==================== ultra_range
<file path="config.mk">
export PLATFORM = sky130hd
export DESIGN_NAME = ultra_range
export DESIGN_NICKNAME = d
export VERILOG_FILES = /design/src/rtl/ultra_pkg.sv /design/src/rtl/ultra_bin2bcd.sv /design/src/rtl/ultra_range.sv
export SDC_FILE = /design/constraint.sdc
export NUM_CORES = 1
export LEC_CHECK = 0
export CELL_PAD_IN_SITES_DETAIL_PLACEMENT = 0
export CELL_PAD_IN_SITES_GLOBAL_PLACEMENT = 1
export CORE_MARGIN = 1.5
export CORE_UTILIZATION = 53
export DETAILED_ROUTE_END_ITERATION = 6
export GPL_ROUTABILITY_DRIVEN = 0
export HOLD_SLACK_MARGIN = 0.15
export PLACE_DENSITY = 0.87
export SKIP_LAST_GASP = 1
export SLEW_MARGIN = 20
export SYNTH_ARGS = -nofsm -noshare
export SYNTH_HDL_FRONTEND = slang
export SYNTH_HIERARCHICAL = 1
export SYNTH_SLANG_ARGS = --single-unit
export TNS_END_PERCENT = 50
</file>
<file path="constraint.sdc">
create_clock -name clk -period 7.04 [get_ports clk]
set_clock_uncertainty 0.05 [all_clocks]
set_input_delay 1.056 -clock clk [delete_from_list [all_inputs] [get_ports clk]]
set_output_delay 1.056 -clock clk [all_outputs]
set_load 0.02 [all_outputs]
</file>
<file path="src/rtl/ultra_pkg.sv">
`default_nettype none
// ----------------------------------------------------------------------------
// ultra_pkg -- shared types, widths and the double-dabble step.  Rev 1.0
// ----------------------------------------------------------------------------
package ultra_pkg;

  typedef enum logic [2:0] {
    IDLE,
    TRIG,
    WAIT_ECHO,
    MEASURE,
    CONVERT,
    UPDATE
  } state_e;

  localparam int CM_W  = 14;
  localparam int BCD_W = 16;
  localparam logic [CM_W-1:0] CM_MAX = 14'd9999;

  // One double-dabble iteration: add 3 to every BCD nibble >= 5, then shift.
  function automatic logic [BCD_W+CM_W-1:0] dabble_step(input logic [BCD_W+CM_W-1:0] sr);
    logic [BCD_W+CM_W-1:0] t;
    t = sr;
    for (int i = 0; i < BCD_W / 4; i++) begin
      if (t[CM_W + 4*i +: 4] >= 4'd5) begin
        t[CM_W + 4*i +: 4] = t[CM_W + 4*i +: 4] + 4'd3;
      end
    end
    return {t[BCD_W+CM_W-2:0], 1'b0};
  endfunction

endpackage
`default_nettype wire

</file>
<file path="src/rtl/ultra_bin2bcd.sv">
`default_nettype none
// ----------------------------------------------------------------------------
// ultra_bin2bcd -- sequential 14-bit binary to 4-digit BCD (double dabble).
// Rev 1.0
// ----------------------------------------------------------------------------
module ultra_bin2bcd
  import ultra_pkg::*;
(
  input  logic             clk,
  input  logic             rst,
  input  logic             start,
  input  logic [CM_W-1:0]  bin,
  output logic [BCD_W-1:0] bcd,
  output logic             busy,
  output logic             done
);

  localparam int SR_W = BCD_W + CM_W;
  localparam logic [3:0] LAST_SHIFT = 4'(CM_W - 1);

  logic [SR_W-1:0]  sr_q, sr_d;
  logic [3:0]       cnt_q, cnt_d;
  logic             busy_q, busy_d;
  logic             done_q, done_d;
  logic [BCD_W-1:0] bcd_q, bcd_d;
  logic [SR_W-1:0]  step;

  always_comb begin
    sr_d   = sr_q;
    cnt_d  = cnt_q;
    busy_d = busy_q;
    done_d = 1'b0;
    bcd_d  = bcd_q;
    step   = dabble_step(sr_q);
    if (!busy_q) begin
      if (start) begin
        sr_d   = {{BCD_W{1'b0}}, bin};
        cnt_d  = 4'd0;
        busy_d = 1'b1;
      end
    end else begin
      sr_d = step;
      if (cnt_q == LAST_SHIFT) begin
        busy_d = 1'b0;
        done_d = 1'b1;
        bcd_d  = step[SR_W-1:CM_W];
      end else begin
        cnt_d = cnt_q + 4'd1;
      end
    end
  end

  always_ff @(posedge clk or posedge rst) begin
    if (rst) begin
      sr_q   <= '0;
      cnt_q  <= '0;
      busy_q <= 1'b0;
      done_q <= 1'b0;
      bcd_q  <= '0;
    end else begin
      sr_q   <= sr_d;
      cnt_q  <= cnt_d;
      busy_q <= busy_d;
      done_q <= done_d;
      bcd_q  <= bcd_d;
    end
  end

  assign bcd  = bcd_q;
  assign busy = busy_q;
  assign done = done_q;

endmodule
`default_nettype wire

</file>
<file path="src/rtl/ultra_range.sv">
`default_nettype none
// ----------------------------------------------------------------------------
// ultra_range -- periodic sensor trigger, echo width in whole cm, held BCD
// digits for the display.  Rev 1.0
// ----------------------------------------------------------------------------
module ultra_range
  import ultra_pkg::*;
#(
  parameter int TICKS_PER_CM = 2900,
  parameter int TRIG_TICKS   = 500,
  parameter int PERIOD_TICKS = 3000000,
  parameter int ECHO_TIMEOUT = 1500000
) (
  input  logic       clk,
  input  logic       rst,
  input  logic       echo,
  output logic       trig,
  output logic [3:0] digit0,
  output logic [3:0] digit1,
  output logic [3:0] digit2,
  output logic [3:0] digit3,
  output logic       range_err,
  output logic       done
);

  localparam int PER_W  = $clog2(PERIOD_TICKS + 1);
  localparam int TRG_W  = $clog2(TRIG_TICKS + 1);
  localparam int TO_W   = $clog2(ECHO_TIMEOUT + 1);
  localparam int TICK_W = $clog2(TICKS_PER_CM);

  localparam logic [PER_W-1:0]  PER_LAST  = PER_W'(PERIOD_TICKS - 1);
  localparam logic [TRG_W-1:0]  TRG_LAST  = TRG_W'(TRIG_TICKS - 1);
  localparam logic [TO_W-1:0]   TO_LAST   = TO_W'(ECHO_TIMEOUT - 1);
  localparam logic [TICK_W-1:0] TICK_LAST = TICK_W'(TICKS_PER_CM - 1);

  logic              echo_meta_q, echo_s_q;
  logic [PER_W-1:0]  per_q;
  state_e            state_q, state_d;
  logic [TRG_W-1:0]  trg_q, trg_d;
  logic [TO_W-1:0]   to_q, to_d;
  logic [TICK_W-1:0] tick_q, tick_d;
  logic [CM_W-1:0]   cm_q, cm_d;
  logic              armed_q, armed_d;
  logic              err_q, err_d;
  logic              trig_q;
  logic              done_q;
  logic              range_err_q;
  logic [BCD_W-1:0]  digits_q;

  logic              conv_start;
  logic [BCD_W-1:0]  conv_bcd;
  logic              conv_busy;
  logic              conv_done;

  ultra_bin2bcd u_bin2bcd (
    .clk   (clk),
    .rst   (rst),
    .start (conv_start),
    .bin   (cm_q),
    .bcd   (conv_bcd),
    .busy  (conv_busy),
    .done  (conv_done)
  );

  always_comb begin
    state_d    = state_q;
    trg_d      = trg_q;
    to_d       = to_q;
    tick_d     = tick_q;
    cm_d       = cm_q;
    armed_d    = armed_q;
    err_d      = err_q;
    conv_start = 1'b0;
    case (state_q)
      IDLE: begin
        if (per_q == PER_LAST) begin
          state_d = TRIG;
          trg_d   = '0;
        end
      end
      TRIG: begin
        to_d    = '0;
        armed_d = 1'b0;
        err_d   = 1'b0;
        if (trg_q == TRG_LAST) begin
          state_d = WAIT_ECHO;
        end else begin
          trg_d = trg_q + 1'b1;
        end
      end
      WAIT_ECHO: begin
        if (to_q == TO_LAST) begin
          cm_d    = CM_MAX;
          err_d   = 1'b1;
          state_d = CONVERT;
        end else begin
          to_d = to_q + 1'b1;
          if (!echo_s_q) begin
            armed_d = 1'b1;
          end else if (armed_q) begin
            // The edge cycle is itself the first high tick of the pulse.
            tick_d  = TICK_W'(1);
            cm_d    = '0;
            state_d = MEASURE;
          end
        end
      end
      MEASURE: begin
        if (to_q == TO_LAST) begin
          cm_d    = CM_MAX;
          err_d   = 1'b1;
          state_d = CONVERT;
        end else begin
          to_d = to_q + 1'b1;
          if (echo_s_q) begin
            if (tick_q == TICK_LAST) begin
              tick_d = '0;
              if (cm_q != CM_MAX) begin
                cm_d = cm_q + 1'b1;
              end
            end else begin
              tick_d = tick_q + 1'b1;
            end
          end else begin
            state_d = CONVERT;
          end
        end
      end
      CONVERT: begin
        conv_start = !conv_busy && !conv_done;
        if (conv_done) begin
          state_d = UPDATE;
        end
      end
      UPDATE: begin
        state_d = IDLE;
      end
      default: begin
        state_d = IDLE;
      end
    endcase
  end

  always_ff @(posedge clk or posedge rst) begin
    if (rst) begin
      echo_meta_q <= 1'b0;
      echo_s_q    <= 1'b0;
      per_q       <= '0;
      state_q     <= IDLE;
      trg_q       <= '0;
      to_q        <= '0;
      tick_q      <= '0;
      cm_q        <= '0;
      armed_q     <= 1'b0;
      err_q       <= 1'b0;
      trig_q      <= 1'b0;
      done_q      <= 1'b0;
      range_err_q <= 1'b0;
      digits_q    <= '0;
    end else begin
      echo_meta_q <= echo;
      echo_s_q    <= echo_meta_q;
      per_q       <= (per_q == PER_LAST) ? '0 : per_q + 1'b1;
      state_q     <= state_d;
      trg_q       <= trg_d;
      to_q        <= to_d;
      tick_q      <= tick_d;
      cm_q        <= cm_d;
      armed_q     <= armed_d;
      err_q       <= err_d;
      trig_q      <= (state_d == TRIG);
      done_q      <= (state_q == UPDATE);
      // Digits and error flag move together so the display never tears.
      if (state_q == UPDATE) begin
        digits_q    <= conv_bcd;
        range_err_q <= err_q;
      end
    end
  end

  assign trig      = trig_q;
  assign done      = done_q;
  assign range_err = range_err_q;
  assign digit0    = digits_q[15:12];
  assign digit1    = digits_q[11:8];
  assign digit2    = digits_q[7:4];
  assign digit3    = digits_q[3:0];

endmodule
`default_nettype wire

</file>
ultra_range/layers.png
Drawn at 3 px/um. Only two layers are drawn.
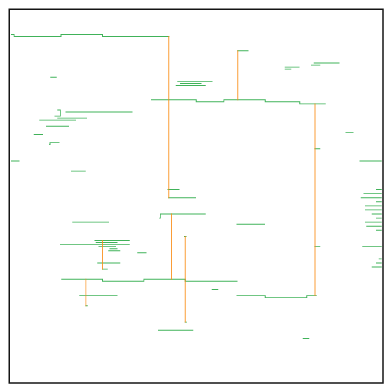
- orange: M4 (wire length 203 um)
- green: M3 (wire length 534 um)
total wire length: 16100 um
routed via count: 5915
wire per inst: 16.1 um
Total GRT Usage: 22.7%

ultra_range/m1.png
Drawn at 3 px/um. Supply wires on this layer in grey.
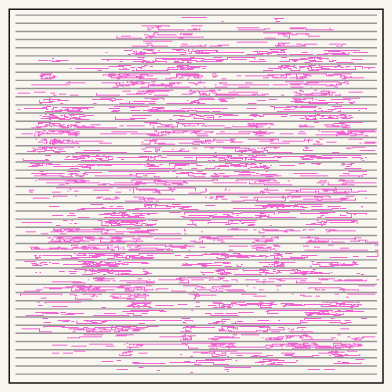
- main direction: horizontal
- share of all routed wire: 46%
- wire length on this layer: 7400 um
- longest straight run: 23.5 um
- nets with wire on the layer: 756
GR Util met1: 29.1%

==> flow_metrics.py <==
# Physical implementation metrics
metrics = {
    "flow_run": {
        "max_cap_violations": 0,
        "warnings": 31,
    },
    "synthesis": {
        "ys_types": 80,
        "yosysWarnings": 6,
        "edf_count": 0,
        "async_flop_share_pct": 100,
        "ys.flops": 156,
        "syn_area_per_cell_um2": 9.80,
    },
    "worst_setup_path": {
        "cp_max_fo": 17,
        "setup.worst_path.end": "tick_q[9]",
        "endpoint_kind": "flop",
        "slowest_delay_ps": 720,
        "crit_chain": "nor2b_1 -> o211a_1 -> o21ai_1 -> buf_4 -> or2_1 -> o41ai_1",
    },
    "route": {
        "wl_met3_um": 533,
        "dr.max_layer_used": "met4",
        "vias_per_cell": 5.92,
    },
    "finish": {
        "nClkBuffers": 20,
        "diodes": 0,
        "seq_cells": 156,
        "post-route-util_pct": 60.2,
        "sh_comb_area_pct": 41.4,
        "logic_gates": 577,
        "buffers": 26,
    },
    "sta": {
        "worstMarginPinSlew_ps": 890,
        "slew_headroom_pct": 40.6,
        "final-hold-violation-count": 0,
    },
    "pwr": {
        "maxPowerGroup": "the clock network",
        "p_total_w": 0.00185,
        "seq-power_w": 0.000898,
        "p_switching_w": 0.000374,
        "power.density_nw_per_um2": 213,
    },
    "hold_path": {
        "hold_start": "echo_meta_q",
    },
    "status": {
        "run_status": "finished clean",
    },
    "placement": {
        "numPortBuffers": 21,
        "placedCellCount": 968,
    },
    "grt": {
        "grt_pass1_wl_um": 27600,
    },
    "clocking": {
        "holdBufCountCts": 0,
        "cts_tree": "built",
    },
}
[sequential cells by signal (all words and copies together) (netlist names), 3 cells and up]
| name | flops |
|---|---|
| digits_q | 16 |
| u_bin2bcd/bcd | 16 |
| to_q | 21 |
| u_bin2bcd/cnt_q | 4 |
| trg_q | 9 |
| per_q | 22 |
| state_q | 3 |
| cm_q | 14 |
| tick_q | 12 |
| u_bin2bcd/sr_q | 30 |
[per-layer routing]
metal	vias to the layer above	track usage (%)
li1	2851	-
met1	2947	29.1
met2	101	38.0
met3	16	4.85
met4	0	8.24
met5	-	0

==================== ternary_fetch_unit_flat
ternary_fetch_unit_flat/closeup.png
Region (32, 50) to (62, 80) um. Cells in grey, sequential cells in the stronger grey; small squares are vias.
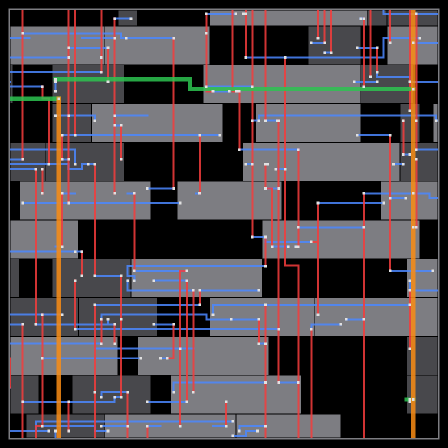
**src/rtl/ternary_fetch_unit_pkg.sv**
```systemverilog
// Shared trit encodings, default sizes and single-trit arithmetic for the ternary fetch path.
// Optional illegal-trit reporting is enabled by defining FETCH_TRIT_CHECK_EN.
package ternary_fetch_unit_pkg;

  localparam int DEFAULT_WORD_SIZE     = 9;
  localparam int DEFAULT_MEM_ADDR_SIZE = 3;

  typedef enum logic [1:0] {
    TRIT_ZERO    = 2'b00,
    TRIT_ONE     = 2'b01,
    TRIT_TWO     = 2'b10,
    TRIT_ILLEGAL = 2'b11
  } trit_e;

  // Returns {carry, trit+1}; an illegal trit is treated as zero.
  function automatic logic [2:0] trit_add_one(input logic [1:0] t);
    case (t)
      TRIT_ONE: return {1'b0, TRIT_TWO};
      TRIT_TWO: return {1'b1, TRIT_ZERO};
      default:  return {1'b0, TRIT_ONE};
    endcase
  endfunction

endpackage

```
**src/rtl/ternary_fetch_unit_if.sv**
```systemverilog
// Bus between the fetch unit, instruction memory and decode.
// The illegal_trit signal exists only when FETCH_TRIT_CHECK_EN is defined.
interface ternary_fetch_unit_if
  import ternary_fetch_unit_pkg::*;
#(
  parameter int WORD_SIZE     = DEFAULT_WORD_SIZE,
  parameter int MEM_ADDR_SIZE = DEFAULT_MEM_ADDR_SIZE
);
  logic                       mem_read_enable;
  logic [2*MEM_ADDR_SIZE-1:0] mem_address;
  logic [2*WORD_SIZE-1:0]     mem_data_out;
  logic                       redirect_valid;
  logic [2*MEM_ADDR_SIZE-1:0] redirect_pc;
  logic                       instr_valid;
  logic                       instr_ready;
  logic [2*WORD_SIZE-1:0]     instr;
  logic [2*MEM_ADDR_SIZE-1:0] instr_pc;
  logic                       fetch_busy;

`ifdef FETCH_TRIT_CHECK_EN
  logic                       illegal_trit;

  modport master (
    output mem_read_enable, mem_address, instr_valid, instr, instr_pc, fetch_busy, illegal_trit,
    input  mem_data_out, redirect_valid, redirect_pc, instr_ready
  );

  modport slave (
    input  mem_read_enable, mem_address, instr_valid, instr, instr_pc, fetch_busy, illegal_trit,
    output mem_data_out, redirect_valid, redirect_pc, instr_ready
  );
`else
  modport master (
    output mem_read_enable, mem_address, instr_valid, instr, instr_pc, fetch_busy,
    input  mem_data_out, redirect_valid, redirect_pc, instr_ready
  );

  modport slave (
    input  mem_read_enable, mem_address, instr_valid, instr, instr_pc, fetch_busy,
    output mem_data_out, redirect_valid, redirect_pc, instr_ready
  );
`endif

endinterface

```
**src/rtl/ternary_fetch_unit_incrementer.sv**
```systemverilog
// Unbalanced-ternary +1 with carry ripple; all-twos wraps to zero without a flag.
// Shared by the fetch PC and the ALU/PC logic.
module ternary_incrementer
  import ternary_fetch_unit_pkg::*;
#(
  parameter int TRITS = DEFAULT_MEM_ADDR_SIZE
) (
  input  logic [2*TRITS-1:0] value,
  output logic [2*TRITS-1:0] result
);

  always_comb begin
    logic       carry;
    logic [2:0] sum;
    carry  = 1'b1;
    sum    = '0;
    result = '0;
    for (int i = 0; i < TRITS; i++) begin
      if (carry) begin
        sum                = trit_add_one(value[2*i +: 2]);
        result[2*i +: 2]   = sum[1:0];
        carry              = sum[2];
      end else begin
        // Trits above the carry are passed through, with illegal codes cleaned to zero.
        result[2*i +: 2]   = (value[2*i +: 2] == TRIT_ILLEGAL) ? TRIT_ZERO : value[2*i +: 2];
      end
    end
  end

endmodule

```
**src/rtl/ternary_fetch_unit.sv**
```systemverilog
// Instruction fetch: ternary PC, registered memory read strobe, prefetch FIFO and decode handshake.
// Define FETCH_TRIT_CHECK_EN to add the registered illegal_trit report on captured words.
module ternary_fetch_unit
  import ternary_fetch_unit_pkg::*;
#(
  parameter int                         WORD_SIZE     = DEFAULT_WORD_SIZE,
  parameter int                         MEM_ADDR_SIZE = DEFAULT_MEM_ADDR_SIZE,
  parameter int                         FIFO_DEPTH    = 2,
  parameter logic [2*MEM_ADDR_SIZE-1:0] RESET_PC      = '0
) (
  input logic                  clock,
  input logic                  reset,
  ternary_fetch_unit_if.master bus
);

  localparam int AW    = 2 * MEM_ADDR_SIZE;
  localparam int DW    = 2 * WORD_SIZE;
  localparam int PTR_W = (FIFO_DEPTH > 1) ? $clog2(FIFO_DEPTH) : 1;
  localparam int CNT_W = $clog2(FIFO_DEPTH + 1);
  localparam int CRD_W = CNT_W + 2;

  function automatic logic [PTR_W-1:0] ptr_next(input logic [PTR_W-1:0] p);
    if (p == PTR_W'(FIFO_DEPTH - 1)) return '0;
    return p + PTR_W'(1);
  endfunction

  logic [AW-1:0]    pc;
  logic [AW-1:0]    pc_inc;
  logic             vld_p0;
  logic [AW-1:0]    addr_p0;
  logic             epoch_p0;
  logic             vld_p1;
  logic [AW-1:0]    addr_p1;
  logic             epoch_p1;
  logic             epoch;

  logic [CNT_W-1:0] occ;
  logic [PTR_W-1:0] rd_ptr;
  logic [PTR_W-1:0] wr_ptr;
  logic [DW-1:0]    fifo_data [FIFO_DEPTH];
  logic [AW-1:0]    fifo_pc   [FIFO_DEPTH];

  logic             pop;
  logic             capture;
  logic             issue;
  logic [CRD_W-1:0] credits;

  ternary_incrementer #(.TRITS(MEM_ADDR_SIZE)) u_pc_inc (
    .value  (pc),
    .result (pc_inc)
  );

  // Credits count every word that will occupy a FIFO slot once the reads already
  // issued have landed, so a new read can never find the FIFO full on capture.
  always_comb begin
    pop     = (occ != '0) && bus.instr_ready;
    capture = vld_p1 && (epoch_p1 == epoch) && !bus.redirect_valid;
    credits = CRD_W'(occ) + CRD_W'(vld_p0) + CRD_W'(capture) - CRD_W'(pop);
    issue   = !bus.redirect_valid && (credits < CRD_W'(FIFO_DEPTH));
  end

  always_ff @(posedge clock or posedge reset) begin
    if (reset) begin
      pc       <= RESET_PC;
      vld_p0   <= 1'b0;
      addr_p0  <= RESET_PC;
      epoch_p0 <= 1'b0;
      vld_p1   <= 1'b0;
      epoch_p1 <= 1'b0;
      epoch    <= 1'b0;
      occ      <= '0;
      rd_ptr   <= '0;
      wr_ptr   <= '0;
    end else begin
      // p0 -> p1: strobe cycle becomes the memory data cycle
      vld_p1   <= vld_p0;
      epoch_p1 <= epoch_p0;
      if (bus.redirect_valid) begin
        pc     <= bus.redirect_pc;
        vld_p0 <= 1'b0;
        epoch  <= ~epoch;
        occ    <= '0;
        rd_ptr <= '0;
        wr_ptr <= '0;
      end else begin
        vld_p0 <= issue;
        if (issue) begin
          addr_p0  <= pc;
          epoch_p0 <= epoch;
          pc       <= pc_inc;
        end
        if (capture) wr_ptr <= ptr_next(wr_ptr);
        if (pop)     rd_ptr <= ptr_next(rd_ptr);
        occ <= occ + CNT_W'(capture) - CNT_W'(pop);
      end
    end
  end

  // p1 -> FIFO: capture the returned word with the address it came from
  always_ff @(posedge clock) begin
    addr_p1 <= addr_p0;
    if (capture) begin
      fifo_data[wr_ptr] <= bus.mem_data_out;
      fifo_pc[wr_ptr]   <= addr_p1;
    end
  end

  assign bus.mem_read_enable = vld_p0;
  assign bus.mem_address     = addr_p0;
  assign bus.instr_valid     = (occ != '0);
  assign bus.instr           = (occ != '0) ? fifo_data[rd_ptr] : '0;
  assign bus.instr_pc        = (occ != '0) ? fifo_pc[rd_ptr] : '0;
  assign bus.fetch_busy      = vld_p0 || vld_p1 || (occ != '0);

`ifdef FETCH_TRIT_CHECK_EN
  function automatic logic has_illegal_trit(input logic [DW-1:0] w);
    for (int i = 0; i < WORD_SIZE; i++) begin
      if (w[2*i +: 2] == TRIT_ILLEGAL) return 1'b1;
    end
    return 1'b0;
  endfunction

  logic illegal_p2;

  always_ff @(posedge clock or posedge reset) begin
    if (reset) illegal_p2 <= 1'b0;
    else       illegal_p2 <= capture && has_illegal_trit(bus.mem_data_out);
  end

  assign bus.illegal_trit = illegal_p2;
`endif

endmodule
```
**src/flat_wrapper.sv**
```systemverilog
// flat-port wrapper written by rule: the top's interface ports become plain ports
module ternary_fetch_unit_flat import ternary_fetch_unit_pkg::*;
#(
  parameter int                         WORD_SIZE     = DEFAULT_WORD_SIZE,
  parameter int                         MEM_ADDR_SIZE = DEFAULT_MEM_ADDR_SIZE,
  parameter int                         FIFO_DEPTH    = 2,
  parameter logic [2*MEM_ADDR_SIZE-1:0] RESET_PC      = '0
)
  (clock, reset, bus_mem_read_enable, bus_mem_address, bus_instr_valid, bus_instr, bus_instr_pc, bus_fetch_busy, bus_mem_data_out, bus_redirect_valid, bus_redirect_pc, bus_instr_ready);
  ternary_fetch_unit_if #(.WORD_SIZE(WORD_SIZE), .MEM_ADDR_SIZE(MEM_ADDR_SIZE)) bus_i ();
  input logic clock;
  input logic reset;
  output wire logic [$bits(bus_i.mem_read_enable)-1:0] bus_mem_read_enable;
  output wire logic [$bits(bus_i.mem_address)-1:0] bus_mem_address;
  output wire logic [$bits(bus_i.instr_valid)-1:0] bus_instr_valid;
  output wire logic [$bits(bus_i.instr)-1:0] bus_instr;
  output wire logic [$bits(bus_i.instr_pc)-1:0] bus_instr_pc;
  output wire logic [$bits(bus_i.fetch_busy)-1:0] bus_fetch_busy;
  input wire logic [$bits(bus_i.mem_data_out)-1:0] bus_mem_data_out;
  input wire logic [$bits(bus_i.redirect_valid)-1:0] bus_redirect_valid;
  input wire logic [$bits(bus_i.redirect_pc)-1:0] bus_redirect_pc;
  input wire logic [$bits(bus_i.instr_ready)-1:0] bus_instr_ready;
  assign bus_mem_read_enable = bus_i.mem_read_enable;
  assign bus_mem_address = bus_i.mem_address;
  assign bus_instr_valid = bus_i.instr_valid;
  assign bus_instr = bus_i.instr;
  assign bus_instr_pc = bus_i.instr_pc;
  assign bus_fetch_busy = bus_i.fetch_busy;
  assign bus_i.mem_data_out = bus_mem_data_out;
  assign bus_i.redirect_valid = bus_redirect_valid;
  assign bus_i.redirect_pc = bus_redirect_pc;
  assign bus_i.instr_ready = bus_instr_ready;
  ternary_fetch_unit #(.WORD_SIZE(WORD_SIZE), .MEM_ADDR_SIZE(MEM_ADDR_SIZE), .FIFO_DEPTH(FIFO_DEPTH), .RESET_PC(RESET_PC)) u_core (.clock(clock), .reset(reset), .bus(bus_i));
endmodule
```
**config.mk**
```make
export PLATFORM = sky130hd
export DESIGN_NAME = ternary_fetch_unit_flat
export DESIGN_NICKNAME = d
export VERILOG_FILES = /design/src/rtl/ternary_fetch_unit_pkg.sv /design/src/rtl/ternary_fetch_unit_if.sv /design/src/rtl/ternary_fetch_unit_incrementer.sv /design/src/rtl/ternary_fetch_unit.sv /design/src/flat_wrapper.sv
export SDC_FILE = /design/constraint.sdc
export NUM_CORES = 1
export LEC_CHECK = 0
export CAP_MARGIN = 15
export CELL_PAD_IN_SITES_DETAIL_PLACEMENT = 0
export CELL_PAD_IN_SITES_GLOBAL_PLACEMENT = 1
export CORE_UTILIZATION = 38
export DETAILED_ROUTE_END_ITERATION = 6
export HOLD_SLACK_MARGIN = 0.15
export PLACE_DENSITY = 0.73
export SETUP_SLACK_MARGIN = 0.3
export SLEW_MARGIN = 30
export SYNTH_ARGS = -nofsm -noshare
export SYNTH_HDL_FRONTEND = slang
export SYNTH_SLANG_ARGS = --single-unit
```
**constraint.sdc**
```tcl
create_clock -name clock -period 3.1 [get_ports clock]
set_clock_uncertainty 0.2 [all_clocks]
set_input_delay 0.62 -clock clock [delete_from_list [all_inputs] [get_ports clock]]
set_output_delay 0.62 -clock clock [all_outputs]
set_load 0.01 [all_outputs]
```
==> flow_metrics.py <==
# Physical implementation metrics
metrics = {
    "status": {
        "run_status": "finished clean",
    },
    "grt": {
        "antenna_found_initial": 0,
        "use_met2_pct": 22.8,
    },
    "hold_path": {
        "hold_start": "u_core.epoch_p0",
    },
    "synthesis": {
        "async_flop_share_pct": 28.0,
        "ys_cells": 216,
        "synthCells": 216,
        "synth.most_common_cell": "edfxtp_1",
    },
    "pwr": {
        "p_switching_w": 0.00142,
        "power_frac_seq_pct": 34.3,
        "combPwrFrac_pct": 49.6,
        "maxPowerGroup": "combinational logic",
        "power.density_nw_per_um2": 977,
        "pg_comb_w": 0.00213,
    },
    "sta": {
        "min_period_ps": 2930,
    },
    "finish": {
        "final_cell_mix": "clkdlybuf4s50_1 (59), edfxtp_1 (48), nor2_1 (28)",
        "largest_reg_flops": 36,
        "buffers": 89,
        "flop_area_um2": 2090,
    },
    "clocking": {
        "ctsResizeCount": 1,
    },
    "flow_run": {
        "max_cap_violations": 0,
    },
    "route": {
        "dr.pass1.iters": 4,
    },
    "worst_setup_path": {
        "critPathBufInv": 1,
    },
}
Notes on ternary_fetch_unit_flat/closeup.png above:
- orange: M4
- green: M3
- blue: M1
- red: M2
- most frequent: dfrtp_1 (9), mux2_4 (5), dfxtp_1 (5)
- cells with their middle in the window: 31
- sequential cells in the window: 18
- netlist names of flops here include: `u_core.bus.mem_address` (6), `u_core.addr_p1` (5), `u_core.fifo_pc` (4)

## per-layer routing
layer | vias to the layer above | wire [um]
met4 | 0 | 83
met3 | 7 | 289
li1 | 950 | -
met1 | 922 | 2690
met5 | - | 0
met2 | 50 | 2720
## cells by family after synthesis
group	share of synthesized area, %
adder cells (fa/ha/maj)	6.18
flip-flops	66.0
AND-OR/OR-AND	3.25
XOR/XNOR	1.94
multiplexers	12.2
buffers and inverters	3.01
AND/OR/NAND/NOR	7.36

==================== mic1_sequencer
mic1_sequencer/gates.png
Drawn at 4 px/um.
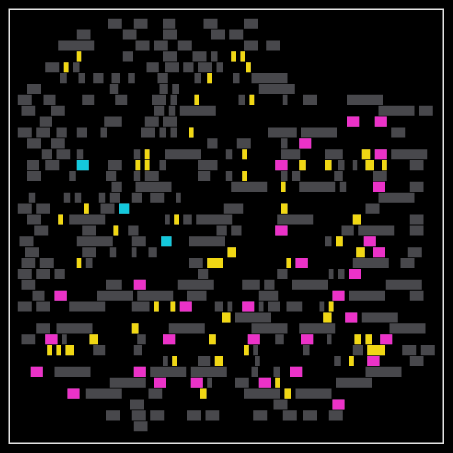
mic1_sequencer/m1.png
Drawn at 3 px/um. Supply wires on this layer in grey.
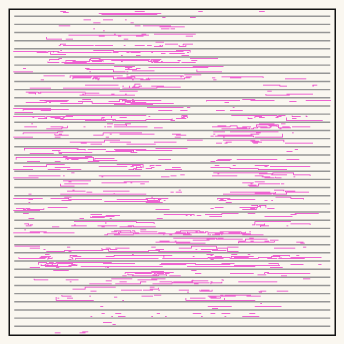
## src/rtl/mic1_sequencer.sv

```systemverilog
// mic1_sequencer: microsequencer in front of the 512x36 control store.
// It computes the next MPC from the current MIR (NEXT_ADDRESS, JMPC, JAMN,
// JAMZ), the ALU flags and MBR. It primes the store after reset, holds on
// datapath stalls and stops at HALT_ADDR.
//
// Handshake: the datapath executes mir whenever mir_valid=1. A
// microinstruction retires on a rising edge where mir_valid=1 and stall=0.
// While stall=1 the sequencer holds mpc, ucount and the store output.
module mic1_sequencer #(
  parameter logic [8:0] RESET_ADDR = 9'h000,
  parameter logic [8:0] HALT_ADDR  = 9'h1FF,
  parameter int         CNT_W      = 32
) (
  input  logic             clk,
  input  logic             rst,
  output logic             cs_ren,
  output logic [8:0]       cs_raddr,
  input  logic [35:0]      cs_rdata,
  input  logic             alu_n,
  input  logic             alu_z,
  input  logic [7:0]       mbr,
  input  logic             stall,
  output logic [35:0]      mir,
  output logic             mir_valid,
  output logic [8:0]       mpc,
  output logic             halted,
  output logic [CNT_W-1:0] ucount,
  output logic [1:0]       state_dbg
);

  typedef enum logic [1:0] {
    ST_PRIME = 2'd0,
    ST_RUN   = 2'd1,
    ST_HALT  = 2'd2
  } state_e;

  state_e           state_q, state_d;
  logic [8:0]       mpc_q, mpc_d;
  logic [CNT_W-1:0] ucount_q, ucount_d;

  // Microinstruction fields taken straight from the registered store output.
  logic [8:0] na;
  logic       jmpc;
  logic       jamn;
  logic       jamz;
  logic [8:0] next_addr;
  logic       unused_fields;

  assign na            = cs_rdata[35:27];
  assign jmpc          = cs_rdata[26];
  assign jamn          = cs_rdata[25];
  assign jamz          = cs_rdata[24];
  assign unused_fields = ^cs_rdata[23:0];

  // Next-address logic: the JAM bits OR into bit 8, JMPC ORs MBR into the low byte.
  always_comb begin
    next_addr[8]   = na[8] | (jamn & alu_n) | (jamz & alu_z);
    next_addr[7:0] = jmpc ? (na[7:0] | mbr) : na[7:0];
  end

  // FSM next-state and outputs. The store address is steered so that the
  // word read this cycle is the microinstruction that executes next cycle.
  always_comb begin
    state_d   = state_q;
    mpc_d     = mpc_q;
    ucount_d  = ucount_q;
    cs_ren    = 1'b0;
    cs_raddr  = mpc_q;
    mir_valid = 1'b0;
    halted    = 1'b0;
    case (state_q)
      ST_PRIME: begin
        cs_ren   = 1'b1;
        cs_raddr = RESET_ADDR;
        state_d  = ST_RUN;
        mpc_d    = RESET_ADDR;
      end
      ST_RUN: begin
        mir_valid = 1'b1;
        cs_raddr  = next_addr;
        // A halt target is never fetched, so mir keeps the last microinstruction.
        cs_ren    = ~stall & (next_addr != HALT_ADDR);
        if (!stall) begin
          mpc_d    = next_addr;
          ucount_d = ucount_q + {{(CNT_W-1){1'b0}}, 1'b1};
          if (next_addr == HALT_ADDR) begin
            state_d = ST_HALT;
          end
        end
      end
      ST_HALT: begin
        halted = 1'b1;
      end
      default: begin
        state_d = ST_PRIME;
      end
    endcase
  end

  // State, MPC and retire-counter registers with asynchronous reset.
  always_ff @(posedge clk or posedge rst) begin
    if (rst) begin
      state_q  <= ST_PRIME;
      mpc_q    <= RESET_ADDR;
      ucount_q <= '0;
    end else begin
      state_q  <= state_d;
      mpc_q    <= mpc_d;
      ucount_q <= ucount_d;
    end
  end

  assign mir       = cs_rdata;
  assign mpc       = mpc_q;
  assign ucount    = ucount_q;
  assign state_dbg = state_q;

endmodule

```

## config.mk

```make
export PLATFORM = sky130hd
export DESIGN_NAME = mic1_sequencer
export DESIGN_NICKNAME = d
export VERILOG_FILES = /design/src/rtl/mic1_sequencer.sv
export SDC_FILE = /design/constraint.sdc
export NUM_CORES = 1
export LEC_CHECK = 0
export CAP_MARGIN = 10
export CELL_PAD_IN_SITES_DETAIL_PLACEMENT = 1
export CELL_PAD_IN_SITES_GLOBAL_PLACEMENT = 2
export CORE_UTILIZATION = 21
export CTS_CLUSTER_SIZE = 16
export DETAILED_ROUTE_END_ITERATION = 10
export PLACE_DENSITY_LB_ADDON = 0.08
export SLEW_MARGIN = 20
export SYNTH_ARGS = -nofsm -noshare
export SYNTH_HDL_FRONTEND = slang
export SYNTH_SLANG_ARGS = --single-unit
export TNS_END_PERCENT = 100
```

## constraint.sdc

```tcl
create_clock -name clk -period 2.35 [get_ports clk]
set_input_delay 0.3525 -clock clk [delete_from_list [all_inputs] [get_ports clk]]
set_output_delay 0.3525 -clock clk [all_outputs]
set_load 0.005 [all_outputs]
```

==> flow_metrics.py <==
# Physical implementation metrics
metrics = {
    "flow_run": {
        "warnings": 26,
    },
    "synthesis": {
        "syn_area_per_cell_um2": 9.54,
        "async_flop_share_pct": 100,
        "top_cell_area_share_pct": 45.5,
        "seq_area_frac_synth_pct": 45.5,
        "ys_cells": 248,
        "synth-simple-area-share_pct": 20.4,
    },
    "finish": {
        "nClkBuffers": 5,
        "nonClkBufAreaFrac_pct": 31.3,
        "drive_gt1_share_pct": 12.2,
        "flop_area_um2": 1080,
        "final_cell_mix": "clkdlybuf4s50_1 (86), dfrtp_1 (43), nand2_1 (31)",
    },
    "worst_setup_path": {
        "start_kind": "primary input",
        "setup.worst_path.end": "cs_ren",
        "cp_max_fo": 2,
    },
    "sta": {
        "worstMarginPinSlew_ps": 487,
        "layout_setup_ws_ps": 127,
        "final-hold-violation-count": 0,
        "setup_viol_count_final": 0,
        "fin_crit_sh_pct": 94.6,
    },
    "floorplanning": {
        "rows": 38,
        "die_area_um2": 11700,
    },
    "pwr": {
        "p_total_w": 0.00188,
    },
    "route": {
        "vias": 2086,
        "vias_per_cell": 4.47,
        "ant_nets": 0,
        "wl_met3_um": 571,
    },
    "clocking": {
        "holdBufCountCts": 0,
        "htreeDepth": 2,
        "clock_latency_ps": 300,
    },
    "grt": {
        "busiest_layer": "met2",
    },
    "status": {
        "run_status": "finished clean",
    },
}
## Picture notes: mic1_sequencer/gates.png
- magenta: xor and xnor cells (cells 31; most used xnor2_1)
- cyan: non-inverting ao/oa cells (cells 3; most used a21o_1)
- yellow: nand cells (cells 53; most used nand2_1; where spread over the die)
fin cells: 467
most frequent logic cell in the layout: clkdlybuf4s50_1
Comb/total area: 28.9%

## Picture notes: mic1_sequencer/m1.png
- longest straight run: 28.5 um
- wire length on this layer: 3530 um
- share of all routed wire: 48%
GR Util met1: 18.4%
total wire length: 7420 um

[per-stage QoR]
stage	util (%)	TNS (ps)
6_report	31.4	0
3_3_place_gp	30.6	-330
5_1_grt	31.4	0
4_1_cts	31.4	0
2_1_floorplan	-	0
3_5_place_dp	30.6	-307
[power breakdown]
group	total (W)	leakage [nW]	internal [W]	switching [W]
Sequential	0.000915	0.555	0.000814	0.000101
Clock	0.000481	0.0440	0.000204	0.000276
Combinational	0.000489	0.854	0.000302	0.000187
[timing repair]
item / in CTS / in global routing
setup buffers: 1 / 0
pin swaps: 2 / 1
resized: 10 / 0
endpoints found under the setup margin: 1 / 1

==================== qspi_flash_responder
qspi_flash_responder/congestion_map.png
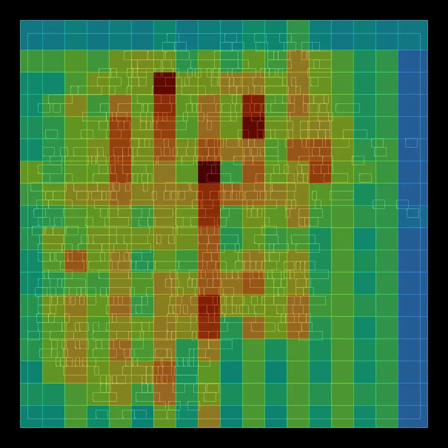
$ cat config.mk
export PLATFORM = sky130hd
export DESIGN_NAME = qspi_flash_responder
export DESIGN_NICKNAME = d
export VERILOG_FILES = /design/src/rtl/qspi_pkg.sv /design/src/rtl/qspi_input_sync.sv /design/src/rtl/qspi_flash_responder.sv
export SDC_FILE = /design/constraint.sdc
export NUM_CORES = 1
export LEC_CHECK = 0
export CAP_MARGIN = 20
export CORE_MARGIN = 2
export CORE_UTILIZATION = 30
export CTS_CLUSTER_SIZE = 16
export DETAILED_ROUTE_END_ITERATION = 16
export PLACE_DENSITY = 0.55
export SLEW_MARGIN = 5
export SYNTH_ARGS = -nofsm -noshare
export SYNTH_HDL_FRONTEND = slang
export SYNTH_SLANG_ARGS = --single-unit
$ cat constraint.sdc
create_clock -name clk -period 4.1 [get_ports clk]
set_clock_uncertainty 0.1 [all_clocks]
set_input_delay 0.41 -clock clk [delete_from_list [all_inputs] [get_ports clk]]
set_output_delay 0.41 -clock clk [all_outputs]
set_load 0.01 [all_outputs]
$ cat src/rtl/qspi_pkg.sv
// Shared definitions for the QSPI flash responder and its controller-side peers:
// state encoding, command/nibble-count defaults and a nibble select helper.
package qspi_pkg;

   typedef enum logic [2:0] {
      IDLE   = 3'd0,
      CMD    = 3'd1,
      ADDR   = 3'd2,
      MODE   = 3'd3,
      DUMMY  = 3'd4,
      DATA   = 3'd5,
      IGNORE = 3'd6
   } qspi_state_e;

   localparam logic [7:0]  CMD_CODE_DEF      = 8'hEB;
   localparam int unsigned ADDR_BITS_DEF     = 24;
   localparam int unsigned MODE_NIBBLES_DEF  = 2;
   localparam int unsigned DUMMY_NIBBLES_DEF = 4;
   localparam int unsigned CNT_W             = 8;

   function automatic logic [3:0] byte_nibble(input logic [7:0] b, input logic low);
      return low ? b[3:0] : b[7:4];
   endfunction

endpackage

$ cat src/rtl/qspi_input_sync.sv
// Brings the host SCK, select and IO lines into the clk domain and derives
// single-cycle SCK rise/fall strobes from the synchronized clock.
module qspi_input_sync
   import qspi_pkg::*;
(
   input  logic       clk,
   input  logic       rstn,
   input  logic       spi_clk_in,
   input  logic       spi_select_in,
   input  logic [3:0] spi_data_in,
   output logic       sck_rise,
   output logic       sck_fall,
   output logic       sel_sync,
   output logic [3:0] data_sync
);

   logic [2:0] sck_q;
   logic [1:0] sel_q;
   logic [3:0] data_q1;
   logic [3:0] data_q2;

   // Idle levels on reset so no spurious edge or select is seen on release.
   always_ff @(posedge clk) begin
      if (!rstn) begin
         sck_q   <= '1;
         sel_q   <= '1;
         data_q1 <= '1;
         data_q2 <= '1;
      end else begin
         sck_q   <= {sck_q[1:0], spi_clk_in};
         sel_q   <= {sel_q[0], spi_select_in};
         data_q1 <= spi_data_in;
         data_q2 <= data_q1;
      end
   end

   assign sck_rise  = sck_q[1] & ~sck_q[2];
   assign sck_fall  = ~sck_q[1] & sck_q[2];
   assign sel_sync  = sel_q[1];
   assign data_sync = data_q2;

endmodule

$ cat src/rtl/qspi_flash_responder.sv
// QSPI quad-I/O fast-read responder: decodes the command/address from the host
// and streams bytes from a backing store, keeping one byte prefetched ahead.
//  state  | meaning
//  IDLE   | deselected; leaves when select falls (only after select was seen high)
//  CMD    | shifting the command byte in on IO0
//  ADDR   | shifting address nibbles in on IO[3:0]
//  MODE   | counting mode nibbles, values ignored
//  DUMMY  | turnaround; leaves on the first SCK fall after the last dummy rise
//  DATA   | driving one nibble per SCK fall, high nibble first
//  IGNORE | unsupported command; bus stays released until deselect
module qspi_flash_responder
   import qspi_pkg::*;
#(
   parameter int unsigned ADDR_BITS     = ADDR_BITS_DEF,
   parameter logic [7:0]  CMD_CODE      = CMD_CODE_DEF,
   parameter int unsigned MODE_NIBBLES  = MODE_NIBBLES_DEF,
   parameter int unsigned DUMMY_NIBBLES = DUMMY_NIBBLES_DEF
) (
   input  logic                 clk,
   input  logic                 rstn,
   input  logic                 spi_clk_in,
   input  logic                 spi_select_in,
   input  logic [3:0]           spi_data_in,
   output logic [3:0]           spi_data_out,
   output logic [3:0]           spi_data_oe,
   output logic [ADDR_BITS-1:0] rd_addr,
   output logic                 rd_req,
   input  logic [7:0]           rd_data,
   input  logic                 rd_valid,
   output logic                 busy,
   output logic                 underrun
);

   localparam logic [CNT_W-1:0] CMD_LAST  = CNT_W'(7);
   localparam logic [CNT_W-1:0] ADDR_LAST = CNT_W'(ADDR_BITS / 4 - 1);
   localparam logic [CNT_W-1:0] MODE_CNT  = CNT_W'(MODE_NIBBLES);
   localparam logic [CNT_W-1:0] DUMMY_CNT = CNT_W'(DUMMY_NIBBLES);

   logic                 sck_rise;
   logic                 sck_fall;
   logic                 sel_sync;
   logic [3:0]           data_sync;

   qspi_state_e          state;
   qspi_state_e          state_nxt;
   logic [CNT_W-1:0]     cnt;
   logic [6:0]           cmd_sr;
   logic [ADDR_BITS-1:0] addr_sr;
   logic [ADDR_BITS-1:0] addr_nxt;
   logic [7:0]           out_byte;
   logic                 low_half;
   logic [7:0]           pf_data;
   logic                 pf_valid;
   logic [1:0]           prime;
   logic                 armed;
   logic                 byte_load;

   qspi_input_sync u_sync (
      .clk           (clk),
      .rstn          (rstn),
      .spi_clk_in    (spi_clk_in),
      .spi_select_in (spi_select_in),
      .spi_data_in   (spi_data_in),
      .sck_rise      (sck_rise),
      .sck_fall      (sck_fall),
      .sel_sync      (sel_sync),
      .data_sync     (data_sync)
   );

   assign addr_nxt  = {addr_sr[ADDR_BITS-5:0], data_sync};
   assign byte_load = !sel_sync && sck_fall &&
                      ((state == DUMMY && cnt == '0) || (state == DATA && low_half));

   always_ff @(posedge clk) begin
      if (!rstn) state <= IDLE;
      else       state <= state_nxt;
   end

   always_comb begin
      state_nxt = state;
      if (sel_sync) begin
         state_nxt = IDLE;
      end else begin
         case (state)
            IDLE:    if (armed) state_nxt = CMD;
            CMD:     if (sck_rise && cnt == '0)
                        state_nxt = ({cmd_sr, data_sync[0]} == CMD_CODE) ? ADDR : IGNORE;
            ADDR:    if (sck_rise && cnt == '0) state_nxt = MODE;
            MODE:    if (cnt == '0) state_nxt = DUMMY;
            DUMMY:   if (sck_fall && cnt == '0) state_nxt = DATA;
            default: state_nxt = state;
         endcase
      end
   end

   always_comb begin
      busy         = (state != IDLE);
      spi_data_oe  = 4'h0;
      spi_data_out = 4'h0;
      if (state == DATA) begin
         spi_data_oe  = 4'hF;
         spi_data_out = byte_nibble(out_byte, low_half);
      end
   end

   // A select seen high is required after reset before a transaction may start,
   // and prime keeps the reset value of the synchronizer from counting as one.
   always_ff @(posedge clk) begin
      if (!rstn) begin
         cnt      <= '0;
         cmd_sr   <= '0;
         addr_sr  <= '0;
         out_byte <= '0;
         low_half <= 1'b0;
         pf_data  <= '0;
         pf_valid <= 1'b0;
         prime    <= '0;
         armed    <= 1'b0;
         rd_req   <= 1'b0;
         rd_addr  <= '0;
         underrun <= 1'b0;
      end else begin
         rd_req   <= 1'b0;
         underrun <= 1'b0;
         prime    <= {prime[0], 1'b1};
         if (prime[1] && sel_sync)
            armed <= 1'b1;
         if (rd_valid && state != IDLE) begin
            pf_data  <= rd_data;
            pf_valid <= 1'b1;
         end
         if (sel_sync) begin
            pf_valid <= 1'b0;
         end else begin
            case (state)
               IDLE: begin
                  cnt      <= CMD_LAST;
                  low_half <= 1'b0;
               end
               CMD: if (sck_rise) begin
                  cmd_sr <= {cmd_sr[5:0], data_sync[0]};
                  cnt    <= (cnt == '0) ? ADDR_LAST : cnt - 1'b1;
               end
               ADDR: if (sck_rise) begin
                  addr_sr <= addr_nxt;
                  if (cnt == '0) begin
                     rd_addr <= addr_nxt;
                     rd_req  <= 1'b1;
                     cnt     <= MODE_CNT;
                  end else begin
                     cnt <= cnt - 1'b1;
                  end
               end
               MODE: begin
                  if (cnt == '0)    cnt <= DUMMY_CNT;
                  else if (sck_rise) cnt <= cnt - 1'b1;
               end
               DUMMY: if (sck_rise && cnt != '0) cnt <= cnt - 1'b1;
               DATA:  if (sck_fall && !low_half) low_half <= 1'b1;
               default: ;
            endcase
            // A response landing in the load cycle itself is used directly.
            if (byte_load) begin
               out_byte <= pf_valid ? pf_data : (rd_valid ? rd_data : 8'h00);
               underrun <= !(pf_valid || rd_valid);
               pf_valid <= 1'b0;
               low_half <= 1'b0;
               rd_addr  <= rd_addr + 1'b1;
               rd_req   <= 1'b1;
            end
         end
      end
   end

endmodule

==> flow_metrics.py <==
# Physical implementation metrics
metrics = {
    "floorplanning": {
        "core_um2": 14600,
        "fp_util_pct": 30.8,
    },
    "placement": {
        "dp_slack_ps": 1380,
        "placedCellCount": 735,
        "numPortBuffers": 51,
    },
    "synthesis": {
        "top_cells_by_area": "dfxtp_1 (44%), nand2_1 (6.8%), a21oi_1 (5.1%)",
        "ys_types": 71,
        "ys_sh_adder_pct": 0.834,
        "yosysWarnings": 0,
        "syn_area_per_cell_um2": 8.46,
        "syn-cell-area_um2": 4500,
        "top_cell_area_share_pct": 43.6,
    },
    "pwr": {
        "clkPwrFrac_pct": 46.0,
        "maxPowerGroup": "sequential cells",
        "power.internal_w": 0.00156,
        "seq-power_w": 0.000975,
        "p_clk_w": 0.000921,
    },
    "clocking": {
        "root_buffer": "clkbuf_16",
        "cts_sinks": 98,
        "cts_setup_buffers": 0,
    },
    "hold_path": {
        "hold_depth": 1,
        "hp-class": "flop to flop",
    },
    "status": {
        "run_status": "finished clean",
    },
    "worst_setup_path": {
        "worstSetupPathType": "flop to flop",
        "rrSetupSlack_ps": 1350,
        "cp.required_ps": 4240,
        "crit_chain": "nand3_1 -> inv_1 -> a32oi_1 -> buf_4 -> nor3_2 -> a31oi_1 -> o31a_1",
        "setup.worst_path.end": "rd_addr[12]",
        "endpoint_kind": "flop",
        "worst_r2r_endpoint": "rd_addr[12]",
    },
    "sta": {
        "whs_ps": 306,
        "fin_tns_setup_ps": 0,
        "final-hold-violation-count": 0,
    },
    "route": {
        "drc_errors": 0,
        "dr.pass1.iters": 4,
    },
    "finish": {
        "lay_top_count": "dfxtp_1",
        "largest_class": "combinational gates",
        "logic_gates": 388,
        "sh_comb_area_pct": 42.7,
        "area_delta_synth_final_pct": 20.4,
        "seq_cells": 98,
        "nonClkBufAreaFrac_pct": 10.3,
    },
    "flow_run": {
        "warnings": 27,
    },
}
## Picture notes: qspi_flash_responder/congestion_map.png
Total GRT Usage: 14.1%
wire per inst: 15.1 um
GR Util met1: 19.7%
routing usage on met3: 2.70%
GR Layer Usage met2: 21.8%

## Yosys cell counts (6+ instances only)
cell type	instances
nor3_1	24
inv_1	7
clkbuf_1	22
dfxtp_1	98
nand3_1	19
nand2b_1	16
nor2_1	46
a21oi_1	46
o21ai_0	12
nand2_1	81
mux2i_1	11
a31oi_1	6
nand4_1	9
a211oi_1	19
## per-layer routing
metal / share of wire, % / global-route usage, % / up-vias
met5: 0 / 0 / -
met4: 1.4 / 4.85 / 0
met1: 49 / 19.7 / 1879
met3: 4.3 / 2.70 / 10
met2: 46 / 21.8 / 80
li1: - / - / 1967

==================== nubus_master
nubus_master/closeup.png
Region (26, 66) to (56, 96) um. Cells in grey, sequential cells in the stronger grey; small squares are vias.
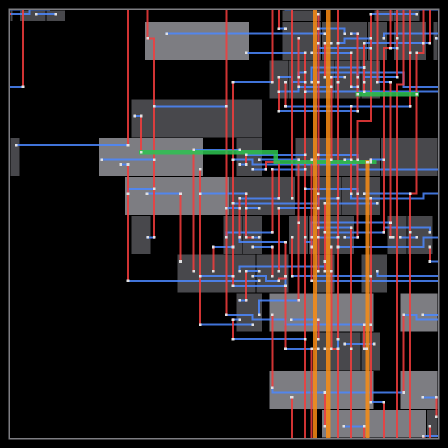
nubus_master/gates.png
Drawn at 4 px/um.
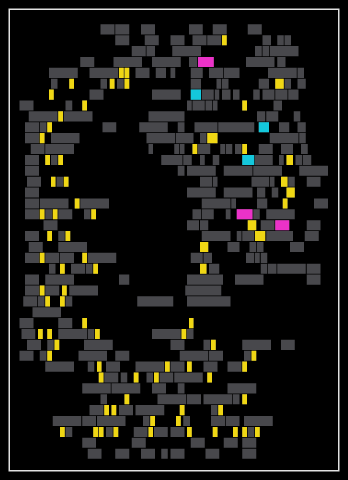
`config.mk`:
```
export PLATFORM = sky130hd
export DESIGN_NAME = nubus_master
export DESIGN_NICKNAME = d
export VERILOG_FILES = /design/src/rtl/nubus_master.sv
export SDC_FILE = /design/constraint.sdc
export NUM_CORES = 1
export LEC_CHECK = 0
export CORE_AREA = 2 2 80 113
export CTS_CLUSTER_DIAMETER = 200
export DETAILED_ROUTE_END_ITERATION = 6
export DIE_AREA = 0 0 82 115
export PLACE_DENSITY = 0.56
export SLEW_MARGIN = 20
export SYNTH_ARGS = -nofsm -noshare
export SYNTH_HDL_FRONTEND = slang
export SYNTH_SLANG_ARGS = --single-unit
```
`constraint.sdc`:
```
create_clock -name clk -period 4.6 [get_ports clk]
set_input_delay 1.38 -clock clk [delete_from_list [all_inputs] [get_ports clk]]
set_output_delay 1.38 -clock clk [all_outputs]
set_load 0.02 [all_outputs]
```
`src/rtl/nubus_master.sv`:
```
// nubus_master: NuBus master-cycle sequencer (arbitrate, address phase, data phase, retry and timeout).
// Every output is a register updated together with the state, so there are no combinational input-to-output paths.
module nubus_master #(
   parameter int TIMEOUT_CYCLES = 255,
   parameter int MAX_RETRY = 3
) (
   input  logic        clk,
   input  logic        reset,
   input  logic        cpu_valid,
   input  logic        cpu_masterd,
   input  logic        cpu_error,
   input  logic [3:0]  cpu_write,
   output logic        cpu_ready,
   output logic [31:0] cpu_rdata,
   output logic [1:0]  cpu_status,
   input  logic [31:0] nub_ad_i,
   input  logic [1:0]  nub_tmn_i,
   input  logic        nub_ackn_i,
   input  logic        nub_grant_i,
   input  logic        nub_busy_i,
   output logic        mst_rqstn_o,
   output logic        mst_startn_o,
   output logic        mst_adrcyn_o,
   output logic        mst_ad_oe_o
);
   localparam int CW = $clog2(TIMEOUT_CYCLES + 1);
   localparam int RW = MAX_RETRY < 1 ? 1 : $clog2(MAX_RETRY + 1);
   typedef enum logic [2:0] {IDLE, REQ, ADDR, DATA, DONE} state_t;
   state_t        state;
   logic [CW-1:0] cnt;
   logic [RW-1:0] retry;
   logic          wr;
   always_ff @(posedge clk) begin
      if (reset) begin
         state        <= IDLE;
         cnt          <= '0;
         retry        <= '0;
         wr           <= 1'b0;
         cpu_ready    <= 1'b0;
         cpu_rdata    <= '0;
         cpu_status   <= 2'b00;
         mst_rqstn_o  <= 1'b1;
         mst_startn_o <= 1'b1;
         mst_adrcyn_o <= 1'b1;
         mst_ad_oe_o  <= 1'b0;
      end else begin
         cpu_ready <= 1'b0;
         case (state)
            IDLE: if (cpu_valid && cpu_masterd) begin
               wr <= |cpu_write;
               if (cpu_error) begin
                  state      <= DONE;
                  cpu_ready  <= 1'b1;
                  cpu_status <= 2'b11;
               end else begin
                  state       <= REQ;
                  mst_rqstn_o <= 1'b0;
               end
            end
            REQ: if (nub_grant_i && !nub_busy_i) begin
               state        <= ADDR;
               cnt          <= '0;
               mst_rqstn_o  <= 1'b1;
               mst_startn_o <= 1'b0;
               mst_adrcyn_o <= 1'b0;
               mst_ad_oe_o  <= 1'b1;
            end
            ADDR: begin
               state        <= DATA;
               mst_startn_o <= 1'b1;
               mst_adrcyn_o <= 1'b1;
               mst_ad_oe_o  <= wr;
            end
            DATA: if (!nub_ackn_i) begin
               mst_ad_oe_o <= 1'b0;
               // tmn 00 is try-again-later; the status code is the inverted tmn for every terminal outcome
               if (nub_tmn_i == 2'b00 && retry < RW'(MAX_RETRY)) begin
                  retry       <= retry + 1'b1;
                  state       <= REQ;
                  mst_rqstn_o <= 1'b0;
               end else begin
                  state      <= DONE;
                  cpu_ready  <= 1'b1;
                  cpu_status <= ~nub_tmn_i;
                  if (nub_tmn_i == 2'b11 && !wr) cpu_rdata <= nub_ad_i;
               end
            end else if (cnt == CW'(TIMEOUT_CYCLES - 1)) begin
               state       <= DONE;
               mst_ad_oe_o <= 1'b0;
               cpu_ready   <= 1'b1;
               cpu_status  <= 2'b10;
            end else begin
               cnt <= cnt + 1'b1;
            end
            DONE: begin
               state <= IDLE;
               retry <= '0;
            end
            default: state <= IDLE;
         endcase
      end
   end
endmodule

```
==> flow_metrics.py <==
# Physical implementation metrics
metrics = {
    "worst_setup_path": {
        "endpoint_kind": "flop",
        "critPathBufInv": 2,
        "ff2ff_path_depth": 4,
        "r2r-start": "state[1]",
        "setup.worst_path.end": "cpu_rdata[30]",
        "slowest_stage": "and3_1",
        "cp.arrival_ps": 3330,
    },
    "pwr": {
        "p_leak_nw": 1.08,
        "power.internal_w": 0.000768,
        "p_switching_w": 0.000213,
    },
    "grt": {
        "track_usage_pct": 12.9,
    },
    "sta": {
        "finalClockSkew_ps": 5.88,
        "whs_ps": 453,
        "timing.fmax_mhz": 320,
        "min_period_ps": 3130,
        "setup_viol_count_final": 0,
        "slew_headroom_pct": 30.8,
    },
    "route": {
        "wl_met2_um": 3170,
        "vias": 2144,
    },
    "floorplanning": {
        "rows": 40,
    },
    "synthesis": {
        "ys_top_logic_family": "simple AND/OR/NAND/NOR gates",
        "aoi_share_pct": 18.9,
        "synth-simple-area-share_pct": 26.1,
    },
    "finish": {
        "final_cell_mix": "clkdlybuf4s50_1 (83), nand2_1 (69), dfxtp_1 (52)",
        "post-route-util_pct": 39.1,
    },
    "clocking": {
        "htreeDepth": 2,
    },
    "placement": {
        "gp_congestion": 0.774,
    },
    "hold_path": {
        "hold_start": "cpu_rdata[16]",
        "hold_depth": 2,
    },
    "status": {
        "run_status": "finished clean",
    },
}
## Picture notes: nubus_master/closeup.png
- green: M3
- red: M2
- blue: M1
- orange: M4
- netlist names of flops here include: `cpu_status` (2), `retry` (2), `state` (2)
- sequential cells in the window: 6
- cells with their middle in the window: 35
- most frequent: nor2_1 (7), dfxtp_1 (6)

## Picture notes: nubus_master/gates.png
- magenta: mux cells (cells 3; most used mux2_2)
- cyan: non-inverting ao/oa cells (cells 3)
- yellow: nand cells (cells 78; most used nand2_1; where spread over the die)
most frequent logic cell in the layout: clkdlybuf4s50_1
fin cells: 454
Comb/total area: 33.0%

==> sequential cells by signal, summed over array words and instances (netlist names) <==
name	count
cnt	8
cpu_rdata	32
cpu_ready	1
cpu_status	2
mst_ad_oe_o	1
mst_adrcyn_o	1
mst_rqstn_o	1
retry	2
state	3
wr	1
==> cell type report <==
cell class / count / area (um2)
multi-input combinational: 198 / 1080
timing repair buffer: 86 / 851
clock inverter: 2 / 35.0
tap: 105 / 131
sequential: 52 / 1040
inverter: 5 / 18.8
clock buffer: 6 / 129
fill: 876 / 5120

==================== fpmul_param
fpmul_param/congestion_map.png
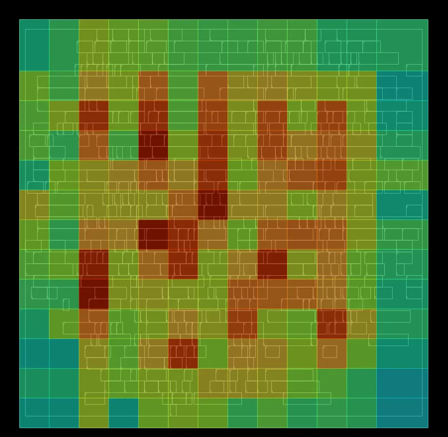
fpmul_param/layers.png
Drawn at 4 px/um. Only two layers are drawn.
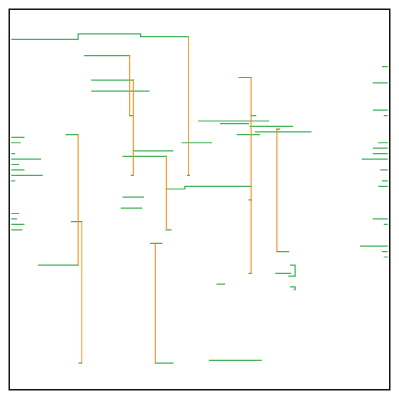
## src/rtl/fpmul_pkg.sv

```systemverilog
// Shared definitions for the parametrised floating-point multiplier.
// Flag bit positions, exponent bias helper and operand classification.
// No logic; imported by the pipeline top and the normalise/round stage.
package fpmul_pkg;

  // Bit positions inside the 4-bit flags word {invalid, overflow, underflow, inexact}
  localparam int FLG_INEXACT   = 0;
  localparam int FLG_UNDERFLOW = 1;
  localparam int FLG_OVERFLOW  = 2;
  localparam int FLG_INVALID   = 3;
  localparam int FLG_W         = 4;

  typedef enum logic [1:0] {
    CLS_ZERO = 2'd0,
    CLS_NORM = 2'd1,
    CLS_INF  = 2'd2,
    CLS_NAN  = 2'd3
  } fp_class_e;

  // Exponent bias for an exponent field of width ew
  function automatic int fp_bias(input int ew);
    return (1 << (ew - 1)) - 1;
  endfunction

endpackage

```

## src/rtl/fpmul_norm_round.sv

```systemverilog
// Third pipeline stage: normalise the significand product, round to nearest-even, pack, raise flags.
// Purely combinational; the enclosing pipeline registers the result.
// No flow control of its own; the top decides when the result is captured.
module fpmul_norm_round
  import fpmul_pkg::*;
#(
  parameter int EW = 4,
  parameter int MW = 6
) (
  input  logic              sign_i,
  input  fp_class_e         cls_a_i,
  input  fp_class_e         cls_b_i,
  input  logic [EW+1:0]     exp_i,   // biased exponent sum, two's complement
  input  logic [2*MW+1:0]   sig_i,   // (MW+1)x(MW+1) significand product
  output logic [EW+MW:0]    res_o,
  output logic [FLG_W-1:0]  flags_o
);

  localparam int EXW = EW + 2;
  localparam logic [EXW-1:0] EXP_MAX = EXW'((1 << EW) - 1);

  logic           hi;
  logic [2*MW:0]  norm;
  logic           guard, sticky, lsb, rnd_up;
  logic [MW:0]    mant_r;
  logic [EXW-1:0] exp_f;
  logic           ovf, unf;
  logic           inval, any_nan, any_inf, any_zero;

  // Normalise to 1.xxx, round to nearest-even and fold any rounding carry into the exponent
  always_comb begin
    hi     = sig_i[2*MW+1];
    // Hidden bit dropped; what remains is MW mantissa bits followed by the discarded bits
    norm   = hi ? sig_i[2*MW:0] : {sig_i[2*MW-1:0], 1'b0};
    lsb    = norm[MW+1];
    guard  = norm[MW];
    sticky = |norm[MW-1:0];
    rnd_up = guard & (sticky | lsb);
    mant_r = {1'b0, norm[2*MW:MW+1]} + {{MW{1'b0}}, rnd_up};
    // A carry out of rounding leaves mant_r[MW-1:0] all zero, i.e. 1.000 at the next exponent
    exp_f  = exp_i + EXW'(hi) + EXW'(mant_r[MW]);
    ovf    = !exp_f[EXW-1] && (exp_f >= EXP_MAX);
    unf    = exp_f[EXW-1] || (exp_f == '0);
  end

  // Special-operand priority: NaN/invalid, then infinity, then zero, then range checks
  always_comb begin
    inval    = (cls_a_i == CLS_INF && cls_b_i == CLS_ZERO) ||
               (cls_a_i == CLS_ZERO && cls_b_i == CLS_INF);
    any_nan  = (cls_a_i == CLS_NAN) || (cls_b_i == CLS_NAN) || inval;
    any_inf  = (cls_a_i == CLS_INF) || (cls_b_i == CLS_INF);
    any_zero = (cls_a_i == CLS_ZERO) || (cls_b_i == CLS_ZERO);
    res_o    = '0;
    flags_o  = '0;
    if (any_nan) begin
      res_o = {1'b0, {EW{1'b1}}, 1'b1, {(MW-1){1'b0}}};
      flags_o[FLG_INVALID] = inval;
    end else if (any_inf) begin
      res_o = {sign_i, {EW{1'b1}}, {MW{1'b0}}};
    end else if (any_zero) begin
      res_o = {sign_i, {(EW+MW){1'b0}}};
    end else if (ovf) begin
      res_o = {sign_i, {EW{1'b1}}, {MW{1'b0}}};
      flags_o[FLG_OVERFLOW] = 1'b1;
      flags_o[FLG_INEXACT]  = 1'b1;
    end else if (unf) begin
      // Both operands are normal here, so the true product is never zero
      res_o = {sign_i, {(EW+MW){1'b0}}};
      flags_o[FLG_UNDERFLOW] = 1'b1;
      flags_o[FLG_INEXACT]   = 1'b1;
    end else begin
      res_o = {sign_i, exp_f[EW-1:0], mant_r[MW-1:0]};
      flags_o[FLG_INEXACT] = guard | sticky;
    end
  end

endmodule

```

## src/rtl/fpmul_param.sv

```systemverilog
// Parametrised floating-point multiplier: unpack/classify, significand multiply, normalise/round/pack.
// Latency 3 cycles from acceptance to out_valid, one result per cycle sustained.
// Valid/ready pipeline: each stage advances only when the next is empty or advancing; output holds under stall.
module fpmul_param
  import fpmul_pkg::*;
#(
  parameter int EW = 4,
  parameter int MW = 6
) (
  input  logic             clk,
  input  logic             rst_n,
  input  logic             in_valid,
  output logic             in_ready,
  input  logic [EW+MW:0]   a,
  input  logic [EW+MW:0]   b,
  output logic             out_valid,
  input  logic             out_ready,
  output logic [EW+MW:0]   product,
  output logic [FLG_W-1:0] flags
);

  localparam int W   = 1 + EW + MW;
  localparam int EXW = EW + 2;
  localparam int SW  = 2 * MW + 2;
  localparam logic [EXW-1:0] BIAS = EXW'(fp_bias(EW));

  function automatic fp_class_e classify(input logic [EW-1:0] e, input logic [MW-1:0] m);
    if (e == '0)      return CLS_ZERO;
    else if (e == '1) return (m == '0) ? CLS_INF : CLS_NAN;
    else              return CLS_NORM;
  endfunction

  logic ready_en_q;
  logic s1_valid_q, s2_valid_q, out_valid_q;
  logic out_free, s2_free, s1_adv, s2_adv, accept;

  logic            s1_sign_q, s2_sign_q;
  fp_class_e       s1_cls_a_q, s1_cls_b_q, s2_cls_a_q, s2_cls_b_q;
  fp_class_e       cls_a_d, cls_b_d;
  logic [EXW-1:0]  s1_exp_q, s1_exp_d, s2_exp_q;
  logic [MW:0]     s1_ma_q, s1_mb_q;
  logic [SW-1:0]   s2_sig_q, s2_sig_d;
  logic [W-1:0]    product_q, s3_res;
  logic [FLG_W-1:0] flags_q, s3_flags;

  // Handshake: a stage may load when it is empty or its content moves on this cycle
  always_comb begin
    out_free = !out_valid_q || out_ready;
    s2_free  = !s2_valid_q || out_free;
    s2_adv   = s2_valid_q && out_free;
    s1_adv   = s1_valid_q && s2_free;
    in_ready = ready_en_q && (!s1_valid_q || s2_free);
    accept   = in_valid && in_ready;
  end

  // S1/S2 combinational work: classify, exponent sum, significand product
  always_comb begin
    cls_a_d  = classify(a[W-2:MW], a[MW-1:0]);
    cls_b_d  = classify(b[W-2:MW], b[MW-1:0]);
    s1_exp_d = {2'b00, a[W-2:MW]} + {2'b00, b[W-2:MW]} - BIAS;
    s2_sig_d = {{(MW+1){1'b0}}, s1_ma_q} * {{(MW+1){1'b0}}, s1_mb_q};
  end

  // Hold off acceptance until the first edge after reset release
  always_ff @(posedge clk or negedge rst_n) begin
    if (!rst_n) ready_en_q <= 1'b0;
    else        ready_en_q <= 1'b1;
  end

  // Stage valid bits; reset discards everything in flight
  always_ff @(posedge clk or negedge rst_n) begin
    if (!rst_n) begin
      s1_valid_q  <= 1'b0;
      s2_valid_q  <= 1'b0;
      out_valid_q <= 1'b0;
    end else begin
      if (in_ready) s1_valid_q  <= in_valid;
      if (s2_free)  s2_valid_q  <= s1_valid_q;
      if (out_free) out_valid_q <= s2_valid_q;
    end
  end

  // Pipeline data registers, loaded only when their stage takes a new operation
  always_ff @(posedge clk) begin
    if (accept) begin
      s1_sign_q  <= a[W-1] ^ b[W-1];
      s1_cls_a_q <= cls_a_d;
      s1_cls_b_q <= cls_b_d;
      s1_exp_q   <= s1_exp_d;
      s1_ma_q    <= {1'b1, a[MW-1:0]};
      s1_mb_q    <= {1'b1, b[MW-1:0]};
    end
    if (s1_adv) begin
      s2_sign_q  <= s1_sign_q;
      s2_cls_a_q <= s1_cls_a_q;
      s2_cls_b_q <= s1_cls_b_q;
      s2_exp_q   <= s1_exp_q;
      s2_sig_q   <= s2_sig_d;
    end
  end

  fpmul_norm_round #(.EW(EW), .MW(MW)) u_norm_round (
    .sign_i  (s2_sign_q),
    .cls_a_i (s2_cls_a_q),
    .cls_b_i (s2_cls_b_q),
    .exp_i   (s2_exp_q),
    .sig_i   (s2_sig_q),
    .res_o   (s3_res),
    .flags_o (s3_flags)
  );

  // Output registers; unchanged while the consumer stalls
  always_ff @(posedge clk or negedge rst_n) begin
    if (!rst_n) begin
      product_q <= '0;
      flags_q   <= '0;
    end else if (s2_adv) begin
      product_q <= s3_res;
      flags_q   <= s3_flags;
    end
  end

  assign out_valid = out_valid_q;
  assign product   = product_q;
  assign flags     = flags_q;

endmodule
```

## config.mk

```make
export PLATFORM = sky130hd
export DESIGN_NAME = fpmul_param
export DESIGN_NICKNAME = d
export VERILOG_FILES = /design/src/rtl/fpmul_pkg.sv /design/src/rtl/fpmul_norm_round.sv /design/src/rtl/fpmul_param.sv
export SDC_FILE = /design/constraint.sdc
export NUM_CORES = 1
export LEC_CHECK = 0
export CORE_UTILIZATION = 55
export CTS_CLUSTER_SIZE = 25
export DETAILED_ROUTE_END_ITERATION = 12
export PLACE_DENSITY = 0.85
export SLEW_MARGIN = 40
export SYNTH_ARGS = -nofsm -noshare
export SYNTH_HDL_FRONTEND = slang
export SYNTH_HIERARCHICAL = 1
export SYNTH_SLANG_ARGS = --single-unit
```

## constraint.sdc

```tcl
create_clock -name clk -period 7.6 [get_ports clk]
set_input_delay 1.52 -clock clk [delete_from_list [all_inputs] [get_ports clk]]
set_output_delay 1.52 -clock clk [all_outputs]
set_load 0.02 [all_outputs]
```

==> flow_metrics.py <==
# Physical implementation metrics
metrics = {
    "clocking": {
        "path_clk_slew_ps": 90,
        "holdBufCountCts": 0,
        "cts_sinks": 67,
    },
    "finish": {
        "diodes": 0,
        "final_area_um2": 5480,
        "top_register": "s2_sig_q",
    },
    "synthesis": {
        "synth-simple-area-share_pct": 15.2,
        "syn-cell-area_um2": 4730,
    },
    "placement": {
        "placedCellCount": 558,
        "numPortBuffers": 42,
    },
    "hold_path": {
        "hp-class": "flop to flop",
    },
    "status": {
        "run_status": "finished clean",
    },
    "grt": {
        "busiest_layer": "met2",
    },
    "sta": {
        "fin_crit_sh_pct": 63.7,
    },
    "worst_setup_path": {
        "critPathBufInv": 4,
    },
    "pwr": {
        "switching_share_pct": 34.9,
    },
}
Notes on fpmul_param/congestion_map.png above:
Total GRT Usage: 21.1%
wire per inst: 15.1 um
Final Util: 66.4%
routing usage on met3: 3.46%

Notes on fpmul_param/layers.png above:
- orange: M4 (wire length 269 um)
- green: M3 (wire length 332 um)
total wire length: 8670 um
routed via count: 3164

-- Yosys cell counts (3+ instances only) --
cell type  count
xnor2_1       14
and2_1        31
xor2_1         7
or4_1          3
nand2_1       30
edfxtp_1      48
fa_1          26
a21oi_1        8
nand2b_1       5
a211oi_1       6
inv_1         49
a21o_1         6
nor2_1        14
nor3_1        12
nor4_1         5
o21ai_1        5
nand3_1        7
ha_1          40
mux2_2        16
nor2b_1        4
o21ai_0        6
nand3b_1       4
dfrtp_1       19
a31oi_1        4

==================== alu_arbiter_seq_flat
[src/rtl/alu_arbiter_seq_if.sv]
// Bundle for the two requester channels, the tagged response channel and the shared ALU port.
// The slave modport is the arbiter. The master modport is everything around it.
interface alu_arbiter_seq_if;
  logic        req0_valid;
  logic        req0_ready;
  logic [3:0]  req0_select;
  logic        req0_mode;
  logic        req0_wide;
  logic        req0_cin;
  logic [31:0] req0_a;
  logic [31:0] req0_b;

  logic        req1_valid;
  logic        req1_ready;
  logic [3:0]  req1_select;
  logic        req1_mode;
  logic        req1_wide;
  logic        req1_cin;
  logic [31:0] req1_a;
  logic [31:0] req1_b;

  logic        rsp_valid;
  logic        rsp_ready;
  logic        rsp_id;
  logic [31:0] rsp_result;
  logic        rsp_carry;
  logic        rsp_equal;

  logic [15:0] alu_in_a;
  logic [15:0] alu_in_b;
  logic [3:0]  alu_select;
  logic        alu_mode;
  logic        alu_carry_in;
  logic [15:0] alu_out;
  logic        alu_carry_out;
  logic        alu_compare;

  modport slave (
    input  req0_valid, req0_select, req0_mode, req0_wide, req0_cin, req0_a, req0_b,
    output req0_ready,
    input  req1_valid, req1_select, req1_mode, req1_wide, req1_cin, req1_a, req1_b,
    output req1_ready,
    output rsp_valid, rsp_id, rsp_result, rsp_carry, rsp_equal,
    input  rsp_ready,
    output alu_in_a, alu_in_b, alu_select, alu_mode, alu_carry_in,
    input  alu_out, alu_carry_out, alu_compare
  );

  modport master (
    output req0_valid, req0_select, req0_mode, req0_wide, req0_cin, req0_a, req0_b,
    input  req0_ready,
    output req1_valid, req1_select, req1_mode, req1_wide, req1_cin, req1_a, req1_b,
    input  req1_ready,
    input  rsp_valid, rsp_id, rsp_result, rsp_carry, rsp_equal,
    output rsp_ready,
    input  alu_in_a, alu_in_b, alu_select, alu_mode, alu_carry_in,
    output alu_out, alu_carry_out, alu_compare
  );
endinterface

[src/rtl/alu_arbiter_seq.sv]
// Round-robin arbiter that shares one 16-bit combinational ALU between two requesters.
// 32-bit ops take two passes with carry chaining. Results return on one tagged response channel.
module alu_arbiter_seq #(
  parameter bit WIDE_EN = 1'b1
) (
  input logic               clk,
  input logic               rst,
  alu_arbiter_seq_if.slave  bus
);

  typedef enum logic [1:0] {StIdle, StExecLo, StExecHi, StResp} state_e;

  state_e      state_q;
  logic        last_grant_q;
  logic [3:0]  cmd_select_q;
  logic        cmd_mode_q;
  logic        cmd_wide_q;
  logic        cmd_cin_q;
  logic        cmd_id_q;
  logic [31:0] cmd_a_q;
  logic [31:0] cmd_b_q;
  logic [31:0] result_q;
  logic        carry_q;
  logic        equal_q;
  logic        rsp_valid_q;

  logic grant0;
  logic grant1;

  // On a tie, the requester that did not win last time gets the grant.
  always_comb begin
    grant0 = 1'b0;
    grant1 = 1'b0;
    if (state_q == StIdle) begin
      if (bus.req0_valid && bus.req1_valid) begin
        grant0 = last_grant_q;
        grant1 = !last_grant_q;
      end else begin
        grant0 = bus.req0_valid;
        grant1 = bus.req1_valid;
      end
    end
  end

  assign bus.req0_ready = grant0;
  assign bus.req1_ready = grant1;

  always_comb begin
    bus.alu_in_a     = '0;
    bus.alu_in_b     = '0;
    bus.alu_select   = '0;
    bus.alu_mode     = 1'b0;
    bus.alu_carry_in = 1'b0;
    case (state_q)
      StExecLo: begin
        bus.alu_in_a     = cmd_a_q[15:0];
        bus.alu_in_b     = cmd_b_q[15:0];
        bus.alu_select   = cmd_select_q;
        bus.alu_mode     = cmd_mode_q;
        bus.alu_carry_in = cmd_cin_q;
      end
      StExecHi: begin
        bus.alu_in_a     = cmd_a_q[31:16];
        bus.alu_in_b     = cmd_b_q[31:16];
        bus.alu_select   = cmd_select_q;
        bus.alu_mode     = cmd_mode_q;
        // Carry chains only for arithmetic; logic ops have no meaningful carry.
        bus.alu_carry_in = cmd_mode_q & carry_q;
      end
      default: ;
    endcase
  end

  assign bus.rsp_valid  = rsp_valid_q;
  assign bus.rsp_id     = cmd_id_q;
  assign bus.rsp_result = result_q;
  assign bus.rsp_carry  = carry_q;
  assign bus.rsp_equal  = equal_q;

  always_ff @(posedge clk or posedge rst) begin
    if (rst) begin
      state_q      <= StIdle;
      last_grant_q <= 1'b1;
      cmd_select_q <= '0;
      cmd_mode_q   <= 1'b0;
      cmd_wide_q   <= 1'b0;
      cmd_cin_q    <= 1'b0;
      cmd_id_q     <= 1'b0;
      cmd_a_q      <= '0;
      cmd_b_q      <= '0;
      result_q     <= '0;
      carry_q      <= 1'b0;
      equal_q      <= 1'b0;
      rsp_valid_q  <= 1'b0;
    end else begin
      case (state_q)
        StIdle: begin
          if (grant0 || grant1) begin
            cmd_select_q <= grant1 ? bus.req1_select : bus.req0_select;
            cmd_mode_q   <= grant1 ? bus.req1_mode : bus.req0_mode;
            cmd_wide_q   <= (grant1 ? bus.req1_wide : bus.req0_wide) & WIDE_EN;
            cmd_cin_q    <= grant1 ? bus.req1_cin : bus.req0_cin;
            cmd_a_q      <= grant1 ? bus.req1_a : bus.req0_a;
            cmd_b_q      <= grant1 ? bus.req1_b : bus.req0_b;
            cmd_id_q     <= grant1;
            last_grant_q <= grant1;
            state_q      <= StExecLo;
          end
        end
        StExecLo: begin
          result_q <= {16'h0000, bus.alu_out};
          carry_q  <= bus.alu_carry_out;
          equal_q  <= bus.alu_compare;
          if (cmd_wide_q) begin
            state_q <= StExecHi;
          end else begin
            rsp_valid_q <= 1'b1;
            state_q     <= StResp;
          end
        end
        StExecHi: begin
          result_q[31:16] <= bus.alu_out;
          carry_q         <= bus.alu_carry_out;
          equal_q         <= equal_q & bus.alu_compare;
          rsp_valid_q     <= 1'b1;
          state_q         <= StResp;
        end
        StResp: begin
          if (bus.rsp_ready) begin
            rsp_valid_q <= 1'b0;
            state_q     <= StIdle;
          end
        end
        default: state_q <= StIdle;
      endcase
    end
  end

endmodule

[src/flat_wrapper.sv]
// flat-port wrapper written by rule: the top's interface ports become plain ports
module alu_arbiter_seq_flat 
#(
  parameter bit WIDE_EN = 1'b1
)
  (clk, rst, bus_req0_valid, bus_req0_select, bus_req0_mode, bus_req0_wide, bus_req0_cin, bus_req0_a, bus_req0_b, bus_req0_ready, bus_req1_valid, bus_req1_select, bus_req1_mode, bus_req1_wide, bus_req1_cin, bus_req1_a, bus_req1_b, bus_req1_ready, bus_rsp_valid, bus_rsp_id, bus_rsp_result, bus_rsp_carry, bus_rsp_equal, bus_rsp_ready, bus_alu_in_a, bus_alu_in_b, bus_alu_select, bus_alu_mode, bus_alu_carry_in, bus_alu_out, bus_alu_carry_out, bus_alu_compare);
  alu_arbiter_seq_if bus_i ();
  input logic clk;
  input logic rst;
  input wire logic [$bits(bus_i.req0_valid)-1:0] bus_req0_valid;
  input wire logic [$bits(bus_i.req0_select)-1:0] bus_req0_select;
  input wire logic [$bits(bus_i.req0_mode)-1:0] bus_req0_mode;
  input wire logic [$bits(bus_i.req0_wide)-1:0] bus_req0_wide;
  input wire logic [$bits(bus_i.req0_cin)-1:0] bus_req0_cin;
  input wire logic [$bits(bus_i.req0_a)-1:0] bus_req0_a;
  input wire logic [$bits(bus_i.req0_b)-1:0] bus_req0_b;
  output wire logic [$bits(bus_i.req0_ready)-1:0] bus_req0_ready;
  input wire logic [$bits(bus_i.req1_valid)-1:0] bus_req1_valid;
  input wire logic [$bits(bus_i.req1_select)-1:0] bus_req1_select;
  input wire logic [$bits(bus_i.req1_mode)-1:0] bus_req1_mode;
  input wire logic [$bits(bus_i.req1_wide)-1:0] bus_req1_wide;
  input wire logic [$bits(bus_i.req1_cin)-1:0] bus_req1_cin;
  input wire logic [$bits(bus_i.req1_a)-1:0] bus_req1_a;
  input wire logic [$bits(bus_i.req1_b)-1:0] bus_req1_b;
  output wire logic [$bits(bus_i.req1_ready)-1:0] bus_req1_ready;
  output wire logic [$bits(bus_i.rsp_valid)-1:0] bus_rsp_valid;
  output wire logic [$bits(bus_i.rsp_id)-1:0] bus_rsp_id;
  output wire logic [$bits(bus_i.rsp_result)-1:0] bus_rsp_result;
  output wire logic [$bits(bus_i.rsp_carry)-1:0] bus_rsp_carry;
  output wire logic [$bits(bus_i.rsp_equal)-1:0] bus_rsp_equal;
  input wire logic [$bits(bus_i.rsp_ready)-1:0] bus_rsp_ready;
  output wire logic [$bits(bus_i.alu_in_a)-1:0] bus_alu_in_a;
  output wire logic [$bits(bus_i.alu_in_b)-1:0] bus_alu_in_b;
  output wire logic [$bits(bus_i.alu_select)-1:0] bus_alu_select;
  output wire logic [$bits(bus_i.alu_mode)-1:0] bus_alu_mode;
  output wire logic [$bits(bus_i.alu_carry_in)-1:0] bus_alu_carry_in;
  input wire logic [$bits(bus_i.alu_out)-1:0] bus_alu_out;
  input wire logic [$bits(bus_i.alu_carry_out)-1:0] bus_alu_carry_out;
  input wire logic [$bits(bus_i.alu_compare)-1:0] bus_alu_compare;
  assign bus_i.req0_valid = bus_req0_valid;
  assign bus_i.req0_select = bus_req0_select;
  assign bus_i.req0_mode = bus_req0_mode;
  assign bus_i.req0_wide = bus_req0_wide;
  assign bus_i.req0_cin = bus_req0_cin;
  assign bus_i.req0_a = bus_req0_a;
  assign bus_i.req0_b = bus_req0_b;
  assign bus_req0_ready = bus_i.req0_ready;
  assign bus_i.req1_valid = bus_req1_valid;
  assign bus_i.req1_select = bus_req1_select;
  assign bus_i.req1_mode = bus_req1_mode;
  assign bus_i.req1_wide = bus_req1_wide;
  assign bus_i.req1_cin = bus_req1_cin;
  assign bus_i.req1_a = bus_req1_a;
  assign bus_i.req1_b = bus_req1_b;
  assign bus_req1_ready = bus_i.req1_ready;
  assign bus_rsp_valid = bus_i.rsp_valid;
  assign bus_rsp_id = bus_i.rsp_id;
  assign bus_rsp_result = bus_i.rsp_result;
  assign bus_rsp_carry = bus_i.rsp_carry;
  assign bus_rsp_equal = bus_i.rsp_equal;
  assign bus_i.rsp_ready = bus_rsp_ready;
  assign bus_alu_in_a = bus_i.alu_in_a;
  assign bus_alu_in_b = bus_i.alu_in_b;
  assign bus_alu_select = bus_i.alu_select;
  assign bus_alu_mode = bus_i.alu_mode;
  assign bus_alu_carry_in = bus_i.alu_carry_in;
  assign bus_i.alu_out = bus_alu_out;
  assign bus_i.alu_carry_out = bus_alu_carry_out;
  assign bus_i.alu_compare = bus_alu_compare;
  alu_arbiter_seq #(.WIDE_EN(WIDE_EN)) u_core (.clk(clk), .rst(rst), .bus(bus_i));
endmodule
[config.mk]
export PLATFORM = sky130hd
export DESIGN_NAME = alu_arbiter_seq_flat
export DESIGN_NICKNAME = d
export VERILOG_FILES = /design/src/rtl/alu_arbiter_seq_if.sv /design/src/rtl/alu_arbiter_seq.sv /design/src/flat_wrapper.sv
export SDC_FILE = /design/constraint.sdc
export NUM_CORES = 1
export LEC_CHECK = 0
export CAP_MARGIN = 20
export CORE_MARGIN = 2
export CORE_UTILIZATION = 25
export DETAILED_ROUTE_END_ITERATION = 7
export GPL_ROUTABILITY_DRIVEN = 0
export SETUP_SLACK_MARGIN = 0.2
export SLEW_MARGIN = 0
export SYNTH_ARGS = -nofsm -noshare
export SYNTH_HDL_FRONTEND = slang
export SYNTH_SLANG_ARGS = --single-unit
[constraint.sdc]
create_clock -name clk -period 6.9 [get_ports clk]
set_input_delay 1.38 -clock clk [delete_from_list [all_inputs] [get_ports clk]]
set_output_delay 1.38 -clock clk [all_outputs]
set_load 0.01 [all_outputs]
alu_arbiter_seq_flat/closeup.png
Region (64, 95) to (94, 125) um. Cells in grey, sequential cells in the stronger grey; small squares are vias.
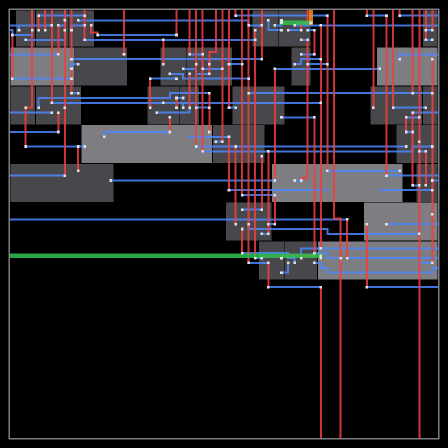
- orange: M4
- blue: M1
- red: M2
- green: M3
- cells with their middle in the window: 27
- sequential cells in the window: 4
- netlist names of flops here include: `u_core.cmd_b_q` (3), `u_core.cmd_a_q` (1)
- most frequent: a31oi_1 (5)

==> flow_metrics.py <==
# Physical implementation metrics
metrics = {
    "placement": {
        "numPortBuffers": 240,
        "placedCellCount": 1100,
    },
    "clocking": {
        "clock_latency_ps": 370,
        "ctsResizeCount": 0,
        "path_clk_slew_ps": 80,
    },
    "worst_setup_path": {
        "cp.arrival_ps": 3620,
        "crit_chain": "inv_1 -> ha_1 -> and2_1 -> buf_4 -> a22o_1 -> clkdlybuf4s50_1",
        "slowest_delay_ps": 810,
    },
    "floorplanning": {
        "die-height_um": 158,
        "die_w_um": 158,
    },
    "synthesis": {
        "ys_top_cells_by_count": "dfrtp_1 (109), nor2_1 (73), a31oi_1 (71), o2111ai_1 (71), o21ai_1 (57)",
        "synth-xor-area-share_pct": 0,
        "synth.most_common_cell": "dfrtp_1",
        "syn-cell-area_um2": 5890,
        "largest_area_cell": "dfrtp_1",
    },
    "status": {
        "run_status": "finished clean",
    },
    "pwr": {
        "p_clk_w": 0.000553,
    },
    "sta": {
        "setup_viol_count_final": 0,
        "fin_tns_setup_ps": 0,
    },
    "finish": {
        "largest_class": "flip-flops and latches",
        "final_area_um2": 8590,
    },
    "route": {
        "met1Wirelength_um": 9680,
        "vias_per_cell": 4.99,
        "vias": 5578,
    },
}
alu_arbiter_seq_flat/congestion_map.png
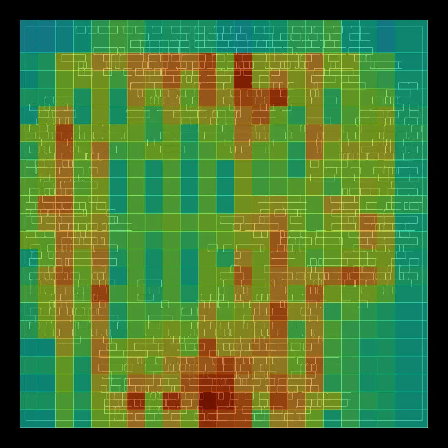
wire per inst: 19.1 um
routing usage on met3: 3.14%
GR Util met1: 23.7%
Total GRT Usage: 17.1%

## worst paths after layout
kind | startpoint | end | slack (ps) | cells past startpoint
max in group asynchronous | rst | u_core.cmd_a_q[18] | 4200 | 3
max | u_core.state_q[1] | bus_alu_in_a[2] | 1900 | 6
min in group asynchronous | rst | u_core.cmd_b_q[27] | 1580 | 2
min reg2reg | u_core.bus.rsp_result[7] | u_core.bus.rsp_result[7] | 510 | 1
min | u_core.bus.rsp_result[7] | u_core.bus.rsp_result[7] | 510 | 1
max reg2reg | u_core.state_q[0] | u_core.cmd_a_q[19] | 3550 | 7

==================== pipe_reg_chain
$ cat src/rtl/pipe_reg_chain_pkg.sv
// rtl/pipe_reg_chain_pkg.sv - shared stage-operation decode for the pipeline register chain
package pipe_reg_chain_pkg;

    typedef enum logic [1:0] {
        OP_HOLD,
        OP_ADVANCE,
        OP_CLEAR
    } chain_op_e;

    // clr and flush share one outcome; both outrank enable.
    function automatic chain_op_e chain_op(input logic clr, input logic flush, input logic en);
        if (clr || flush) return OP_CLEAR;
        if (en) return OP_ADVANCE;
        return OP_HOLD;
    endfunction

endpackage

$ cat src/rtl/pipe_reg_stage.sv
// rtl/pipe_reg_stage.sv - one data+valid stage of the pipeline register chain
module pipe_reg_stage
    import pipe_reg_chain_pkg::*;
#(
    parameter int               WIDTH       = 32,
    parameter logic [WIDTH-1:0] RESET_VALUE = '0,
    parameter bit               ZERO_BUBBLE = 1'b1
) (
    input  logic             clk,
    input  logic             clr,
    input  logic             flush,
    input  logic             en,
    input  logic [WIDTH-1:0] d,
    input  logic             v_in,
    output logic [WIDTH-1:0] q,
    output logic             v_out
);

    always_ff @(posedge clk) begin
        unique case (chain_op(clr, flush, en))
            OP_CLEAR: begin
                q     <= RESET_VALUE;
                v_out <= 1'b0;
            end
            OP_ADVANCE: begin
                // Interior stages only ever see scrubbed bubbles, so scrubbing here too is harmless.
                q     <= (v_in || !ZERO_BUBBLE) ? d : RESET_VALUE;
                v_out <= v_in;
            end
            default: begin
                q     <= q;
                v_out <= v_out;
            end
        endcase
    end

endmodule

$ cat src/rtl/pipe_reg_chain.sv
// rtl/pipe_reg_chain.sv - DEPTH-stage pipeline register with stall, flush and occupancy count
module pipe_reg_chain
    import pipe_reg_chain_pkg::*;
#(
    parameter int               WIDTH       = 32,
    parameter int               DEPTH       = 2,
    parameter logic [WIDTH-1:0] RESET_VALUE = '0,
    parameter bit               ZERO_BUBBLE = 1'b1
) (
    input  logic                       clk,
    input  logic                       clr,
    input  logic                       Enable,
    input  logic                       Flush,
    input  logic [WIDTH-1:0]           Data_in,
    input  logic                       Valid_in,
    output logic [WIDTH-1:0]           Data_out,
    output logic                       Valid_out,
    output logic [$clog2(DEPTH+1)-1:0] Occupancy
);

    localparam int OCC_W = $clog2(DEPTH+1);

    logic [WIDTH-1:0] stage_q [DEPTH];
    logic             stage_v [DEPTH];
    logic [OCC_W-1:0] occ_q;

    for (genvar i = 0; i < DEPTH; i++) begin : g_stage
        logic [WIDTH-1:0] d_i;
        logic             v_i;

        if (i == 0) begin : g_head
            assign d_i = Data_in;
            assign v_i = Valid_in;
        end else begin : g_body
            assign d_i = stage_q[i-1];
            assign v_i = stage_v[i-1];
        end

        pipe_reg_stage #(
            .WIDTH       (WIDTH),
            .RESET_VALUE (RESET_VALUE),
            .ZERO_BUBBLE (ZERO_BUBBLE)
        ) u_stage (
            .clk   (clk),
            .clr   (clr),
            .flush (Flush),
            .en    (Enable),
            .d     (d_i),
            .v_in  (v_i),
            .q     (stage_q[i]),
            .v_out (stage_v[i])
        );
    end

    // Tracks the valid-bit popcount incrementally: one word may enter and one retire per advance.
    always_ff @(posedge clk) begin
        unique case (chain_op(clr, Flush, Enable))
            OP_CLEAR:   occ_q <= '0;
            OP_ADVANCE: occ_q <= occ_q + OCC_W'(Valid_in) - OCC_W'(stage_v[DEPTH-1]);
            default:    occ_q <= occ_q;
        endcase
    end

    assign Data_out  = stage_q[DEPTH-1];
    assign Valid_out = stage_v[DEPTH-1];
    assign Occupancy = occ_q;

endmodule
$ cat config.mk
export PLATFORM = sky130hd
export DESIGN_NAME = pipe_reg_chain
export DESIGN_NICKNAME = d
export VERILOG_FILES = /design/src/rtl/pipe_reg_chain_pkg.sv /design/src/rtl/pipe_reg_stage.sv /design/src/rtl/pipe_reg_chain.sv
export SDC_FILE = /design/constraint.sdc
export NUM_CORES = 1
export LEC_CHECK = 0
export ABC_AREA = 0
export CORE_UTILIZATION = 47
export CTS_CLUSTER_DIAMETER = 200
export DETAILED_ROUTE_END_ITERATION = 8
export GPL_TIMING_DRIVEN = 0
export PLACE_DENSITY = 0.81
export SLEW_MARGIN = 25
export SYNTH_ARGS = -nofsm -noshare
export SYNTH_HDL_FRONTEND = slang
export SYNTH_SLANG_ARGS = --single-unit
$ cat constraint.sdc
create_clock -name clk -period 3.35 [get_ports clk]
set_clock_uncertainty 0.05 [all_clocks]
set_input_delay 1.005 -clock clk [delete_from_list [all_inputs] [get_ports clk]]
set_output_delay 1.005 -clock clk [all_outputs]
set_load 0.005 [all_outputs]
pipe_reg_chain/congestion_map.png
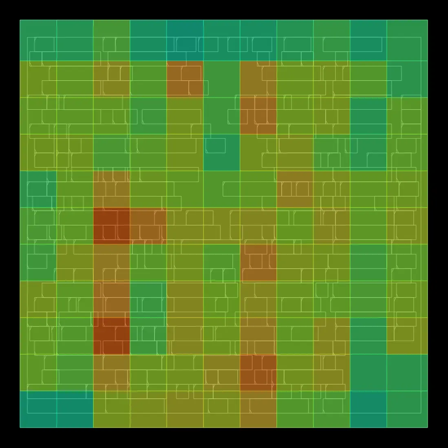
Total GRT Usage: 15.1%
Final Util: 68.5%
wire per inst: 12.8 um
routing usage on met3: 5.60%

pipe_reg_chain/closeup.png
Region (23, 39) to (53, 69) um. Cells in grey, sequential cells in the stronger grey; small squares are vias.
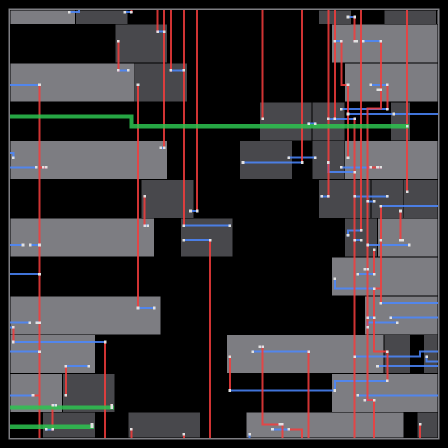
- green: M3
- blue: M1
- red: M2
- cells with their middle in the window: 28
- netlist names of flops here include: `g_stage.u_stage.q` (12)
- sequential cells in the window: 12
- most frequent: edfxtp_1 (12), clkdlybuf4s50_1 (9), and2_1 (4)

==> flow_metrics.py <==
# Physical implementation metrics
metrics = {
    "finish": {
        "largest_class": "flip-flops and latches",
        "finish.cell_count_without_fillers": 305,
        "clk_share_pct": 4.04,
        "flop_area_um2": 2040,
    },
    "hold_path": {
        "hold_start": "g_stage[0].u_stage.q[6]",
    },
    "worst_setup_path": {
        "worstSetupPathType": "primary input to flop",
        "cp.required_ps": 3370,
        "slowest_delay_ps": 590,
    },
    "status": {
        "run_status": "finished clean",
    },
    "route": {
        "vias": 1383,
    },
    "synthesis": {
        "async_flop_share_pct": 0,
        "ys_top_logic_family": "simple AND/OR/NAND/NOR gates",
        "seq_area_frac_synth_pct": 77.9,
        "aoi_share_pct": 0,
        "yosysWarnings": 0,
    },
    "placement": {
        "placedCellCount": 291,
    },
    "pwr": {
        "combPwrFrac_pct": 7.0,
        "p_total_w": 0.00161,
    },
    "clocking": {
        "cts_buffers": 9,
    },
    "grt": {
        "use_met2_pct": 24.7,
    },
}
pipe_reg_chain/clock_wires.png
Drawn at 4 px/um.
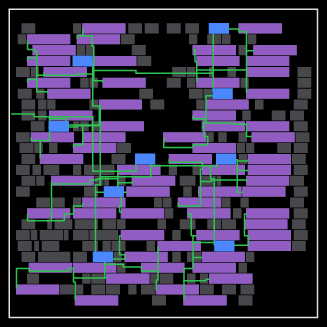
- green: clock wires (length 691 um)
- blue: clock-net drivers (count 9)
- purple: flip-flops (count 68)
- flops lie: spread over the die
- routed clock nets: 10
worst skew pair latency: 330 ps
clock group share of total power: 31.9%
P_clk: 0.000513 W

stage by stage:
step | hold WS, ps | setup slack (ps) | area (um2)
floorplan | 447 | 369 | 2620
global placement | 449 | -634 | 3420
detailed placement | 453 | 677 | 3440
CTS | 468 | 1030 | 3590
global route | 483 | 978 | 3590
finish | 465 | 1030 | 3590
layer usage:
metal	vias up	part of all wire [%]
met5	-	0
met3	9	8.3
li1	690	-
met2	52	53
met4	0	1.7
met1	632	37
state kept, by name (all words and copies together), names as in the netlist:
name / count
g_stage.u_stage.v_out: 2
g_stage.u_stage.q: 64
Occupancy: 2

==================== dsp48_mac_sequencer
dsp48_mac_sequencer/layers.png
Drawn at 2 px/um. Only two layers are drawn.
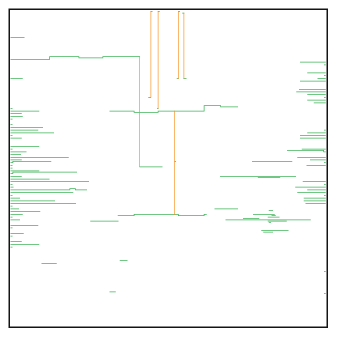
dsp48_mac_sequencer/closeup.png
Region (64, 96) to (94, 126) um. Cells in grey, sequential cells in the stronger grey; small squares are vias.
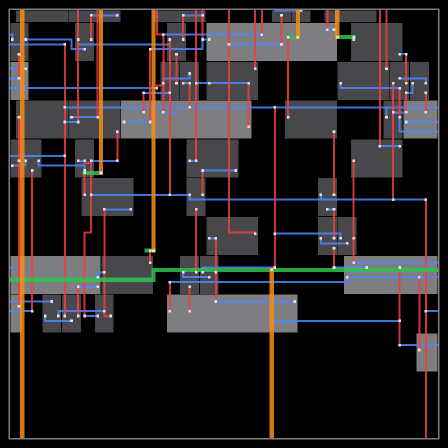
`src/rtl/dsp48_pkg.sv`:
```
// dsp48_pkg: shared FSM states, OPMODE encodings and DSP slice register configuration
package dsp48_pkg;
    typedef enum logic [1:0] {IDLE, RUN, DRAIN, RESULT} state_t;
    localparam logic [7:0] OPM_FIRST = 8'b0000_0001;
    localparam logic [7:0] OPM_ACC   = 8'b0000_1001;
    localparam logic [7:0] OPM_HOLD  = 8'b0000_1000;
    localparam int A0REG     = 0;
    localparam int A1REG     = 1;
    localparam int B0REG     = 0;
    localparam int B1REG     = 1;
    localparam int MREG      = 1;
    localparam int PREG      = 1;
    localparam int OPMODEREG = 1;
endpackage

```
`src/rtl/dsp48_opm_align.sv`:
```
// dsp48_opm_align: delays {beat-valid, first} from data issue so OPMODE meets its product in the slice
module dsp48_opm_align
    import dsp48_pkg::*;
#(
    parameter int DEPTH = 1
) (
    input  logic       clk,
    input  logic       rst_n,
    input  logic       beat_v,
    input  logic       beat_first,
    output logic [7:0] opmode
);
    logic [DEPTH-1:0] v_q, v_d, f_q, f_d;
    always_comb begin
        v_d    = (v_q << 1) | DEPTH'(beat_v);
        f_d    = (f_q << 1) | DEPTH'(beat_first);
        opmode = !v_q[DEPTH-1] ? OPM_HOLD : (f_q[DEPTH-1] ? OPM_FIRST : OPM_ACC);
    end
    always_ff @(posedge clk or negedge rst_n) begin
        if (!rst_n) begin
            v_q <= '0;
            f_q <= '0;
        end else begin
            v_q <= v_d;
            f_q <= f_d;
        end
    end
endmodule

```
`src/rtl/dsp48_mac_sequencer.sv`:
```
// dsp48_mac_sequencer: command-driven MAC controller sequencing one DSP48 slice into a held result port
module dsp48_mac_sequencer
    import dsp48_pkg::*;
#(
    parameter int LEN_W   = 16,
    parameter int DSP_LAT = 3
) (
    input  logic             CLK,
    input  logic             RST_N,
    input  logic             cmd_valid,
    output logic             cmd_ready,
    input  logic [LEN_W-1:0] cmd_len,
    input  logic             in_valid,
    output logic             in_ready,
    input  logic [17:0]      in_a,
    input  logic [17:0]      in_b,
    output logic             res_valid,
    input  logic             res_ready,
    output logic [47:0]      res_data,
    output logic [17:0]      dsp_a,
    output logic [17:0]      dsp_b,
    output logic [7:0]       dsp_opmode,
    output logic             dsp_ce,
    input  logic [47:0]      dsp_p
);
    localparam int DW = $clog2(DSP_LAT + 1);
    state_t           state_q, state_d;
    logic [LEN_W-1:0] cnt_q, cnt_d;
    logic [DW-1:0]    drain_q, drain_d;
    logic             first_q, first_d;
    logic             issue_v_q, issue_v_d, issue_f_q, issue_f_d;
    logic             cmd_ready_q, cmd_ready_d, in_ready_q, in_ready_d, res_valid_q, res_valid_d;
    logic [47:0]      res_data_q, res_data_d;
    logic [17:0]      dsp_a_q, dsp_a_d, dsp_b_q, dsp_b_d;
    always_comb begin
        state_d    = state_q;
        cnt_d      = cnt_q;
        drain_d    = drain_q;
        first_d    = first_q;
        res_data_d = res_data_q;
        dsp_a_d    = dsp_a_q;
        dsp_b_d    = dsp_b_q;
        issue_v_d  = 1'b0;
        issue_f_d  = 1'b0;
        case (state_q)
            IDLE: if (cmd_valid && cmd_ready_q) begin
                if (cmd_len != '0) begin
                    cnt_d   = cmd_len;
                    first_d = 1'b1;
                    state_d = RUN;
                end else begin
                    res_data_d = '0;
                    state_d    = RESULT;
                end
            end
            RUN: if (in_valid && in_ready_q) begin
                dsp_a_d   = in_a;
                dsp_b_d   = in_b;
                issue_v_d = 1'b1;
                issue_f_d = first_q;
                first_d   = 1'b0;
                cnt_d     = cnt_q - 1'b1;
                if (cnt_q == LEN_W'(1)) begin
                    drain_d = DW'(DSP_LAT);
                    state_d = DRAIN;
                end
            end
            DRAIN: if (drain_q == '0) begin
                res_data_d = dsp_p;
                state_d    = RESULT;
            end else begin
                drain_d = drain_q - 1'b1;
            end
            RESULT: if (res_ready && res_valid_q) state_d = IDLE;
        endcase
        cmd_ready_d = state_d == IDLE;
        in_ready_d  = state_d == RUN;
        res_valid_d = state_d == RESULT;
    end
    always_ff @(posedge CLK or negedge RST_N) begin
        if (!RST_N) begin
            state_q     <= IDLE;
            cnt_q       <= '0;
            drain_q     <= '0;
            first_q     <= 1'b0;
            issue_v_q   <= 1'b0;
            issue_f_q   <= 1'b0;
            cmd_ready_q <= 1'b0;
            in_ready_q  <= 1'b0;
            res_valid_q <= 1'b0;
            res_data_q  <= '0;
            dsp_a_q     <= '0;
            dsp_b_q     <= '0;
        end else begin
            state_q     <= state_d;
            cnt_q       <= cnt_d;
            drain_q     <= drain_d;
            first_q     <= first_d;
            issue_v_q   <= issue_v_d;
            issue_f_q   <= issue_f_d;
            cmd_ready_q <= cmd_ready_d;
            in_ready_q  <= in_ready_d;
            res_valid_q <= res_valid_d;
            res_data_q  <= res_data_d;
            dsp_a_q     <= dsp_a_d;
            dsp_b_q     <= dsp_b_d;
        end
    end
    // issue flags already sit one edge after acceptance, so only DSP_LAT-2 more stages are needed
    dsp48_opm_align #(.DEPTH(DSP_LAT - 2)) u_align (
        .clk       (CLK),
        .rst_n     (RST_N),
        .beat_v    (issue_v_q),
        .beat_first(issue_f_q),
        .opmode    (dsp_opmode)
    );
    assign cmd_ready = cmd_ready_q;
    assign in_ready  = in_ready_q;
    assign res_valid = res_valid_q;
    assign res_data  = res_data_q;
    assign dsp_a     = dsp_a_q;
    assign dsp_b     = dsp_b_q;
    assign dsp_ce    = RST_N;
endmodule

```
`config.mk`:
```
export PLATFORM = sky130hd
export DESIGN_NAME = dsp48_mac_sequencer
export DESIGN_NICKNAME = d
export VERILOG_FILES = /design/src/rtl/dsp48_pkg.sv /design/src/rtl/dsp48_opm_align.sv /design/src/rtl/dsp48_mac_sequencer.sv
export SDC_FILE = /design/constraint.sdc
export NUM_CORES = 1
export LEC_CHECK = 0
export ABC_CLOCK_PERIOD_IN_PS = 2540
export CORE_MARGIN = 4
export CORE_UTILIZATION = 25
export DETAILED_ROUTE_END_ITERATION = 7
export GPL_TIMING_DRIVEN = 0
export PLACE_DENSITY = 0.52
export SETUP_SLACK_MARGIN = 0.3
export SLEW_MARGIN = 40
export SYNTH_ARGS = -nofsm -noshare
export SYNTH_HDL_FRONTEND = slang
export SYNTH_SLANG_ARGS = --single-unit
```
`constraint.sdc`:
```
create_clock -name CLK -period 2.54 [get_ports CLK]
set_input_delay 0.508 -clock CLK [delete_from_list [all_inputs] [get_ports CLK]]
set_output_delay 0.508 -clock CLK [all_outputs]
set_load 0.01 [all_outputs]
```
==> flow_metrics.py <==
# Physical implementation metrics
metrics = {
    "finish": {
        "area_delta_synth_final_pct": 48.6,
        "diodes": 0,
        "largest_reg_flops": 48,
        "post-route-util_pct": 38.1,
        "final_nets": 944,
        "finish.cell_count_without_fillers": 1121,
        "logic_area_um2": 2420,
    },
    "clocking": {
        "holdBufCountCts": 2,
        "path_clk_slew_ps": 80,
        "cts_tree": "built",
        "htreeDepth": 3,
    },
    "grt": {
        "grt_pass1_vias": 5181,
        "gr-total-overflow": 0,
        "antenna_found_initial": 0,
        "grt_max_degree": 45,
    },
    "route": {
        "drc_errors": 0,
        "drt_iter0_markers": 287,
    },
    "worst_setup_path": {
        "endpoint_kind": "flop",
        "slowest_delay_ps": 500,
        "startpoint": "cmd_len[0]",
        "crit_cells": 7,
    },
    "flow_run": {
        "warnings": 29,
    },
    "synthesis": {
        "yosysWarnings": 0,
        "largest_area_cell": "dfrtp_1",
        "ys_sh_adder_pct": 0.665,
        "ys_top_cells_by_count": "nand2_1 (126), dfrtp_1 (112), inv_1 (59)",
        "top_cells_by_area": "dfrtp_1 (50%), nand2_1 (8.4%), a22o_1 (7.6%)",
        "synth-xor-area-share_pct": 0,
        "synth-simple-area-share_pct": 15.2,
        "ys_top_logic_family": "AND-OR/OR-AND gates",
        "ys_cells": 620,
        "flop_cell": "dfrtp_1",
        "top_cell_area_share_pct": 49.6,
    },
    "status": {
        "run_status": "finished clean",
    },
    "pwr": {
        "p_switching_w": 0.00382,
        "clkPwrFrac_pct": 14.9,
    },
    "sta": {
        "whs_ps": 74.3,
        "slew_headroom_pct": 57.3,
        "finalClockSkew_ps": 9.66,
        "worstMarginPinSlew_ps": 641,
        "min_period_ps": 2160,
    },
    "placement": {
        "numPortBuffers": 194,
        "dp_slack_ps": -395,
    },
    "floorplanning": {
        "fp_util_pct": 25.6,
        "die_area_um2": 25100,
    },
}
## Picture notes: dsp48_mac_sequencer/layers.png
- orange: M4 (wire length 264 um)
- green: M3 (wire length 1170 um)
routed via count: 5200
Total GRT Usage: 14.5%
wire per inst: 16.5 um

## Picture notes: dsp48_mac_sequencer/closeup.png
- blue: M1
- green: M3
- orange: M4
- red: M2
- netlist names of flops here include: `dsp_a` (5)
- cells with their middle in the window: 36
- sequential cells in the window: 5
- most frequent: nand2_1 (20), clkdlybuf4s50_1 (11), dfrtp_1 (5)

[layout make-up]
cell class	count	area share [%]
plain buffers	51	2.94
clock buffers	11	2.77
clock inverters	5	0.492
inverters	61	2.73
multi-input cells	401	28.8
flip-flops and latches	112	33.4
well taps	280	4.18
repair buffers	200	24.7
[metal layers]
metal	up-vias	part of all wire, %	global-route usage (%)	wire length [um]
li1	2601	-	-	-
met2	137	47	23.5	8800
met5	-	0	0	0
met1	2449	45	19.5	8300
met4	0	1.4	2.88	263
met3	13	6.3	4.35	1170

==================== rv_test_result_tx
===== config.mk =====
export PLATFORM = sky130hd
export DESIGN_NAME = rv_test_result_tx
export DESIGN_NICKNAME = d
export VERILOG_FILES = /design/src/rtl/rv_test_pkg.sv /design/src/rtl/uart_tx_8n1.sv /design/src/rtl/rv_test_result_tx.sv
export SDC_FILE = /design/constraint.sdc
export NUM_CORES = 1
export LEC_CHECK = 0
export CAP_MARGIN = 20
export CORE_UTILIZATION = 40
export DETAILED_ROUTE_END_ITERATION = 10
export HOLD_SLACK_MARGIN = 0.02
export PLACE_DENSITY = 0.66
export SYNTH_ARGS = -nofsm -noshare
export SYNTH_HDL_FRONTEND = slang
export SYNTH_SLANG_ARGS = --single-unit

===== constraint.sdc =====
create_clock -name clk -period 3.9 [get_ports clk]
set_input_delay 0.39 -clock clk [delete_from_list [all_inputs] [get_ports clk]]
set_output_delay 0.39 -clock clk [all_outputs]
set_load 0.1 [all_outputs]

===== src/rtl/rv_test_pkg.sv =====
// Shared definitions for the riscv-tests verdict reporter: message bytes,
// FSM encoding and the default halt PC (also used by simulation benches).
package rv_test_pkg;

    localparam logic [31:0] HALT_PC_DEFAULT = 32'h0000_0044;

    localparam int unsigned MSG_LEN = 7;

    // Index 0 is the first byte on the wire.
    localparam logic [0:MSG_LEN-1][7:0] MSG_PASS =
        {8'h70, 8'h61, 8'h73, 8'h73, 8'h65, 8'h64, 8'h0A};
    localparam logic [0:MSG_LEN-1][7:0] MSG_FAIL =
        {8'h66, 8'h61, 8'h69, 8'h6C, 8'h65, 8'h64, 8'h0A};

    typedef enum logic [1:0] {
        StIdle = 2'd0,
        StSend = 2'd1,
        StDone = 2'd2
    } state_e;

    // Byte idx of the verdict line; idx is kept within 0..MSG_LEN-1 by the caller.
    function automatic logic [7:0] msg_byte(input logic verdict, input logic [2:0] idx);
        return verdict ? MSG_PASS[idx] : MSG_FAIL[idx];
    endfunction

endpackage


===== src/rtl/uart_tx_8n1.sv =====
// 8N1 UART transmitter. Accepts a byte when byte_valid && byte_ready.
// byte_ready is also high on the last cycle of a stop bit, so a byte offered
// then starts its start bit immediately with no idle gap.
module uart_tx_8n1 #(
    parameter int unsigned CLKS_PER_BIT = 868
) (
    input  logic       clk,
    input  logic       rst,
    input  logic       byte_valid,
    input  logic [7:0] byte_data,
    output logic       byte_ready,
    output logic       tx
);

    localparam int unsigned TimerW = (CLKS_PER_BIT > 1) ? $clog2(CLKS_PER_BIT) : 1;
    localparam logic [TimerW-1:0] TimerMax = TimerW'(CLKS_PER_BIT - 1);

    logic              active_q, active_d;
    logic              tx_q, tx_d;
    logic [TimerW-1:0] timer_q, timer_d;
    logic [3:0]        bit_q, bit_d;     // 0 start, 1..8 data, 9 stop
    logic [7:0]        data_q, data_d;

    logic bit_end;
    logic last_cycle;

    assign bit_end    = (timer_q == TimerMax);
    assign last_cycle = active_q && bit_end && (bit_q == 4'd9);
    assign byte_ready = !active_q || last_cycle;
    assign tx         = tx_q;

    // Next-state: load a new frame, or advance bit timer / bit index.
    always_comb begin
        active_d = active_q;
        tx_d     = tx_q;
        timer_d  = timer_q;
        bit_d    = bit_q;
        data_d   = data_q;
        if (byte_valid && byte_ready) begin
            active_d = 1'b1;
            tx_d     = 1'b0;
            timer_d  = '0;
            bit_d    = 4'd0;
            data_d   = byte_data;
        end else if (active_q) begin
            if (bit_end) begin
                timer_d = '0;
                if (bit_q == 4'd9) begin
                    active_d = 1'b0;
                    tx_d     = 1'b1;
                    bit_d    = 4'd0;
                end else begin
                    bit_d = bit_q + 4'd1;
                    // Entering bit_q+1: data bit bit_q, or the stop bit after d7.
                    tx_d  = (bit_q == 4'd8) ? 1'b1 : data_q[bit_q[2:0]];
                end
            end else begin
                timer_d = timer_q + 1'b1;
            end
        end
    end

    // State register with synchronous reset to an idle-high line.
    always_ff @(posedge clk) begin
        if (rst) begin
            active_q <= 1'b0;
            tx_q     <= 1'b1;
            timer_q  <= '0;
            bit_q    <= 4'd0;
            data_q   <= 8'h00;
        end else begin
            active_q <= active_d;
            tx_q     <= tx_d;
            timer_q  <= timer_d;
            bit_q    <= bit_d;
            data_q   <= data_d;
        end
    end

endmodule


===== src/rtl/rv_test_result_tx.sv =====
// Watches the retiring PC and gp (x3); on the halt PC, or after a timeout,
// sends "passed\n" or "failed\n" over an 8N1 UART and raises sticky flags.
module rv_test_result_tx
    import rv_test_pkg::*;
#(
    parameter logic [31:0] HALT_PC      = HALT_PC_DEFAULT,
    parameter int unsigned CLKS_PER_BIT = 868,
    parameter int unsigned TIMEOUT      = 5000
) (
    input  logic        clk,
    input  logic        rst,
    input  logic        pc_valid,
    input  logic [31:0] pc,
    input  logic [31:0] gp,
    output logic        uart_tx,
    output logic        busy,
    output logic        done,
    output logic        pass,
    output logic        timed_out
);

    state_e      state_q, state_d;
    logic        pass_q, pass_d;
    logic        timed_out_q, timed_out_d;
    logic        done_q, done_d;
    logic [2:0]  idx_q, idx_d;          // byte currently in flight, 0..MSG_LEN-1
    logic [31:0] tmo_cnt_q, tmo_cnt_d;

    logic       halt_hit;
    logic       timeout_hit;
    logic       byte_valid;
    logic [7:0] byte_data;
    logic       byte_ready;

    assign halt_hit    = pc_valid && (pc == HALT_PC);
    assign timeout_hit = (TIMEOUT != 0) && (tmo_cnt_q == 32'(TIMEOUT - 1));

    // Next-state and byte hand-off; the first byte is offered on the trigger
    // edge itself so the start bit appears on the following cycle.
    always_comb begin
        state_d     = state_q;
        pass_d      = pass_q;
        timed_out_d = timed_out_q;
        done_d      = done_q;
        idx_d       = idx_q;
        tmo_cnt_d   = tmo_cnt_q;
        byte_valid  = 1'b0;
        byte_data   = 8'h00;
        unique case (state_q)
            StIdle: begin
                tmo_cnt_d = tmo_cnt_q + 32'd1;
                if (halt_hit) begin
                    pass_d     = (gp == 32'h1);
                    state_d    = StSend;
                    idx_d      = 3'd0;
                    byte_valid = 1'b1;
                    byte_data  = msg_byte(gp == 32'h1, 3'd0);
                end else if (timeout_hit) begin
                    pass_d      = 1'b0;
                    timed_out_d = 1'b1;
                    state_d     = StSend;
                    idx_d       = 3'd0;
                    byte_valid  = 1'b1;
                    byte_data   = msg_byte(1'b0, 3'd0);
                end
            end
            StSend: begin
                if (byte_ready) begin
                    if (idx_q == 3'(MSG_LEN - 1)) begin
                        state_d = StDone;
                        done_d  = 1'b1;
                    end else begin
                        idx_d      = idx_q + 3'd1;
                        byte_valid = 1'b1;
                        byte_data  = msg_byte(pass_q, idx_q + 3'd1);
                    end
                end
            end
            StDone: begin
            end
            default: state_d = StIdle;
        endcase
    end

    // FSM and sticky flag registers.
    always_ff @(posedge clk) begin
        if (rst) begin
            state_q     <= StIdle;
            pass_q      <= 1'b0;
            timed_out_q <= 1'b0;
            done_q      <= 1'b0;
            idx_q       <= 3'd0;
            tmo_cnt_q   <= 32'd0;
        end else begin
            state_q     <= state_d;
            pass_q      <= pass_d;
            timed_out_q <= timed_out_d;
            done_q      <= done_d;
            idx_q       <= idx_d;
            tmo_cnt_q   <= tmo_cnt_d;
        end
    end

    uart_tx_8n1 #(
        .CLKS_PER_BIT(CLKS_PER_BIT)
    ) u_uart (
        .clk       (clk),
        .rst       (rst),
        .byte_valid(byte_valid),
        .byte_data (byte_data),
        .byte_ready(byte_ready),
        .tx        (uart_tx)
    );

    assign busy      = (state_q == StSend);
    assign done      = done_q;
    assign pass      = pass_q;
    assign timed_out = timed_out_q;

endmodule


==> flow_metrics.py <==
# Physical implementation metrics
metrics = {
    "status": {
        "run_status": "finished clean",
    },
    "floorplanning": {
        "tap_cells": 102,
        "rows": 32,
    },
    "grt": {
        "busiest_layer": "met2",
        "grt_util_met3_pct": 4.02,
        "grt_pass1_wl_um": 12700,
        "gr-total-overflow": 0,
    },
    "placement": {
        "place_area_um2": 3960,
        "placedCellCount": 541,
        "place_hpwl_um": 5570,
    },
    "finish": {
        "logic_area_um2": 1830,
        "top_regs": "tmo_cnt_q x32, u_uart.timer_q x10, u_uart.data_q x6",
        "nonClkBufAreaFrac_pct": 17.1,
    },
    "clocking": {
        "htreeDepth": 3,
        "clock_latency_ps": 330,
    },
    "synthesis": {
        "top_cell_area_share_pct": 39.2,
        "ys_top_cells_by_count": "dfxtp_1 (62), nor2_1 (44), nand2_1 (35)",
        "ys_sh_mux_pct": 1.66,
        "yosysWarnings": 0,
        "synth-simple-area-share_pct": 32.8,
        "top_cells_by_area": "dfxtp_1 (39%), xor2_1 (5.8%), nor2_1 (5.2%)",
    },
    "route": {
        "drc_errors": 0,
        "ant_nets": 0,
        "dr.pass1.iters": 4,
    },
    "pwr": {
        "clkPwrFrac_pct": 47.2,
        "maxPowerGroup": "the clock network",
        "p_total_w": 0.00138,
    },
    "worst_setup_path": {
        "cp.arrival_ps": 2310,
        "cp.required_ps": 3510,
        "r2r-start": "u_uart.bit_q[0]",
    },
    "hold_path": {
        "hold_start": "done",
        "hold_depth": 2,
    },
    "sta": {
        "rsz0062_at_grt": "false",
    },
}
-- worst max-delay path by stage --
stage / cells after the start / start / slack (ps) / to
4_1_cts: 2 / state_q[0] / 1150 / busy
3_5_place_dp: 7 / pc[4] / 950 / u_uart.data_q[5]
6_report: 2 / state_q[0] / 1200 / busy
5_1_grt: 6 / u_uart.bit_q[0] / 1000 / u_uart.data_q[5]
3_3_place_gp: 7 / pc[4] / 970 / u_uart.data_q[5]
2_1_floorplan: 6 / state_q[0] / 800 / u_uart.timer_q[0]
-- worst max-delay path: stages, from the launching register on --
cell and delay (ps):
dfxtp_1 400, nor2b_1 350, clkdlybuf4s50_1 1220
rv_test_result_tx/closeup.png
Region (30, 49) to (60, 79) um. Cells in grey, sequential cells in the stronger grey; small squares are vias.
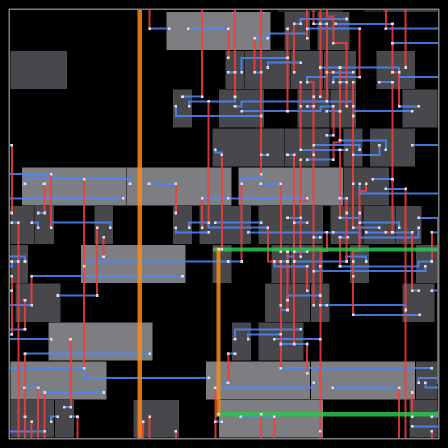
- red: M2
- green: M3
- blue: M1
- orange: M4
- cells with their middle in the window: 52
- sequential cells in the window: 10
- most frequent: dfxtp_1 (10), nor2_1 (9), xor2_1 (7)
- netlist names of flops here include: `tmo_cnt_q` (4), `u_uart.timer_q` (4)

rv_test_result_tx/layers.png
Drawn at 4 px/um. Only two layers are drawn.
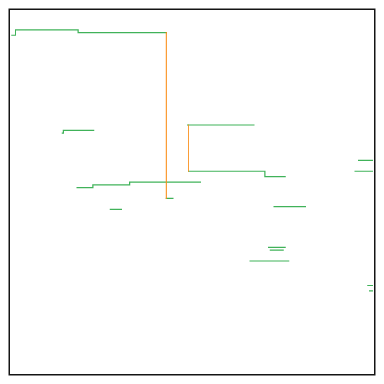
- green: M3 (wire length 162 um)
- orange: M4 (wire length 53.0 um)
wire per inst: 13.4 um
routed via count: 2828
Total GRT Usage: 18.9%

rv_test_result_tx/gates.png
Drawn at 4 px/um.
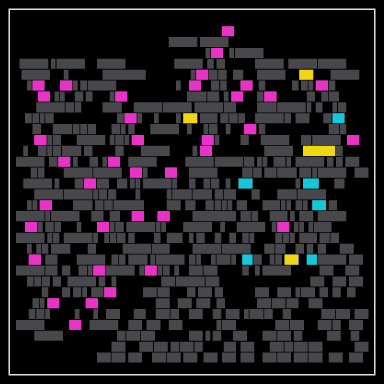
- yellow: mux cells (cells 4; most used mux2i_1)
- cyan: non-inverting ao/oa cells (cells 6; where east)
- magenta: xor and xnor cells (cells 37; most used xor2_1)
Comb/total area: 43.5%
most frequent logic cell in the layout: clkdlybuf4s50_1
fin cells: 557


==================== imem_loader_flat
imem_loader_flat/congestion_map.png
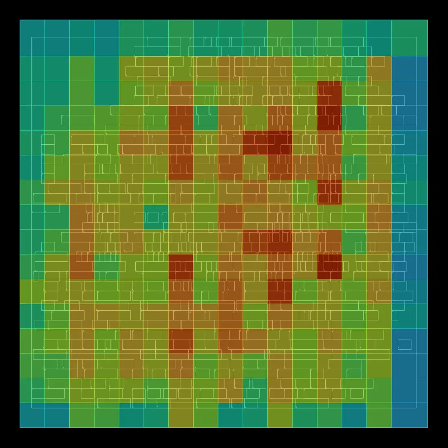
===== config.mk =====
export PLATFORM = sky130hd
export DESIGN_NAME = imem_loader_flat
export DESIGN_NICKNAME = d
export VERILOG_FILES = /design/src/rtl/imem_loader_if.sv /design/src/rtl/imem_loader.sv /design/src/flat_wrapper.sv
export SDC_FILE = /design/constraint.sdc
export NUM_CORES = 1
export LEC_CHECK = 0
export CORE_MARGIN = 3
export CORE_UTILIZATION = 48
export DETAILED_ROUTE_END_ITERATION = 16
export GPL_TIMING_DRIVEN = 0
export HOLD_SLACK_MARGIN = 0.05
export PLACE_DENSITY = 0.71
export RECOVER_POWER = 25
export SLEW_MARGIN = 30
export SYNTH_ARGS = -nofsm -noshare
export SYNTH_HDL_FRONTEND = slang
export SYNTH_SLANG_ARGS = --single-unit

===== constraint.sdc =====
create_clock -name i_clk -period 7.8 [get_ports i_clk]
set_input_delay 2.34 -clock i_clk [delete_from_list [all_inputs] [get_ports i_clk]]
set_output_delay 2.34 -clock i_clk [all_outputs]
set_load 0.05 [all_outputs]

===== src/rtl/imem_loader_if.sv =====
// Byte-stream and SRAM write-port signals shared by the instruction memory loader.
// The master side drives the byte stream; the slave side (the loader) drives the SRAM port.
interface imem_loader_if #(
    parameter int unsigned ADDR_WIDTH = 11
);
    logic [7:0]            rx_data;
    logic                  rx_valid;
    logic                  rx_ready;
    logic [ADDR_WIDTH-1:0] mem_a;
    logic [31:0]           mem_d;
    logic                  mem_cen;
    logic                  mem_wen;

    modport master (
        output rx_data,
        output rx_valid,
        input  rx_ready,
        input  mem_a,
        input  mem_d,
        input  mem_cen,
        input  mem_wen
    );

    modport slave (
        input  rx_data,
        input  rx_valid,
        output rx_ready,
        output mem_a,
        output mem_d,
        output mem_cen,
        output mem_wen
    );
endinterface


===== src/rtl/imem_loader.sv =====
// Boot loader: parses a length/data/checksum byte frame and writes little-endian words
// into the instruction SRAM, holding the core in reset until a load succeeds.
module imem_loader #(
    parameter int unsigned ADDR_WIDTH = 11,
    parameter int unsigned MAX_WORDS  = 2048
) (
    input  logic                i_clk,
    input  logic                i_rst,
    input  logic                i_start,
    imem_loader_if.slave        io_bus,
    output logic                o_core_hold,
    output logic                o_busy,
    output logic                o_done,
    output logic                o_err,
    output logic [ADDR_WIDTH:0] o_words_loaded
);
    localparam int unsigned LEN_W = 16;
    localparam int unsigned CNT_W = ADDR_WIDTH + 1;

    typedef enum logic [2:0] {
        S_IDLE,
        S_LEN0,
        S_LEN1,
        S_DATA,
        S_WRITE,
        S_CSUM,
        S_OK,
        S_FAIL
    } state_t;

    state_t                r_state;
    state_t                w_state_nxt;

    logic                  r_rx_ready;
    logic                  r_busy;
    logic                  r_mem_cen;
    logic                  r_mem_wen;
    logic [ADDR_WIDTH-1:0] r_mem_a;
    logic [31:0]           r_mem_d;
    logic                  r_done;
    logic                  r_err;
    logic                  r_hold;
    logic [7:0]            r_len_lo;
    logic [LEN_W-1:0]      r_len;
    logic [CNT_W-1:0]      r_idx;
    logic [1:0]            r_byte_cnt;
    logic [23:0]           r_word;
    logic [7:0]            r_csum;

    logic                  w_rx_fire;
    logic [LEN_W-1:0]      w_len_full;
    logic                  w_len_bad;
    logic                  w_len_zero;
    logic [CNT_W-1:0]      w_idx_inc;
    logic                  w_last_word;
    logic                  w_csum_ok;

    assign w_rx_fire   = io_bus.rx_valid && r_rx_ready;
    assign w_len_full  = {io_bus.rx_data, r_len_lo};
    assign w_len_bad   = w_len_full > LEN_W'(MAX_WORDS);
    assign w_len_zero  = w_len_full == '0;
    assign w_idx_inc   = r_idx + CNT_W'(1);
    assign w_last_word = LEN_W'(w_idx_inc) == r_len;
    assign w_csum_ok   = io_bus.rx_data == r_csum;

    // State register
    always_ff @(posedge i_clk or posedge i_rst) begin
        if (i_rst) begin
            r_state <= S_IDLE;
        end else begin
            r_state <= w_state_nxt;
        end
    end

    // Next-state decode
    always_comb begin
        w_state_nxt = r_state;
        case (r_state)
            S_IDLE:  if (i_start) w_state_nxt = S_LEN0;
            S_LEN0:  if (w_rx_fire) w_state_nxt = S_LEN1;
            S_LEN1: begin
                if (w_rx_fire) begin
                    if (w_len_bad)       w_state_nxt = S_FAIL;
                    else if (w_len_zero) w_state_nxt = S_CSUM;
                    else                 w_state_nxt = S_DATA;
                end
            end
            S_DATA:  if (w_rx_fire && (r_byte_cnt == 2'd3)) w_state_nxt = S_WRITE;
            S_WRITE: w_state_nxt = w_last_word ? S_CSUM : S_DATA;
            S_CSUM:  if (w_rx_fire) w_state_nxt = w_csum_ok ? S_OK : S_FAIL;
            S_OK:    w_state_nxt = S_IDLE;
            S_FAIL:  w_state_nxt = S_IDLE;
            default: w_state_nxt = S_IDLE;
        endcase
    end

    // Handshake and strobe outputs registered from the next state so they align with it
    always_ff @(posedge i_clk or posedge i_rst) begin
        if (i_rst) begin
            r_rx_ready <= 1'b0;
            r_busy     <= 1'b0;
            r_mem_cen  <= 1'b1;
            r_mem_wen  <= 1'b1;
        end else begin
            r_rx_ready <= w_state_nxt inside {S_LEN0, S_LEN1, S_DATA, S_CSUM};
            r_busy     <= w_state_nxt != S_IDLE;
            r_mem_cen  <= w_state_nxt != S_WRITE;
            r_mem_wen  <= w_state_nxt != S_WRITE;
        end
    end

    // Frame datapath: length capture, word assembly, checksum and sticky status
    always_ff @(posedge i_clk or posedge i_rst) begin
        if (i_rst) begin
            r_mem_a    <= '0;
            r_mem_d    <= '0;
            r_done     <= 1'b0;
            r_err      <= 1'b0;
            r_hold     <= 1'b1;
            r_len_lo   <= '0;
            r_len      <= '0;
            r_idx      <= '0;
            r_byte_cnt <= '0;
            r_word     <= '0;
            r_csum     <= '0;
        end else begin
            case (r_state)
                S_IDLE: begin
                    if (i_start) begin
                        r_done     <= 1'b0;
                        r_err      <= 1'b0;
                        r_hold     <= 1'b1;
                        r_idx      <= '0;
                        r_csum     <= '0;
                        r_byte_cnt <= '0;
                    end
                end
                S_LEN0: begin
                    if (w_rx_fire) begin
                        r_len_lo <= io_bus.rx_data;
                        r_csum   <= r_csum + io_bus.rx_data;
                    end
                end
                S_LEN1: begin
                    if (w_rx_fire) begin
                        r_len  <= w_len_full;
                        r_csum <= r_csum + io_bus.rx_data;
                        if (w_len_bad) r_err <= 1'b1;
                    end
                end
                S_DATA: begin
                    if (w_rx_fire) begin
                        r_csum     <= r_csum + io_bus.rx_data;
                        r_byte_cnt <= r_byte_cnt + 2'd1;
                        // Bytes shift in from the top so lane 0 ends up least significant
                        r_word     <= {io_bus.rx_data, r_word[23:8]};
                        if (r_byte_cnt == 2'd3) begin
                            r_mem_a <= r_idx[ADDR_WIDTH-1:0];
                            r_mem_d <= {io_bus.rx_data, r_word};
                        end
                    end
                end
                S_WRITE: r_idx <= w_idx_inc;
                S_CSUM: begin
                    if (w_rx_fire) begin
                        if (w_csum_ok) begin
                            r_done <= 1'b1;
                            r_hold <= 1'b0;
                        end else begin
                            r_err <= 1'b1;
                        end
                    end
                end
                default: ;
            endcase
        end
    end

    assign io_bus.rx_ready = r_rx_ready;
    assign io_bus.mem_a    = r_mem_a;
    assign io_bus.mem_d    = r_mem_d;
    assign io_bus.mem_cen  = r_mem_cen;
    assign io_bus.mem_wen  = r_mem_wen;
    assign o_core_hold     = r_hold;
    assign o_busy          = r_busy;
    assign o_done          = r_done;
    assign o_err           = r_err;
    assign o_words_loaded  = r_idx;
endmodule


===== src/flat_wrapper.sv =====
// flat-port wrapper written by rule: the top's interface ports become plain ports
module imem_loader_flat 
#(
    parameter int unsigned ADDR_WIDTH = 11,
    parameter int unsigned MAX_WORDS  = 2048
)
  (i_clk, i_rst, i_start, o_core_hold, o_busy, o_done, o_err, o_words_loaded, io_bus_rx_data, io_bus_rx_valid, io_bus_rx_ready, io_bus_mem_a, io_bus_mem_d, io_bus_mem_cen, io_bus_mem_wen);
  imem_loader_if #(.ADDR_WIDTH(ADDR_WIDTH)) io_bus_i ();
  input  logic i_clk;
  input  logic i_rst;
  input  logic i_start;
  output logic o_core_hold;
  output logic o_busy;
  output logic o_done;
  output logic o_err;
  output logic [ADDR_WIDTH:0] o_words_loaded;
  input wire logic [$bits(io_bus_i.rx_data)-1:0] io_bus_rx_data;
  input wire logic [$bits(io_bus_i.rx_valid)-1:0] io_bus_rx_valid;
  output wire logic [$bits(io_bus_i.rx_ready)-1:0] io_bus_rx_ready;
  output wire logic [$bits(io_bus_i.mem_a)-1:0] io_bus_mem_a;
  output wire logic [$bits(io_bus_i.mem_d)-1:0] io_bus_mem_d;
  output wire logic [$bits(io_bus_i.mem_cen)-1:0] io_bus_mem_cen;
  output wire logic [$bits(io_bus_i.mem_wen)-1:0] io_bus_mem_wen;
  assign io_bus_i.rx_data = io_bus_rx_data;
  assign io_bus_i.rx_valid = io_bus_rx_valid;
  assign io_bus_rx_ready = io_bus_i.rx_ready;
  assign io_bus_mem_a = io_bus_i.mem_a;
  assign io_bus_mem_d = io_bus_i.mem_d;
  assign io_bus_mem_cen = io_bus_i.mem_cen;
  assign io_bus_mem_wen = io_bus_i.mem_wen;
  imem_loader #(.ADDR_WIDTH(ADDR_WIDTH), .MAX_WORDS(MAX_WORDS)) u_core (.i_clk(i_clk), .i_rst(i_rst), .i_start(i_start), .io_bus(io_bus_i), .o_core_hold(o_core_hold), .o_busy(o_busy), .o_done(o_done), .o_err(o_err), .o_words_loaded(o_words_loaded));
endmodule

==> flow_metrics.py <==
# Physical implementation metrics
metrics = {
    "finish": {
        "drive_gt1_share_pct": 24.2,
        "finish.cell_count_without_fillers": 699,
    },
    "floorplanning": {
        "fp_util_pct": 50.1,
    },
    "flow_run": {
        "warnings": 26,
        "max_cap_violations": 1,
    },
    "route": {
        "ant_nets": 0,
        "wire_per_inst_um": 17.5,
    },
    "status": {
        "run_status": "complete, but fails checks",
        "violations": "max-capacitance violations, max-slew violations",
    },
    "pwr": {
        "power.density_nw_per_um2": 483,
        "ir_drop_v": 0.000251,
    },
    "worst_setup_path": {
        "start_kind": "primary input",
        "endpoint_kind": "flop",
        "ff2ff_path_depth": 9,
        "crit_chain": "clkdlybuf4s50_1 -> nand2_1 -> nor2_1 -> nand4_1 -> clkbuf_1 -> mux2_2",
    },
    "grt": {
        "grt_pass1_wl_um": 20100,
        "track_usage_pct": 20.0,
        "grt_pass1_vias": 4035,
        "gr-total-overflow": 0,
    },
    "sta": {
        "slew_viol_final": 59,
        "layout_setup_ws_ps": 3330,
        "whs_ps": 457,
    },
    "clocking": {
        "root_buffer": "clkbuf_16",
        "ctsResizeCount": 0,
        "clk_path_buf_depth": 2,
        "path_clk_slew_ps": 50,
        "holdBufCountCts": 0,
    },
    "synthesis": {
        "ys_top_cells_by_count": "dfrtp_1 (120), mux2_2 (88), nand2_1 (33)",
    },
}
Notes on imem_loader_flat/congestion_map.png above:
global route hottest layer: met2
GR Layer Usage met2: 32.9%
Final Util: 64.0%
routing usage on met3: 4.88%

per-layer routing:
metal / wire [um] / track usage, % / vias to the layer above
met5: 0 / 0 / -
met4: 136 / 6.73 / 0
met3: 578 / 4.88 / 14
met2: 5970 / 32.9 / 102
met1: 5540 / 26.2 / 1912
li1: - / - / 1811
area by class of cell:
| cell class | instances | share of cell area (%) |
|---|---|---|
| sequential | 122 | 43.1 |
| multi-input combinational | 303 | 33.3 |
| timing repair buffer | 73 | 10.6 |
| clock buffer | 23 | 6.74 |
| tap | 140 | 2.47 |
| clock inverter | 8 | 1.66 |
| buffer | 20 | 1.66 |
| inverter | 10 | 0.547 |

==================== game_state_core
`src/rtl/game_state_core.sv`:
```
// game_state_core
// Game-flow controller for a timed, three-stage game. Commands come in as a
// 4-bit code plus a strobe. The block tracks game state, stage, lives and
// score, and runs a one-second countdown timer.
//
// Ports
//   clk_1mhz       in   1   system clock (CLK_HZ cycles per timer second)
//   rst            in   1   asynchronous active-high reset
//   flag           in   4   command code, captured alongside trig
//   trig           in   1   command strobe, only a rising edge is a request
//   done           out  1   one-cycle pulse for an accepted command
//   sec_posedge    out  1   one-cycle pulse on every timer second tick
//   timer_running  out  1   countdown active
//   timer          out  7   seconds remaining
//   state          out  3   0 READY, 1 PLAYING, 3 GAME_OVER, 4 STAGE_CLEAR, 5 GAME_CLEAR
//   stage          out  2   current stage, 1..3
//   lives          out  2   remaining lives, 0..3
//   score          out  10  score, 0..999
module game_state_core #(
    parameter int unsigned CLK_HZ     = 1000000,
    parameter int unsigned READY_SEC  = 3,
    parameter int unsigned STAGE1_SEC = 30,
    parameter int unsigned STAGE2_SEC = 25,
    parameter int unsigned STAGE3_SEC = 20
) (
    input  logic       clk_1mhz,
    input  logic       rst,
    input  logic [3:0] flag,
    input  logic       trig,
    output logic       done,
    output logic       sec_posedge,
    output logic       timer_running,
    output logic [6:0] timer,
    output logic [2:0] state,
    output logic [1:0] stage,
    output logic [1:0] lives,
    output logic [9:0] score
);

    localparam int unsigned PRESC_W   = (CLK_HZ > 1) ? $clog2(CLK_HZ) : 1;
    localparam int unsigned SCORE_MAX = 999;

    localparam logic [PRESC_W-1:0] PRESC_LAST = PRESC_W'(CLK_HZ - 1);
    localparam logic [6:0]         READY_T    = 7'(READY_SEC);
    localparam logic [6:0]         STAGE1_T   = 7'(STAGE1_SEC);
    localparam logic [6:0]         STAGE2_T   = 7'(STAGE2_SEC);
    localparam logic [6:0]         STAGE3_T   = 7'(STAGE3_SEC);

    localparam logic [3:0] CMD_START = 4'b0101;
    localparam logic [3:0] CMD_PLAY  = 4'b1010;
    localparam logic [3:0] CMD_HIT   = 4'b0001;
    localparam logic [3:0] CMD_MISS  = 4'b0010;
    localparam logic [3:0] CMD_NEXT  = 4'b1100;
    localparam logic [3:0] CMD_WIN   = 4'b1110;
    localparam logic [3:0] CMD_LOSE  = 4'b1101;
    localparam logic [3:0] CMD_BACK  = 4'b1000;

    typedef enum logic [2:0] {
        ST_READY       = 3'd0,
        ST_PLAYING     = 3'd1,
        ST_GAME_OVER   = 3'd3,
        ST_STAGE_CLEAR = 3'd4,
        ST_GAME_CLEAR  = 3'd5
    } game_state_t;

    game_state_t        st;
    logic               trig_s;
    logic               trig_q;
    logic [3:0]         flag_s;
    logic [PRESC_W-1:0] presc;

    logic        trig_rise;
    logic        cmd_ok;
    logic        sec_wrap;
    logic [6:0]  stage_time;
    logic [10:0] score_sum;
    logic [9:0]  score_next;

    assign state     = st;
    assign trig_rise = trig_s & ~trig_q;
    assign sec_wrap  = timer_running && (presc == PRESC_LAST);

    // Command legality: a request only counts in the states that define it.
    always_comb begin
        cmd_ok = 1'b0;
        if (trig_rise) begin
            case (flag_s)
                CMD_START: cmd_ok = (st == ST_READY) && (timer != 7'd0);
                CMD_PLAY:  cmd_ok = (st == ST_READY) && !timer_running;
                CMD_HIT,
                CMD_MISS:  cmd_ok = (st == ST_PLAYING) && (lives != 2'd0);
                CMD_NEXT,
                CMD_WIN,
                CMD_LOSE:  cmd_ok = (st == ST_PLAYING);
                CMD_BACK:  cmd_ok = (st == ST_STAGE_CLEAR) || (st == ST_GAME_OVER) ||
                                    (st == ST_GAME_CLEAR);
                default:   cmd_ok = 1'b0;
            endcase
        end
    end

    // Play time for the current stage.
    always_comb begin
        case (stage)
            2'd2:    stage_time = STAGE2_T;
            2'd3:    stage_time = STAGE3_T;
            default: stage_time = STAGE1_T;
        endcase
    end

    // Saturating score add; the 11-bit sum cannot overflow (999 + 3).
    always_comb begin
        score_sum  = 11'(score) + 11'(stage);
        score_next = (score_sum > 11'(SCORE_MAX)) ? 10'(SCORE_MAX) : score_sum[9:0];
    end

    // Game state, timer and strobe handling.
    always_ff @(posedge clk_1mhz or posedge rst) begin
        if (rst) begin
            st            <= ST_READY;
            stage         <= 2'd1;
            lives         <= 2'd3;
            score         <= 10'd0;
            timer         <= READY_T;
            timer_running <= 1'b0;
            done          <= 1'b0;
            sec_posedge   <= 1'b0;
            presc         <= '0;
            trig_s        <= 1'b0;
            trig_q        <= 1'b0;
            flag_s        <= 4'd0;
        end else begin
            // flag is captured with trig so the code lines up with the edge.
            trig_s      <= trig;
            trig_q      <= trig_s;
            flag_s      <= flag;
            done        <= 1'b0;
            sec_posedge <= 1'b0;

            // Second tick first; a timer-loading command below overrides it.
            if (timer_running) begin
                if (sec_wrap) begin
                    presc       <= '0;
                    sec_posedge <= 1'b1;
                    if (timer != 7'd0) begin
                        timer <= timer - 7'd1;
                    end else begin
                        timer_running <= 1'b0;
                    end
                end else begin
                    presc <= presc + PRESC_W'(1);
                end
            end else begin
                presc <= '0;
            end

            if (cmd_ok) begin
                done <= 1'b1;
                case (flag_s)
                    CMD_START: begin
                        timer_running <= 1'b1;
                        presc         <= '0;
                    end
                    CMD_PLAY: begin
                        st            <= ST_PLAYING;
                        timer         <= stage_time;
                        timer_running <= 1'b1;
                        presc         <= '0;
                    end
                    CMD_HIT: begin
                        score <= score_next;
                    end
                    CMD_MISS: begin
                        lives <= lives - 2'd1;
                    end
                    CMD_NEXT: begin
                        st            <= ST_STAGE_CLEAR;
                        timer_running <= 1'b0;
                        if (stage != 2'd3) begin
                            stage <= stage + 2'd1;
                        end
                    end
                    CMD_WIN: begin
                        st            <= ST_GAME_CLEAR;
                        timer_running <= 1'b0;
                    end
                    CMD_LOSE: begin
                        st            <= ST_GAME_OVER;
                        timer_running <= 1'b0;
                    end
                    CMD_BACK: begin
                        // Leaving a stage clear keeps progress; game end restarts.
                        if (st != ST_STAGE_CLEAR) begin
                            stage <= 2'd1;
                            lives <= 2'd3;
                            score <= 10'd0;
                        end
                        st            <= ST_READY;
                        timer         <= READY_T;
                        timer_running <= 1'b0;
                    end
                    default: begin
                    end
                endcase
            end
        end
    end

endmodule
```
`config.mk`:
```
export PLATFORM = sky130hd
export DESIGN_NAME = game_state_core
export DESIGN_NICKNAME = d
export VERILOG_FILES = /design/src/rtl/game_state_core.sv
export SDC_FILE = /design/constraint.sdc
export NUM_CORES = 1
export LEC_CHECK = 0
export CAP_MARGIN = 5
export CORE_ASPECT_RATIO = 0.5
export CORE_MARGIN = 4
export CORE_UTILIZATION = 56
export DETAILED_ROUTE_END_ITERATION = 8
export PLACE_DENSITY = 0.8
export SYNTH_ARGS = -nofsm -noshare
export SYNTH_HDL_FRONTEND = slang
export SYNTH_SLANG_ARGS = --single-unit
```
`constraint.sdc`:
```
create_clock -name clk_1mhz -period 4.11 [get_ports clk_1mhz]
set_clock_uncertainty 0.15 [all_clocks]
set_input_delay 0.411 -clock clk_1mhz [delete_from_list [all_inputs] [get_ports clk_1mhz]]
set_output_delay 0.411 -clock clk_1mhz [all_outputs]
set_load 0.005 [all_outputs]
```
game_state_core/gates.png
Drawn at 6 px/um.
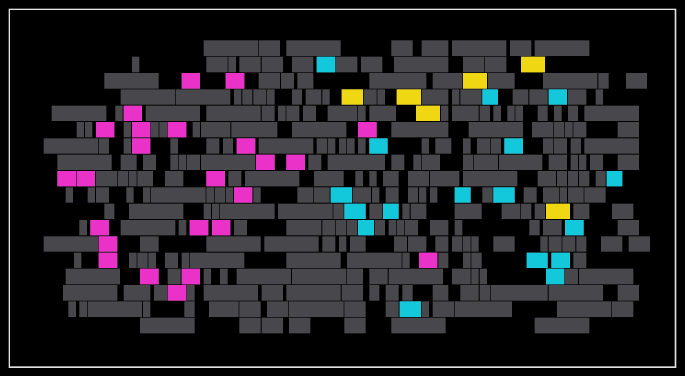
- cyan: non-inverting ao/oa cells (cells 17; most used a21o_1)
- magenta: xor and xnor cells (cells 24; most used xnor2_1)
- yellow: mux cells (cells 6; most used mux2_2)
fin cells: 406
Comb/total area: 43.6%
most frequent logic cell in the layout: dfrtp_1

game_state_core/m1.png
Drawn at 4 px/um. Supply wires on this layer in grey.
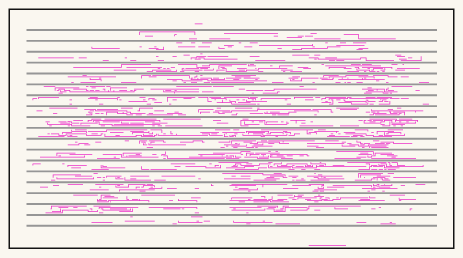
- longest straight run: 16.6 um
- share of all routed wire: 44%
- wire length on this layer: 2780 um
- main direction: horizontal
- nets with wire on the layer: 321
GR Util met1: 26.0%
routed via count: 2424

==> flow_metrics.py <==
# Physical implementation metrics
metrics = {
    "synthesis": {
        "largest_area_cell": "dfrtp_1",
        "ys_chip_area_um2": 2960,
        "synthCells": 308,
        "seq_area_frac_synth_pct": 45.1,
        "ys_sh_adder_pct": 3.64,
        "flop_cell": "dfrtp_1",
    },
    "clocking": {
        "clk_path_buf_depth": 2,
        "cts_sinks": 53,
        "path_clk_slew_ps": 90,
    },
    "finish": {
        "sh_seq_area_pct": 39.1,
        "largest_reg_flops": 20,
        "nClkBuffers": 5,
    },
    "worst_setup_path": {
        "ff2ff_path_depth": 9,
        "start_kind": "flop",
        "worstSetupPathType": "flop to flop",
        "crit_chain": "ha_1 -> inv_1 -> fa_1 -> and4b_1 -> a21boi_0 -> o211ai_1 -> or4_1 -> a311oi_1 -> o21ai_0",
        "endpoint_kind": "flop",
    },
    "pwr": {
        "pg_comb_w": 0.000208,
        "power_frac_seq_pct": 55.4,
        "p_clk_w": 0.000296,
        "clkPwrFrac_pct": 26.2,
        "power.internal_w": 0.000793,
    },
    "sta": {
        "slew_headroom_pct": 28.0,
        "final-hold-violation-count": 0,
        "worstMarginPinSlew_ps": 1080,
    },
    "route": {
        "dr.pass1.iters": 4,
        "ant_nets": 0,
        "drc_errors": 0,
    },
    "hold_path": {
        "hold_depth": 0,
    },
    "floorplanning": {
        "tap_cells": 70,
        "ios": 34,
    },
    "placement": {
        "numPortBuffers": 33,
    },
    "status": {
        "run_status": "finished clean",
    },
}
worst max-delay path by stage:
stage	depth (start not counted)	slack (ps)	end	start
6_report	9	770	score[3]	stage[0]
3_5_place_dp	9	800	score[3]	stage[0]
5_1_grt	9	560	score[4]	stage[0]
4_1_cts	9	780	score[3]	stage[0]
2_1_floorplan	10	1040	score[2]	stage[0]
3_3_place_gp	9	900	score[2]	stage[0]

==================== parking_gate_controller
<file path="src/rtl/parking_pkg.sv">
// Shared types and default timing constants for the parking gate controller.
package parking_pkg;

  typedef enum logic [1:0] {
    CLOSED = 2'd0,
    RAISE  = 2'd1,
    OPEN   = 2'd2,
    LOWER  = 2'd3
  } gate_state_t;

  localparam int DEFAULT_MOVE_CYCLES    = 50;
  localparam int DEFAULT_TIMEOUT_CYCLES = 1000;

endpackage

</file>
<file path="src/rtl/gate_fsm.sv">
// One barrier: edge detectors, raise/open/lower sequencing and motor drive.
// PARKING_TIMEOUT_EN adds an idle timer that auto-lowers an unused open gate.
module gate_fsm
  import parking_pkg::*;
#(
  parameter int MOVE_CYCLES    = DEFAULT_MOVE_CYCLES,
  parameter int TIMEOUT_CYCLES = DEFAULT_TIMEOUT_CYCLES
) (
  input  logic clk,
  input  logic rst_n,
  input  logic unlock,
  input  logic pass,
  input  logic inhibit,
  output logic motor_up,
  output logic motor_down,
  output logic gate_open,
  output logic req_evt,
  output logic pass_evt
);

  localparam int MOVE_W = $clog2(MOVE_CYCLES + 1);
  localparam logic [MOVE_W-1:0] MOVE_LOAD = MOVE_W'(MOVE_CYCLES - 1);

  gate_state_t       state;
  logic [MOVE_W-1:0] move_cnt;
  logic              unlock_q;
  logic              pass_q;
  logic              req;
  logic              pass_fall;
  logic              pass_rise;
  logic              timeout;

  assign req       = unlock & ~unlock_q;
  assign pass_fall = ~pass & pass_q;
  assign pass_rise = pass & ~pass_q;
  assign req_evt   = req && (state == CLOSED);
  assign pass_evt  = pass_fall && (state == OPEN);

`ifdef PARKING_TIMEOUT_EN
  localparam int TMR_W = $clog2(TIMEOUT_CYCLES + 1);
  localparam logic [TMR_W-1:0] TMR_LAST = TMR_W'(TIMEOUT_CYCLES - 1);

  logic [TMR_W-1:0] idle_cnt;

  assign timeout = (state == OPEN) && (idle_cnt == TMR_LAST);

  // Held at zero outside OPEN, so every entry into OPEN starts a fresh count.
  always_ff @(posedge clk or negedge rst_n) begin
    if (!rst_n) begin
      idle_cnt <= '0;
    end else if (state != OPEN) begin
      idle_cnt <= '0;
    end else if (!timeout) begin
      idle_cnt <= idle_cnt + 1'b1;
    end
  end
`else
  assign timeout = 1'b0;
`endif

  // NOTE: non-blocking assignments keep every register sampling pre-edge values,
  // so the edge detectors compare this cycle's input against last cycle's.
  always_ff @(posedge clk or negedge rst_n) begin
    if (!rst_n) begin
      state      <= CLOSED;
      move_cnt   <= '0;
      unlock_q   <= 1'b0;
      pass_q     <= 1'b0;
      motor_up   <= 1'b0;
      motor_down <= 1'b0;
      gate_open  <= 1'b0;
    end else begin
      unlock_q <= unlock;
      pass_q   <= pass;
      case (state)
        CLOSED: begin
          if (req && !inhibit) begin
            state    <= RAISE;
            move_cnt <= MOVE_LOAD;
            motor_up <= 1'b1;
          end
        end
        RAISE: begin
          if (move_cnt == '0) begin
            state     <= OPEN;
            motor_up  <= 1'b0;
            gate_open <= 1'b1;
          end else begin
            move_cnt <= move_cnt - 1'b1;
          end
        end
        OPEN: begin
          if (pass_fall || timeout) begin
            state      <= LOWER;
            move_cnt   <= MOVE_LOAD;
            gate_open  <= 1'b0;
            motor_down <= 1'b1;
          end
        end
        LOWER: begin
          // A car breaking the beam under a descending barrier reverses it.
          if (pass_rise) begin
            state      <= RAISE;
            move_cnt   <= MOVE_LOAD;
            motor_down <= 1'b0;
            motor_up   <= 1'b1;
          end else if (move_cnt == '0) begin
            state      <= CLOSED;
            motor_down <= 1'b0;
          end else begin
            move_cnt <= move_cnt - 1'b1;
          end
        end
        default: begin
          state      <= CLOSED;
          motor_up   <= 1'b0;
          motor_down <= 1'b0;
          gate_open  <= 1'b0;
        end
      endcase
    end
  end

endmodule

</file>
<file path="src/rtl/parking_gate_controller.sv">
// Entry/exit barrier controller with lot occupancy tracking and full-lot denial.
// PARKING_TIMEOUT_EN enables auto-close of gates left open with no car passing.
module parking_gate_controller
  import parking_pkg::*;
#(
  parameter int CAPACITY       = 16,
  parameter int MOVE_CYCLES    = DEFAULT_MOVE_CYCLES,
  parameter int TIMEOUT_CYCLES = DEFAULT_TIMEOUT_CYCLES,
  parameter int CNT_W          = $clog2(CAPACITY + 1)
) (
  input  logic             clk,
  input  logic             rst_n,
  input  logic             unlock_in,
  input  logic             unlock_out,
  input  logic             pass_in,
  input  logic             pass_out,
  output logic             motor_up_in,
  output logic             motor_down_in,
  output logic             motor_up_out,
  output logic             motor_down_out,
  output logic             gate_open_in,
  output logic             gate_open_out,
  output logic [CNT_W-1:0] occupancy,
  output logic             full,
  output logic             empty,
  output logic             denied_in
);

  localparam logic [CNT_W-1:0] CAP = CNT_W'(CAPACITY);

  logic             entry_req;
  logic             entry_pass;
  logic             exit_pass;
  logic             unused_exit_req;
  logic [CNT_W-1:0] occ_next;

  gate_fsm #(
    .MOVE_CYCLES   (MOVE_CYCLES),
    .TIMEOUT_CYCLES(TIMEOUT_CYCLES)
  ) u_entry (
    .clk       (clk),
    .rst_n     (rst_n),
    .unlock    (unlock_in),
    .pass      (pass_in),
    .inhibit   (full),
    .motor_up  (motor_up_in),
    .motor_down(motor_down_in),
    .gate_open (gate_open_in),
    .req_evt   (entry_req),
    .pass_evt  (entry_pass)
  );

  // Exit is never inhibited: a car already inside can always leave.
  gate_fsm #(
    .MOVE_CYCLES   (MOVE_CYCLES),
    .TIMEOUT_CYCLES(TIMEOUT_CYCLES)
  ) u_exit (
    .clk       (clk),
    .rst_n     (rst_n),
    .unlock    (unlock_out),
    .pass      (pass_out),
    .inhibit   (1'b0),
    .motor_up  (motor_up_out),
    .motor_down(motor_down_out),
    .gate_open (gate_open_out),
    .req_evt   (unused_exit_req),
    .pass_evt  (exit_pass)
  );

  // NOTE: the default assignment first guarantees no latch on any path.
  always_comb begin
    occ_next = occupancy;
    if (entry_pass && !exit_pass && occupancy != CAP) begin
      occ_next = occupancy + 1'b1;
    end else if (exit_pass && !entry_pass && occupancy != '0) begin
      occ_next = occupancy - 1'b1;
    end
  end

  // Flags are derived from occ_next so they always match the registered count.
  always_ff @(posedge clk or negedge rst_n) begin
    if (!rst_n) begin
      occupancy <= '0;
      full      <= 1'b0;
      empty     <= 1'b1;
      denied_in <= 1'b0;
    end else begin
      occupancy <= occ_next;
      full      <= (occ_next == CAP);
      empty     <= (occ_next == '0);
      denied_in <= entry_req && full;
    end
  end

endmodule

</file>
<file path="config.mk">
export PLATFORM = sky130hd
export DESIGN_NAME = parking_gate_controller
export DESIGN_NICKNAME = d
export VERILOG_FILES = /design/src/rtl/parking_pkg.sv /design/src/rtl/gate_fsm.sv /design/src/rtl/parking_gate_controller.sv
export SDC_FILE = /design/constraint.sdc
export NUM_CORES = 1
export LEC_CHECK = 0
export CORE_MARGIN = 2
export CORE_UTILIZATION = 40
export CTS_CLUSTER_DIAMETER = 50
export DETAILED_ROUTE_END_ITERATION = 12
export MAX_ROUTING_LAYER = met4
export PLACE_DENSITY = 0.58
export SYNTH_ARGS = -nofsm -noshare
export SYNTH_HDL_FRONTEND = slang
export SYNTH_HIERARCHICAL = 1
export SYNTH_SLANG_ARGS = --single-unit
</file>
<file path="constraint.sdc">
create_clock -name clk -period 7.1 [get_ports clk]
set_input_delay 0.71 -clock clk [delete_from_list [all_inputs] [get_ports clk]]
set_output_delay 0.71 -clock clk [all_outputs]
set_load 0.05 [all_outputs]
</file>
parking_gate_controller/layers.png
Drawn at 4 px/um. Only two layers are drawn.
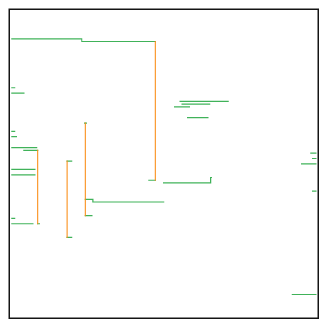
- green: M3 (wire length 149 um)
- orange: M4 (wire length 95.2 um)
routed via count: 1694
Total GRT Usage: 16.5%
total wire length: 4380 um

parking_gate_controller/gates.png
Drawn at 6 px/um.
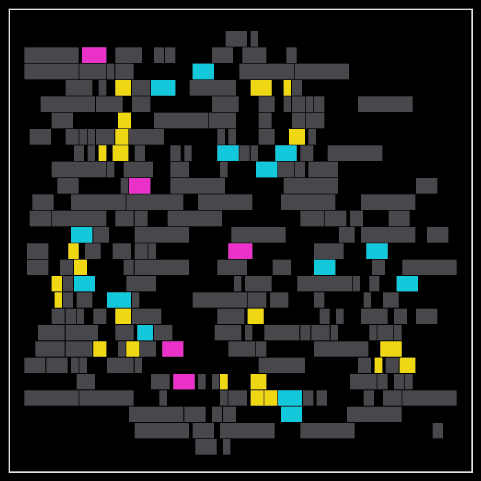
- magenta: mux cells (cells 5; most used mux2i_1)
- yellow: nand cells (cells 23; most used nand3b_1; where spread over the die)
- cyan: non-inverting ao/oa cells (cells 14; most used a32o_1)
most frequent logic cell in the layout: dfrtp_1
Comb/total area: 47.5%
fin cells: 301

==> flow_metrics.py <==
# Physical implementation metrics
metrics = {
    "status": {
        "run_status": "finished clean",
    },
    "route": {
        "dr.pass1.iters": 4,
    },
    "floorplanning": {
        "die-height_um": 76.9,
        "die_w_um": 76.9,
        "die_area_um2": 5910,
    },
    "pwr": {
        "p_total_w": 0.000369,
        "p_leak_nw": 1.07,
        "power.density_nw_per_um2": 150,
    },
    "clocking": {
        "clk_path_buf_depth": 2,
        "cts_tree": "built",
    },
    "sta": {
        "timing.fmax_mhz": 393,
        "whs_ps": 485,
        "finalClockSkew_ps": 6.14,
        "final-hold-violation-count": 0,
    },
    "finish": {
        "largest_class": "combinational gates",
        "drive_gt1_share_pct": 14.3,
        "clk_share_pct": 3.70,
        "final_nets": 250,
        "nClkBuffers": 7,
        "final_cell_mix": "dfrtp_1 (33), inv_1 (21), clkdlybuf4s50_1 (18)",
    },
    "worst_setup_path": {
        "cp_max_fo": 7,
        "rrSetupSlack_ps": 4570,
        "cp.required_ps": 7290,
        "setup.worst_path.end": "empty",
        "crit_chain": "clkdlybuf4s50_1 -> nor2_1 -> or2b_2 -> o311ai_0 -> o21ai_0 -> nor4_1",
        "ff2ff_path_depth": 8,
        "cpLargestDelayFamily": "simple AND/OR/NAND/NOR gates",
        "startpoint": "pass_in",
        "r2r-start": "u_entry/state[0]",
        "cp.arrival_ps": 2730,
    },
    "grt": {
        "grt_use_met1_pct": 20.8,
    },
    "flow_run": {
        "warnings": 35,
    },
    "synthesis": {
        "synthCells": 206,
    },
}
parking_gate_controller/closeup.png
Region (23, 39) to (53, 69) um. Cells in grey, sequential cells in the stronger grey; small squares are vias.
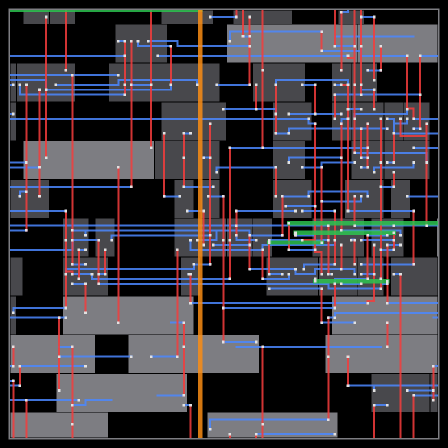
- red: M2
- blue: M1
- green: M3
- orange: M4
- cells with their middle in the window: 46
- most frequent: dfrtp_1 (10), nor2_1 (4)
- netlist names of flops here include: `u_exit/move_cnt` (4)
- sequential cells in the window: 11

[where the power goes]
part / internal [W] / switching, W
Combinational: 0.00000810 / 0.0000147
Sequential: 0.000196 / 0.00000286
Clock: 0.0000782 / 0.0000693
[registers in the layout, summed over array words and instances (netlist names)]
name,cells
u_entry/gate_open,1
u_exit/move_cnt,6
u_entry/pass_q,1
occupancy,5
u_entry/unlock_q,1
u_entry/move_cnt,6
u_exit/unlock_q,1
u_exit/gate_open,1
full,1
denied_in,1
u_exit/pass_q,1
u_entry/state,2
u_exit/state,2
u_entry/motor_up,1
u_entry/motor_down,1
u_exit/motor_down,1
u_exit/motor_up,1
empty,1

==================== layer_inter_ring_control
**config.mk**
```make
export PLATFORM = sky130hd
export DESIGN_NAME = layer_inter_ring_control
export DESIGN_NICKNAME = d
export VERILOG_FILES = /design/src/rtl/convnn_inter_pkg.sv /design/src/rtl/inter_bank_router.sv /design/src/rtl/layer_inter_ring_control.sv
export SDC_FILE = /design/constraint.sdc
export NUM_CORES = 1
export LEC_CHECK = 0
export CORE_AREA = 5 5 562 564
export CTS_BUF_LIST = sky130_fd_sc_hd__clkbuf_4 sky130_fd_sc_hd__clkbuf_8
export DETAILED_ROUTE_END_ITERATION = 10
export DIE_AREA = 0 0 567 569
export SLEW_MARGIN = 10
export SYNTH_ARGS = -nofsm -noshare
export SYNTH_HDL_FRONTEND = slang
export SYNTH_SLANG_ARGS = --single-unit
export TNS_END_PERCENT = 5
```
**constraint.sdc**
```tcl
create_clock -name clock -period 3 [get_ports clock]
set_input_delay 0.45 -clock clock [delete_from_list [all_inputs] [get_ports clock]]
set_output_delay 0.45 -clock clock [all_outputs]
set_load 0.03 [all_outputs]
```
**src/rtl/convnn_inter_pkg.sv**
```systemverilog
// Shared definitions for the inter-layer bank ring: layer FSM encoding,
// pointer wrap helper and the default ring depth.
package convnn_inter_pkg;

   localparam int DEFAULT_NUM_BANKS = 2;

   typedef enum logic [1:0] {
      IDLE  = 2'd0,
      START = 2'd1,
      RUN   = 2'd2,
      FULL  = 2'd3
   } layer_state_t;

   function automatic int ptr_wrap(input int ptr, input int num_banks);
      return (ptr >= num_banks - 1) ? 0 : ptr + 1;
   endfunction

endpackage

```
**src/rtl/inter_bank_router.sv**
```systemverilog
// Combinational per-bank demux of the two layers' RAM ports onto the ring,
// plus the q mux that returns the read bank's data to the next layer.
module inter_bank_router #(
   parameter int ADDR_WIDTH = 11,
   parameter int DATA_W     = 224,
   parameter int NUM_BANKS  = 2,
   parameter int PTR_W      = 3
) (
   input  logic [PTR_W-1:0]                wr_ptr,
   input  logic [PTR_W-1:0]                rd_ptr,
   input  logic                            wr_active,
   input  logic                            rd_active,
   input  logic [ADDR_WIDTH-1:0]           former_addr_a,
   input  logic [ADDR_WIDTH-1:0]           former_addr_b,
   input  logic                            former_rden_a,
   input  logic                            former_rden_b,
   input  logic                            former_wren_a,
   input  logic                            former_wren_b,
   input  logic [ADDR_WIDTH-1:0]           next_addr_a,
   input  logic [ADDR_WIDTH-1:0]           next_addr_b,
   input  logic                            next_rden_a,
   input  logic                            next_rden_b,
   input  logic                            next_wren_a,
   input  logic                            next_wren_b,
   output logic [NUM_BANKS*ADDR_WIDTH-1:0] bank_addr_a,
   output logic [NUM_BANKS*ADDR_WIDTH-1:0] bank_addr_b,
   output logic [NUM_BANKS-1:0]            bank_rden_a,
   output logic [NUM_BANKS-1:0]            bank_rden_b,
   output logic [NUM_BANKS-1:0]            bank_wren_a,
   output logic [NUM_BANKS-1:0]            bank_wren_b,
   input  logic [NUM_BANKS*DATA_W-1:0]     bank_q_a_all,
   input  logic [NUM_BANKS*DATA_W-1:0]     bank_q_b_all,
   output logic [DATA_W-1:0]               next_q_a,
   output logic [DATA_W-1:0]               next_q_b
);

   // Write side wins the priority only nominally: the controller never lets
   // both active pointers land on the same bank.
   always_comb begin
      bank_addr_a = '0;
      bank_addr_b = '0;
      bank_rden_a = '0;
      bank_rden_b = '0;
      bank_wren_a = '0;
      bank_wren_b = '0;
      for (int i = 0; i < NUM_BANKS; i++) begin
         if (wr_active && (wr_ptr == PTR_W'(i))) begin
            bank_addr_a[i*ADDR_WIDTH +: ADDR_WIDTH] = former_addr_a;
            bank_addr_b[i*ADDR_WIDTH +: ADDR_WIDTH] = former_addr_b;
            bank_rden_a[i] = former_rden_a;
            bank_rden_b[i] = former_rden_b;
            bank_wren_a[i] = former_wren_a;
            bank_wren_b[i] = former_wren_b;
         end else if (rd_active && (rd_ptr == PTR_W'(i))) begin
            bank_addr_a[i*ADDR_WIDTH +: ADDR_WIDTH] = next_addr_a;
            bank_addr_b[i*ADDR_WIDTH +: ADDR_WIDTH] = next_addr_b;
            bank_rden_a[i] = next_rden_a;
            bank_rden_b[i] = next_rden_b;
            bank_wren_a[i] = next_wren_a;
            bank_wren_b[i] = next_wren_b;
         end
      end
   end

   always_comb begin
      next_q_a = '0;
      next_q_b = '0;
      for (int i = 0; i < NUM_BANKS; i++) begin
         if (rd_ptr == PTR_W'(i)) begin
            next_q_a = bank_q_a_all[i*DATA_W +: DATA_W];
            next_q_b = bank_q_b_all[i*DATA_W +: DATA_W];
         end
      end
   end

endmodule

```
**src/rtl/layer_inter_ring_control.sv**
```systemverilog
// N-bank ring controller between two CNN layer engines. Optional statistics
// outputs (stall_cycles, max_occupancy) are built when INTER_RING_STATS_EN is defined.
//
// state | meaning
// IDLE  | layer parked, waiting for run and a bank to work on
// START | one-cycle restart pulse issued to the layer
// RUN   | layer enabled on its current bank
// FULL  | former only: every bank holds an unread frame
module layer_inter_ring_control
   import convnn_inter_pkg::*;
#(
   parameter int ADDR_WIDTH = 11,
   parameter int DATA_W     = 224,
   parameter int NUM_BANKS  = DEFAULT_NUM_BANKS,
   parameter int PTR_W      = 3,
   parameter int CNT_W      = 4
) (
   input  logic                            clock,
   input  logic                            reset,
   input  logic                            enable,
   input  logic                            former_done,
   input  logic                            next_done,
   output logic                            former_enable,
   output logic                            former_reset,
   output logic                            next_enable,
   output logic                            next_reset,
   input  logic [ADDR_WIDTH-1:0]           former_addr_a,
   input  logic [ADDR_WIDTH-1:0]           former_addr_b,
   input  logic                            former_rden_a,
   input  logic                            former_rden_b,
   input  logic                            former_wren_a,
   input  logic                            former_wren_b,
   input  logic [ADDR_WIDTH-1:0]           next_addr_a,
   input  logic [ADDR_WIDTH-1:0]           next_addr_b,
   input  logic                            next_rden_a,
   input  logic                            next_rden_b,
   input  logic                            next_wren_a,
   input  logic                            next_wren_b,
   output logic [NUM_BANKS*ADDR_WIDTH-1:0] bank_addr_a,
   output logic [NUM_BANKS*ADDR_WIDTH-1:0] bank_addr_b,
   output logic [NUM_BANKS-1:0]            bank_rden_a,
   output logic [NUM_BANKS-1:0]            bank_rden_b,
   output logic [NUM_BANKS-1:0]            bank_wren_a,
   output logic [NUM_BANKS-1:0]            bank_wren_b,
   input  logic [NUM_BANKS*DATA_W-1:0]     bank_q_a_all,
   input  logic [NUM_BANKS*DATA_W-1:0]     bank_q_b_all,
   output logic [DATA_W-1:0]               next_q_a,
   output logic [DATA_W-1:0]               next_q_b,
`ifdef INTER_RING_STATS_EN
   output logic [15:0]                     stall_cycles,
   output logic [CNT_W-1:0]                max_occupancy,
`endif
   output logic [CNT_W-1:0]                occupancy
);

   localparam logic [CNT_W-1:0] FULL_CNT = CNT_W'(NUM_BANKS);

   layer_state_t       f_state;
   layer_state_t       n_state;
   logic [PTR_W-1:0]   wr_ptr;
   logic [PTR_W-1:0]   rd_ptr;
   logic [CNT_W-1:0]   occ_q;
   logic [CNT_W-1:0]   occ_next;
   logic               fd_acc;
   logic               nd_acc;

   // A done pulse only counts while its layer actually owns a bank.
   always_comb begin
      fd_acc   = former_done && (f_state == RUN);
      nd_acc   = next_done && (n_state == RUN);
      occ_next = occ_q;
      if (fd_acc && !nd_acc) begin
         occ_next = occ_q + CNT_W'(1);
      end else if (nd_acc && !fd_acc) begin
         occ_next = occ_q - CNT_W'(1);
      end
   end

   always_ff @(posedge clock or negedge reset) begin
      if (!reset) begin
         occ_q  <= '0;
         wr_ptr <= '0;
         rd_ptr <= '0;
      end else begin
         occ_q <= occ_next;
         if (fd_acc) wr_ptr <= PTR_W'(ptr_wrap(int'(wr_ptr), NUM_BANKS));
         if (nd_acc) rd_ptr <= PTR_W'(ptr_wrap(int'(rd_ptr), NUM_BANKS));
      end
   end

   always_ff @(posedge clock or negedge reset) begin
      if (!reset) begin
         f_state      <= IDLE;
         former_reset <= 1'b0;
      end else begin
         former_reset <= 1'b0;
         case (f_state)
            IDLE, FULL: begin
               if (enable && (occ_q < FULL_CNT)) begin
                  f_state      <= START;
                  former_reset <= 1'b1;
               end
            end
            START: begin
               if (enable) f_state <= RUN;
            end
            RUN: begin
               // A frame finishing while paused parks in IDLE so no restart fires until run returns.
               if (fd_acc) begin
                  if (occ_next == FULL_CNT) begin
                     f_state <= FULL;
                  end else if (enable) begin
                     f_state      <= START;
                     former_reset <= 1'b1;
                  end else begin
                     f_state <= IDLE;
                  end
               end
            end
            default: f_state <= IDLE;
         endcase
      end
   end

   always_ff @(posedge clock or negedge reset) begin
      if (!reset) begin
         n_state    <= IDLE;
         next_reset <= 1'b0;
      end else begin
         next_reset <= 1'b0;
         case (n_state)
            IDLE: begin
               if (enable && (occ_q != '0)) begin
                  n_state    <= START;
                  next_reset <= 1'b1;
               end
            end
            START: begin
               if (enable) n_state <= RUN;
            end
            RUN: begin
               if (nd_acc) begin
                  if ((occ_next != '0) && enable) begin
                     n_state    <= START;
                     next_reset <= 1'b1;
                  end else begin
                     n_state <= IDLE;
                  end
               end
            end
            default: n_state <= IDLE;
         endcase
      end
   end

   assign former_enable = (f_state == RUN) && enable;
   assign next_enable   = (n_state == RUN) && enable;
   assign occupancy     = occ_q;

   inter_bank_router #(
      .ADDR_WIDTH (ADDR_WIDTH),
      .DATA_W     (DATA_W),
      .NUM_BANKS  (NUM_BANKS),
      .PTR_W      (PTR_W)
   ) u_router (
      .wr_ptr        (wr_ptr),
      .rd_ptr        (rd_ptr),
      .wr_active     (f_state == RUN),
      .rd_active     (n_state == RUN),
      .former_addr_a (former_addr_a),
      .former_addr_b (former_addr_b),
      .former_rden_a (former_rden_a),
      .former_rden_b (former_rden_b),
      .former_wren_a (former_wren_a),
      .former_wren_b (former_wren_b),
      .next_addr_a   (next_addr_a),
      .next_addr_b   (next_addr_b),
      .next_rden_a   (next_rden_a),
      .next_rden_b   (next_rden_b),
      .next_wren_a   (next_wren_a),
      .next_wren_b   (next_wren_b),
      .bank_addr_a   (bank_addr_a),
      .bank_addr_b   (bank_addr_b),
      .bank_rden_a   (bank_rden_a),
      .bank_rden_b   (bank_rden_b),
      .bank_wren_a   (bank_wren_a),
      .bank_wren_b   (bank_wren_b),
      .bank_q_a_all  (bank_q_a_all),
      .bank_q_b_all  (bank_q_b_all),
      .next_q_a      (next_q_a),
      .next_q_b      (next_q_b)
   );

`ifdef INTER_RING_STATS_EN
   always_ff @(posedge clock or negedge reset) begin
      if (!reset) begin
         stall_cycles  <= '0;
         max_occupancy <= '0;
      end else begin
         if ((f_state == FULL) && (stall_cycles != 16'hFFFF)) begin
            stall_cycles <= stall_cycles + 16'd1;
         end
         if (occ_next > max_occupancy) max_occupancy <= occ_next;
      end
   end
`endif

   occ_bound: assert property (@(posedge clock) disable iff (!reset) occ_q <= FULL_CNT);

endmodule
```
layer_inter_ring_control/layers.png
Drawn at 1 px/um. Only two layers are drawn.
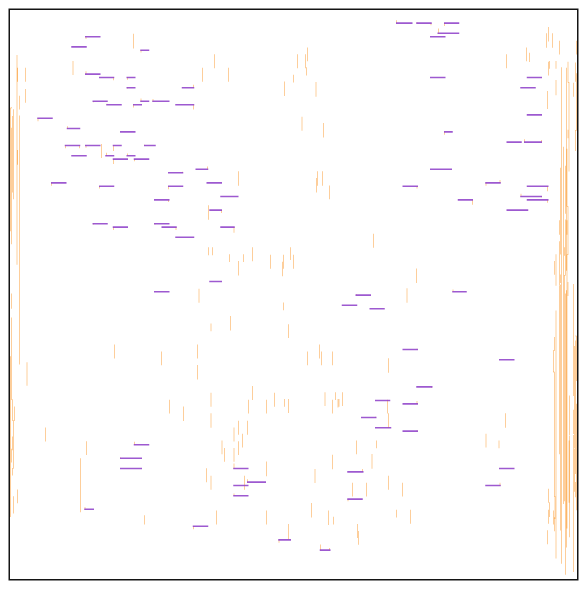
- purple: M5 (wire length 1230 um)
- orange: M4 (wire length 7710 um)
total wire length: 267000 um
Total GRT Usage: 15.8%
routed via count: 15100
wire per inst: 42.2 um

layer_inter_ring_control/m1.png
Drawn at 1 px/um. Supply wires on this layer in grey.
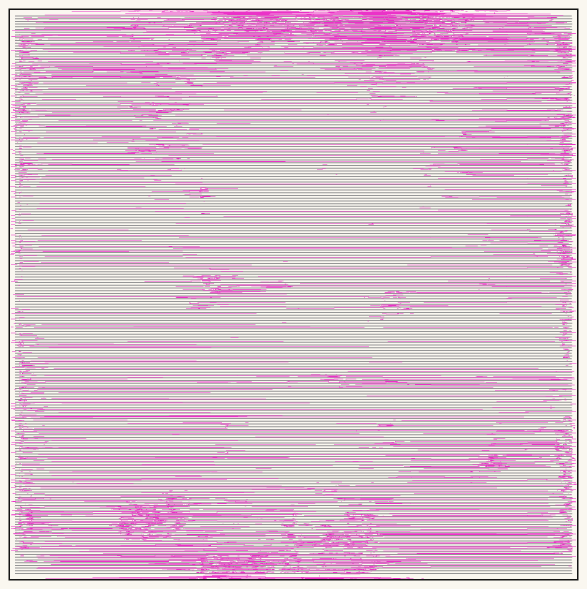
- wire length on this layer: 96.2 mm
- share of all routed wire: 36%
GR Util met1: 16.7%

==> flow_metrics.py <==
# Physical implementation metrics
metrics = {
    "synthesis": {
        "ys_top_cells_by_count": "a22o_1 (502), clkbuf_1 (107), dfrtp_1 (16)",
        "syn_area_per_cell_um2": 8.10,
        "ys_cells": 727,
        "syn-cell-area_um2": 5890,
        "ys_types": 41,
    },
    "pwr": {
        "seq-power_w": 0.000441,
        "clkPwrFrac_pct": 0.4,
        "p_switching_w": 0.0283,
        "p_leak_nw": 10.7,
        "power.density_nw_per_um2": 1620,
        "pg_comb_w": 0.0483,
        "maxPowerGroup": "combinational logic",
    },
    "sta": {
        "min_period_ps": 2910,
        "whs_ps": 536,
        "worstMarginPinSlew_ps": 820,
    },
    "route": {
        "vias_per_cell": 2.38,
        "drc_errors": 0,
    },
    "worst_setup_path": {
        "crit_cells": 8,
        "worst_path_most_repeated_cell": "buf_12",
        "cp_max_fo": 40,
        "start_kind": "flop",
        "critPathBufInv": 5,
    },
    "floorplanning": {
        "core_um2": 310000,
        "tap_cells": 4140,
        "ios": 1461,
        "die-height_um": 569,
    },
    "finish": {
        "lay_top_count": "clkdlybuf4s50_1",
        "seq_cells": 16,
        "nClkBuffers": 4,
        "logic_area_um2": 5080,
        "final_area_um2": 30300,
        "largest_class": "buffers",
    },
    "grt": {
        "grt_max_degree": 68,
    },
    "clocking": {
        "path_clk_slew_ps": 70,
        "root_buffer": "clkbuf_8",
    },
    "placement": {
        "numPortBuffers": 1460,
    },
    "status": {
        "run_status": "finished clean",
    },
    "flow_run": {
        "warnings": 33,
    },
}
[cell families (layout without fill, tap and decap cells)]
kind of cell	count (synthesis)	in the layout	synth area share (%)
other cells	0	55	0
mux	3	3	0.531
fa+ha+maj	11	11	2.34
simple gates	43	43	4.18
xor+xnor	4	4	0.595
buf+inv	122	1527	7.86
compound gates	528	528	77.7
flops	16	16	6.80
[per-layer routing]
layer | track usage (%) | part of all wire, % | vias to the layer above
li1 | - | - | 6024
met1 | 16.7 | 36 | 6883
met2 | 25.3 | 44 | 1421
met3 | 12.1 | 17 | 544
met4 | 2.48 | 2.9 | 180
met5 | 0 | 0.46 | -

==================== traffic_display_ctrl_flat
--- src/rtl/traffic_disp_pkg.sv ---
// Shared constants for the traffic-light display driver: state codes, glyph ROM and
// 7-segment decode table.
package traffic_disp_pkg;

  localparam logic [1:0] ST_WALK  = 2'd0;
  localparam logic [1:0] ST_STOP  = 2'd1;
  localparam logic [1:0] ST_STAND = 2'd2;
  localparam logic [1:0] ST_DARK  = 2'd3;

  // Index 0 is the pattern for hex digit 0; active-low, bit order gfedcba.
  localparam logic [15:0][6:0] SEG7 = {
    7'h0E, 7'h06, 7'h21, 7'h46, 7'h03, 7'h08, 7'h10, 7'h00,
    7'h58, 7'h02, 7'h12, 7'h19, 7'h30, 7'h24, 7'h79, 7'h40
  };

  // Counter width that also covers the degenerate single-value case.
  function automatic int unsigned cnt_w(input int unsigned n);
    return (n > 1) ? $clog2(n) : 1;
  endfunction

  // Glyph ROM: row 0 sits in the top byte of each 64-bit pattern.
  function automatic logic [7:0] glyph_row(input logic [1:0] st, input logic [2:0] row);
    logic [63:0] g;
    g = '0;
    unique case (st)
      ST_WALK:  g = 64'h0C0C_197E_9818_2848;
      ST_STOP:  g = 64'h0024_3CBD_FF3C_3C00;
      ST_STAND: g = 64'h1818_3C3C_5A18_1824;
      ST_DARK:  g = 64'h0000_0000_0000_0000;
    endcase
    return g[8*(7-int'(row)) +: 8];
  endfunction

endpackage

--- src/rtl/traffic_display_ctrl_if.sv ---
// Bundle between the traffic FSM side (master) and the display driver (slave).
interface traffic_display_ctrl_if #(
  parameter int unsigned NUM_DIGITS = 2
);
  logic [1:0]              state;
  logic [4*NUM_DIGITS-1:0] count_down;
  logic                    lz_blank;
  logic                    blink_en;
  logic [7:0]              dot_row;
  logic [7:0]              dot_col;
  logic [6:0]              seg;
  logic [NUM_DIGITS-1:0]   digit_sel;
  logic                    frame_start;

  modport master (
    output state, count_down, lz_blank, blink_en,
    input  dot_row, dot_col, seg, digit_sel, frame_start
  );

  modport slave (
    input  state, count_down, lz_blank, blink_en,
    output dot_row, dot_col, seg, digit_sel, frame_start
  );
endinterface

--- src/rtl/disp_scan_timer.sv ---
// Scan timebase: prescaler, row and digit scan counters, and the frame-rate blink phase.
module disp_scan_timer
  import traffic_disp_pkg::*;
#(
  parameter int unsigned SCAN_DIV     = 4096,
  parameter int unsigned NUM_DIGITS   = 2,
  parameter int unsigned BLINK_FRAMES = 16
) (
  input  logic                             clk_i,
  input  logic                             rst_i,
  output logic                             tick_o,
  output logic                             frame_boundary_o,
  output logic [2:0]                       row_cnt_o,
  output logic [cnt_w(NUM_DIGITS)-1:0]     dig_cnt_o,
  output logic                             blink_phase_o
);

  localparam int unsigned PreW = cnt_w(SCAN_DIV);
  localparam int unsigned DigW = cnt_w(NUM_DIGITS);
  localparam int unsigned BlkW = cnt_w(BLINK_FRAMES);
  localparam logic [PreW-1:0] PreMax = PreW'(SCAN_DIV - 1);
  localparam logic [DigW-1:0] DigMax = DigW'(NUM_DIGITS - 1);
  localparam logic [BlkW-1:0] BlkMax = BlkW'(BLINK_FRAMES - 1);

  logic [PreW-1:0] pre_cnt_q, pre_cnt_d;
  logic [2:0]      row_cnt_q, row_cnt_d;
  logic [DigW-1:0] dig_cnt_q, dig_cnt_d;
  logic [BlkW-1:0] blink_cnt_q, blink_cnt_d;
  logic            blink_phase_q, blink_phase_d;
  logic            tick, frame_boundary;

  always_comb begin
    tick           = (pre_cnt_q == PreMax);
    frame_boundary = tick && (row_cnt_q == 3'd7);
    pre_cnt_d      = tick ? '0 : pre_cnt_q + 1'b1;
    row_cnt_d      = tick ? row_cnt_q + 3'd1 : row_cnt_q;
    dig_cnt_d      = dig_cnt_q;
    if (tick) begin
      dig_cnt_d = (dig_cnt_q == DigMax) ? '0 : dig_cnt_q + 1'b1;
    end
    blink_cnt_d   = blink_cnt_q;
    blink_phase_d = blink_phase_q;
    if (frame_boundary) begin
      if (blink_cnt_q == BlkMax) begin
        blink_cnt_d   = '0;
        blink_phase_d = ~blink_phase_q;
      end else begin
        blink_cnt_d = blink_cnt_q + 1'b1;
      end
    end
  end

  always_ff @(posedge clk_i) begin
    if (rst_i) begin
      pre_cnt_q     <= '0;
      row_cnt_q     <= '0;
      dig_cnt_q     <= '0;
      blink_cnt_q   <= '0;
      blink_phase_q <= 1'b1;
    end else begin
      pre_cnt_q     <= pre_cnt_d;
      row_cnt_q     <= row_cnt_d;
      dig_cnt_q     <= dig_cnt_d;
      blink_cnt_q   <= blink_cnt_d;
      blink_phase_q <= blink_phase_d;
    end
  end

  assign tick_o           = tick;
  assign frame_boundary_o = frame_boundary;
  assign row_cnt_o        = row_cnt_q;
  assign dig_cnt_o        = dig_cnt_q;
  assign blink_phase_o    = blink_phase_q;

endmodule

--- src/rtl/traffic_display_ctrl.sv ---
// Traffic-light display driver: scans an 8x8 glyph and a multiplexed 7-segment countdown,
// switching glyphs only on frame boundaries.
module traffic_display_ctrl
  import traffic_disp_pkg::*;
#(
  parameter int unsigned SCAN_DIV     = 4096,
  parameter int unsigned NUM_DIGITS   = 2,
  parameter int unsigned BLINK_FRAMES = 16,
  parameter int unsigned BLINK_THRESH = 3
) (
  input logic                   clk,
  input logic                   rst,
  traffic_display_ctrl_if.slave disp_io
);

  localparam int unsigned DigW = cnt_w(NUM_DIGITS);
  localparam logic [NUM_DIGITS-1:0] DigOne = 1;

  logic            tick, frame_boundary, blink_phase;
  logic [2:0]      row_cnt;
  logic [DigW-1:0] dig_cnt;

  disp_scan_timer #(
    .SCAN_DIV     (SCAN_DIV),
    .NUM_DIGITS   (NUM_DIGITS),
    .BLINK_FRAMES (BLINK_FRAMES)
  ) u_scan_timer (
    .clk_i            (clk),
    .rst_i            (rst),
    .tick_o           (tick),
    .frame_boundary_o (frame_boundary),
    .row_cnt_o        (row_cnt),
    .dig_cnt_o        (dig_cnt),
    .blink_phase_o    (blink_phase)
  );

  logic [1:0]              state_q, state_d;
  logic                    row_adv_q;
  logic [7:0]              dot_row_q, dot_row_d, dot_col_q, dot_col_d;
  logic [6:0]              seg_q, seg_d;
  logic [NUM_DIGITS-1:0]   digit_sel_q, digit_sel_d;
  logic                    frame_start_q, frame_start_d;
  logic                    blank_glyph;
  logic [3:0]              nibble;
  logic [4*NUM_DIGITS-1:0] upper;

  always_comb begin
    state_d       = frame_boundary ? disp_io.state : state_q;
    blank_glyph   = disp_io.blink_en && !blink_phase &&
                    (32'(disp_io.count_down) <= BLINK_THRESH);
    nibble        = disp_io.count_down[4*dig_cnt +: 4];
    upper         = disp_io.count_down >> (4*dig_cnt);
    dot_row_d     = ~(8'h80 >> row_cnt);
    dot_col_d     = blank_glyph ? 8'h00 : glyph_row(state_q, row_cnt);
    digit_sel_d   = ~(DigOne << dig_cnt);
    seg_d         = SEG7[nibble];
    if (disp_io.lz_blank && (dig_cnt != '0) && (upper == '0)) begin
      seg_d = 7'h7F;
    end
    // row_adv_q marks that the counter just stepped, so row 0 here is a fresh frame.
    frame_start_d = row_adv_q && (row_cnt == 3'd0);
  end

  always_ff @(posedge clk) begin
    if (rst) begin
      state_q       <= ST_DARK;
      row_adv_q     <= 1'b0;
      dot_row_q     <= 8'hFF;
      dot_col_q     <= 8'h00;
      seg_q         <= 7'h7F;
      digit_sel_q   <= '1;
      frame_start_q <= 1'b0;
    end else begin
      state_q       <= state_d;
      row_adv_q     <= tick;
      dot_row_q     <= dot_row_d;
      dot_col_q     <= dot_col_d;
      seg_q         <= seg_d;
      digit_sel_q   <= digit_sel_d;
      frame_start_q <= frame_start_d;
    end
  end

  assign disp_io.dot_row     = dot_row_q;
  assign disp_io.dot_col     = dot_col_q;
  assign disp_io.seg         = seg_q;
  assign disp_io.digit_sel   = digit_sel_q;
  assign disp_io.frame_start = frame_start_q;

endmodule

--- src/flat_wrapper.sv ---
// flat-port wrapper written by rule: the top's interface ports become plain ports
module traffic_display_ctrl_flat import traffic_disp_pkg::*;
#(
  parameter int unsigned SCAN_DIV     = 4096,
  parameter int unsigned NUM_DIGITS   = 2,
  parameter int unsigned BLINK_FRAMES = 16,
  parameter int unsigned BLINK_THRESH = 3
)
  (clk, rst, disp_io_state, disp_io_count_down, disp_io_lz_blank, disp_io_blink_en, disp_io_dot_row, disp_io_dot_col, disp_io_seg, disp_io_digit_sel, disp_io_frame_start);
  traffic_display_ctrl_if #(.NUM_DIGITS(NUM_DIGITS)) disp_io_i ();
  input logic clk;
  input logic rst;
  input wire logic [$bits(disp_io_i.state)-1:0] disp_io_state;
  input wire logic [$bits(disp_io_i.count_down)-1:0] disp_io_count_down;
  input wire logic [$bits(disp_io_i.lz_blank)-1:0] disp_io_lz_blank;
  input wire logic [$bits(disp_io_i.blink_en)-1:0] disp_io_blink_en;
  output wire logic [$bits(disp_io_i.dot_row)-1:0] disp_io_dot_row;
  output wire logic [$bits(disp_io_i.dot_col)-1:0] disp_io_dot_col;
  output wire logic [$bits(disp_io_i.seg)-1:0] disp_io_seg;
  output wire logic [$bits(disp_io_i.digit_sel)-1:0] disp_io_digit_sel;
  output wire logic [$bits(disp_io_i.frame_start)-1:0] disp_io_frame_start;
  assign disp_io_i.state = disp_io_state;
  assign disp_io_i.count_down = disp_io_count_down;
  assign disp_io_i.lz_blank = disp_io_lz_blank;
  assign disp_io_i.blink_en = disp_io_blink_en;
  assign disp_io_dot_row = disp_io_i.dot_row;
  assign disp_io_dot_col = disp_io_i.dot_col;
  assign disp_io_seg = disp_io_i.seg;
  assign disp_io_digit_sel = disp_io_i.digit_sel;
  assign disp_io_frame_start = disp_io_i.frame_start;
  traffic_display_ctrl #(.SCAN_DIV(SCAN_DIV), .NUM_DIGITS(NUM_DIGITS), .BLINK_FRAMES(BLINK_FRAMES), .BLINK_THRESH(BLINK_THRESH)) u_core (.clk(clk), .rst(rst), .disp_io(disp_io_i));
endmodule
--- config.mk ---
export PLATFORM = sky130hd
export DESIGN_NAME = traffic_display_ctrl_flat
export DESIGN_NICKNAME = d
export VERILOG_FILES = /design/src/rtl/traffic_disp_pkg.sv /design/src/rtl/traffic_display_ctrl_if.sv /design/src/rtl/disp_scan_timer.sv /design/src/rtl/traffic_display_ctrl.sv /design/src/flat_wrapper.sv
export SDC_FILE = /design/constraint.sdc
export NUM_CORES = 1
export LEC_CHECK = 0
export CORE_UTILIZATION = 34
export CTS_CLUSTER_DIAMETER = 100
export DETAILED_ROUTE_END_ITERATION = 6
export SETUP_SLACK_MARGIN = 0.2
export SLEW_MARGIN = 5
export SYNTH_ARGS = -nofsm -noshare
export SYNTH_HDL_FRONTEND = slang
export SYNTH_SLANG_ARGS = --single-unit
--- constraint.sdc ---
create_clock -name clk -period 2 [get_ports clk]
set_clock_uncertainty 0.1 [all_clocks]
set_input_delay 0.2 -clock clk [delete_from_list [all_inputs] [get_ports clk]]
set_output_delay 0.2 -clock clk [all_outputs]
set_load 0.01 [all_outputs]
traffic_display_ctrl_flat/closeup.png
Region (27, 43) to (57, 73) um. Cells in grey, sequential cells in the stronger grey; small squares are vias.
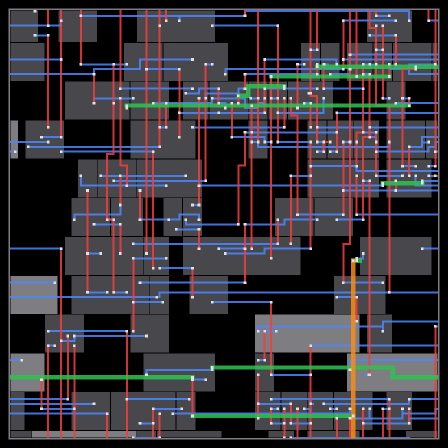
- orange: M4
- blue: M1
- red: M2
- green: M3
- cells with their middle in the window: 61
- netlist names of flops here include: `u_core.disp_io.dot_col` (1), `u_core.disp_io.seg` (1)
- sequential cells in the window: 2
- most frequent: buf_4 (12), nor2_1 (6)

==> flow_metrics.py <==
# Physical implementation metrics
metrics = {
    "pwr": {
        "seq-power_w": 0.00102,
        "combPwrFrac_pct": 9.9,
    },
    "finish": {
        "diodes": 0,
        "top_register": "u_core.u_scan_timer.pre_cnt_q",
        "seq_cells": 50,
        "area_delta_synth_final_pct": 43.0,
    },
    "placement": {
        "numPortBuffers": 39,
    },
    "floorplanning": {
        "ios": 40,
        "die_area_um2": 6920,
    },
    "synthesis": {
        "top_cells_by_area": "dfxtp_1 (45%), ha_1 (10%), nand2_1 (5.0%)",
        "synthCells": 246,
    },
    "status": {
        "run_status": "finished clean",
    },
    "grt": {
        "grt_util_met3_pct": 3.18,
        "grt_pass1_vias": 1779,
    },
    "clocking": {
        "path_clk_slew_ps": 90,
        "holdBufCountCts": 0,
    },
    "route": {
        "wire_per_inst_um": 12.4,
        "drt_iter0_markers": 158,
    },
    "worst_setup_path": {
        "endpoint_kind": "flop",
        "setup.worst_path.end": "u_core.u_scan_timer.blink_cnt_q[3]",
        "rrSetupSlack_ps": 50,
    },
    "sta": {
        "final-hold-violation-count": 0,
        "slew_viol_final": 0,
        "slew_headroom_pct": 73.5,
        "whs_ps": 362,
        "worstMarginPinSlew_ps": 387,
    },
    "hold_path": {
        "hold_depth": 1,
    },
}
traffic_display_ctrl_flat/gates.png
Drawn at 6 px/um.
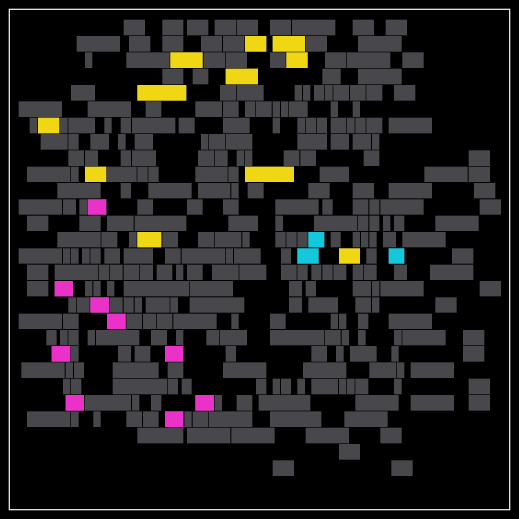
- magenta: xor and xnor cells (cells 9; most used xnor2_1)
- cyan: non-inverting ao/oa cells (cells 3)
- yellow: mux cells (cells 11; most used mux2i_1)
most frequent logic cell in the layout: dfxtp_1
fin cells: 400
Comb/total area: 39.5%

## per-stage QoR
stage               setup TNS, ps  area (um2)  setup slack (ps)
finish                          0        3200              53.1
CTS                             0        3120              70.6
detailed placement           -128        2990             -52.6
floorplan                       0        2310              32.2
global route                    0        3200              6.65
global placement            -55.0        2990             -36.8
## kinds of logic after synthesis
group / after synthesis / synth area share, %
AND-OR/OR-AND: 39 / 10.9
XOR/XNOR: 9 / 3.52
adder cells (fa/ha/maj): 18 / 10.1
buffers and inverters: 20 / 3.46
flip-flops: 50 / 44.7
multiplexers: 11 / 5.70
AND/OR/NAND/NOR: 99 / 21.7

==================== uart_tx_sched
uart_tx_sched/layers.png
Drawn at 6 px/um. Only two layers are drawn.
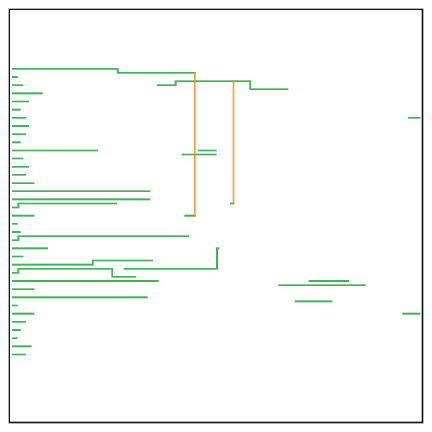
uart_tx_sched/m1.png
Drawn at 6 px/um. Supply wires on this layer in grey.
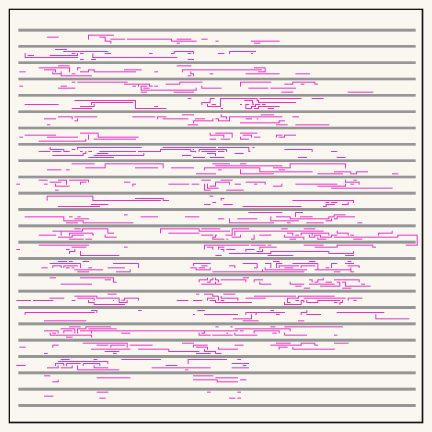
uart_tx_sched/congestion_map.png
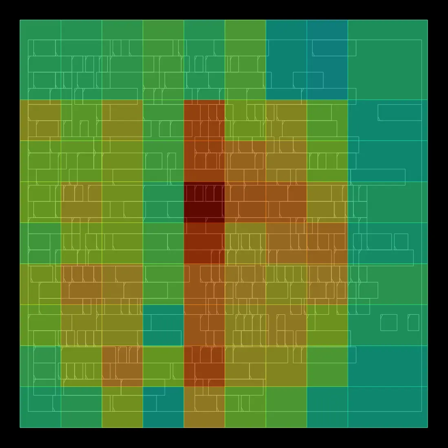
==> config.mk <==
export PLATFORM = sky130hd
export DESIGN_NAME = uart_tx_sched
export DESIGN_NICKNAME = d
export VERILOG_FILES = /design/src/rtl/uart_pkg.sv /design/src/rtl/uart_rr_arb2.sv /design/src/rtl/uart_tx_sched.sv
export SDC_FILE = /design/constraint.sdc
export NUM_CORES = 1
export LEC_CHECK = 0
export ABC_AREA = 1
export CAP_MARGIN = 10
export CORE_UTILIZATION = 40
export DETAILED_ROUTE_END_ITERATION = 6
export PLACE_DENSITY = 0.77
export SLEW_MARGIN = 20
export SYNTH_ARGS = -nofsm -noshare
export SYNTH_HDL_FRONTEND = slang
export SYNTH_SLANG_ARGS = --single-unit
==> constraint.sdc <==
create_clock -name clk -period 1.76 [get_ports clk]
set_input_delay 0.352 -clock clk [delete_from_list [all_inputs] [get_ports clk]]
set_output_delay 0.352 -clock clk [all_outputs]
set_load 0.1 [all_outputs]
==> src/rtl/uart_pkg.sv <==
// Shared definitions for the UART transmit scheduler: FSM state encoding,
// default oversample ratio and the frame data-length codes.
package uart_pkg;

   typedef enum logic [1:0] {
      ST_IDLE      = 2'd0,
      ST_START     = 2'd1,
      ST_WAIT_DONE = 2'd2,
      ST_GAP       = 2'd3
   } state_t;

   localparam int unsigned UART_TICKS_PER_BIT = 16;

   // data_bit_num codes: number of data bits in a frame
   localparam logic [1:0] DBN_5 = 2'b00;
   localparam logic [1:0] DBN_6 = 2'b01;
   localparam logic [1:0] DBN_7 = 2'b10;
   localparam logic [1:0] DBN_8 = 2'b11;

endpackage

==> src/rtl/uart_rr_arb2.sv <==
// Two-requester round-robin arbiter.
// Ports:
//   i_clk, i_rst_n : clock, async active-low reset
//   i_req          : request vector
//   i_accept       : grant is taken this cycle; pointer moves to winner
//   o_gnt_c        : one-hot grant (combinational)
//   o_gnt_id_c     : index of the winner (combinational)
//   o_last_id      : registered index of the last accepted requester
module uart_rr_arb2 (
   input  logic       i_clk,
   input  logic       i_rst_n,
   input  logic [1:0] i_req,
   input  logic       i_accept,
   output logic [1:0] o_gnt_c,
   output logic       o_gnt_id_c,
   output logic       o_last_id
);

   logic r_last;

   // Winner select: contended -> the one not granted last time
   always_comb begin
      o_gnt_id_c = 1'b0;
      o_gnt_c    = 2'b00;
      case (i_req)
         2'b01:   o_gnt_id_c = 1'b0;
         2'b10:   o_gnt_id_c = 1'b1;
         2'b11:   o_gnt_id_c = ~r_last;
         default: o_gnt_id_c = 1'b0;
      endcase
      if (|i_req) begin
         o_gnt_c = o_gnt_id_c ? 2'b10 : 2'b01;
      end
   end

   // Pointer resets to 1 so requester 0 wins the first contention
   always_ff @(posedge i_clk or negedge i_rst_n) begin
      if (!i_rst_n) begin
         r_last <= 1'b1;
      end else if (i_accept) begin
         r_last <= o_gnt_id_c;
      end
   end

   assign o_last_id = r_last;

endmodule

==> src/rtl/uart_tx_sched.sv <==
// UART transmit scheduler: arbitrates two byte requesters, latches the
// frame config, hands the byte to the transmitter with a start strobe,
// waits for frame completion and optionally inserts idle bit periods.
// Ports:
//   clk, rst_n          : clock, async active-low reset
//   tick                : baud oversample level; rising edge = tick event
//   req_valid/req_data* : two byte requesters; req_ready is the accept pulse
//   cfg_*               : frame config, sampled only at grant
//   cts_n               : peer clear-to-send, sampled only in IDLE
//   tx_data, start_tx, data_bit_num, stop_bit_num, parity_en, parity_type :
//                         to the transmitter
//   tx_done             : transmitter frame-complete level; rising edge used
//   busy, grant_id      : status
module uart_tx_sched
   import uart_pkg::*;
#(
   parameter int unsigned GAP_W         = 4,
   parameter int unsigned TICKS_PER_BIT = UART_TICKS_PER_BIT
) (
   input  logic             clk,
   input  logic             rst_n,
   input  logic             tick,
   input  logic [1:0]       req_valid,
   input  logic [7:0]       req_data0,
   input  logic [7:0]       req_data1,
   output logic [1:0]       req_ready,
   input  logic [1:0]       cfg_data_bit_num,
   input  logic             cfg_stop_bit_num,
   input  logic             cfg_parity_en,
   input  logic             cfg_parity_type,
   input  logic [GAP_W-1:0] cfg_gap_bits,
   input  logic             cts_n,
   output logic [7:0]       tx_data,
   output logic             start_tx,
   output logic [1:0]       data_bit_num,
   output logic             stop_bit_num,
   output logic             parity_en,
   output logic             parity_type,
   input  logic             tx_done,
   output logic             busy,
   output logic             grant_id
);

   localparam int unsigned TPB_W = $clog2(TICKS_PER_BIT);
   localparam int unsigned CNT_W = GAP_W + TPB_W;

   state_t             r_state;
   state_t             w_state_nxt;
   logic               r_tick_prev;
   logic               r_done_prev;
   logic               r_tick_seen;
   logic               w_tick_seen_nxt;
   logic [CNT_W-1:0]   r_gap_cnt;
   logic [CNT_W-1:0]   w_gap_cnt_nxt;
   logic [CNT_W-1:0]   w_gap_last;
   logic [GAP_W-1:0]   r_gap;
   logic               r_arm;
   logic               w_accept;
   logic               w_tick_ev;
   logic               w_done_rise;
   logic [1:0]         w_gnt;
   logic               w_gnt_id;
   logic [1:0]         r_req_ready;
   logic [7:0]         r_tx_data;
   logic [1:0]         r_dbn;
   logic               r_stop;
   logic               r_par_en;
   logic               r_par_type;
   logic               r_start_tx;
   logic               r_busy;

   uart_rr_arb2 u_arb (
      .i_clk      (clk),
      .i_rst_n    (rst_n),
      .i_req      (req_valid),
      .i_accept   (w_accept),
      .o_gnt_c    (w_gnt),
      .o_gnt_id_c (w_gnt_id),
      .o_last_id  (grant_id)
   );

   assign w_tick_ev   = tick & ~r_tick_prev;
   assign w_done_rise = tx_done & ~r_done_prev;
   // Last count of the gap; gap of zero never reaches GAP
   assign w_gap_last  = (CNT_W'(r_gap) * CNT_W'(TICKS_PER_BIT)) - CNT_W'(1);

   // Next-state logic
   always_comb begin
      w_state_nxt     = r_state;
      w_accept        = 1'b0;
      w_tick_seen_nxt = r_tick_seen;
      w_gap_cnt_nxt   = r_gap_cnt;
      case (r_state)
         ST_IDLE: begin
            // r_arm blocks a grant on the first cycle out of reset
            if (r_arm && !cts_n && (|req_valid)) begin
               w_accept        = 1'b1;
               w_tick_seen_nxt = 1'b0;
               w_state_nxt     = ST_START;
            end
         end
         ST_START: begin
            // Hold start_tx one cycle past the first tick event
            if (r_tick_seen) begin
               w_tick_seen_nxt = 1'b0;
               w_state_nxt     = ST_WAIT_DONE;
            end else if (w_tick_ev) begin
               w_tick_seen_nxt = 1'b1;
            end
         end
         ST_WAIT_DONE: begin
            if (w_done_rise) begin
               w_gap_cnt_nxt = '0;
               w_state_nxt   = (r_gap != '0) ? ST_GAP : ST_IDLE;
            end
         end
         ST_GAP: begin
            if (w_tick_ev) begin
               if (r_gap_cnt == w_gap_last) begin
                  w_state_nxt = ST_IDLE;
               end else begin
                  w_gap_cnt_nxt = r_gap_cnt + CNT_W'(1);
               end
            end
         end
         default: w_state_nxt = ST_IDLE;
      endcase
   end

   // State, edge history and counters
   always_ff @(posedge clk or negedge rst_n) begin
      if (!rst_n) begin
         r_state     <= ST_IDLE;
         r_tick_prev <= 1'b0;
         r_done_prev <= 1'b0;
         r_tick_seen <= 1'b0;
         r_gap_cnt   <= '0;
         r_arm       <= 1'b0;
      end else begin
         r_state     <= w_state_nxt;
         r_tick_prev <= tick;
         r_done_prev <= tx_done;
         r_tick_seen <= w_tick_seen_nxt;
         r_gap_cnt   <= w_gap_cnt_nxt;
         r_arm       <= 1'b1;
      end
   end

   // Frame payload and config latched only at grant
   always_ff @(posedge clk or negedge rst_n) begin
      if (!rst_n) begin
         r_req_ready <= 2'b00;
         r_tx_data   <= 8'h00;
         r_dbn       <= DBN_8;
         r_stop      <= 1'b0;
         r_par_en    <= 1'b0;
         r_par_type  <= 1'b0;
         r_gap       <= '0;
         r_start_tx  <= 1'b0;
         r_busy      <= 1'b0;
      end else begin
         r_req_ready <= 2'b00;
         if (w_accept) begin
            r_req_ready <= w_gnt;
            r_tx_data   <= w_gnt_id ? req_data1 : req_data0;
            r_dbn       <= cfg_data_bit_num;
            r_stop      <= cfg_stop_bit_num;
            r_par_en    <= cfg_parity_en;
            r_par_type  <= cfg_parity_type;
            r_gap       <= cfg_gap_bits;
         end
         r_start_tx <= (w_state_nxt == ST_START);
         r_busy     <= (w_state_nxt != ST_IDLE);
      end
   end

   assign req_ready    = r_req_ready;
   assign tx_data      = r_tx_data;
   assign data_bit_num = r_dbn;
   assign stop_bit_num = r_stop;
   assign parity_en    = r_par_en;
   assign parity_type  = r_par_type;
   assign start_tx     = r_start_tx;
   assign busy         = r_busy;

endmodule

==> flow_metrics.py <==
# Physical implementation metrics
metrics = {
    "status": {
        "run_status": "finished clean",
    },
    "clocking": {
        "root_buffer": "clkbuf_8",
        "htreeDepth": 2,
        "cts_tree": "built",
    },
    "synthesis": {
        "ys_sh_adder_pct": 1.41,
        "ys.flops": 36,
        "async_flop_share_pct": 100,
        "largest_area_cell": "dfrtp_1",
        "syn_area_per_cell_um2": 8.22,
        "synth.most_common_cell": "nand2_1",
        "synth-simple-area-share_pct": 35.4,
        "synthCells": 216,
        "fp_nets": 250,
        "syn-cell-area_um2": 1780,
        "ys_top_cells_by_count": "nand2_1 (77), dfrtp_1 (33), inv_1 (22)",
    },
    "route": {
        "dr.pass1.iters": 4,
        "wl_met2_um": 1780,
        "drc_errors": 0,
    },
    "worst_setup_path": {
        "worstSetupPathType": "flop to flop",
        "crit_chain": "inv_2 -> ha_4 -> inv_1 -> nand2_1 -> nand2_1 -> nand3_2 -> nor2_2 -> nand2_2 -> nand3b_4 -> buf_12 -> nand3_1 -> nand2_1",
        "slowest_stage": "dfrtp_1",
        "startpoint": "r_gap[0]",
        "cp.required_ps": 1940,
        "ff2ff_path_depth": 12,
    },
    "grt": {
        "grt_max_degree": 37,
    },
    "pwr": {
        "power_frac_seq_pct": 48.3,
        "ir_drop_v": 0.000386,
        "p_leak_nw": 1.29,
    },
    "floorplanning": {
        "ios": 50,
        "tap_cells": 50,
        "rows": 23,
        "die_w_um": 68.6,
    },
    "finish": {
        "logic_area_um2": 808,
        "nonClkBufAreaFrac_pct": 26.8,
        "flop_area_um2": 905,
    },
    "placement": {
        "gp_congestion": 0.787,
        "numPortBuffers": 49,
    },
    "sta": {
        "setup_viol_count_final": 0,
    },
    "flow_run": {
        "warnings": 26,
    },
}
## Picture notes: uart_tx_sched/layers.png
- green: M3 (wire length 373 um)
- orange: M4 (wire length 44.2 um)
routed via count: 1555
Total GRT Usage: 18.6%

## Picture notes: uart_tx_sched/m1.png
- wire length on this layer: 1620 um
- share of all routed wire: 43%
- nets with wire on the layer: 268
total wire length: 3810 um
GR Util met1: 22.0%

## Picture notes: uart_tx_sched/congestion_map.png
wire per inst: 11.7 um
GR Layer Usage met2: 28.7%
Final Util: 65.2%

[power groups by stage]
stage	combinational (W)	sequential (W)	clock, W
6_report	0.000259	0.000923	0.000730
5_1_grt	0.000298	0.000932	0.000781
4_1_cts	0.000245	0.000923	0.000750
3_5_place_dp	0.000244	0.000939	0
3_3_place_gp	0.000235	0.000938	0
2_1_floorplan	0.000137	0.000928	0
[sequential cells by signal, indices dropped and copies added, names as in the netlist, 2 cells and up]
name / flops
tx_data: 8
r_state: 2
r_gap_cnt: 8
r_gap: 4
data_bit_num: 2
req_ready: 2

==================== sram_arbiter_flat
$ cat config.mk
export PLATFORM = sky130hd
export DESIGN_NAME = sram_arbiter_flat
export DESIGN_NICKNAME = d
export VERILOG_FILES = /design/src/rtl/sram_arbiter_pkg.sv /design/src/rtl/sram_arbiter_if.sv /design/src/rtl/sram_arbiter_slot.sv /design/src/rtl/sram_arbiter.sv /design/src/flat_wrapper.sv
export SDC_FILE = /design/constraint.sdc
export NUM_CORES = 1
export LEC_CHECK = 0
export ABC_AREA = 0
export CAP_MARGIN = 10
export CORE_UTILIZATION = 53
export CTS_BUF_LIST = sky130_fd_sc_hd__clkbuf_4
export DETAILED_ROUTE_END_ITERATION = 8
export GPL_ROUTABILITY_DRIVEN = 0
export PLACE_DENSITY = 0.87
export SETUP_SLACK_MARGIN = 0.1
export SYNTH_ARGS = -nofsm -noshare
export SYNTH_HDL_FRONTEND = slang
export SYNTH_SLANG_ARGS = --single-unit
export TNS_END_PERCENT = 20
$ cat constraint.sdc
create_clock -name clk -period 3.4 [get_ports clk]
set_input_delay 0.68 -clock clk [delete_from_list [all_inputs] [get_ports clk]]
set_output_delay 0.68 -clock clk [all_outputs]
set_load 0.03 [all_outputs]
$ cat src/rtl/sram_arbiter_pkg.sv
// ---------------------------------------------------------------------------
// sram_arbiter_pkg
// Shared definitions for the two-master SRAM arbiter:
//   - bus geometry (data width, access-size code width, SRAM virtual address
//     width) matching the sram_controller header values
//   - access-size codes
//   - arbiter FSM state encoding
//   - arb_pick(): grant selection between the two request slots
// ---------------------------------------------------------------------------
package sram_arbiter_pkg;

  localparam int BUS_WIDTH     = 32;
  localparam int BUS_ACC_WIDTH = 2;
  localparam int SRAM_VA_WIDTH = 19;

  localparam logic [BUS_ACC_WIDTH-1:0] BUS_ACC_1B = 2'b00;
  localparam logic [BUS_ACC_WIDTH-1:0] BUS_ACC_2B = 2'b01;
  localparam logic [BUS_ACC_WIDTH-1:0] BUS_ACC_4B = 2'b10;

  typedef enum logic {
    ARB_IDLE = 1'b0,
    ARB_WAIT = 1'b1
  } arb_state_e;

  // Returns the master index to grant (0 = m0, 1 = m1). The round-robin
  // pointer only matters when both slots hold a request.
  function automatic logic arb_pick(input logic full0, input logic full1,
                                    input logic rr);
    return (full0 && full1) ? rr : full1;
  endfunction

endpackage

$ cat src/rtl/sram_arbiter_if.sv
// ---------------------------------------------------------------------------
// sram_arbiter_if
// One SRAM request/response bus. Used three times around the arbiter: the
// ibus (m0) and dbus (m1) links, where the arbiter is the slave, and the
// controller link, where the arbiter is the master.
//   addr   AW    request address
//   w_rb   1     1 = write, 0 = read
//   acc    ACCW  access-size code
//   wdata  DW    write data
//   req    1     single-cycle request pulse
//   rdata  DW    read data, valid with resp
//   resp   1     single-cycle completion pulse
//   fault  1     single-cycle error pulse (replaces resp)
// ---------------------------------------------------------------------------
interface sram_arbiter_if
  import sram_arbiter_pkg::*;
#(
  parameter int AW   = SRAM_VA_WIDTH,
  parameter int DW   = BUS_WIDTH,
  parameter int ACCW = BUS_ACC_WIDTH
) ();

  logic [AW-1:0]   addr;
  logic            w_rb;
  logic [ACCW-1:0] acc;
  logic [DW-1:0]   wdata;
  logic            req;
  logic [DW-1:0]   rdata;
  logic            resp;
  logic            fault;

  modport master (
    output addr, w_rb, acc, wdata, req,
    input  rdata, resp, fault
  );

  modport slave (
    input  addr, w_rb, acc, wdata, req,
    output rdata, resp, fault
  );

endinterface

$ cat src/rtl/sram_arbiter_slot.sv
// ---------------------------------------------------------------------------
// sram_arbiter_slot
// Single-entry request holder for one master. Captures {w_rb,addr,acc,wdata}
// on a request pulse and keeps it until the arbiter frees it at the end of
// the transaction. A request arriving while the slot is still occupied is
// dropped and answered with a one-cycle overflow fault.
//   clk, rstn      clock, synchronous active-low reset
//   req_i          request pulse from the master
//   w_rb_i/addr_i/acc_i/wdata_i   request fields
//   free_i         owning transaction ends this cycle
//   full_o         slot holds a request
//   w_rb_o/addr_o/acc_o/wdata_o   held request fields
//   ovf_fault_o    registered pulse for a dropped request
// ---------------------------------------------------------------------------
module sram_arbiter_slot #(
  parameter int AW   = 19,
  parameter int DW   = 32,
  parameter int ACCW = 2
) (
  input  logic            clk,
  input  logic            rstn,
  input  logic            req_i,
  input  logic            w_rb_i,
  input  logic [AW-1:0]   addr_i,
  input  logic [ACCW-1:0] acc_i,
  input  logic [DW-1:0]   wdata_i,
  input  logic            free_i,
  output logic            full_o,
  output logic            w_rb_o,
  output logic [AW-1:0]   addr_o,
  output logic [ACCW-1:0] acc_o,
  output logic [DW-1:0]   wdata_o,
  output logic            ovf_fault_o
);

  logic            full_q,  full_d;
  logic            w_rb_q,  w_rb_d;
  logic [AW-1:0]   addr_q,  addr_d;
  logic [ACCW-1:0] acc_q,   acc_d;
  logic [DW-1:0]   wdata_q, wdata_d;
  logic            ovf_q,   ovf_d;

  // A request landing in the same cycle the slot is freed is accepted, so a
  // master may issue its next access alongside the completion of the last.
  always_comb begin
    full_d  = full_q;
    w_rb_d  = w_rb_q;
    addr_d  = addr_q;
    acc_d   = acc_q;
    wdata_d = wdata_q;
    ovf_d   = 1'b0;
    if (req_i && (!full_q || free_i)) begin
      full_d  = 1'b1;
      w_rb_d  = w_rb_i;
      addr_d  = addr_i;
      acc_d   = acc_i;
      wdata_d = wdata_i;
    end else begin
      if (req_i) begin
        ovf_d = 1'b1;
      end
      if (free_i) begin
        full_d = 1'b0;
      end
    end
  end

  always_ff @(posedge clk) begin
    if (!rstn) begin
      full_q  <= 1'b0;
      w_rb_q  <= 1'b0;
      addr_q  <= '0;
      acc_q   <= '0;
      wdata_q <= '0;
      ovf_q   <= 1'b0;
    end else begin
      full_q  <= full_d;
      w_rb_q  <= w_rb_d;
      addr_q  <= addr_d;
      acc_q   <= acc_d;
      wdata_q <= wdata_d;
      ovf_q   <= ovf_d;
    end
  end

  assign full_o      = full_q;
  assign w_rb_o      = w_rb_q;
  assign addr_o      = addr_q;
  assign acc_o       = acc_q;
  assign wdata_o     = wdata_q;
  assign ovf_fault_o = ovf_q;

endmodule

$ cat src/rtl/sram_arbiter.sv
// ---------------------------------------------------------------------------
// sram_arbiter
// Two-master front end for sram_controller. ibus (m0) and dbus (m1) requests
// are captured into per-master slots, granted round-robin onto the single
// controller port, and the controller response (rdata/resp/fault) is routed
// back to the owning master. A watchdog turns a missing response into a
// fault so neither bus can hang.
//   clk      clock, same domain as sram_controller
//   rstn     synchronous active-low reset
//   m0_bus   ibus link (arbiter is slave)
//   m1_bus   dbus link (arbiter is slave)
//   s_bus    controller link (arbiter is master); s_bus.fault is sampled
//            combinationally in the s_req cycle
// ---------------------------------------------------------------------------
module sram_arbiter
  import sram_arbiter_pkg::*;
#(
  parameter int AW      = SRAM_VA_WIDTH,
  parameter int DW      = BUS_WIDTH,
  parameter int ACCW    = BUS_ACC_WIDTH,
  parameter int TIMEOUT = 15
) (
  input logic            clk,
  input logic            rstn,
  sram_arbiter_if.slave  m0_bus,
  sram_arbiter_if.slave  m1_bus,
  sram_arbiter_if.master s_bus
);

  localparam int WDW = $clog2(TIMEOUT + 1);
  localparam logic [WDW-1:0] WDOG_LIMIT = WDW'(TIMEOUT);

  logic            full0, full1, ovf0, ovf1, free0, free1;
  logic            w_rb0, w_rb1;
  logic [AW-1:0]   addr0, addr1;
  logic [ACCW-1:0] acc0, acc1;
  logic [DW-1:0]   wdata0, wdata1;

  arb_state_e      state_q, state_d;
  logic            owner_q, owner_d;
  logic            rr_q, rr_d;
  logic [WDW-1:0]  wdog_q, wdog_d;
  logic            s_req_q, s_req_d;
  logic            s_w_rb_q, s_w_rb_d;
  logic [AW-1:0]   s_addr_q, s_addr_d;
  logic [ACCW-1:0] s_acc_q, s_acc_d;
  logic [DW-1:0]   s_wdata_q, s_wdata_d;
  logic [DW-1:0]   m0_rdata_q, m0_rdata_d, m1_rdata_q, m1_rdata_d;
  logic            m0_resp_q, m0_resp_d, m1_resp_q, m1_resp_d;
  logic            m0_fault_q, m0_fault_d, m1_fault_q, m1_fault_d;
  logic            grant, txn_resp, txn_fault;

  sram_arbiter_slot #(.AW(AW), .DW(DW), .ACCW(ACCW)) u_slot0 (
    .clk         (clk),
    .rstn        (rstn),
    .req_i       (m0_bus.req),
    .w_rb_i      (m0_bus.w_rb),
    .addr_i      (m0_bus.addr),
    .acc_i       (m0_bus.acc),
    .wdata_i     (m0_bus.wdata),
    .free_i      (free0),
    .full_o      (full0),
    .w_rb_o      (w_rb0),
    .addr_o      (addr0),
    .acc_o       (acc0),
    .wdata_o     (wdata0),
    .ovf_fault_o (ovf0)
  );

  sram_arbiter_slot #(.AW(AW), .DW(DW), .ACCW(ACCW)) u_slot1 (
    .clk         (clk),
    .rstn        (rstn),
    .req_i       (m1_bus.req),
    .w_rb_i      (m1_bus.w_rb),
    .addr_i      (m1_bus.addr),
    .acc_i       (m1_bus.acc),
    .wdata_i     (m1_bus.wdata),
    .free_i      (free1),
    .full_o      (full1),
    .w_rb_o      (w_rb1),
    .addr_o      (addr1),
    .acc_o       (acc1),
    .wdata_o     (wdata1),
    .ovf_fault_o (ovf1)
  );

  always_comb begin
    state_d    = state_q;
    owner_d    = owner_q;
    rr_d       = rr_q;
    wdog_d     = wdog_q;
    s_req_d    = 1'b0;
    s_w_rb_d   = s_w_rb_q;
    s_addr_d   = s_addr_q;
    s_acc_d    = s_acc_q;
    s_wdata_d  = s_wdata_q;
    m0_rdata_d = m0_rdata_q;
    m1_rdata_d = m1_rdata_q;
    m0_resp_d  = 1'b0;
    m1_resp_d  = 1'b0;
    m0_fault_d = 1'b0;
    m1_fault_d = 1'b0;
    free0      = 1'b0;
    free1      = 1'b0;
    grant      = 1'b0;
    txn_resp   = 1'b0;
    txn_fault  = 1'b0;

    unique case (state_q)
      ARB_IDLE: begin
        wdog_d = '0;
        if (full0 || full1) begin
          grant = arb_pick(full0, full1, rr_q);
          // The pointer advances only on contested grants, so an uncontested
          // grant does not cost the other master its turn.
          if (full0 && full1) begin
            rr_d = ~rr_q;
          end
          owner_d   = grant;
          s_req_d   = 1'b1;
          s_w_rb_d  = grant ? w_rb1  : w_rb0;
          s_addr_d  = grant ? addr1  : addr0;
          s_acc_d   = grant ? acc1   : acc0;
          s_wdata_d = grant ? wdata1 : wdata0;
          state_d   = ARB_WAIT;
        end
      end

      ARB_WAIT: begin
        wdog_d = wdog_q + WDW'(1);
        // Controller fault is only meaningful alongside s_req; a response
        // that arrives exactly at the limit still wins over the watchdog.
        if (s_req_q && s_bus.fault) begin
          txn_fault = 1'b1;
        end else if (s_bus.resp) begin
          txn_resp = 1'b1;
        end else if (wdog_q == WDOG_LIMIT) begin
          txn_fault = 1'b1;
        end

        if (txn_resp || txn_fault) begin
          state_d = ARB_IDLE;
          wdog_d  = '0;
          if (owner_q) begin
            free1      = 1'b1;
            m1_resp_d  = txn_resp;
            m1_fault_d = txn_fault;
            if (txn_resp) begin
              m1_rdata_d = s_bus.rdata;
            end
          end else begin
            free0      = 1'b1;
            m0_resp_d  = txn_resp;
            m0_fault_d = txn_fault;
            if (txn_resp) begin
              m0_rdata_d = s_bus.rdata;
            end
          end
        end
      end

      default: begin
        state_d = ARB_IDLE;
      end
    endcase
  end

  always_ff @(posedge clk) begin
    if (!rstn) begin
      state_q    <= ARB_IDLE;
      owner_q    <= 1'b0;
      rr_q       <= 1'b0;
      wdog_q     <= '0;
      s_req_q    <= 1'b0;
      s_w_rb_q   <= 1'b0;
      s_addr_q   <= '0;
      s_acc_q    <= '0;
      s_wdata_q  <= '0;
      m0_rdata_q <= '0;
      m1_rdata_q <= '0;
      m0_resp_q  <= 1'b0;
      m1_resp_q  <= 1'b0;
      m0_fault_q <= 1'b0;
      m1_fault_q <= 1'b0;
    end else begin
      state_q    <= state_d;
      owner_q    <= owner_d;
      rr_q       <= rr_d;
      wdog_q     <= wdog_d;
      s_req_q    <= s_req_d;
      s_w_rb_q   <= s_w_rb_d;
      s_addr_q   <= s_addr_d;
      s_acc_q    <= s_acc_d;
      s_wdata_q  <= s_wdata_d;
      m0_rdata_q <= m0_rdata_d;
      m1_rdata_q <= m1_rdata_d;
      m0_resp_q  <= m0_resp_d;
      m1_resp_q  <= m1_resp_d;
      m0_fault_q <= m0_fault_d;
      m1_fault_q <= m1_fault_d;
    end
  end

  assign s_bus.req   = s_req_q;
  assign s_bus.w_rb  = s_w_rb_q;
  assign s_bus.addr  = s_addr_q;
  assign s_bus.acc   = s_acc_q;
  assign s_bus.wdata = s_wdata_q;

  // An overflow fault can only hit a master whose slot is not being freed,
  // so it never coincides with that master's own resp or transaction fault.
  assign m0_bus.rdata = m0_rdata_q;
  assign m0_bus.resp  = m0_resp_q;
  assign m0_bus.fault = m0_fault_q | ovf0;
  assign m1_bus.rdata = m1_rdata_q;
  assign m1_bus.resp  = m1_resp_q;
  assign m1_bus.fault = m1_fault_q | ovf1;

endmodule
$ cat src/flat_wrapper.sv
// flat-port wrapper written by rule: the top's interface ports become plain ports
module sram_arbiter_flat import sram_arbiter_pkg::*;
#(
  parameter int AW      = SRAM_VA_WIDTH,
  parameter int DW      = BUS_WIDTH,
  parameter int ACCW    = BUS_ACC_WIDTH,
  parameter int TIMEOUT = 15
)
  (clk, rstn, m0_bus_addr, m0_bus_w_rb, m0_bus_acc, m0_bus_wdata, m0_bus_req, m0_bus_rdata, m0_bus_resp, m0_bus_fault, m1_bus_addr, m1_bus_w_rb, m1_bus_acc, m1_bus_wdata, m1_bus_req, m1_bus_rdata, m1_bus_resp, m1_bus_fault, s_bus_addr, s_bus_w_rb, s_bus_acc, s_bus_wdata, s_bus_req, s_bus_rdata, s_bus_resp, s_bus_fault);
  sram_arbiter_if #(.AW(AW), .DW(DW), .ACCW(ACCW)) m0_bus_i ();
  sram_arbiter_if #(.AW(AW), .DW(DW), .ACCW(ACCW)) m1_bus_i ();
  sram_arbiter_if #(.AW(AW), .DW(DW), .ACCW(ACCW)) s_bus_i ();
  input logic clk;
  input logic rstn;
  input wire logic [$bits(m0_bus_i.addr)-1:0] m0_bus_addr;
  input wire logic [$bits(m0_bus_i.w_rb)-1:0] m0_bus_w_rb;
  input wire logic [$bits(m0_bus_i.acc)-1:0] m0_bus_acc;
  input wire logic [$bits(m0_bus_i.wdata)-1:0] m0_bus_wdata;
  input wire logic [$bits(m0_bus_i.req)-1:0] m0_bus_req;
  output wire logic [$bits(m0_bus_i.rdata)-1:0] m0_bus_rdata;
  output wire logic [$bits(m0_bus_i.resp)-1:0] m0_bus_resp;
  output wire logic [$bits(m0_bus_i.fault)-1:0] m0_bus_fault;
  input wire logic [$bits(m1_bus_i.addr)-1:0] m1_bus_addr;
  input wire logic [$bits(m1_bus_i.w_rb)-1:0] m1_bus_w_rb;
  input wire logic [$bits(m1_bus_i.acc)-1:0] m1_bus_acc;
  input wire logic [$bits(m1_bus_i.wdata)-1:0] m1_bus_wdata;
  input wire logic [$bits(m1_bus_i.req)-1:0] m1_bus_req;
  output wire logic [$bits(m1_bus_i.rdata)-1:0] m1_bus_rdata;
  output wire logic [$bits(m1_bus_i.resp)-1:0] m1_bus_resp;
  output wire logic [$bits(m1_bus_i.fault)-1:0] m1_bus_fault;
  output wire logic [$bits(s_bus_i.addr)-1:0] s_bus_addr;
  output wire logic [$bits(s_bus_i.w_rb)-1:0] s_bus_w_rb;
  output wire logic [$bits(s_bus_i.acc)-1:0] s_bus_acc;
  output wire logic [$bits(s_bus_i.wdata)-1:0] s_bus_wdata;
  output wire logic [$bits(s_bus_i.req)-1:0] s_bus_req;
  input wire logic [$bits(s_bus_i.rdata)-1:0] s_bus_rdata;
  input wire logic [$bits(s_bus_i.resp)-1:0] s_bus_resp;
  input wire logic [$bits(s_bus_i.fault)-1:0] s_bus_fault;
  assign m0_bus_i.addr = m0_bus_addr;
  assign m0_bus_i.w_rb = m0_bus_w_rb;
  assign m0_bus_i.acc = m0_bus_acc;
  assign m0_bus_i.wdata = m0_bus_wdata;
  assign m0_bus_i.req = m0_bus_req;
  assign m0_bus_rdata = m0_bus_i.rdata;
  assign m0_bus_resp = m0_bus_i.resp;
  assign m0_bus_fault = m0_bus_i.fault;
  assign m1_bus_i.addr = m1_bus_addr;
  assign m1_bus_i.w_rb = m1_bus_w_rb;
  assign m1_bus_i.acc = m1_bus_acc;
  assign m1_bus_i.wdata = m1_bus_wdata;
  assign m1_bus_i.req = m1_bus_req;
  assign m1_bus_rdata = m1_bus_i.rdata;
  assign m1_bus_resp = m1_bus_i.resp;
  assign m1_bus_fault = m1_bus_i.fault;
  assign s_bus_addr = s_bus_i.addr;
  assign s_bus_w_rb = s_bus_i.w_rb;
  assign s_bus_acc = s_bus_i.acc;
  assign s_bus_wdata = s_bus_i.wdata;
  assign s_bus_req = s_bus_i.req;
  assign s_bus_i.rdata = s_bus_rdata;
  assign s_bus_i.resp = s_bus_resp;
  assign s_bus_i.fault = s_bus_fault;
  sram_arbiter #(.AW(AW), .DW(DW), .ACCW(ACCW), .TIMEOUT(TIMEOUT)) u_core (.clk(clk), .rstn(rstn), .m0_bus(m0_bus_i), .m1_bus(m1_bus_i), .s_bus(s_bus_i));
endmodule
==> flow_metrics.py <==
# Physical implementation metrics
metrics = {
    "floorplanning": {
        "tap_cells": 225,
        "rows": 48,
    },
    "synthesis": {
        "yosysWarnings": 0,
        "ys_chip_area_um2": 9490,
        "ys_top_logic_family": "simple AND/OR/NAND/NOR gates",
        "top_cells_by_area": "dfxtp_1 (51%), nand2_1 (12%), mux2i_1 (11%)",
    },
    "worst_setup_path": {
        "cp.required_ps": 2720,
        "setup.worst_path.end": "m1_bus_fault",
        "cp_max_fo": 1,
    },
    "finish": {
        "final_area_um2": 12800,
        "logic_area_um2": 4120,
        "largest_class": "flip-flops and latches",
    },
    "pwr": {
        "p_leak_nw": 5.03,
        "maxPowerGroup": "sequential cells",
    },
    "clocking": {
        "clock_latency_ps": 660,
        "cts_buffers": 58,
        "holdBufCountCts": 0,
    },
    "status": {
        "run_status": "finished clean",
    },
    "route": {
        "dr.max_layer_used": "met4",
        "drc_errors": 0,
    },
    "grt": {
        "grt_pass1_wl_um": 37500,
    },
    "sta": {
        "min_period_ps": 2530,
    },
}
==> registers in the layout, indices dropped and copies added (netlist names), 4 cells and up <==
| name | flops |
|---|---|
| u_core.s_bus.wdata | 32 |
| u_core.u_slot1.addr_o | 19 |
| u_core.m0_bus.rdata | 32 |
| u_core.m1_bus.rdata | 32 |
| u_core.wdog_q | 4 |
| u_core.u_slot1.wdata_o | 32 |
| u_core.u_slot0.addr_o | 19 |
| u_core.s_bus.addr | 19 |
| u_core.u_slot0.wdata_o | 32 |
==> tightest hold or removal path, cell delays in order (launching register included) <==
cell      delay, ps
dfxtp_1         310
nand2_1          50
a21boi_1         50
sram_arbiter_flat/layers.png
Drawn at 3 px/um. Only two layers are drawn.
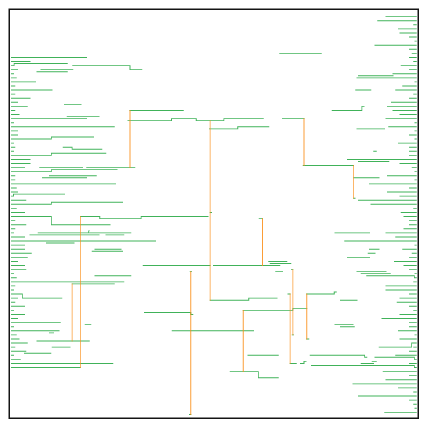
- orange: M4 (wire length 318 um)
- green: M3 (wire length 2100 um)
Total GRT Usage: 25.3%
wire per inst: 14.9 um

sram_arbiter_flat/closeup.png
Region (53, 80) to (83, 110) um. Cells in grey, sequential cells in the stronger grey; small squares are vias.
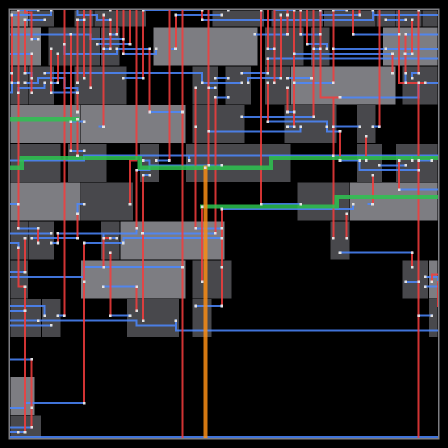
- blue: M1
- orange: M4
- green: M3
- red: M2
- most frequent: dfxtp_1 (9), nand2_1 (7), mux2i_1 (4)
- netlist names of flops here include: `u_core.u_slot1.addr_o` (3), `u_core.u_slot0.wdata_o` (2)
- cells with their middle in the window: 41
- sequential cells in the window: 9


==================== qreverse
qreverse/layers.png
Drawn at 1 px/um. Only two layers are drawn.
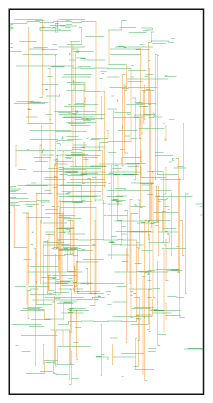
qreverse/congestion_map.png
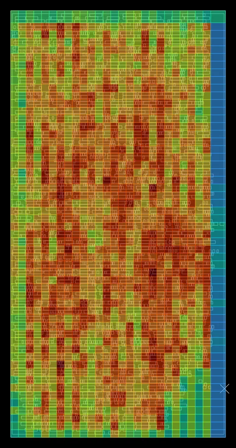
### src/rtl/qreverse_pkg.sv
// Shared types and width helpers for the qreverse transaction reverser.
package qreverse_pkg;

    typedef enum logic {
        FILL  = 1'b0,
        DRAIN = 1'b1
    } qreverse_state_t;

    localparam int unsigned DefaultDepth = 64;
    localparam int unsigned DefaultDin   = 16;

    // Index width for a RAM of the given depth; never below 1 bit.
    function automatic int unsigned cnt_width(input int unsigned depth);
        return (depth < 2) ? 1 : $clog2(depth);
    endfunction

    function automatic int unsigned eot_bit(input int unsigned din_w);
        return din_w - 1;
    endfunction

endpackage

### src/rtl/qreverse_ram.sv
// Item storage for qreverse: synchronous write port, asynchronous read port.
module qreverse_ram
    import qreverse_pkg::*;
#(
    parameter int unsigned DEPTH = DefaultDepth,
    parameter int unsigned WIDTH = DefaultDin - 1,
    localparam int unsigned AW   = cnt_width(DEPTH)
) (
    input  logic             clk,
    input  logic             we,
    input  logic [AW-1:0]    waddr,
    input  logic [WIDTH-1:0] wdata,
    input  logic [AW-1:0]    raddr,
    output logic [WIDTH-1:0] rdata
);

    logic [WIDTH-1:0] mem_q [DEPTH];

    always_ff @(posedge clk) begin
        if (we) begin
            mem_q[waddr] <= wdata;
        end
    end

    assign rdata = mem_q[raddr];

endmodule

### src/rtl/qreverse.sv
// Reverses eot-terminated DTI transactions (LIFO within each transaction).
// Optional QREVERSE_OVF_EN adds a sticky ovf flag for transactions truncated at DEPTH.
module qreverse
    import qreverse_pkg::*;
#(
    parameter int unsigned DEPTH = DefaultDepth,
    parameter int unsigned DIN   = DefaultDin
) (
    input  logic           clk,
    input  logic           rst,
    input  logic           din_valid,
    output logic           din_ready,
    input  logic [DIN-1:0] din_data,
    output logic           dout_valid,
    input  logic           dout_ready,
    output logic [DIN-1:0] dout_data
`ifdef QREVERSE_OVF_EN
    ,
    output logic           ovf
`endif
);

    localparam int unsigned CW     = cnt_width(DEPTH);
    localparam int unsigned EotBit = eot_bit(DIN);
    localparam int unsigned PW     = DIN - 1;
    localparam logic [CW:0] LastCnt = (CW + 1)'(DEPTH - 1);

    qreverse_state_t state_q, state_d;
    logic [CW:0]     cnt_q, cnt_d;
    logic [CW-1:0]   rptr_q, rptr_d;
    logic            ram_we;
    logic            close;
    logic [PW-1:0]   rdata;

    qreverse_ram #(
        .DEPTH (DEPTH),
        .WIDTH (PW)
    ) u_ram (
        .clk   (clk),
        .we    (ram_we),
        .waddr (cnt_q[CW-1:0]),
        .wdata (din_data[PW-1:0]),
        .raddr (rptr_q),
        .rdata (rdata)
    );

    always_comb begin
        state_d    = state_q;
        cnt_d      = cnt_q;
        rptr_d     = rptr_q;
        din_ready  = 1'b0;
        dout_valid = 1'b0;
        ram_we     = 1'b0;
        close      = 1'b0;
        unique case (state_q)
            FILL: begin
                din_ready = 1'b1;
                if (din_valid) begin
                    ram_we = 1'b1;
                    cnt_d  = cnt_q + 1'b1;
                    // A full RAM closes the transaction even without eot.
                    if (din_data[EotBit] || (cnt_q == LastCnt)) begin
                        close   = 1'b1;
                        rptr_d  = cnt_q[CW-1:0];
                        state_d = DRAIN;
                    end
                end
            end
            DRAIN: begin
                dout_valid = 1'b1;
                if (dout_ready) begin
                    if (rptr_q == '0) begin
                        cnt_d   = '0;
                        state_d = FILL;
                    end else begin
                        rptr_d = rptr_q - 1'b1;
                    end
                end
            end
            default: state_d = FILL;
        endcase
    end

    // Eot is regenerated: the item at index 0 is always the last one replayed.
    assign dout_data = {(rptr_q == '0), rdata};

    always_ff @(posedge clk) begin
        if (rst) begin
            state_q <= FILL;
            cnt_q   <= '0;
            rptr_q  <= '0;
        end else begin
            state_q <= state_d;
            cnt_q   <= cnt_d;
            rptr_q  <= rptr_d;
        end
    end

`ifdef QREVERSE_OVF_EN
    logic ovf_q, ovf_d;

    // Closing without eot can only happen through truncation.
    always_comb begin
        ovf_d = ovf_q | (close & ~din_data[EotBit]);
    end

    always_ff @(posedge clk) begin
        if (rst) begin
            ovf_q <= 1'b0;
        end else begin
            ovf_q <= ovf_d;
        end
    end

    assign ovf = ovf_q;
`endif

endmodule

### config.mk
export PLATFORM = sky130hd
export DESIGN_NAME = qreverse
export DESIGN_NICKNAME = d
export VERILOG_FILES = /design/src/rtl/qreverse_pkg.sv /design/src/rtl/qreverse_ram.sv /design/src/rtl/qreverse.sv
export SDC_FILE = /design/constraint.sdc
export NUM_CORES = 1
export LEC_CHECK = 0
export ABC_AREA = 1
export CAP_MARGIN = 20
export CELL_PAD_IN_SITES_DETAIL_PLACEMENT = 0
export CELL_PAD_IN_SITES_GLOBAL_PLACEMENT = 1
export CORE_ASPECT_RATIO = 2
export CORE_UTILIZATION = 55
export CTS_CLUSTER_SIZE = 25
export DETAILED_ROUTE_END_ITERATION = 8
export PLACE_DENSITY = 0.8
export SLEW_MARGIN = 20
export SYNTH_ARGS = -nofsm -noshare
export SYNTH_HDL_FRONTEND = slang
export SYNTH_SLANG_ARGS = --single-unit
### constraint.sdc
create_clock -name clk -period 5.8 [get_ports clk]
set_input_delay 1.45 -clock clk [delete_from_list [all_inputs] [get_ports clk]]
set_output_delay 1.45 -clock clk [all_outputs]
set_load 0.05 [all_outputs]
==> flow_metrics.py <==
# Physical implementation metrics
metrics = {
    "status": {
        "run_status": "complete, but fails checks",
        "violations": "design-rule violations",
    },
    "sta": {
        "min_period_ps": 5520,
        "fin_tns_setup_ps": 0,
        "setup_viol_count_final": 0,
        "slew_viol_final": 0,
    },
    "clocking": {
        "htreeDepth": 3,
        "ctsResizeCount": 0,
        "cts_sinks": 980,
        "clk_path_buf_depth": 3,
        "cts_tree": "built",
    },
    "route": {
        "drc_errors": 2,
        "met1Wirelength_um": 38400,
    },
    "pwr": {
        "p_total_w": 0.0152,
        "ir_drop_v": 0.000333,
        "power_frac_seq_pct": 51.7,
        "clkPwrFrac_pct": 36.7,
        "switching_share_pct": 25.2,
    },
    "placement": {
        "numPortBuffers": 37,
        "placedCellCount": 4284,
        "place_area_um2": 41300,
        "place_hpwl_um": 65000,
    },
    "grt": {
        "busiest_layer": "met2",
        "grt_max_degree": 158,
    },
    "finish": {
        "diodes": 0,
        "finish.cell_count_without_fillers": 4430,
        "post-route-util_pct": 61.1,
    },
    "hold_path": {
        "hold_start": "cnt_q[6]",
        "whs_endpoint": "cnt_q[6]",
        "hold_depth": 2,
    },
    "worst_setup_path": {
        "ff2ff_path_depth": 5,
        "crit_chain": "buf_12 -> nand2_1 -> nand3_1 -> nand3_1 -> nand2_1 -> nand2_1 -> nand3_1 -> nand3_1 -> nand2_1 -> clkdlybuf4s50_1",
        "worst_r2r_endpoint": "u_ram.mem_q[16][0]",
        "cp.arrival_ps": 4070,
        "rrSetupSlack_ps": 2920,
        "r2r-start": "state_q",
        "slowest_delay_ps": 820,
        "worstSetupPathType": "flop to output pin",
    },
    "synthesis": {
        "async_flop_share_pct": 0,
        "largest_area_cell": "edfxtp_1",
        "synthCells": 3437,
        "syn-cell-area_um2": 40000,
    },
    "floorplanning": {
        "rows": 139,
        "core_um2": 71800,
    },
}
About qreverse/layers.png:
- orange: M4 (wire length 7760 um)
- green: M3 (wire length 7150 um)
Total GRT Usage: 30.6%
wire per inst: 24.9 um
total wire length: 110000 um
routed via count: 26500

About qreverse/congestion_map.png:
GR Layer Usage met2: 53.2%
GR Util met1: 35.2%
routing usage on met3: 3.96%

[final cells by class]
type | instances | area [um2] | area share [%]
flip-flops and latches | 980 | 29200 | 66.6
multi-input cells | 2207 | 9480 | 21.6
clock buffers | 104 | 2200 | 5.00
repair buffers | 149 | 1260 | 2.88
well taps | 916 | 1150 | 2.61
clock inverters | 41 | 445 | 1.01
inverters | 33 | 146 | 0.333
[flip-flops by register name, indices dropped and copies added (netlist names), named ones only]
signal and flops:
rptr_q 6, u_ram.mem_q 960, cnt_q 7, state_q 1

==================== sublist_sorted_store
sublist_sorted_store/closeup.png
Region (123, 178) to (153, 208) um. Cells in grey, sequential cells in the stronger grey; small squares are vias.
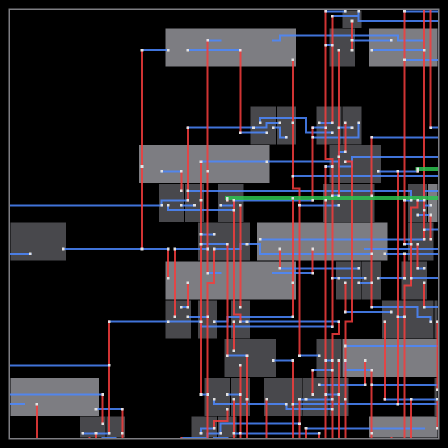
sublist_sorted_store/gates.png
Drawn at 1.5 px/um.
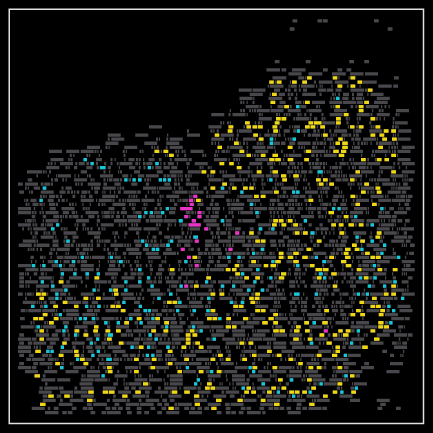
===== src/rtl/sublist_sorted_store.sv =====
// Sorted scheduler sublist: keeps up to N elements ordered by rank, inserts in two
// cycles, pops the head in one, and publishes a registered pointer summary.
package vertigo_datatypes;
  localparam int NUM_OF_ELEMENTS_PER_SUBLIST = 8;
  localparam int NUM_OF_SUBLIST              = 16;

  typedef struct packed {
    logic [5:0]  id;
    logic [15:0] rank;
    logic [15:0] send_time;
  } SublistElement;

  typedef struct packed {
    logic [3:0]  id;
    logic [15:0] smallest_rank;
    logic [15:0] smallest_send_time;
    logic        full;
    logic [2:0]  num;
  } PointerElement;
endpackage

module sublist_sorted_store
  import vertigo_datatypes::*;
#(
  parameter int NUM_OF_SUBLIST_ELEMS = NUM_OF_ELEMENTS_PER_SUBLIST,
  parameter int SUBLIST_IDX_W        = $clog2(NUM_OF_SUBLIST)
) (
  input  logic                     clk,
  input  logic                     rst,
  input  logic [SUBLIST_IDX_W-1:0] sublist_id,
  input  logic                     ins_valid,
  output logic                     ins_ready,
  input  SublistElement            ins_elem,
  input  logic                     pop_valid,
  output logic                     pop_ready,
  output SublistElement            pop_elem,
  output logic                     pop_elem_valid,
  output PointerElement            ptr_out
);

  localparam int N     = NUM_OF_SUBLIST_ELEMS;
  localparam int CNT_W = $clog2(N) + 1;

  typedef enum logic {IDLE, INS} state_t;

  state_t           state_q, state_d;
  logic [CNT_W-1:0] count_q, count_d;
  SublistElement    entries_q [N];
  SublistElement    entries_d [N];
  SublistElement    latch_q, latch_d;
  SublistElement    pop_elem_q, pop_elem_d;
  logic             pop_elem_valid_q, pop_elem_valid_d;
  PointerElement    ptr_q, ptr_d;
  logic [CNT_W-1:0] ins_idx;
  logic [15:0]      min_send_time;

  // Entries are sorted, so counting ranks <= the new rank gives the FIFO-stable slot.
  always_comb begin
    ins_idx = '0;
    for (int i = 0; i < N; i++) begin
      if (CNT_W'(i) < count_q && entries_q[i].rank <= latch_q.rank) begin
        ins_idx = ins_idx + CNT_W'(1);
      end
    end
  end

  always_comb begin
    state_d          = state_q;
    count_d          = count_q;
    entries_d        = entries_q;
    latch_d          = latch_q;
    pop_elem_d       = pop_elem_q;
    pop_elem_valid_d = 1'b0;
    ins_ready        = 1'b0;
    pop_ready        = 1'b0;

    case (state_q)
      IDLE: begin
        pop_ready = (count_q != '0);
        ins_ready = (count_q != CNT_W'(N)) && !pop_valid;
        if (pop_valid && pop_ready) begin
          pop_elem_d       = entries_q[0];
          pop_elem_valid_d = 1'b1;
          for (int i = 0; i < N - 1; i++) begin
            entries_d[i] = entries_q[i+1];
          end
          count_d = count_q - CNT_W'(1);
        end else if (ins_valid && ins_ready) begin
          latch_d = ins_elem;
          state_d = INS;
        end
      end
      INS: begin
        for (int i = 1; i < N; i++) begin
          if (CNT_W'(i) > ins_idx && CNT_W'(i) <= count_q) begin
            entries_d[i] = entries_q[i-1];
          end
        end
        for (int i = 0; i < N; i++) begin
          if (CNT_W'(i) == ins_idx) begin
            entries_d[i] = latch_q;
          end
        end
        count_d = count_q + CNT_W'(1);
        state_d = IDLE;
      end
      default: state_d = IDLE;
    endcase
  end

  always_comb begin
    min_send_time = 16'hFFFF;
    for (int i = 0; i < N; i++) begin
      if (CNT_W'(i) < count_q && entries_q[i].send_time < min_send_time) begin
        min_send_time = entries_q[i].send_time;
      end
    end
    ptr_d.id                 = 4'(sublist_id);
    ptr_d.smallest_rank      = (count_q != '0) ? entries_q[0].rank : 16'hFFFF;
    ptr_d.smallest_send_time = min_send_time;
    ptr_d.full               = (count_q == CNT_W'(N));
    ptr_d.num                = 3'(count_q);
  end

  always_ff @(posedge clk or posedge rst) begin
    if (rst) begin
      state_q          <= IDLE;
      count_q          <= '0;
      latch_q          <= '0;
      pop_elem_q       <= '0;
      pop_elem_valid_q <= 1'b0;
      ptr_q            <= '{id: 4'd0, smallest_rank: 16'hFFFF,
                            smallest_send_time: 16'hFFFF, full: 1'b0, num: 3'd0};
      for (int i = 0; i < N; i++) begin
        entries_q[i] <= '0;
      end
    end else begin
      state_q          <= state_d;
      count_q          <= count_d;
      latch_q          <= latch_d;
      pop_elem_q       <= pop_elem_d;
      pop_elem_valid_q <= pop_elem_valid_d;
      ptr_q            <= ptr_d;
      entries_q        <= entries_d;
    end
  end

  assign pop_elem       = pop_elem_q;
  assign pop_elem_valid = pop_elem_valid_q;
  assign ptr_out        = ptr_q;

endmodule


===== config.mk =====
export PLATFORM = sky130hd
export DESIGN_NAME = sublist_sorted_store
export DESIGN_NICKNAME = d
export VERILOG_FILES = /design/src/rtl/sublist_sorted_store.sv
export SDC_FILE = /design/constraint.sdc
export NUM_CORES = 2
export LEC_CHECK = 0
export CORE_MARGIN = 5
export CORE_UTILIZATION = 40
export DETAILED_ROUTE_END_ITERATION = 8
export PLACE_DENSITY = 0.63
export SYNTH_ARGS = -nofsm -noshare
export SYNTH_HDL_FRONTEND = slang
export SYNTH_SLANG_ARGS = --single-unit

===== constraint.sdc =====
create_clock -name clk -period 18.63 [get_ports clk]
set_clock_uncertainty 0.05 [all_clocks]
set_input_delay 3.726 -clock clk [delete_from_list [all_inputs] [get_ports clk]]
set_output_delay 3.726 -clock clk [all_outputs]
set_load 0.01 [all_outputs]

==> flow_metrics.py <==
# Physical implementation metrics
metrics = {
    "sta": {
        "worstMarginPinSlew_ps": 964,
        "slew_viol_final": 0,
        "setup_viol_count_final": 0,
    },
    "status": {
        "run_status": "finished clean",
    },
    "synthesis": {
        "fp_nets": 3416,
        "ys_top_logic_family": "AND-OR/OR-AND gates",
        "ys_chip_area_um2": 28100,
        "syn-cell-area_um2": 28100,
    },
    "finish": {
        "flop_area_um2": 10700,
        "logic_gates": 2348,
        "post-route-util_pct": 45.4,
        "area_delta_synth_final_pct": 12.8,
        "largest_reg_flops": 304,
    },
    "clocking": {
        "cts_sinks": 426,
        "cts_tree": "built",
        "cts_buffers": 49,
    },
    "placement": {
        "place_area_um2": 30100,
        "place_hpwl_um": 56200,
    },
    "worst_setup_path": {
        "endpoint_kind": "flop",
    },
    "grt": {
        "grt_max_degree": 195,
    },
}
## Picture notes: sublist_sorted_store/closeup.png
- green: M3
- blue: M1
- red: M2
- cells with their middle in the window: 39
- sequential cells in the window: 8
- most frequent: o21ai_0 (14), nand2_1 (11), dfrtp_1 (8)
- netlist names of flops here include: `entries_q` (8)

## Picture notes: sublist_sorted_store/gates.png
- magenta: xor and xnor cells (cells 18; where centre)
- cyan: non-inverting ao/oa cells (cells 194; most used a21o_1)
- yellow: mux cells (cells 363; most used mux2i_1; where spread over the die)
Comb/total area: 51.0%
fin cells: 4112
most frequent logic cell in the layout: nand2_1

-- worst paths after layout --
path | endpoint | cells past startpoint | slack [ps] | from
worst max register to register | ptr_out[10] | 75 | 1590 | count_q[2]
worst min register to register | entries_q[37] | 2 | 430 | entries_q[37]
max in group asynchronous | entries_q[96] | 4 | 12930 | rst
worst max-delay path | ptr_out[10] | 75 | 1590 | count_q[2]
worst min-delay path | entries_q[37] | 2 | 430 | entries_q[37]
min in group asynchronous | pop_elem_valid | 2 | 3580 | rst

==================== s_box_sequencer
==> config.mk <==
export PLATFORM = sky130hd
export DESIGN_NAME = s_box_sequencer
export DESIGN_NICKNAME = d
export VERILOG_FILES = /design/src/rtl/s_box_sequencer.sv
export SDC_FILE = /design/constraint.sdc
export NUM_CORES = 1
export LEC_CHECK = 0
export CELL_PAD_IN_SITES_DETAIL_PLACEMENT = 0
export CELL_PAD_IN_SITES_GLOBAL_PLACEMENT = 1
export CORE_MARGIN = 2
export CORE_UTILIZATION = 38
export DETAILED_ROUTE_END_ITERATION = 7
export PLACE_DENSITY = 0.92
export SYNTH_ARGS = -nofsm -noshare
export SYNTH_HDL_FRONTEND = slang
export SYNTH_SLANG_ARGS = --single-unit
==> constraint.sdc <==
create_clock -name clk -period 4.9 [get_ports clk]
set_input_delay 1.47 -clock clk [delete_from_list [all_inputs] [get_ports clk]]
set_output_delay 1.47 -clock clk [all_outputs]
set_load 0.1 [all_outputs]
==> src/rtl/s_box_sequencer.sv <==
// Sequencer for the eight DES S-box units of one f-function round: latches the
// 48-bit word, walks or broadcasts the box selects, gathers the 4-bit results.
module s_box_sequencer #(
  parameter int PARALLEL = 0
) (
  input  logic        clk,
  input  logic        rst_n,
  input  logic        start,
  input  logic [48:1] data_in,
  output logic        busy,
  output logic        done,
  output logic        err,
  output logic [32:1] data_out,
  output logic [48:1] sbox_in,
  output logic [8:1]  sbox_sel,
  input  logic [32:1] sbox_out,
  input  logic [8:1]  sbox_fin
);

  typedef enum logic [1:0] {IDLE, ISSUE, CAPTURE, DONE} state_t;

  state_t      state_q, state_d;
  logic [3:0]  idx_q, idx_d;
  logic [32:1] res_q, res_d;
  logic [32:1] dout_d;
  logic [8:1]  sel_d;
  logic        done_d, err_d, latch;
  logic        cap_ok;

  // idx names the box captured this cycle; its result appears one cycle
  // after its select, so the select issued alongside it is for box idx+2.
  assign cap_ok = (PARALLEL != 0) ? (&sbox_fin) : sbox_fin[idx_q];
  assign busy   = (state_q != IDLE);

  always_ff @(posedge clk or negedge rst_n) begin
    if (!rst_n) state_q <= IDLE;
    else        state_q <= state_d;
  end

  always_comb begin
    state_d = state_q;
    case (state_q)
      IDLE:    if (start) state_d = ISSUE;
      ISSUE:   state_d = CAPTURE;
      CAPTURE: begin
        if (!cap_ok)                               state_d = IDLE;
        else if ((PARALLEL != 0) || idx_q == 4'd8) state_d = DONE;
      end
      DONE:    state_d = IDLE;
      default: state_d = IDLE;
    endcase
  end

  always_comb begin
    sel_d  = '0;
    done_d = 1'b0;
    err_d  = 1'b0;
    latch  = 1'b0;
    idx_d  = idx_q;
    res_d  = res_q;
    dout_d = data_out;
    case (state_q)
      IDLE: begin
        if (start) begin
          latch = 1'b1;
          idx_d = 4'd1;
          res_d = '0;
          sel_d = (PARALLEL != 0) ? 8'hFF : 8'h01;
        end
      end
      ISSUE: begin
        if (PARALLEL == 0) sel_d = 8'(1) << idx_q;
      end
      CAPTURE: begin
        if (!cap_ok) begin
          err_d = 1'b1;
          res_d = '0;
          idx_d = 4'd1;
        end else if (PARALLEL != 0) begin
          res_d  = sbox_out;
          dout_d = sbox_out;
          done_d = 1'b1;
        end else begin
          for (int unsigned n = 1; n <= 8; n++) begin
            if (idx_q == 4'(n)) res_d[36-4*n -: 4] = sbox_out[36-4*n -: 4];
          end
          if (idx_q == 4'd8) begin
            dout_d = res_d;
            done_d = 1'b1;
            idx_d  = 4'd1;
          end else begin
            idx_d = idx_q + 4'd1;
            if (idx_q <= 4'd6) sel_d = 8'(1) << (idx_q + 4'd1);
          end
        end
      end
      DONE:    idx_d = 4'd1;
      default: idx_d = 4'd1;
    endcase
  end

  always_ff @(posedge clk or negedge rst_n) begin
    if (!rst_n) begin
      idx_q    <= 4'd1;
      res_q    <= '0;
      sbox_sel <= '0;
      sbox_in  <= '0;
      data_out <= '0;
      done     <= 1'b0;
      err      <= 1'b0;
    end else begin
      idx_q    <= idx_d;
      res_q    <= res_d;
      sbox_sel <= sel_d;
      done     <= done_d;
      err      <= err_d;
      data_out <= dout_d;
      if (latch) sbox_in <= data_in;
    end
  end

endmodule

==> flow_metrics.py <==
# Physical implementation metrics
metrics = {
    "status": {
        "run_status": "finished clean",
    },
    "synthesis": {
        "flop_cell": "dfrtp_1",
        "aoi_share_pct": 11.4,
    },
    "worst_setup_path": {
        "cp.arrival_ps": 2170,
        "r2r-start": "idx_q[1]",
        "worstSetupPathType": "flop to output pin",
        "crit_cells": 2,
        "endpoint_kind": "output pin",
    },
    "pwr": {
        "pg_comb_w": 0.00286,
        "seq-power_w": 0.00143,
        "maxPowerGroup": "combinational logic",
        "p_leak_nw": 3.33,
    },
    "placement": {
        "place_hpwl_um": 10600,
        "gp_congestion": 0.908,
    },
    "grt": {
        "grt_max_degree": 125,
    },
    "clocking": {
        "clock_latency_ps": 410,
    },
    "route": {
        "drt_iter0_markers": 254,
    },
    "finish": {
        "final_area_um2": 8100,
        "logic_area_um2": 2280,
        "nClkBuffers": 23,
        "clk_share_pct": 7.41,
    },
    "sta": {
        "whs_ps": 496,
    },
}
## layer usage
metal	vias to the layer above	track usage, %	wire [um]
met5	-	0	0
met4	0	7.52	295
met2	164	33.3	7760
met3	26	4.88	890
li1	2076	-	-
met1	2222	23.5	6170
## path summary, 6_finish.rpt
check                               endpoint  slack, ps
worst max register to register   data_out[8]       1920
min in group asynchronous       data_out[28]       1090
max in group asynchronous        sbox_in[47]       3170
worst min-delay path                res_q[5]        500
worst max-delay path                    busy       1260
worst min register to register      res_q[5]        500
s_box_sequencer/layers.png
Drawn at 3 px/um. Only two layers are drawn.
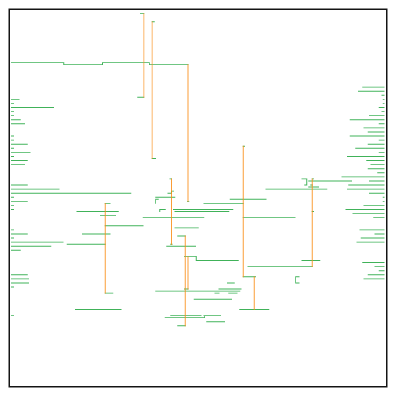
- orange: M4 (wire length 295 um)
- green: M3 (wire length 891 um)
wire per inst: 18.0 um
routed via count: 4488
total wire length: 15100 um

s_box_sequencer/m1.png
Drawn at 3 px/um. Supply wires on this layer in grey.
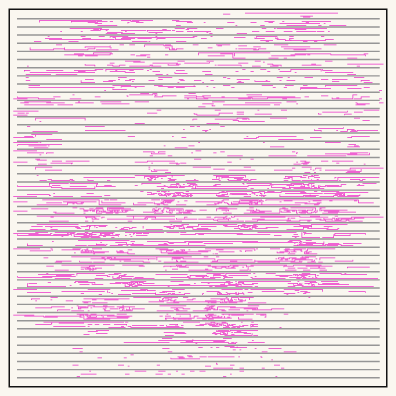
- nets with wire on the layer: 655
- wire length on this layer: 6170 um
- longest straight run: 40.0 um
- main direction: horizontal
GR Util met1: 23.5%


==================== seq_detector
--- src/rtl/seq_det_pkg.sv ---
// rtl/seq_det_pkg.sv - shared helpers and mode constants for the symbol-sequence detector
package seq_det_pkg;

    localparam logic OVL_ON  = 1'b1;
    localparam logic OVL_OFF = 1'b0;

    function automatic int len_w(input int max_len);
        return $clog2(max_len + 1);
    endfunction

    // A zero length would make the comparator vacuous, so it is promoted to one symbol.
    function automatic int clamp_len(input int raw, input int max_len);
        if (raw <= 0) begin
            return 1;
        end
        if (raw > max_len) begin
            return max_len;
        end
        return raw;
    endfunction

endpackage

--- src/rtl/sym_window.sv ---
// rtl/sym_window.sv - SYM_W x MAX_LEN symbol shift register, newest symbol at position len-1
module sym_window #(
    parameter int SYM_W   = 2,
    parameter int MAX_LEN = 4,
    parameter int LEN_W   = 3
) (
    input  logic                     clk,
    input  logic                     rst,
    input  logic                     i_shift,
    input  logic                     i_clr,
    input  logic [LEN_W-1:0]         i_len,
    input  logic [SYM_W-1:0]         i_sym,
    output logic [MAX_LEN*SYM_W-1:0] o_win_next
);

    logic [MAX_LEN*SYM_W-1:0] r_win;
    logic [MAX_LEN*SYM_W-1:0] w_next;

    // Positions at or above len are left untouched; only the low len slots form the window.
    always_comb begin
        w_next = r_win;
        if (i_clr) begin
            w_next = '0;
        end else if (i_shift) begin
            for (int i = 0; i < MAX_LEN; i++) begin
                if (i + 1 < int'(i_len)) begin
                    w_next[i*SYM_W +: SYM_W] = r_win[(i+1)*SYM_W +: SYM_W];
                end else if (i + 1 == int'(i_len)) begin
                    w_next[i*SYM_W +: SYM_W] = i_sym;
                end
            end
        end
    end

    always_ff @(posedge clk or posedge rst) begin
        if (rst) begin
            r_win <= '0;
        end else begin
            r_win <= w_next;
        end
    end

    assign o_win_next = w_next;

endmodule

--- src/rtl/seq_detector.sv ---
// rtl/seq_detector.sv - run-time programmable symbol-sequence detector with saturating match counter
module seq_detector
    import seq_det_pkg::*;
#(
    parameter  int SYM_W   = 2,
    parameter  int MAX_LEN = 4,
    parameter  int CNT_W   = 8,
    localparam int LEN_W   = len_w(MAX_LEN)
) (
    input  logic                     clk,
    input  logic                     reset,
    input  logic                     in_valid,
    input  logic [SYM_W-1:0]         sym,
    input  logic                     cfg_load,
    input  logic [LEN_W-1:0]         cfg_len,
    input  logic [MAX_LEN*SYM_W-1:0] cfg_pattern,
    input  logic                     cfg_overlap,
    input  logic                     cnt_clr,
    output logic                     armed,
    output logic                     match,
    output logic [LEN_W-1:0]         fill,
    output logic [CNT_W-1:0]         match_count
);

    logic [LEN_W-1:0]         r_len;
    logic [MAX_LEN*SYM_W-1:0] r_pat;
    logic                     r_ovl;
    logic                     r_armed;
    logic                     r_match;
    logic [LEN_W-1:0]         r_fill;
    logic [CNT_W-1:0]         r_cnt;

    logic                     w_accept;
    logic [LEN_W-1:0]         w_fill_inc;
    logic                     w_full;
    logic                     w_pat_eq;
    logic                     w_hit;
    logic [MAX_LEN*SYM_W-1:0] w_win_next;

    // A symbol arriving on the same edge as cfg_load is dropped.
    assign w_accept = in_valid & ~cfg_load;

    sym_window #(
        .SYM_W   (SYM_W),
        .MAX_LEN (MAX_LEN),
        .LEN_W   (LEN_W)
    ) u_window (
        .clk        (clk),
        .rst        (reset),
        .i_shift    (w_accept),
        .i_clr      (cfg_load),
        .i_len      (r_len),
        .i_sym      (sym),
        .o_win_next (w_win_next)
    );

    assign w_fill_inc = (r_fill < r_len) ? r_fill + LEN_W'(1) : r_len;
    assign w_full     = (w_fill_inc == r_len);

    always_comb begin
        w_pat_eq = 1'b1;
        for (int k = 0; k < MAX_LEN; k++) begin
            if (k < int'(r_len) &&
                w_win_next[k*SYM_W +: SYM_W] != r_pat[k*SYM_W +: SYM_W]) begin
                w_pat_eq = 1'b0;
            end
        end
    end

    assign w_hit = w_accept & r_armed & w_full & w_pat_eq;

    always_ff @(posedge clk or posedge reset) begin
        if (reset) begin
            r_len   <= LEN_W'(1);
            r_pat   <= '0;
            r_ovl   <= OVL_ON;
            r_armed <= 1'b0;
            r_match <= 1'b0;
            r_fill  <= '0;
        end else if (cfg_load) begin
            r_len   <= LEN_W'(clamp_len(int'(cfg_len), MAX_LEN));
            r_pat   <= cfg_pattern;
            r_ovl   <= cfg_overlap;
            r_armed <= 1'b1;
            r_match <= 1'b0;
            r_fill  <= '0;
        end else if (w_accept) begin
            r_match <= w_hit;
            // Non-overlapping mode restarts the count so the next match needs len fresh symbols.
            if (w_hit && r_ovl == OVL_OFF) begin
                r_fill <= '0;
            end else begin
                r_fill <= w_fill_inc;
            end
        end else begin
            r_match <= 1'b0;
        end
    end

    always_ff @(posedge clk or posedge reset) begin
        if (reset) begin
            r_cnt <= '0;
        end else if (cnt_clr) begin
            r_cnt <= '0;
        end else if (w_hit && r_cnt != {CNT_W{1'b1}}) begin
            r_cnt <= r_cnt + CNT_W'(1);
        end
    end

    assign armed       = r_armed;
    assign match       = r_match;
    assign fill        = r_fill;
    assign match_count = r_cnt;

endmodule

--- config.mk ---
export PLATFORM = sky130hd
export DESIGN_NAME = seq_detector
export DESIGN_NICKNAME = d
export VERILOG_FILES = /design/src/rtl/seq_det_pkg.sv /design/src/rtl/sym_window.sv /design/src/rtl/seq_detector.sv
export SDC_FILE = /design/constraint.sdc
export NUM_CORES = 1
export LEC_CHECK = 0
export ABC_CLOCK_PERIOD_IN_PS = 3400
export CORE_MARGIN = 2
export CORE_UTILIZATION = 53
export CTS_BUF_LIST = sky130_fd_sc_hd__clkbuf_8 sky130_fd_sc_hd__clkbuf_16
export DETAILED_ROUTE_END_ITERATION = 8
export PLACE_DENSITY = 0.84
export SETUP_SLACK_MARGIN = 0.05
export SYNTH_ARGS = -nofsm -noshare
export SYNTH_HDL_FRONTEND = slang
export SYNTH_SLANG_ARGS = --single-unit
--- constraint.sdc ---
create_clock -name clk -period 3.4 [get_ports clk]
set_clock_uncertainty 0.2 [all_clocks]
set_input_delay 0.34 -clock clk [delete_from_list [all_inputs] [get_ports clk]]
set_output_delay 0.34 -clock clk [all_outputs]
set_load 0.05 [all_outputs]
seq_detector/congestion_map.png
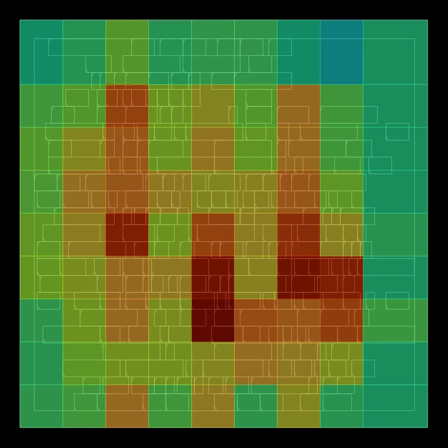
Total GRT Usage: 24.6%
global route hottest layer: met2

seq_detector/closeup.png
Region (18, 31) to (48, 61) um. Cells in grey, sequential cells in the stronger grey; small squares are vias.
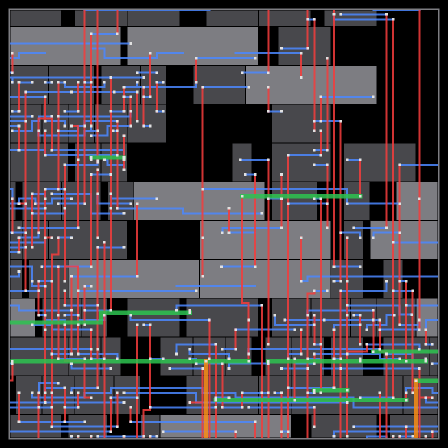
- green: M3
- red: M2
- blue: M1
- orange: M4
- cells with their middle in the window: 69
- sequential cells in the window: 9
- netlist names of flops here include: `match_count` (4), `r_pat` (3), `u_window.r_win` (2)
- most frequent: dfrtp_1 (9), nand3_1 (6)

==> flow_metrics.py <==
# Physical implementation metrics
metrics = {
    "sta": {
        "slew_headroom_pct": 66.5,
        "rsz0062_at_grt": "false",
        "fin_crit_sh_pct": 92.3,
    },
    "synthesis": {
        "ys_sh_mux_pct": 8.66,
        "ys_top_cells_by_count": "dfrtp_1 (31), nor2_1 (15), nand2_1 (12)",
        "ys_top_logic_family": "simple AND/OR/NAND/NOR gates",
        "aoi_share_pct": 18.4,
        "syn-cell-area_um2": 2010,
        "largest_area_cell": "dfrtp_1",
        "ys_cells": 205,
        "ys_chip_area_um2": 2010,
        "flop_cell": "dfrtp_1",
        "top_cells_by_area": "dfrtp_1 (39%), mux2_2 (5.0%), nor2_1 (2.8%)",
        "yosysWarnings": 0,
        "fp_nets": 228,
    },
    "hold_path": {
        "hp-class": "primary input to asynchronous set/reset pin",
    },
    "route": {
        "vias_per_cell": 5.85,
        "dr.max_layer_used": "met4",
        "wire_per_inst_um": 15.8,
        "finalWirelength_um": 4570,
        "met1Wirelength_um": 2070,
        "dr.pass1.iters": 4,
    },
    "clocking": {
        "root_buffer": "clkbuf_8",
        "cts_tree": "built",
    },
    "floorplanning": {
        "rows": 22,
        "die-height_um": 65.6,
        "die_w_um": 65.6,
    },
    "worst_setup_path": {
        "ff2ff_path_depth": 7,
        "cp_max_fo": 16,
        "startpoint": "r_len[1]",
        "start_kind": "flop",
    },
    "finish": {
        "post-route-util_pct": 67.9,
        "fillers": 285,
        "nClkBuffers": 7,
        "finish.cell_count_without_fillers": 289,
        "nonClkBufAreaFrac_pct": 14.9,
        "drive_gt1_share_pct": 16.2,
        "largest_class": "combinational gates",
    },
    "pwr": {
        "p_total_w": 0.00107,
    },
    "status": {
        "run_status": "finished clean",
    },
    "placement": {
        "placedCellCount": 281,
    },
}
==> registers in the layout (all words and copies together), names as in the netlist <==
| name | cells |
|---|---|
| u_window.r_win | 8 |
| fill | 3 |
| match | 1 |
| r_len | 3 |
| r_ovl | 1 |
| armed | 1 |
| match_count | 8 |
| r_pat | 8 |
==> where the power goes <==
part / internal [W] / switching [W]
Sequential: 0.000421 / 0.0000390
Clock: 0.000183 / 0.000139
Combinational: 0.000129 / 0.000162
==> critical path: stages (launching register included) <==
cell and delay (ps):
dfrtp_1 560, and4bb_1 440, mux2i_1 290, mux2i_1 160, nor4_2 380, o211ai_4 230, nor4b_2 390, mux2_1 360

==================== qdr_lvds_dac_tx
qdr_lvds_dac_tx/m1.png
Drawn at 8 px/um. Supply wires on this layer in grey.
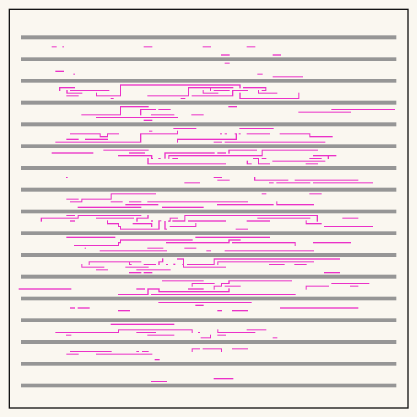
qdr_lvds_dac_tx/closeup.png
Region (10, 20) to (40, 50) um. Cells in grey, sequential cells in the stronger grey; small squares are vias.
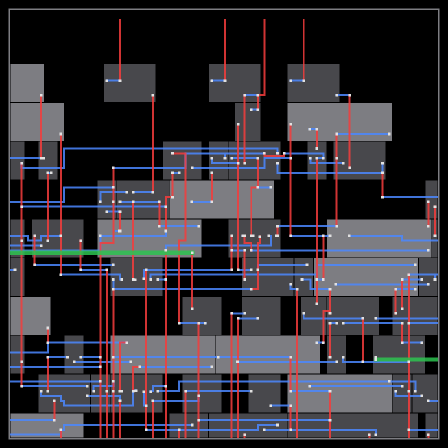
### config.mk
export PLATFORM = sky130hd
export DESIGN_NAME = qdr_lvds_dac_tx
export DESIGN_NICKNAME = d
export VERILOG_FILES = /design/src/rtl/qdr_lvds_pkg.sv /design/src/rtl/qdr_lvds_dac_tx_lvds_pair.sv /design/src/rtl/qdr_lvds_dac_tx.sv
export SDC_FILE = /design/constraint.sdc
export NUM_CORES = 1
export LEC_CHECK = 0
export CORE_UTILIZATION = 32
export CTS_CLUSTER_SIZE = 16
export DETAILED_ROUTE_END_ITERATION = 10
export GPL_TIMING_DRIVEN = 0
export HOLD_SLACK_MARGIN = 0.02
export MAX_ROUTING_LAYER = met4
export PLACE_DENSITY_LB_ADDON = 0.15
export SETUP_SLACK_MARGIN = 0.2
export SLEW_MARGIN = 40
export SYNTH_ARGS = -nofsm -noshare
export SYNTH_HDL_FRONTEND = slang
export SYNTH_HIERARCHICAL = 1
export SYNTH_SLANG_ARGS = --single-unit
export TNS_END_PERCENT = 20
### constraint.sdc
create_clock -name clk -period 1.45 [get_ports clk]
set_input_delay 0.2175 -clock clk [delete_from_list [all_inputs] [get_ports clk]]
set_output_delay 0.2175 -clock clk [all_outputs]
set_load 0.01 [all_outputs]
### src/rtl/qdr_lvds_pkg.sv
// Shared constants and helpers for the QDR LVDS DAC transmitter.
package qdr_lvds_pkg;

    localparam int SLOT_W   = 2;
    localparam int WORD_W   = 16;
    localparam int NIBBLE_W = 4;
    localparam int DATA_W   = 14;

    // Nibble of the frame word sent in a given slot, MSB nibble first.
    function automatic logic [NIBBLE_W-1:0] nibble_sel(
        input logic [WORD_W-1:0] word,
        input logic [SLOT_W-1:0] slot
    );
        logic [NIBBLE_W-1:0] n;
        case (slot)
            2'd0:    n = word[15:12];
            2'd1:    n = word[11:8];
            2'd2:    n = word[7:4];
            default: n = word[3:0];
        endcase
        return n;
    endfunction

endpackage

### src/rtl/qdr_lvds_dac_tx_lvds_pair.sv
// Complementary pin pair driver: p follows d, m is its exact complement.
module lvds_pair (
    input  logic d,
    output logic p,
    output logic m
);

    // Both legs are pure functions of d, so they stay complementary in every cycle.
    assign p = d;
    assign m = ~d;

endmodule

### src/rtl/qdr_lvds_dac_tx.sv
// Free-running 4-slot serializer: one 14-bit sample per frame, sent as four
// nibbles MSB first with a forwarded clock and a frame marker.
// Interface note: there is no valid/ready handshake; one sample is taken
// from data_in at the edge leaving slot 3, every 4 cycles, unconditionally.
module qdr_lvds_dac_tx
    import qdr_lvds_pkg::*;
#(
    parameter int DATA_W = 14,
    parameter int LANES  = 4
) (
    input  logic              clk,
    input  logic              reset,
    input  logic [DATA_W-1:0] data_in,
    output logic [LANES-1:0]  DA,
    output logic              DACLKM,
    output logic              DAFRAMEM,
    output logic              DACLKP,
    output logic              DAFRAMEP
);

    // Zero padding below the left-justified sample.
    localparam int PAD_W = WORD_W - qdr_lvds_pkg::DATA_W;

    logic [SLOT_W-1:0] s;
    logic [WORD_W-1:0] w;

    // Slot counter and frame word; the word only reloads when leaving slot 3.
    always_ff @(posedge clk) begin
        if (reset) begin
            s <= '0;
            w <= '0;
        end else begin
            s <= s + SLOT_W'(1);
            if (s == SLOT_W'(3)) begin
                w <= {data_in, {PAD_W{1'b0}}};
            end
        end
    end

    // Lane data is decoded purely from the flops, never from data_in.
    assign DA = nibble_sel(w, s);

    // Forwarded clock toggles every slot: each edge delimits one nibble.
    lvds_pair u_daclk (
        .d (s[0]),
        .p (DACLKP),
        .m (DACLKM)
    );

    // Frame marker is high for slots 0-1; its rising edge tags the MSB nibble.
    lvds_pair u_daframe (
        .d (~s[1]),
        .p (DAFRAMEP),
        .m (DAFRAMEM)
    );

endmodule

==> flow_metrics.py <==
# Physical implementation metrics
metrics = {
    "worst_setup_path": {
        "endpoint_kind": "output pin",
        "crit_chain": "inv_4 -> ha_4 -> a222oi_1 -> mux2i_1 -> buf_2",
        "cp.arrival_ps": 1490,
        "cp_max_fo": 4,
    },
    "status": {
        "run_status": "complete, but fails checks",
        "violations": "negative setup slack",
    },
    "clocking": {
        "ctsResizeCount": 30,
        "clock_latency_ps": 290,
        "holdBufCountCts": 0,
        "path_clk_slew_ps": 100,
    },
    "sta": {
        "slew_viol_final": 0,
        "timing.fmax_mhz": 587,
        "rsz0062_at_grt": "true",
        "setup_viol_count_final": 4,
        "layout_setup_ws_ps": -254,
    },
    "grt": {
        "use_met2_pct": 20.3,
        "grt_pass1_wl_um": 2440,
    },
    "pwr": {
        "combPwrFrac_pct": 20.1,
        "p_total_w": 0.000901,
        "p_switching_w": 0.000229,
        "power_frac_seq_pct": 52.6,
        "clkPwrFrac_pct": 27.3,
        "power.internal_w": 0.000673,
    },
    "synthesis": {
        "yosysWarnings": 6,
        "fp_nets": 91,
        "ys_sh_adder_pct": 8.61,
        "ys_cells": 70,
        "ys_chip_area_um2": 727,
        "flop_cell": "dfxtp_1",
        "ys_top_logic_family": "multiplexers",
    },
    "route": {
        "drt_iter0_markers": 14,
    },
    "floorplanning": {
        "fp_util_pct": 35.6,
        "tap_cells": 27,
    },
    "placement": {
        "gp_congestion": 0.684,
    },
    "flow_run": {
        "max_cap_violations": 0,
    },
    "finish": {
        "drive_gt1_share_pct": 27.0,
    },
}
Notes on qdr_lvds_dac_tx/m1.png above:
- main direction: horizontal
- longest straight run: 17.9 um
- share of all routed wire: 50%
- wire length on this layer: 745 um
- nets with wire on the layer: 100
GR Util met1: 17.8%
total wire length: 1490 um
routed via count: 587

Notes on qdr_lvds_dac_tx/closeup.png above:
- red: M2
- blue: M1
- green: M3
- sequential cells in the window: 10
- netlist names of flops here include: `w` (10)
- most frequent: dfxtp_1 (10), mux2i_1 (8), nor2_1 (8)
- cells with their middle in the window: 46

power by group through the flow:
stage | clock network, W | logic (W) | registers (W)
finish | 0.000246 | 0.000181 | 0.000474
floorplan | 0 | 0.0000914 | 0.000478
global placement | 0 | 0.000175 | 0.000482
detailed placement | 0 | 0.000176 | 0.000483
CTS | 0.000258 | 0.000184 | 0.000474
global route | 0.000273 | 0.000197 | 0.000477
sequential cells by signal (all words and copies together) (netlist names):
name	flops
s	2
w	14


==> screenshots <==
M1 wires.
picture 1
Drawn at 3 px/um. Supply wires on this layer in grey.
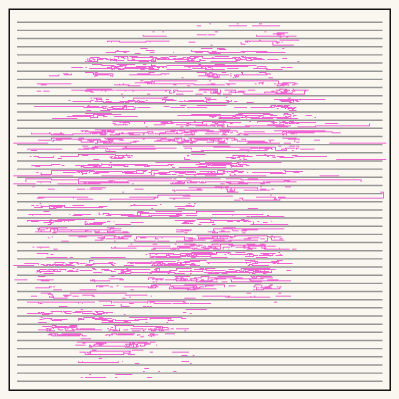
picture 2
Drawn at 4 px/um. Supply wires on this layer in grey.
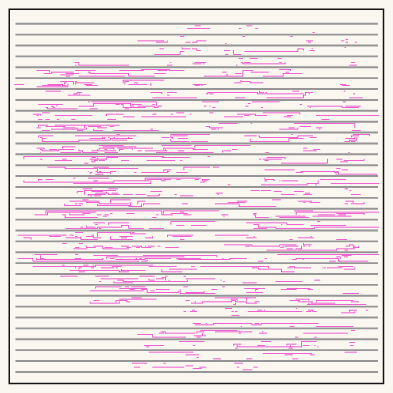
picture 3
Drawn at 4 px/um. Supply wires on this layer in grey.
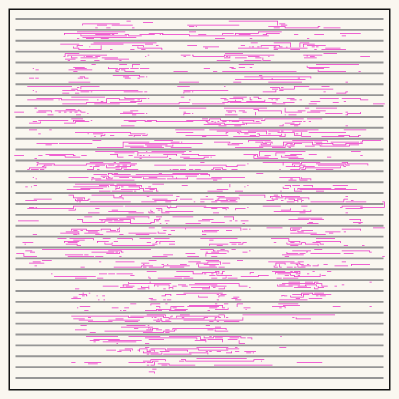
picture 4
Drawn at 3 px/um. Supply wires on this layer in grey.
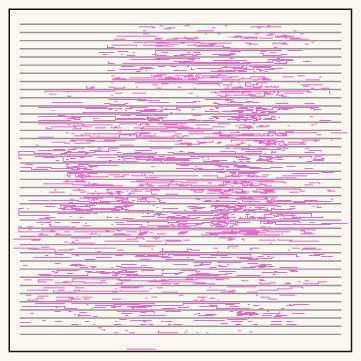
picture 5
Drawn at 3 px/um. Supply wires on this layer in grey.
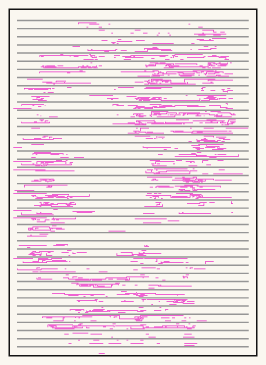
picture 6
Drawn at 4 px/um. Supply wires on this layer in grey.
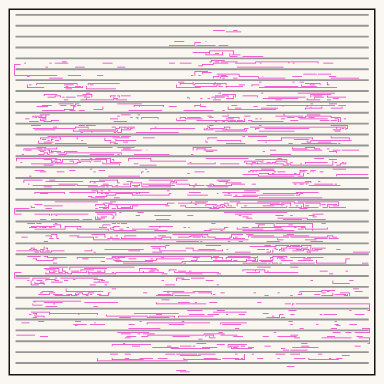
The one with the largest die is picture 1.
rv_test_result_tx -> picture 6
nubus_master -> picture 5
qspi_flash_responder -> picture 1
ternary_fetch_unit_flat -> picture 2
fpmul_param -> picture 3
imem_loader_flat -> picture 4

Key to picture 4:
- nets with wire on the layer: 510
- wire length on this layer: 5540 um
- longest straight run: 71.8 um
- main direction: horizontal
- share of all routed wire: 45%


==> screenshots <==
Gate families picked out.
panel A
Drawn at 4 px/um.
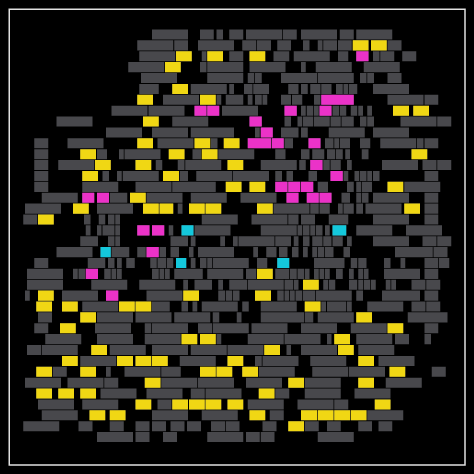
panel B
Drawn at 1.5 px/um.
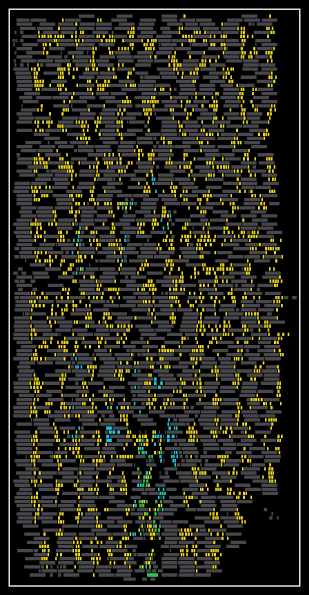
panel C
Drawn at 3 px/um.
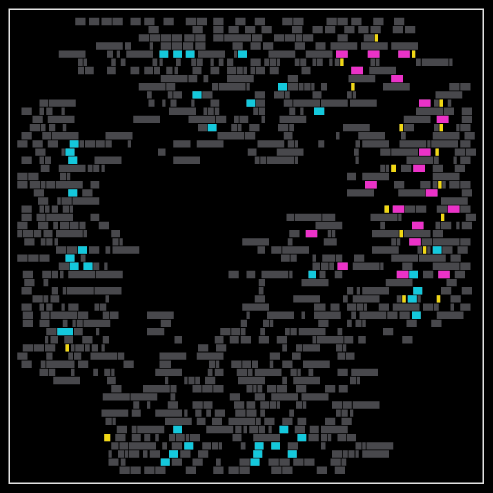
panel D
Drawn at 6 px/um.
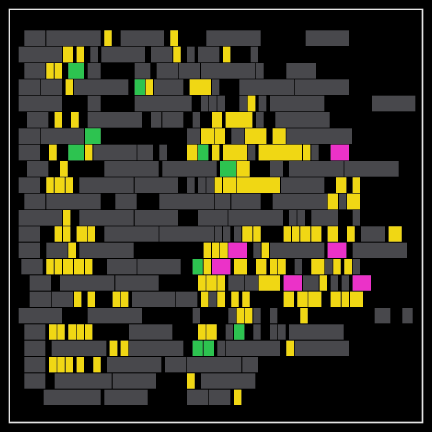
panel E
Drawn at 4 px/um.
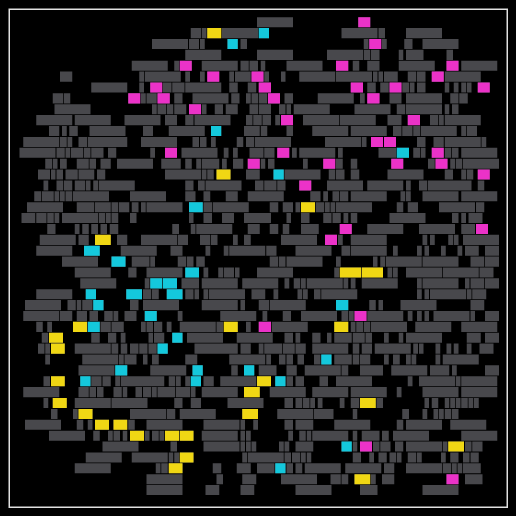
panel F
Drawn at 3 px/um.
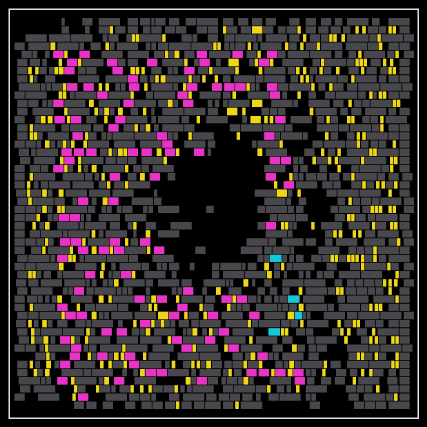
panel D -> uart_tx_sched
panel F -> sram_arbiter_flat
panel A -> imem_loader_flat
panel E -> ultra_range
panel C -> alu_arbiter_seq_flat
panel B -> qreverse
Of these, smallest die: panel D
Of these, most cells: panel B

Key to panel D:
- yellow: nand cells (cells 110; most used nand2_1)
- magenta: xor and xnor cells (cells 6; most used xor2_1)
- green: aoi and oai cells (cells 10; most used o21ai_0)

Power figures rest on the tool's default switching activity, not on a simulated workload.
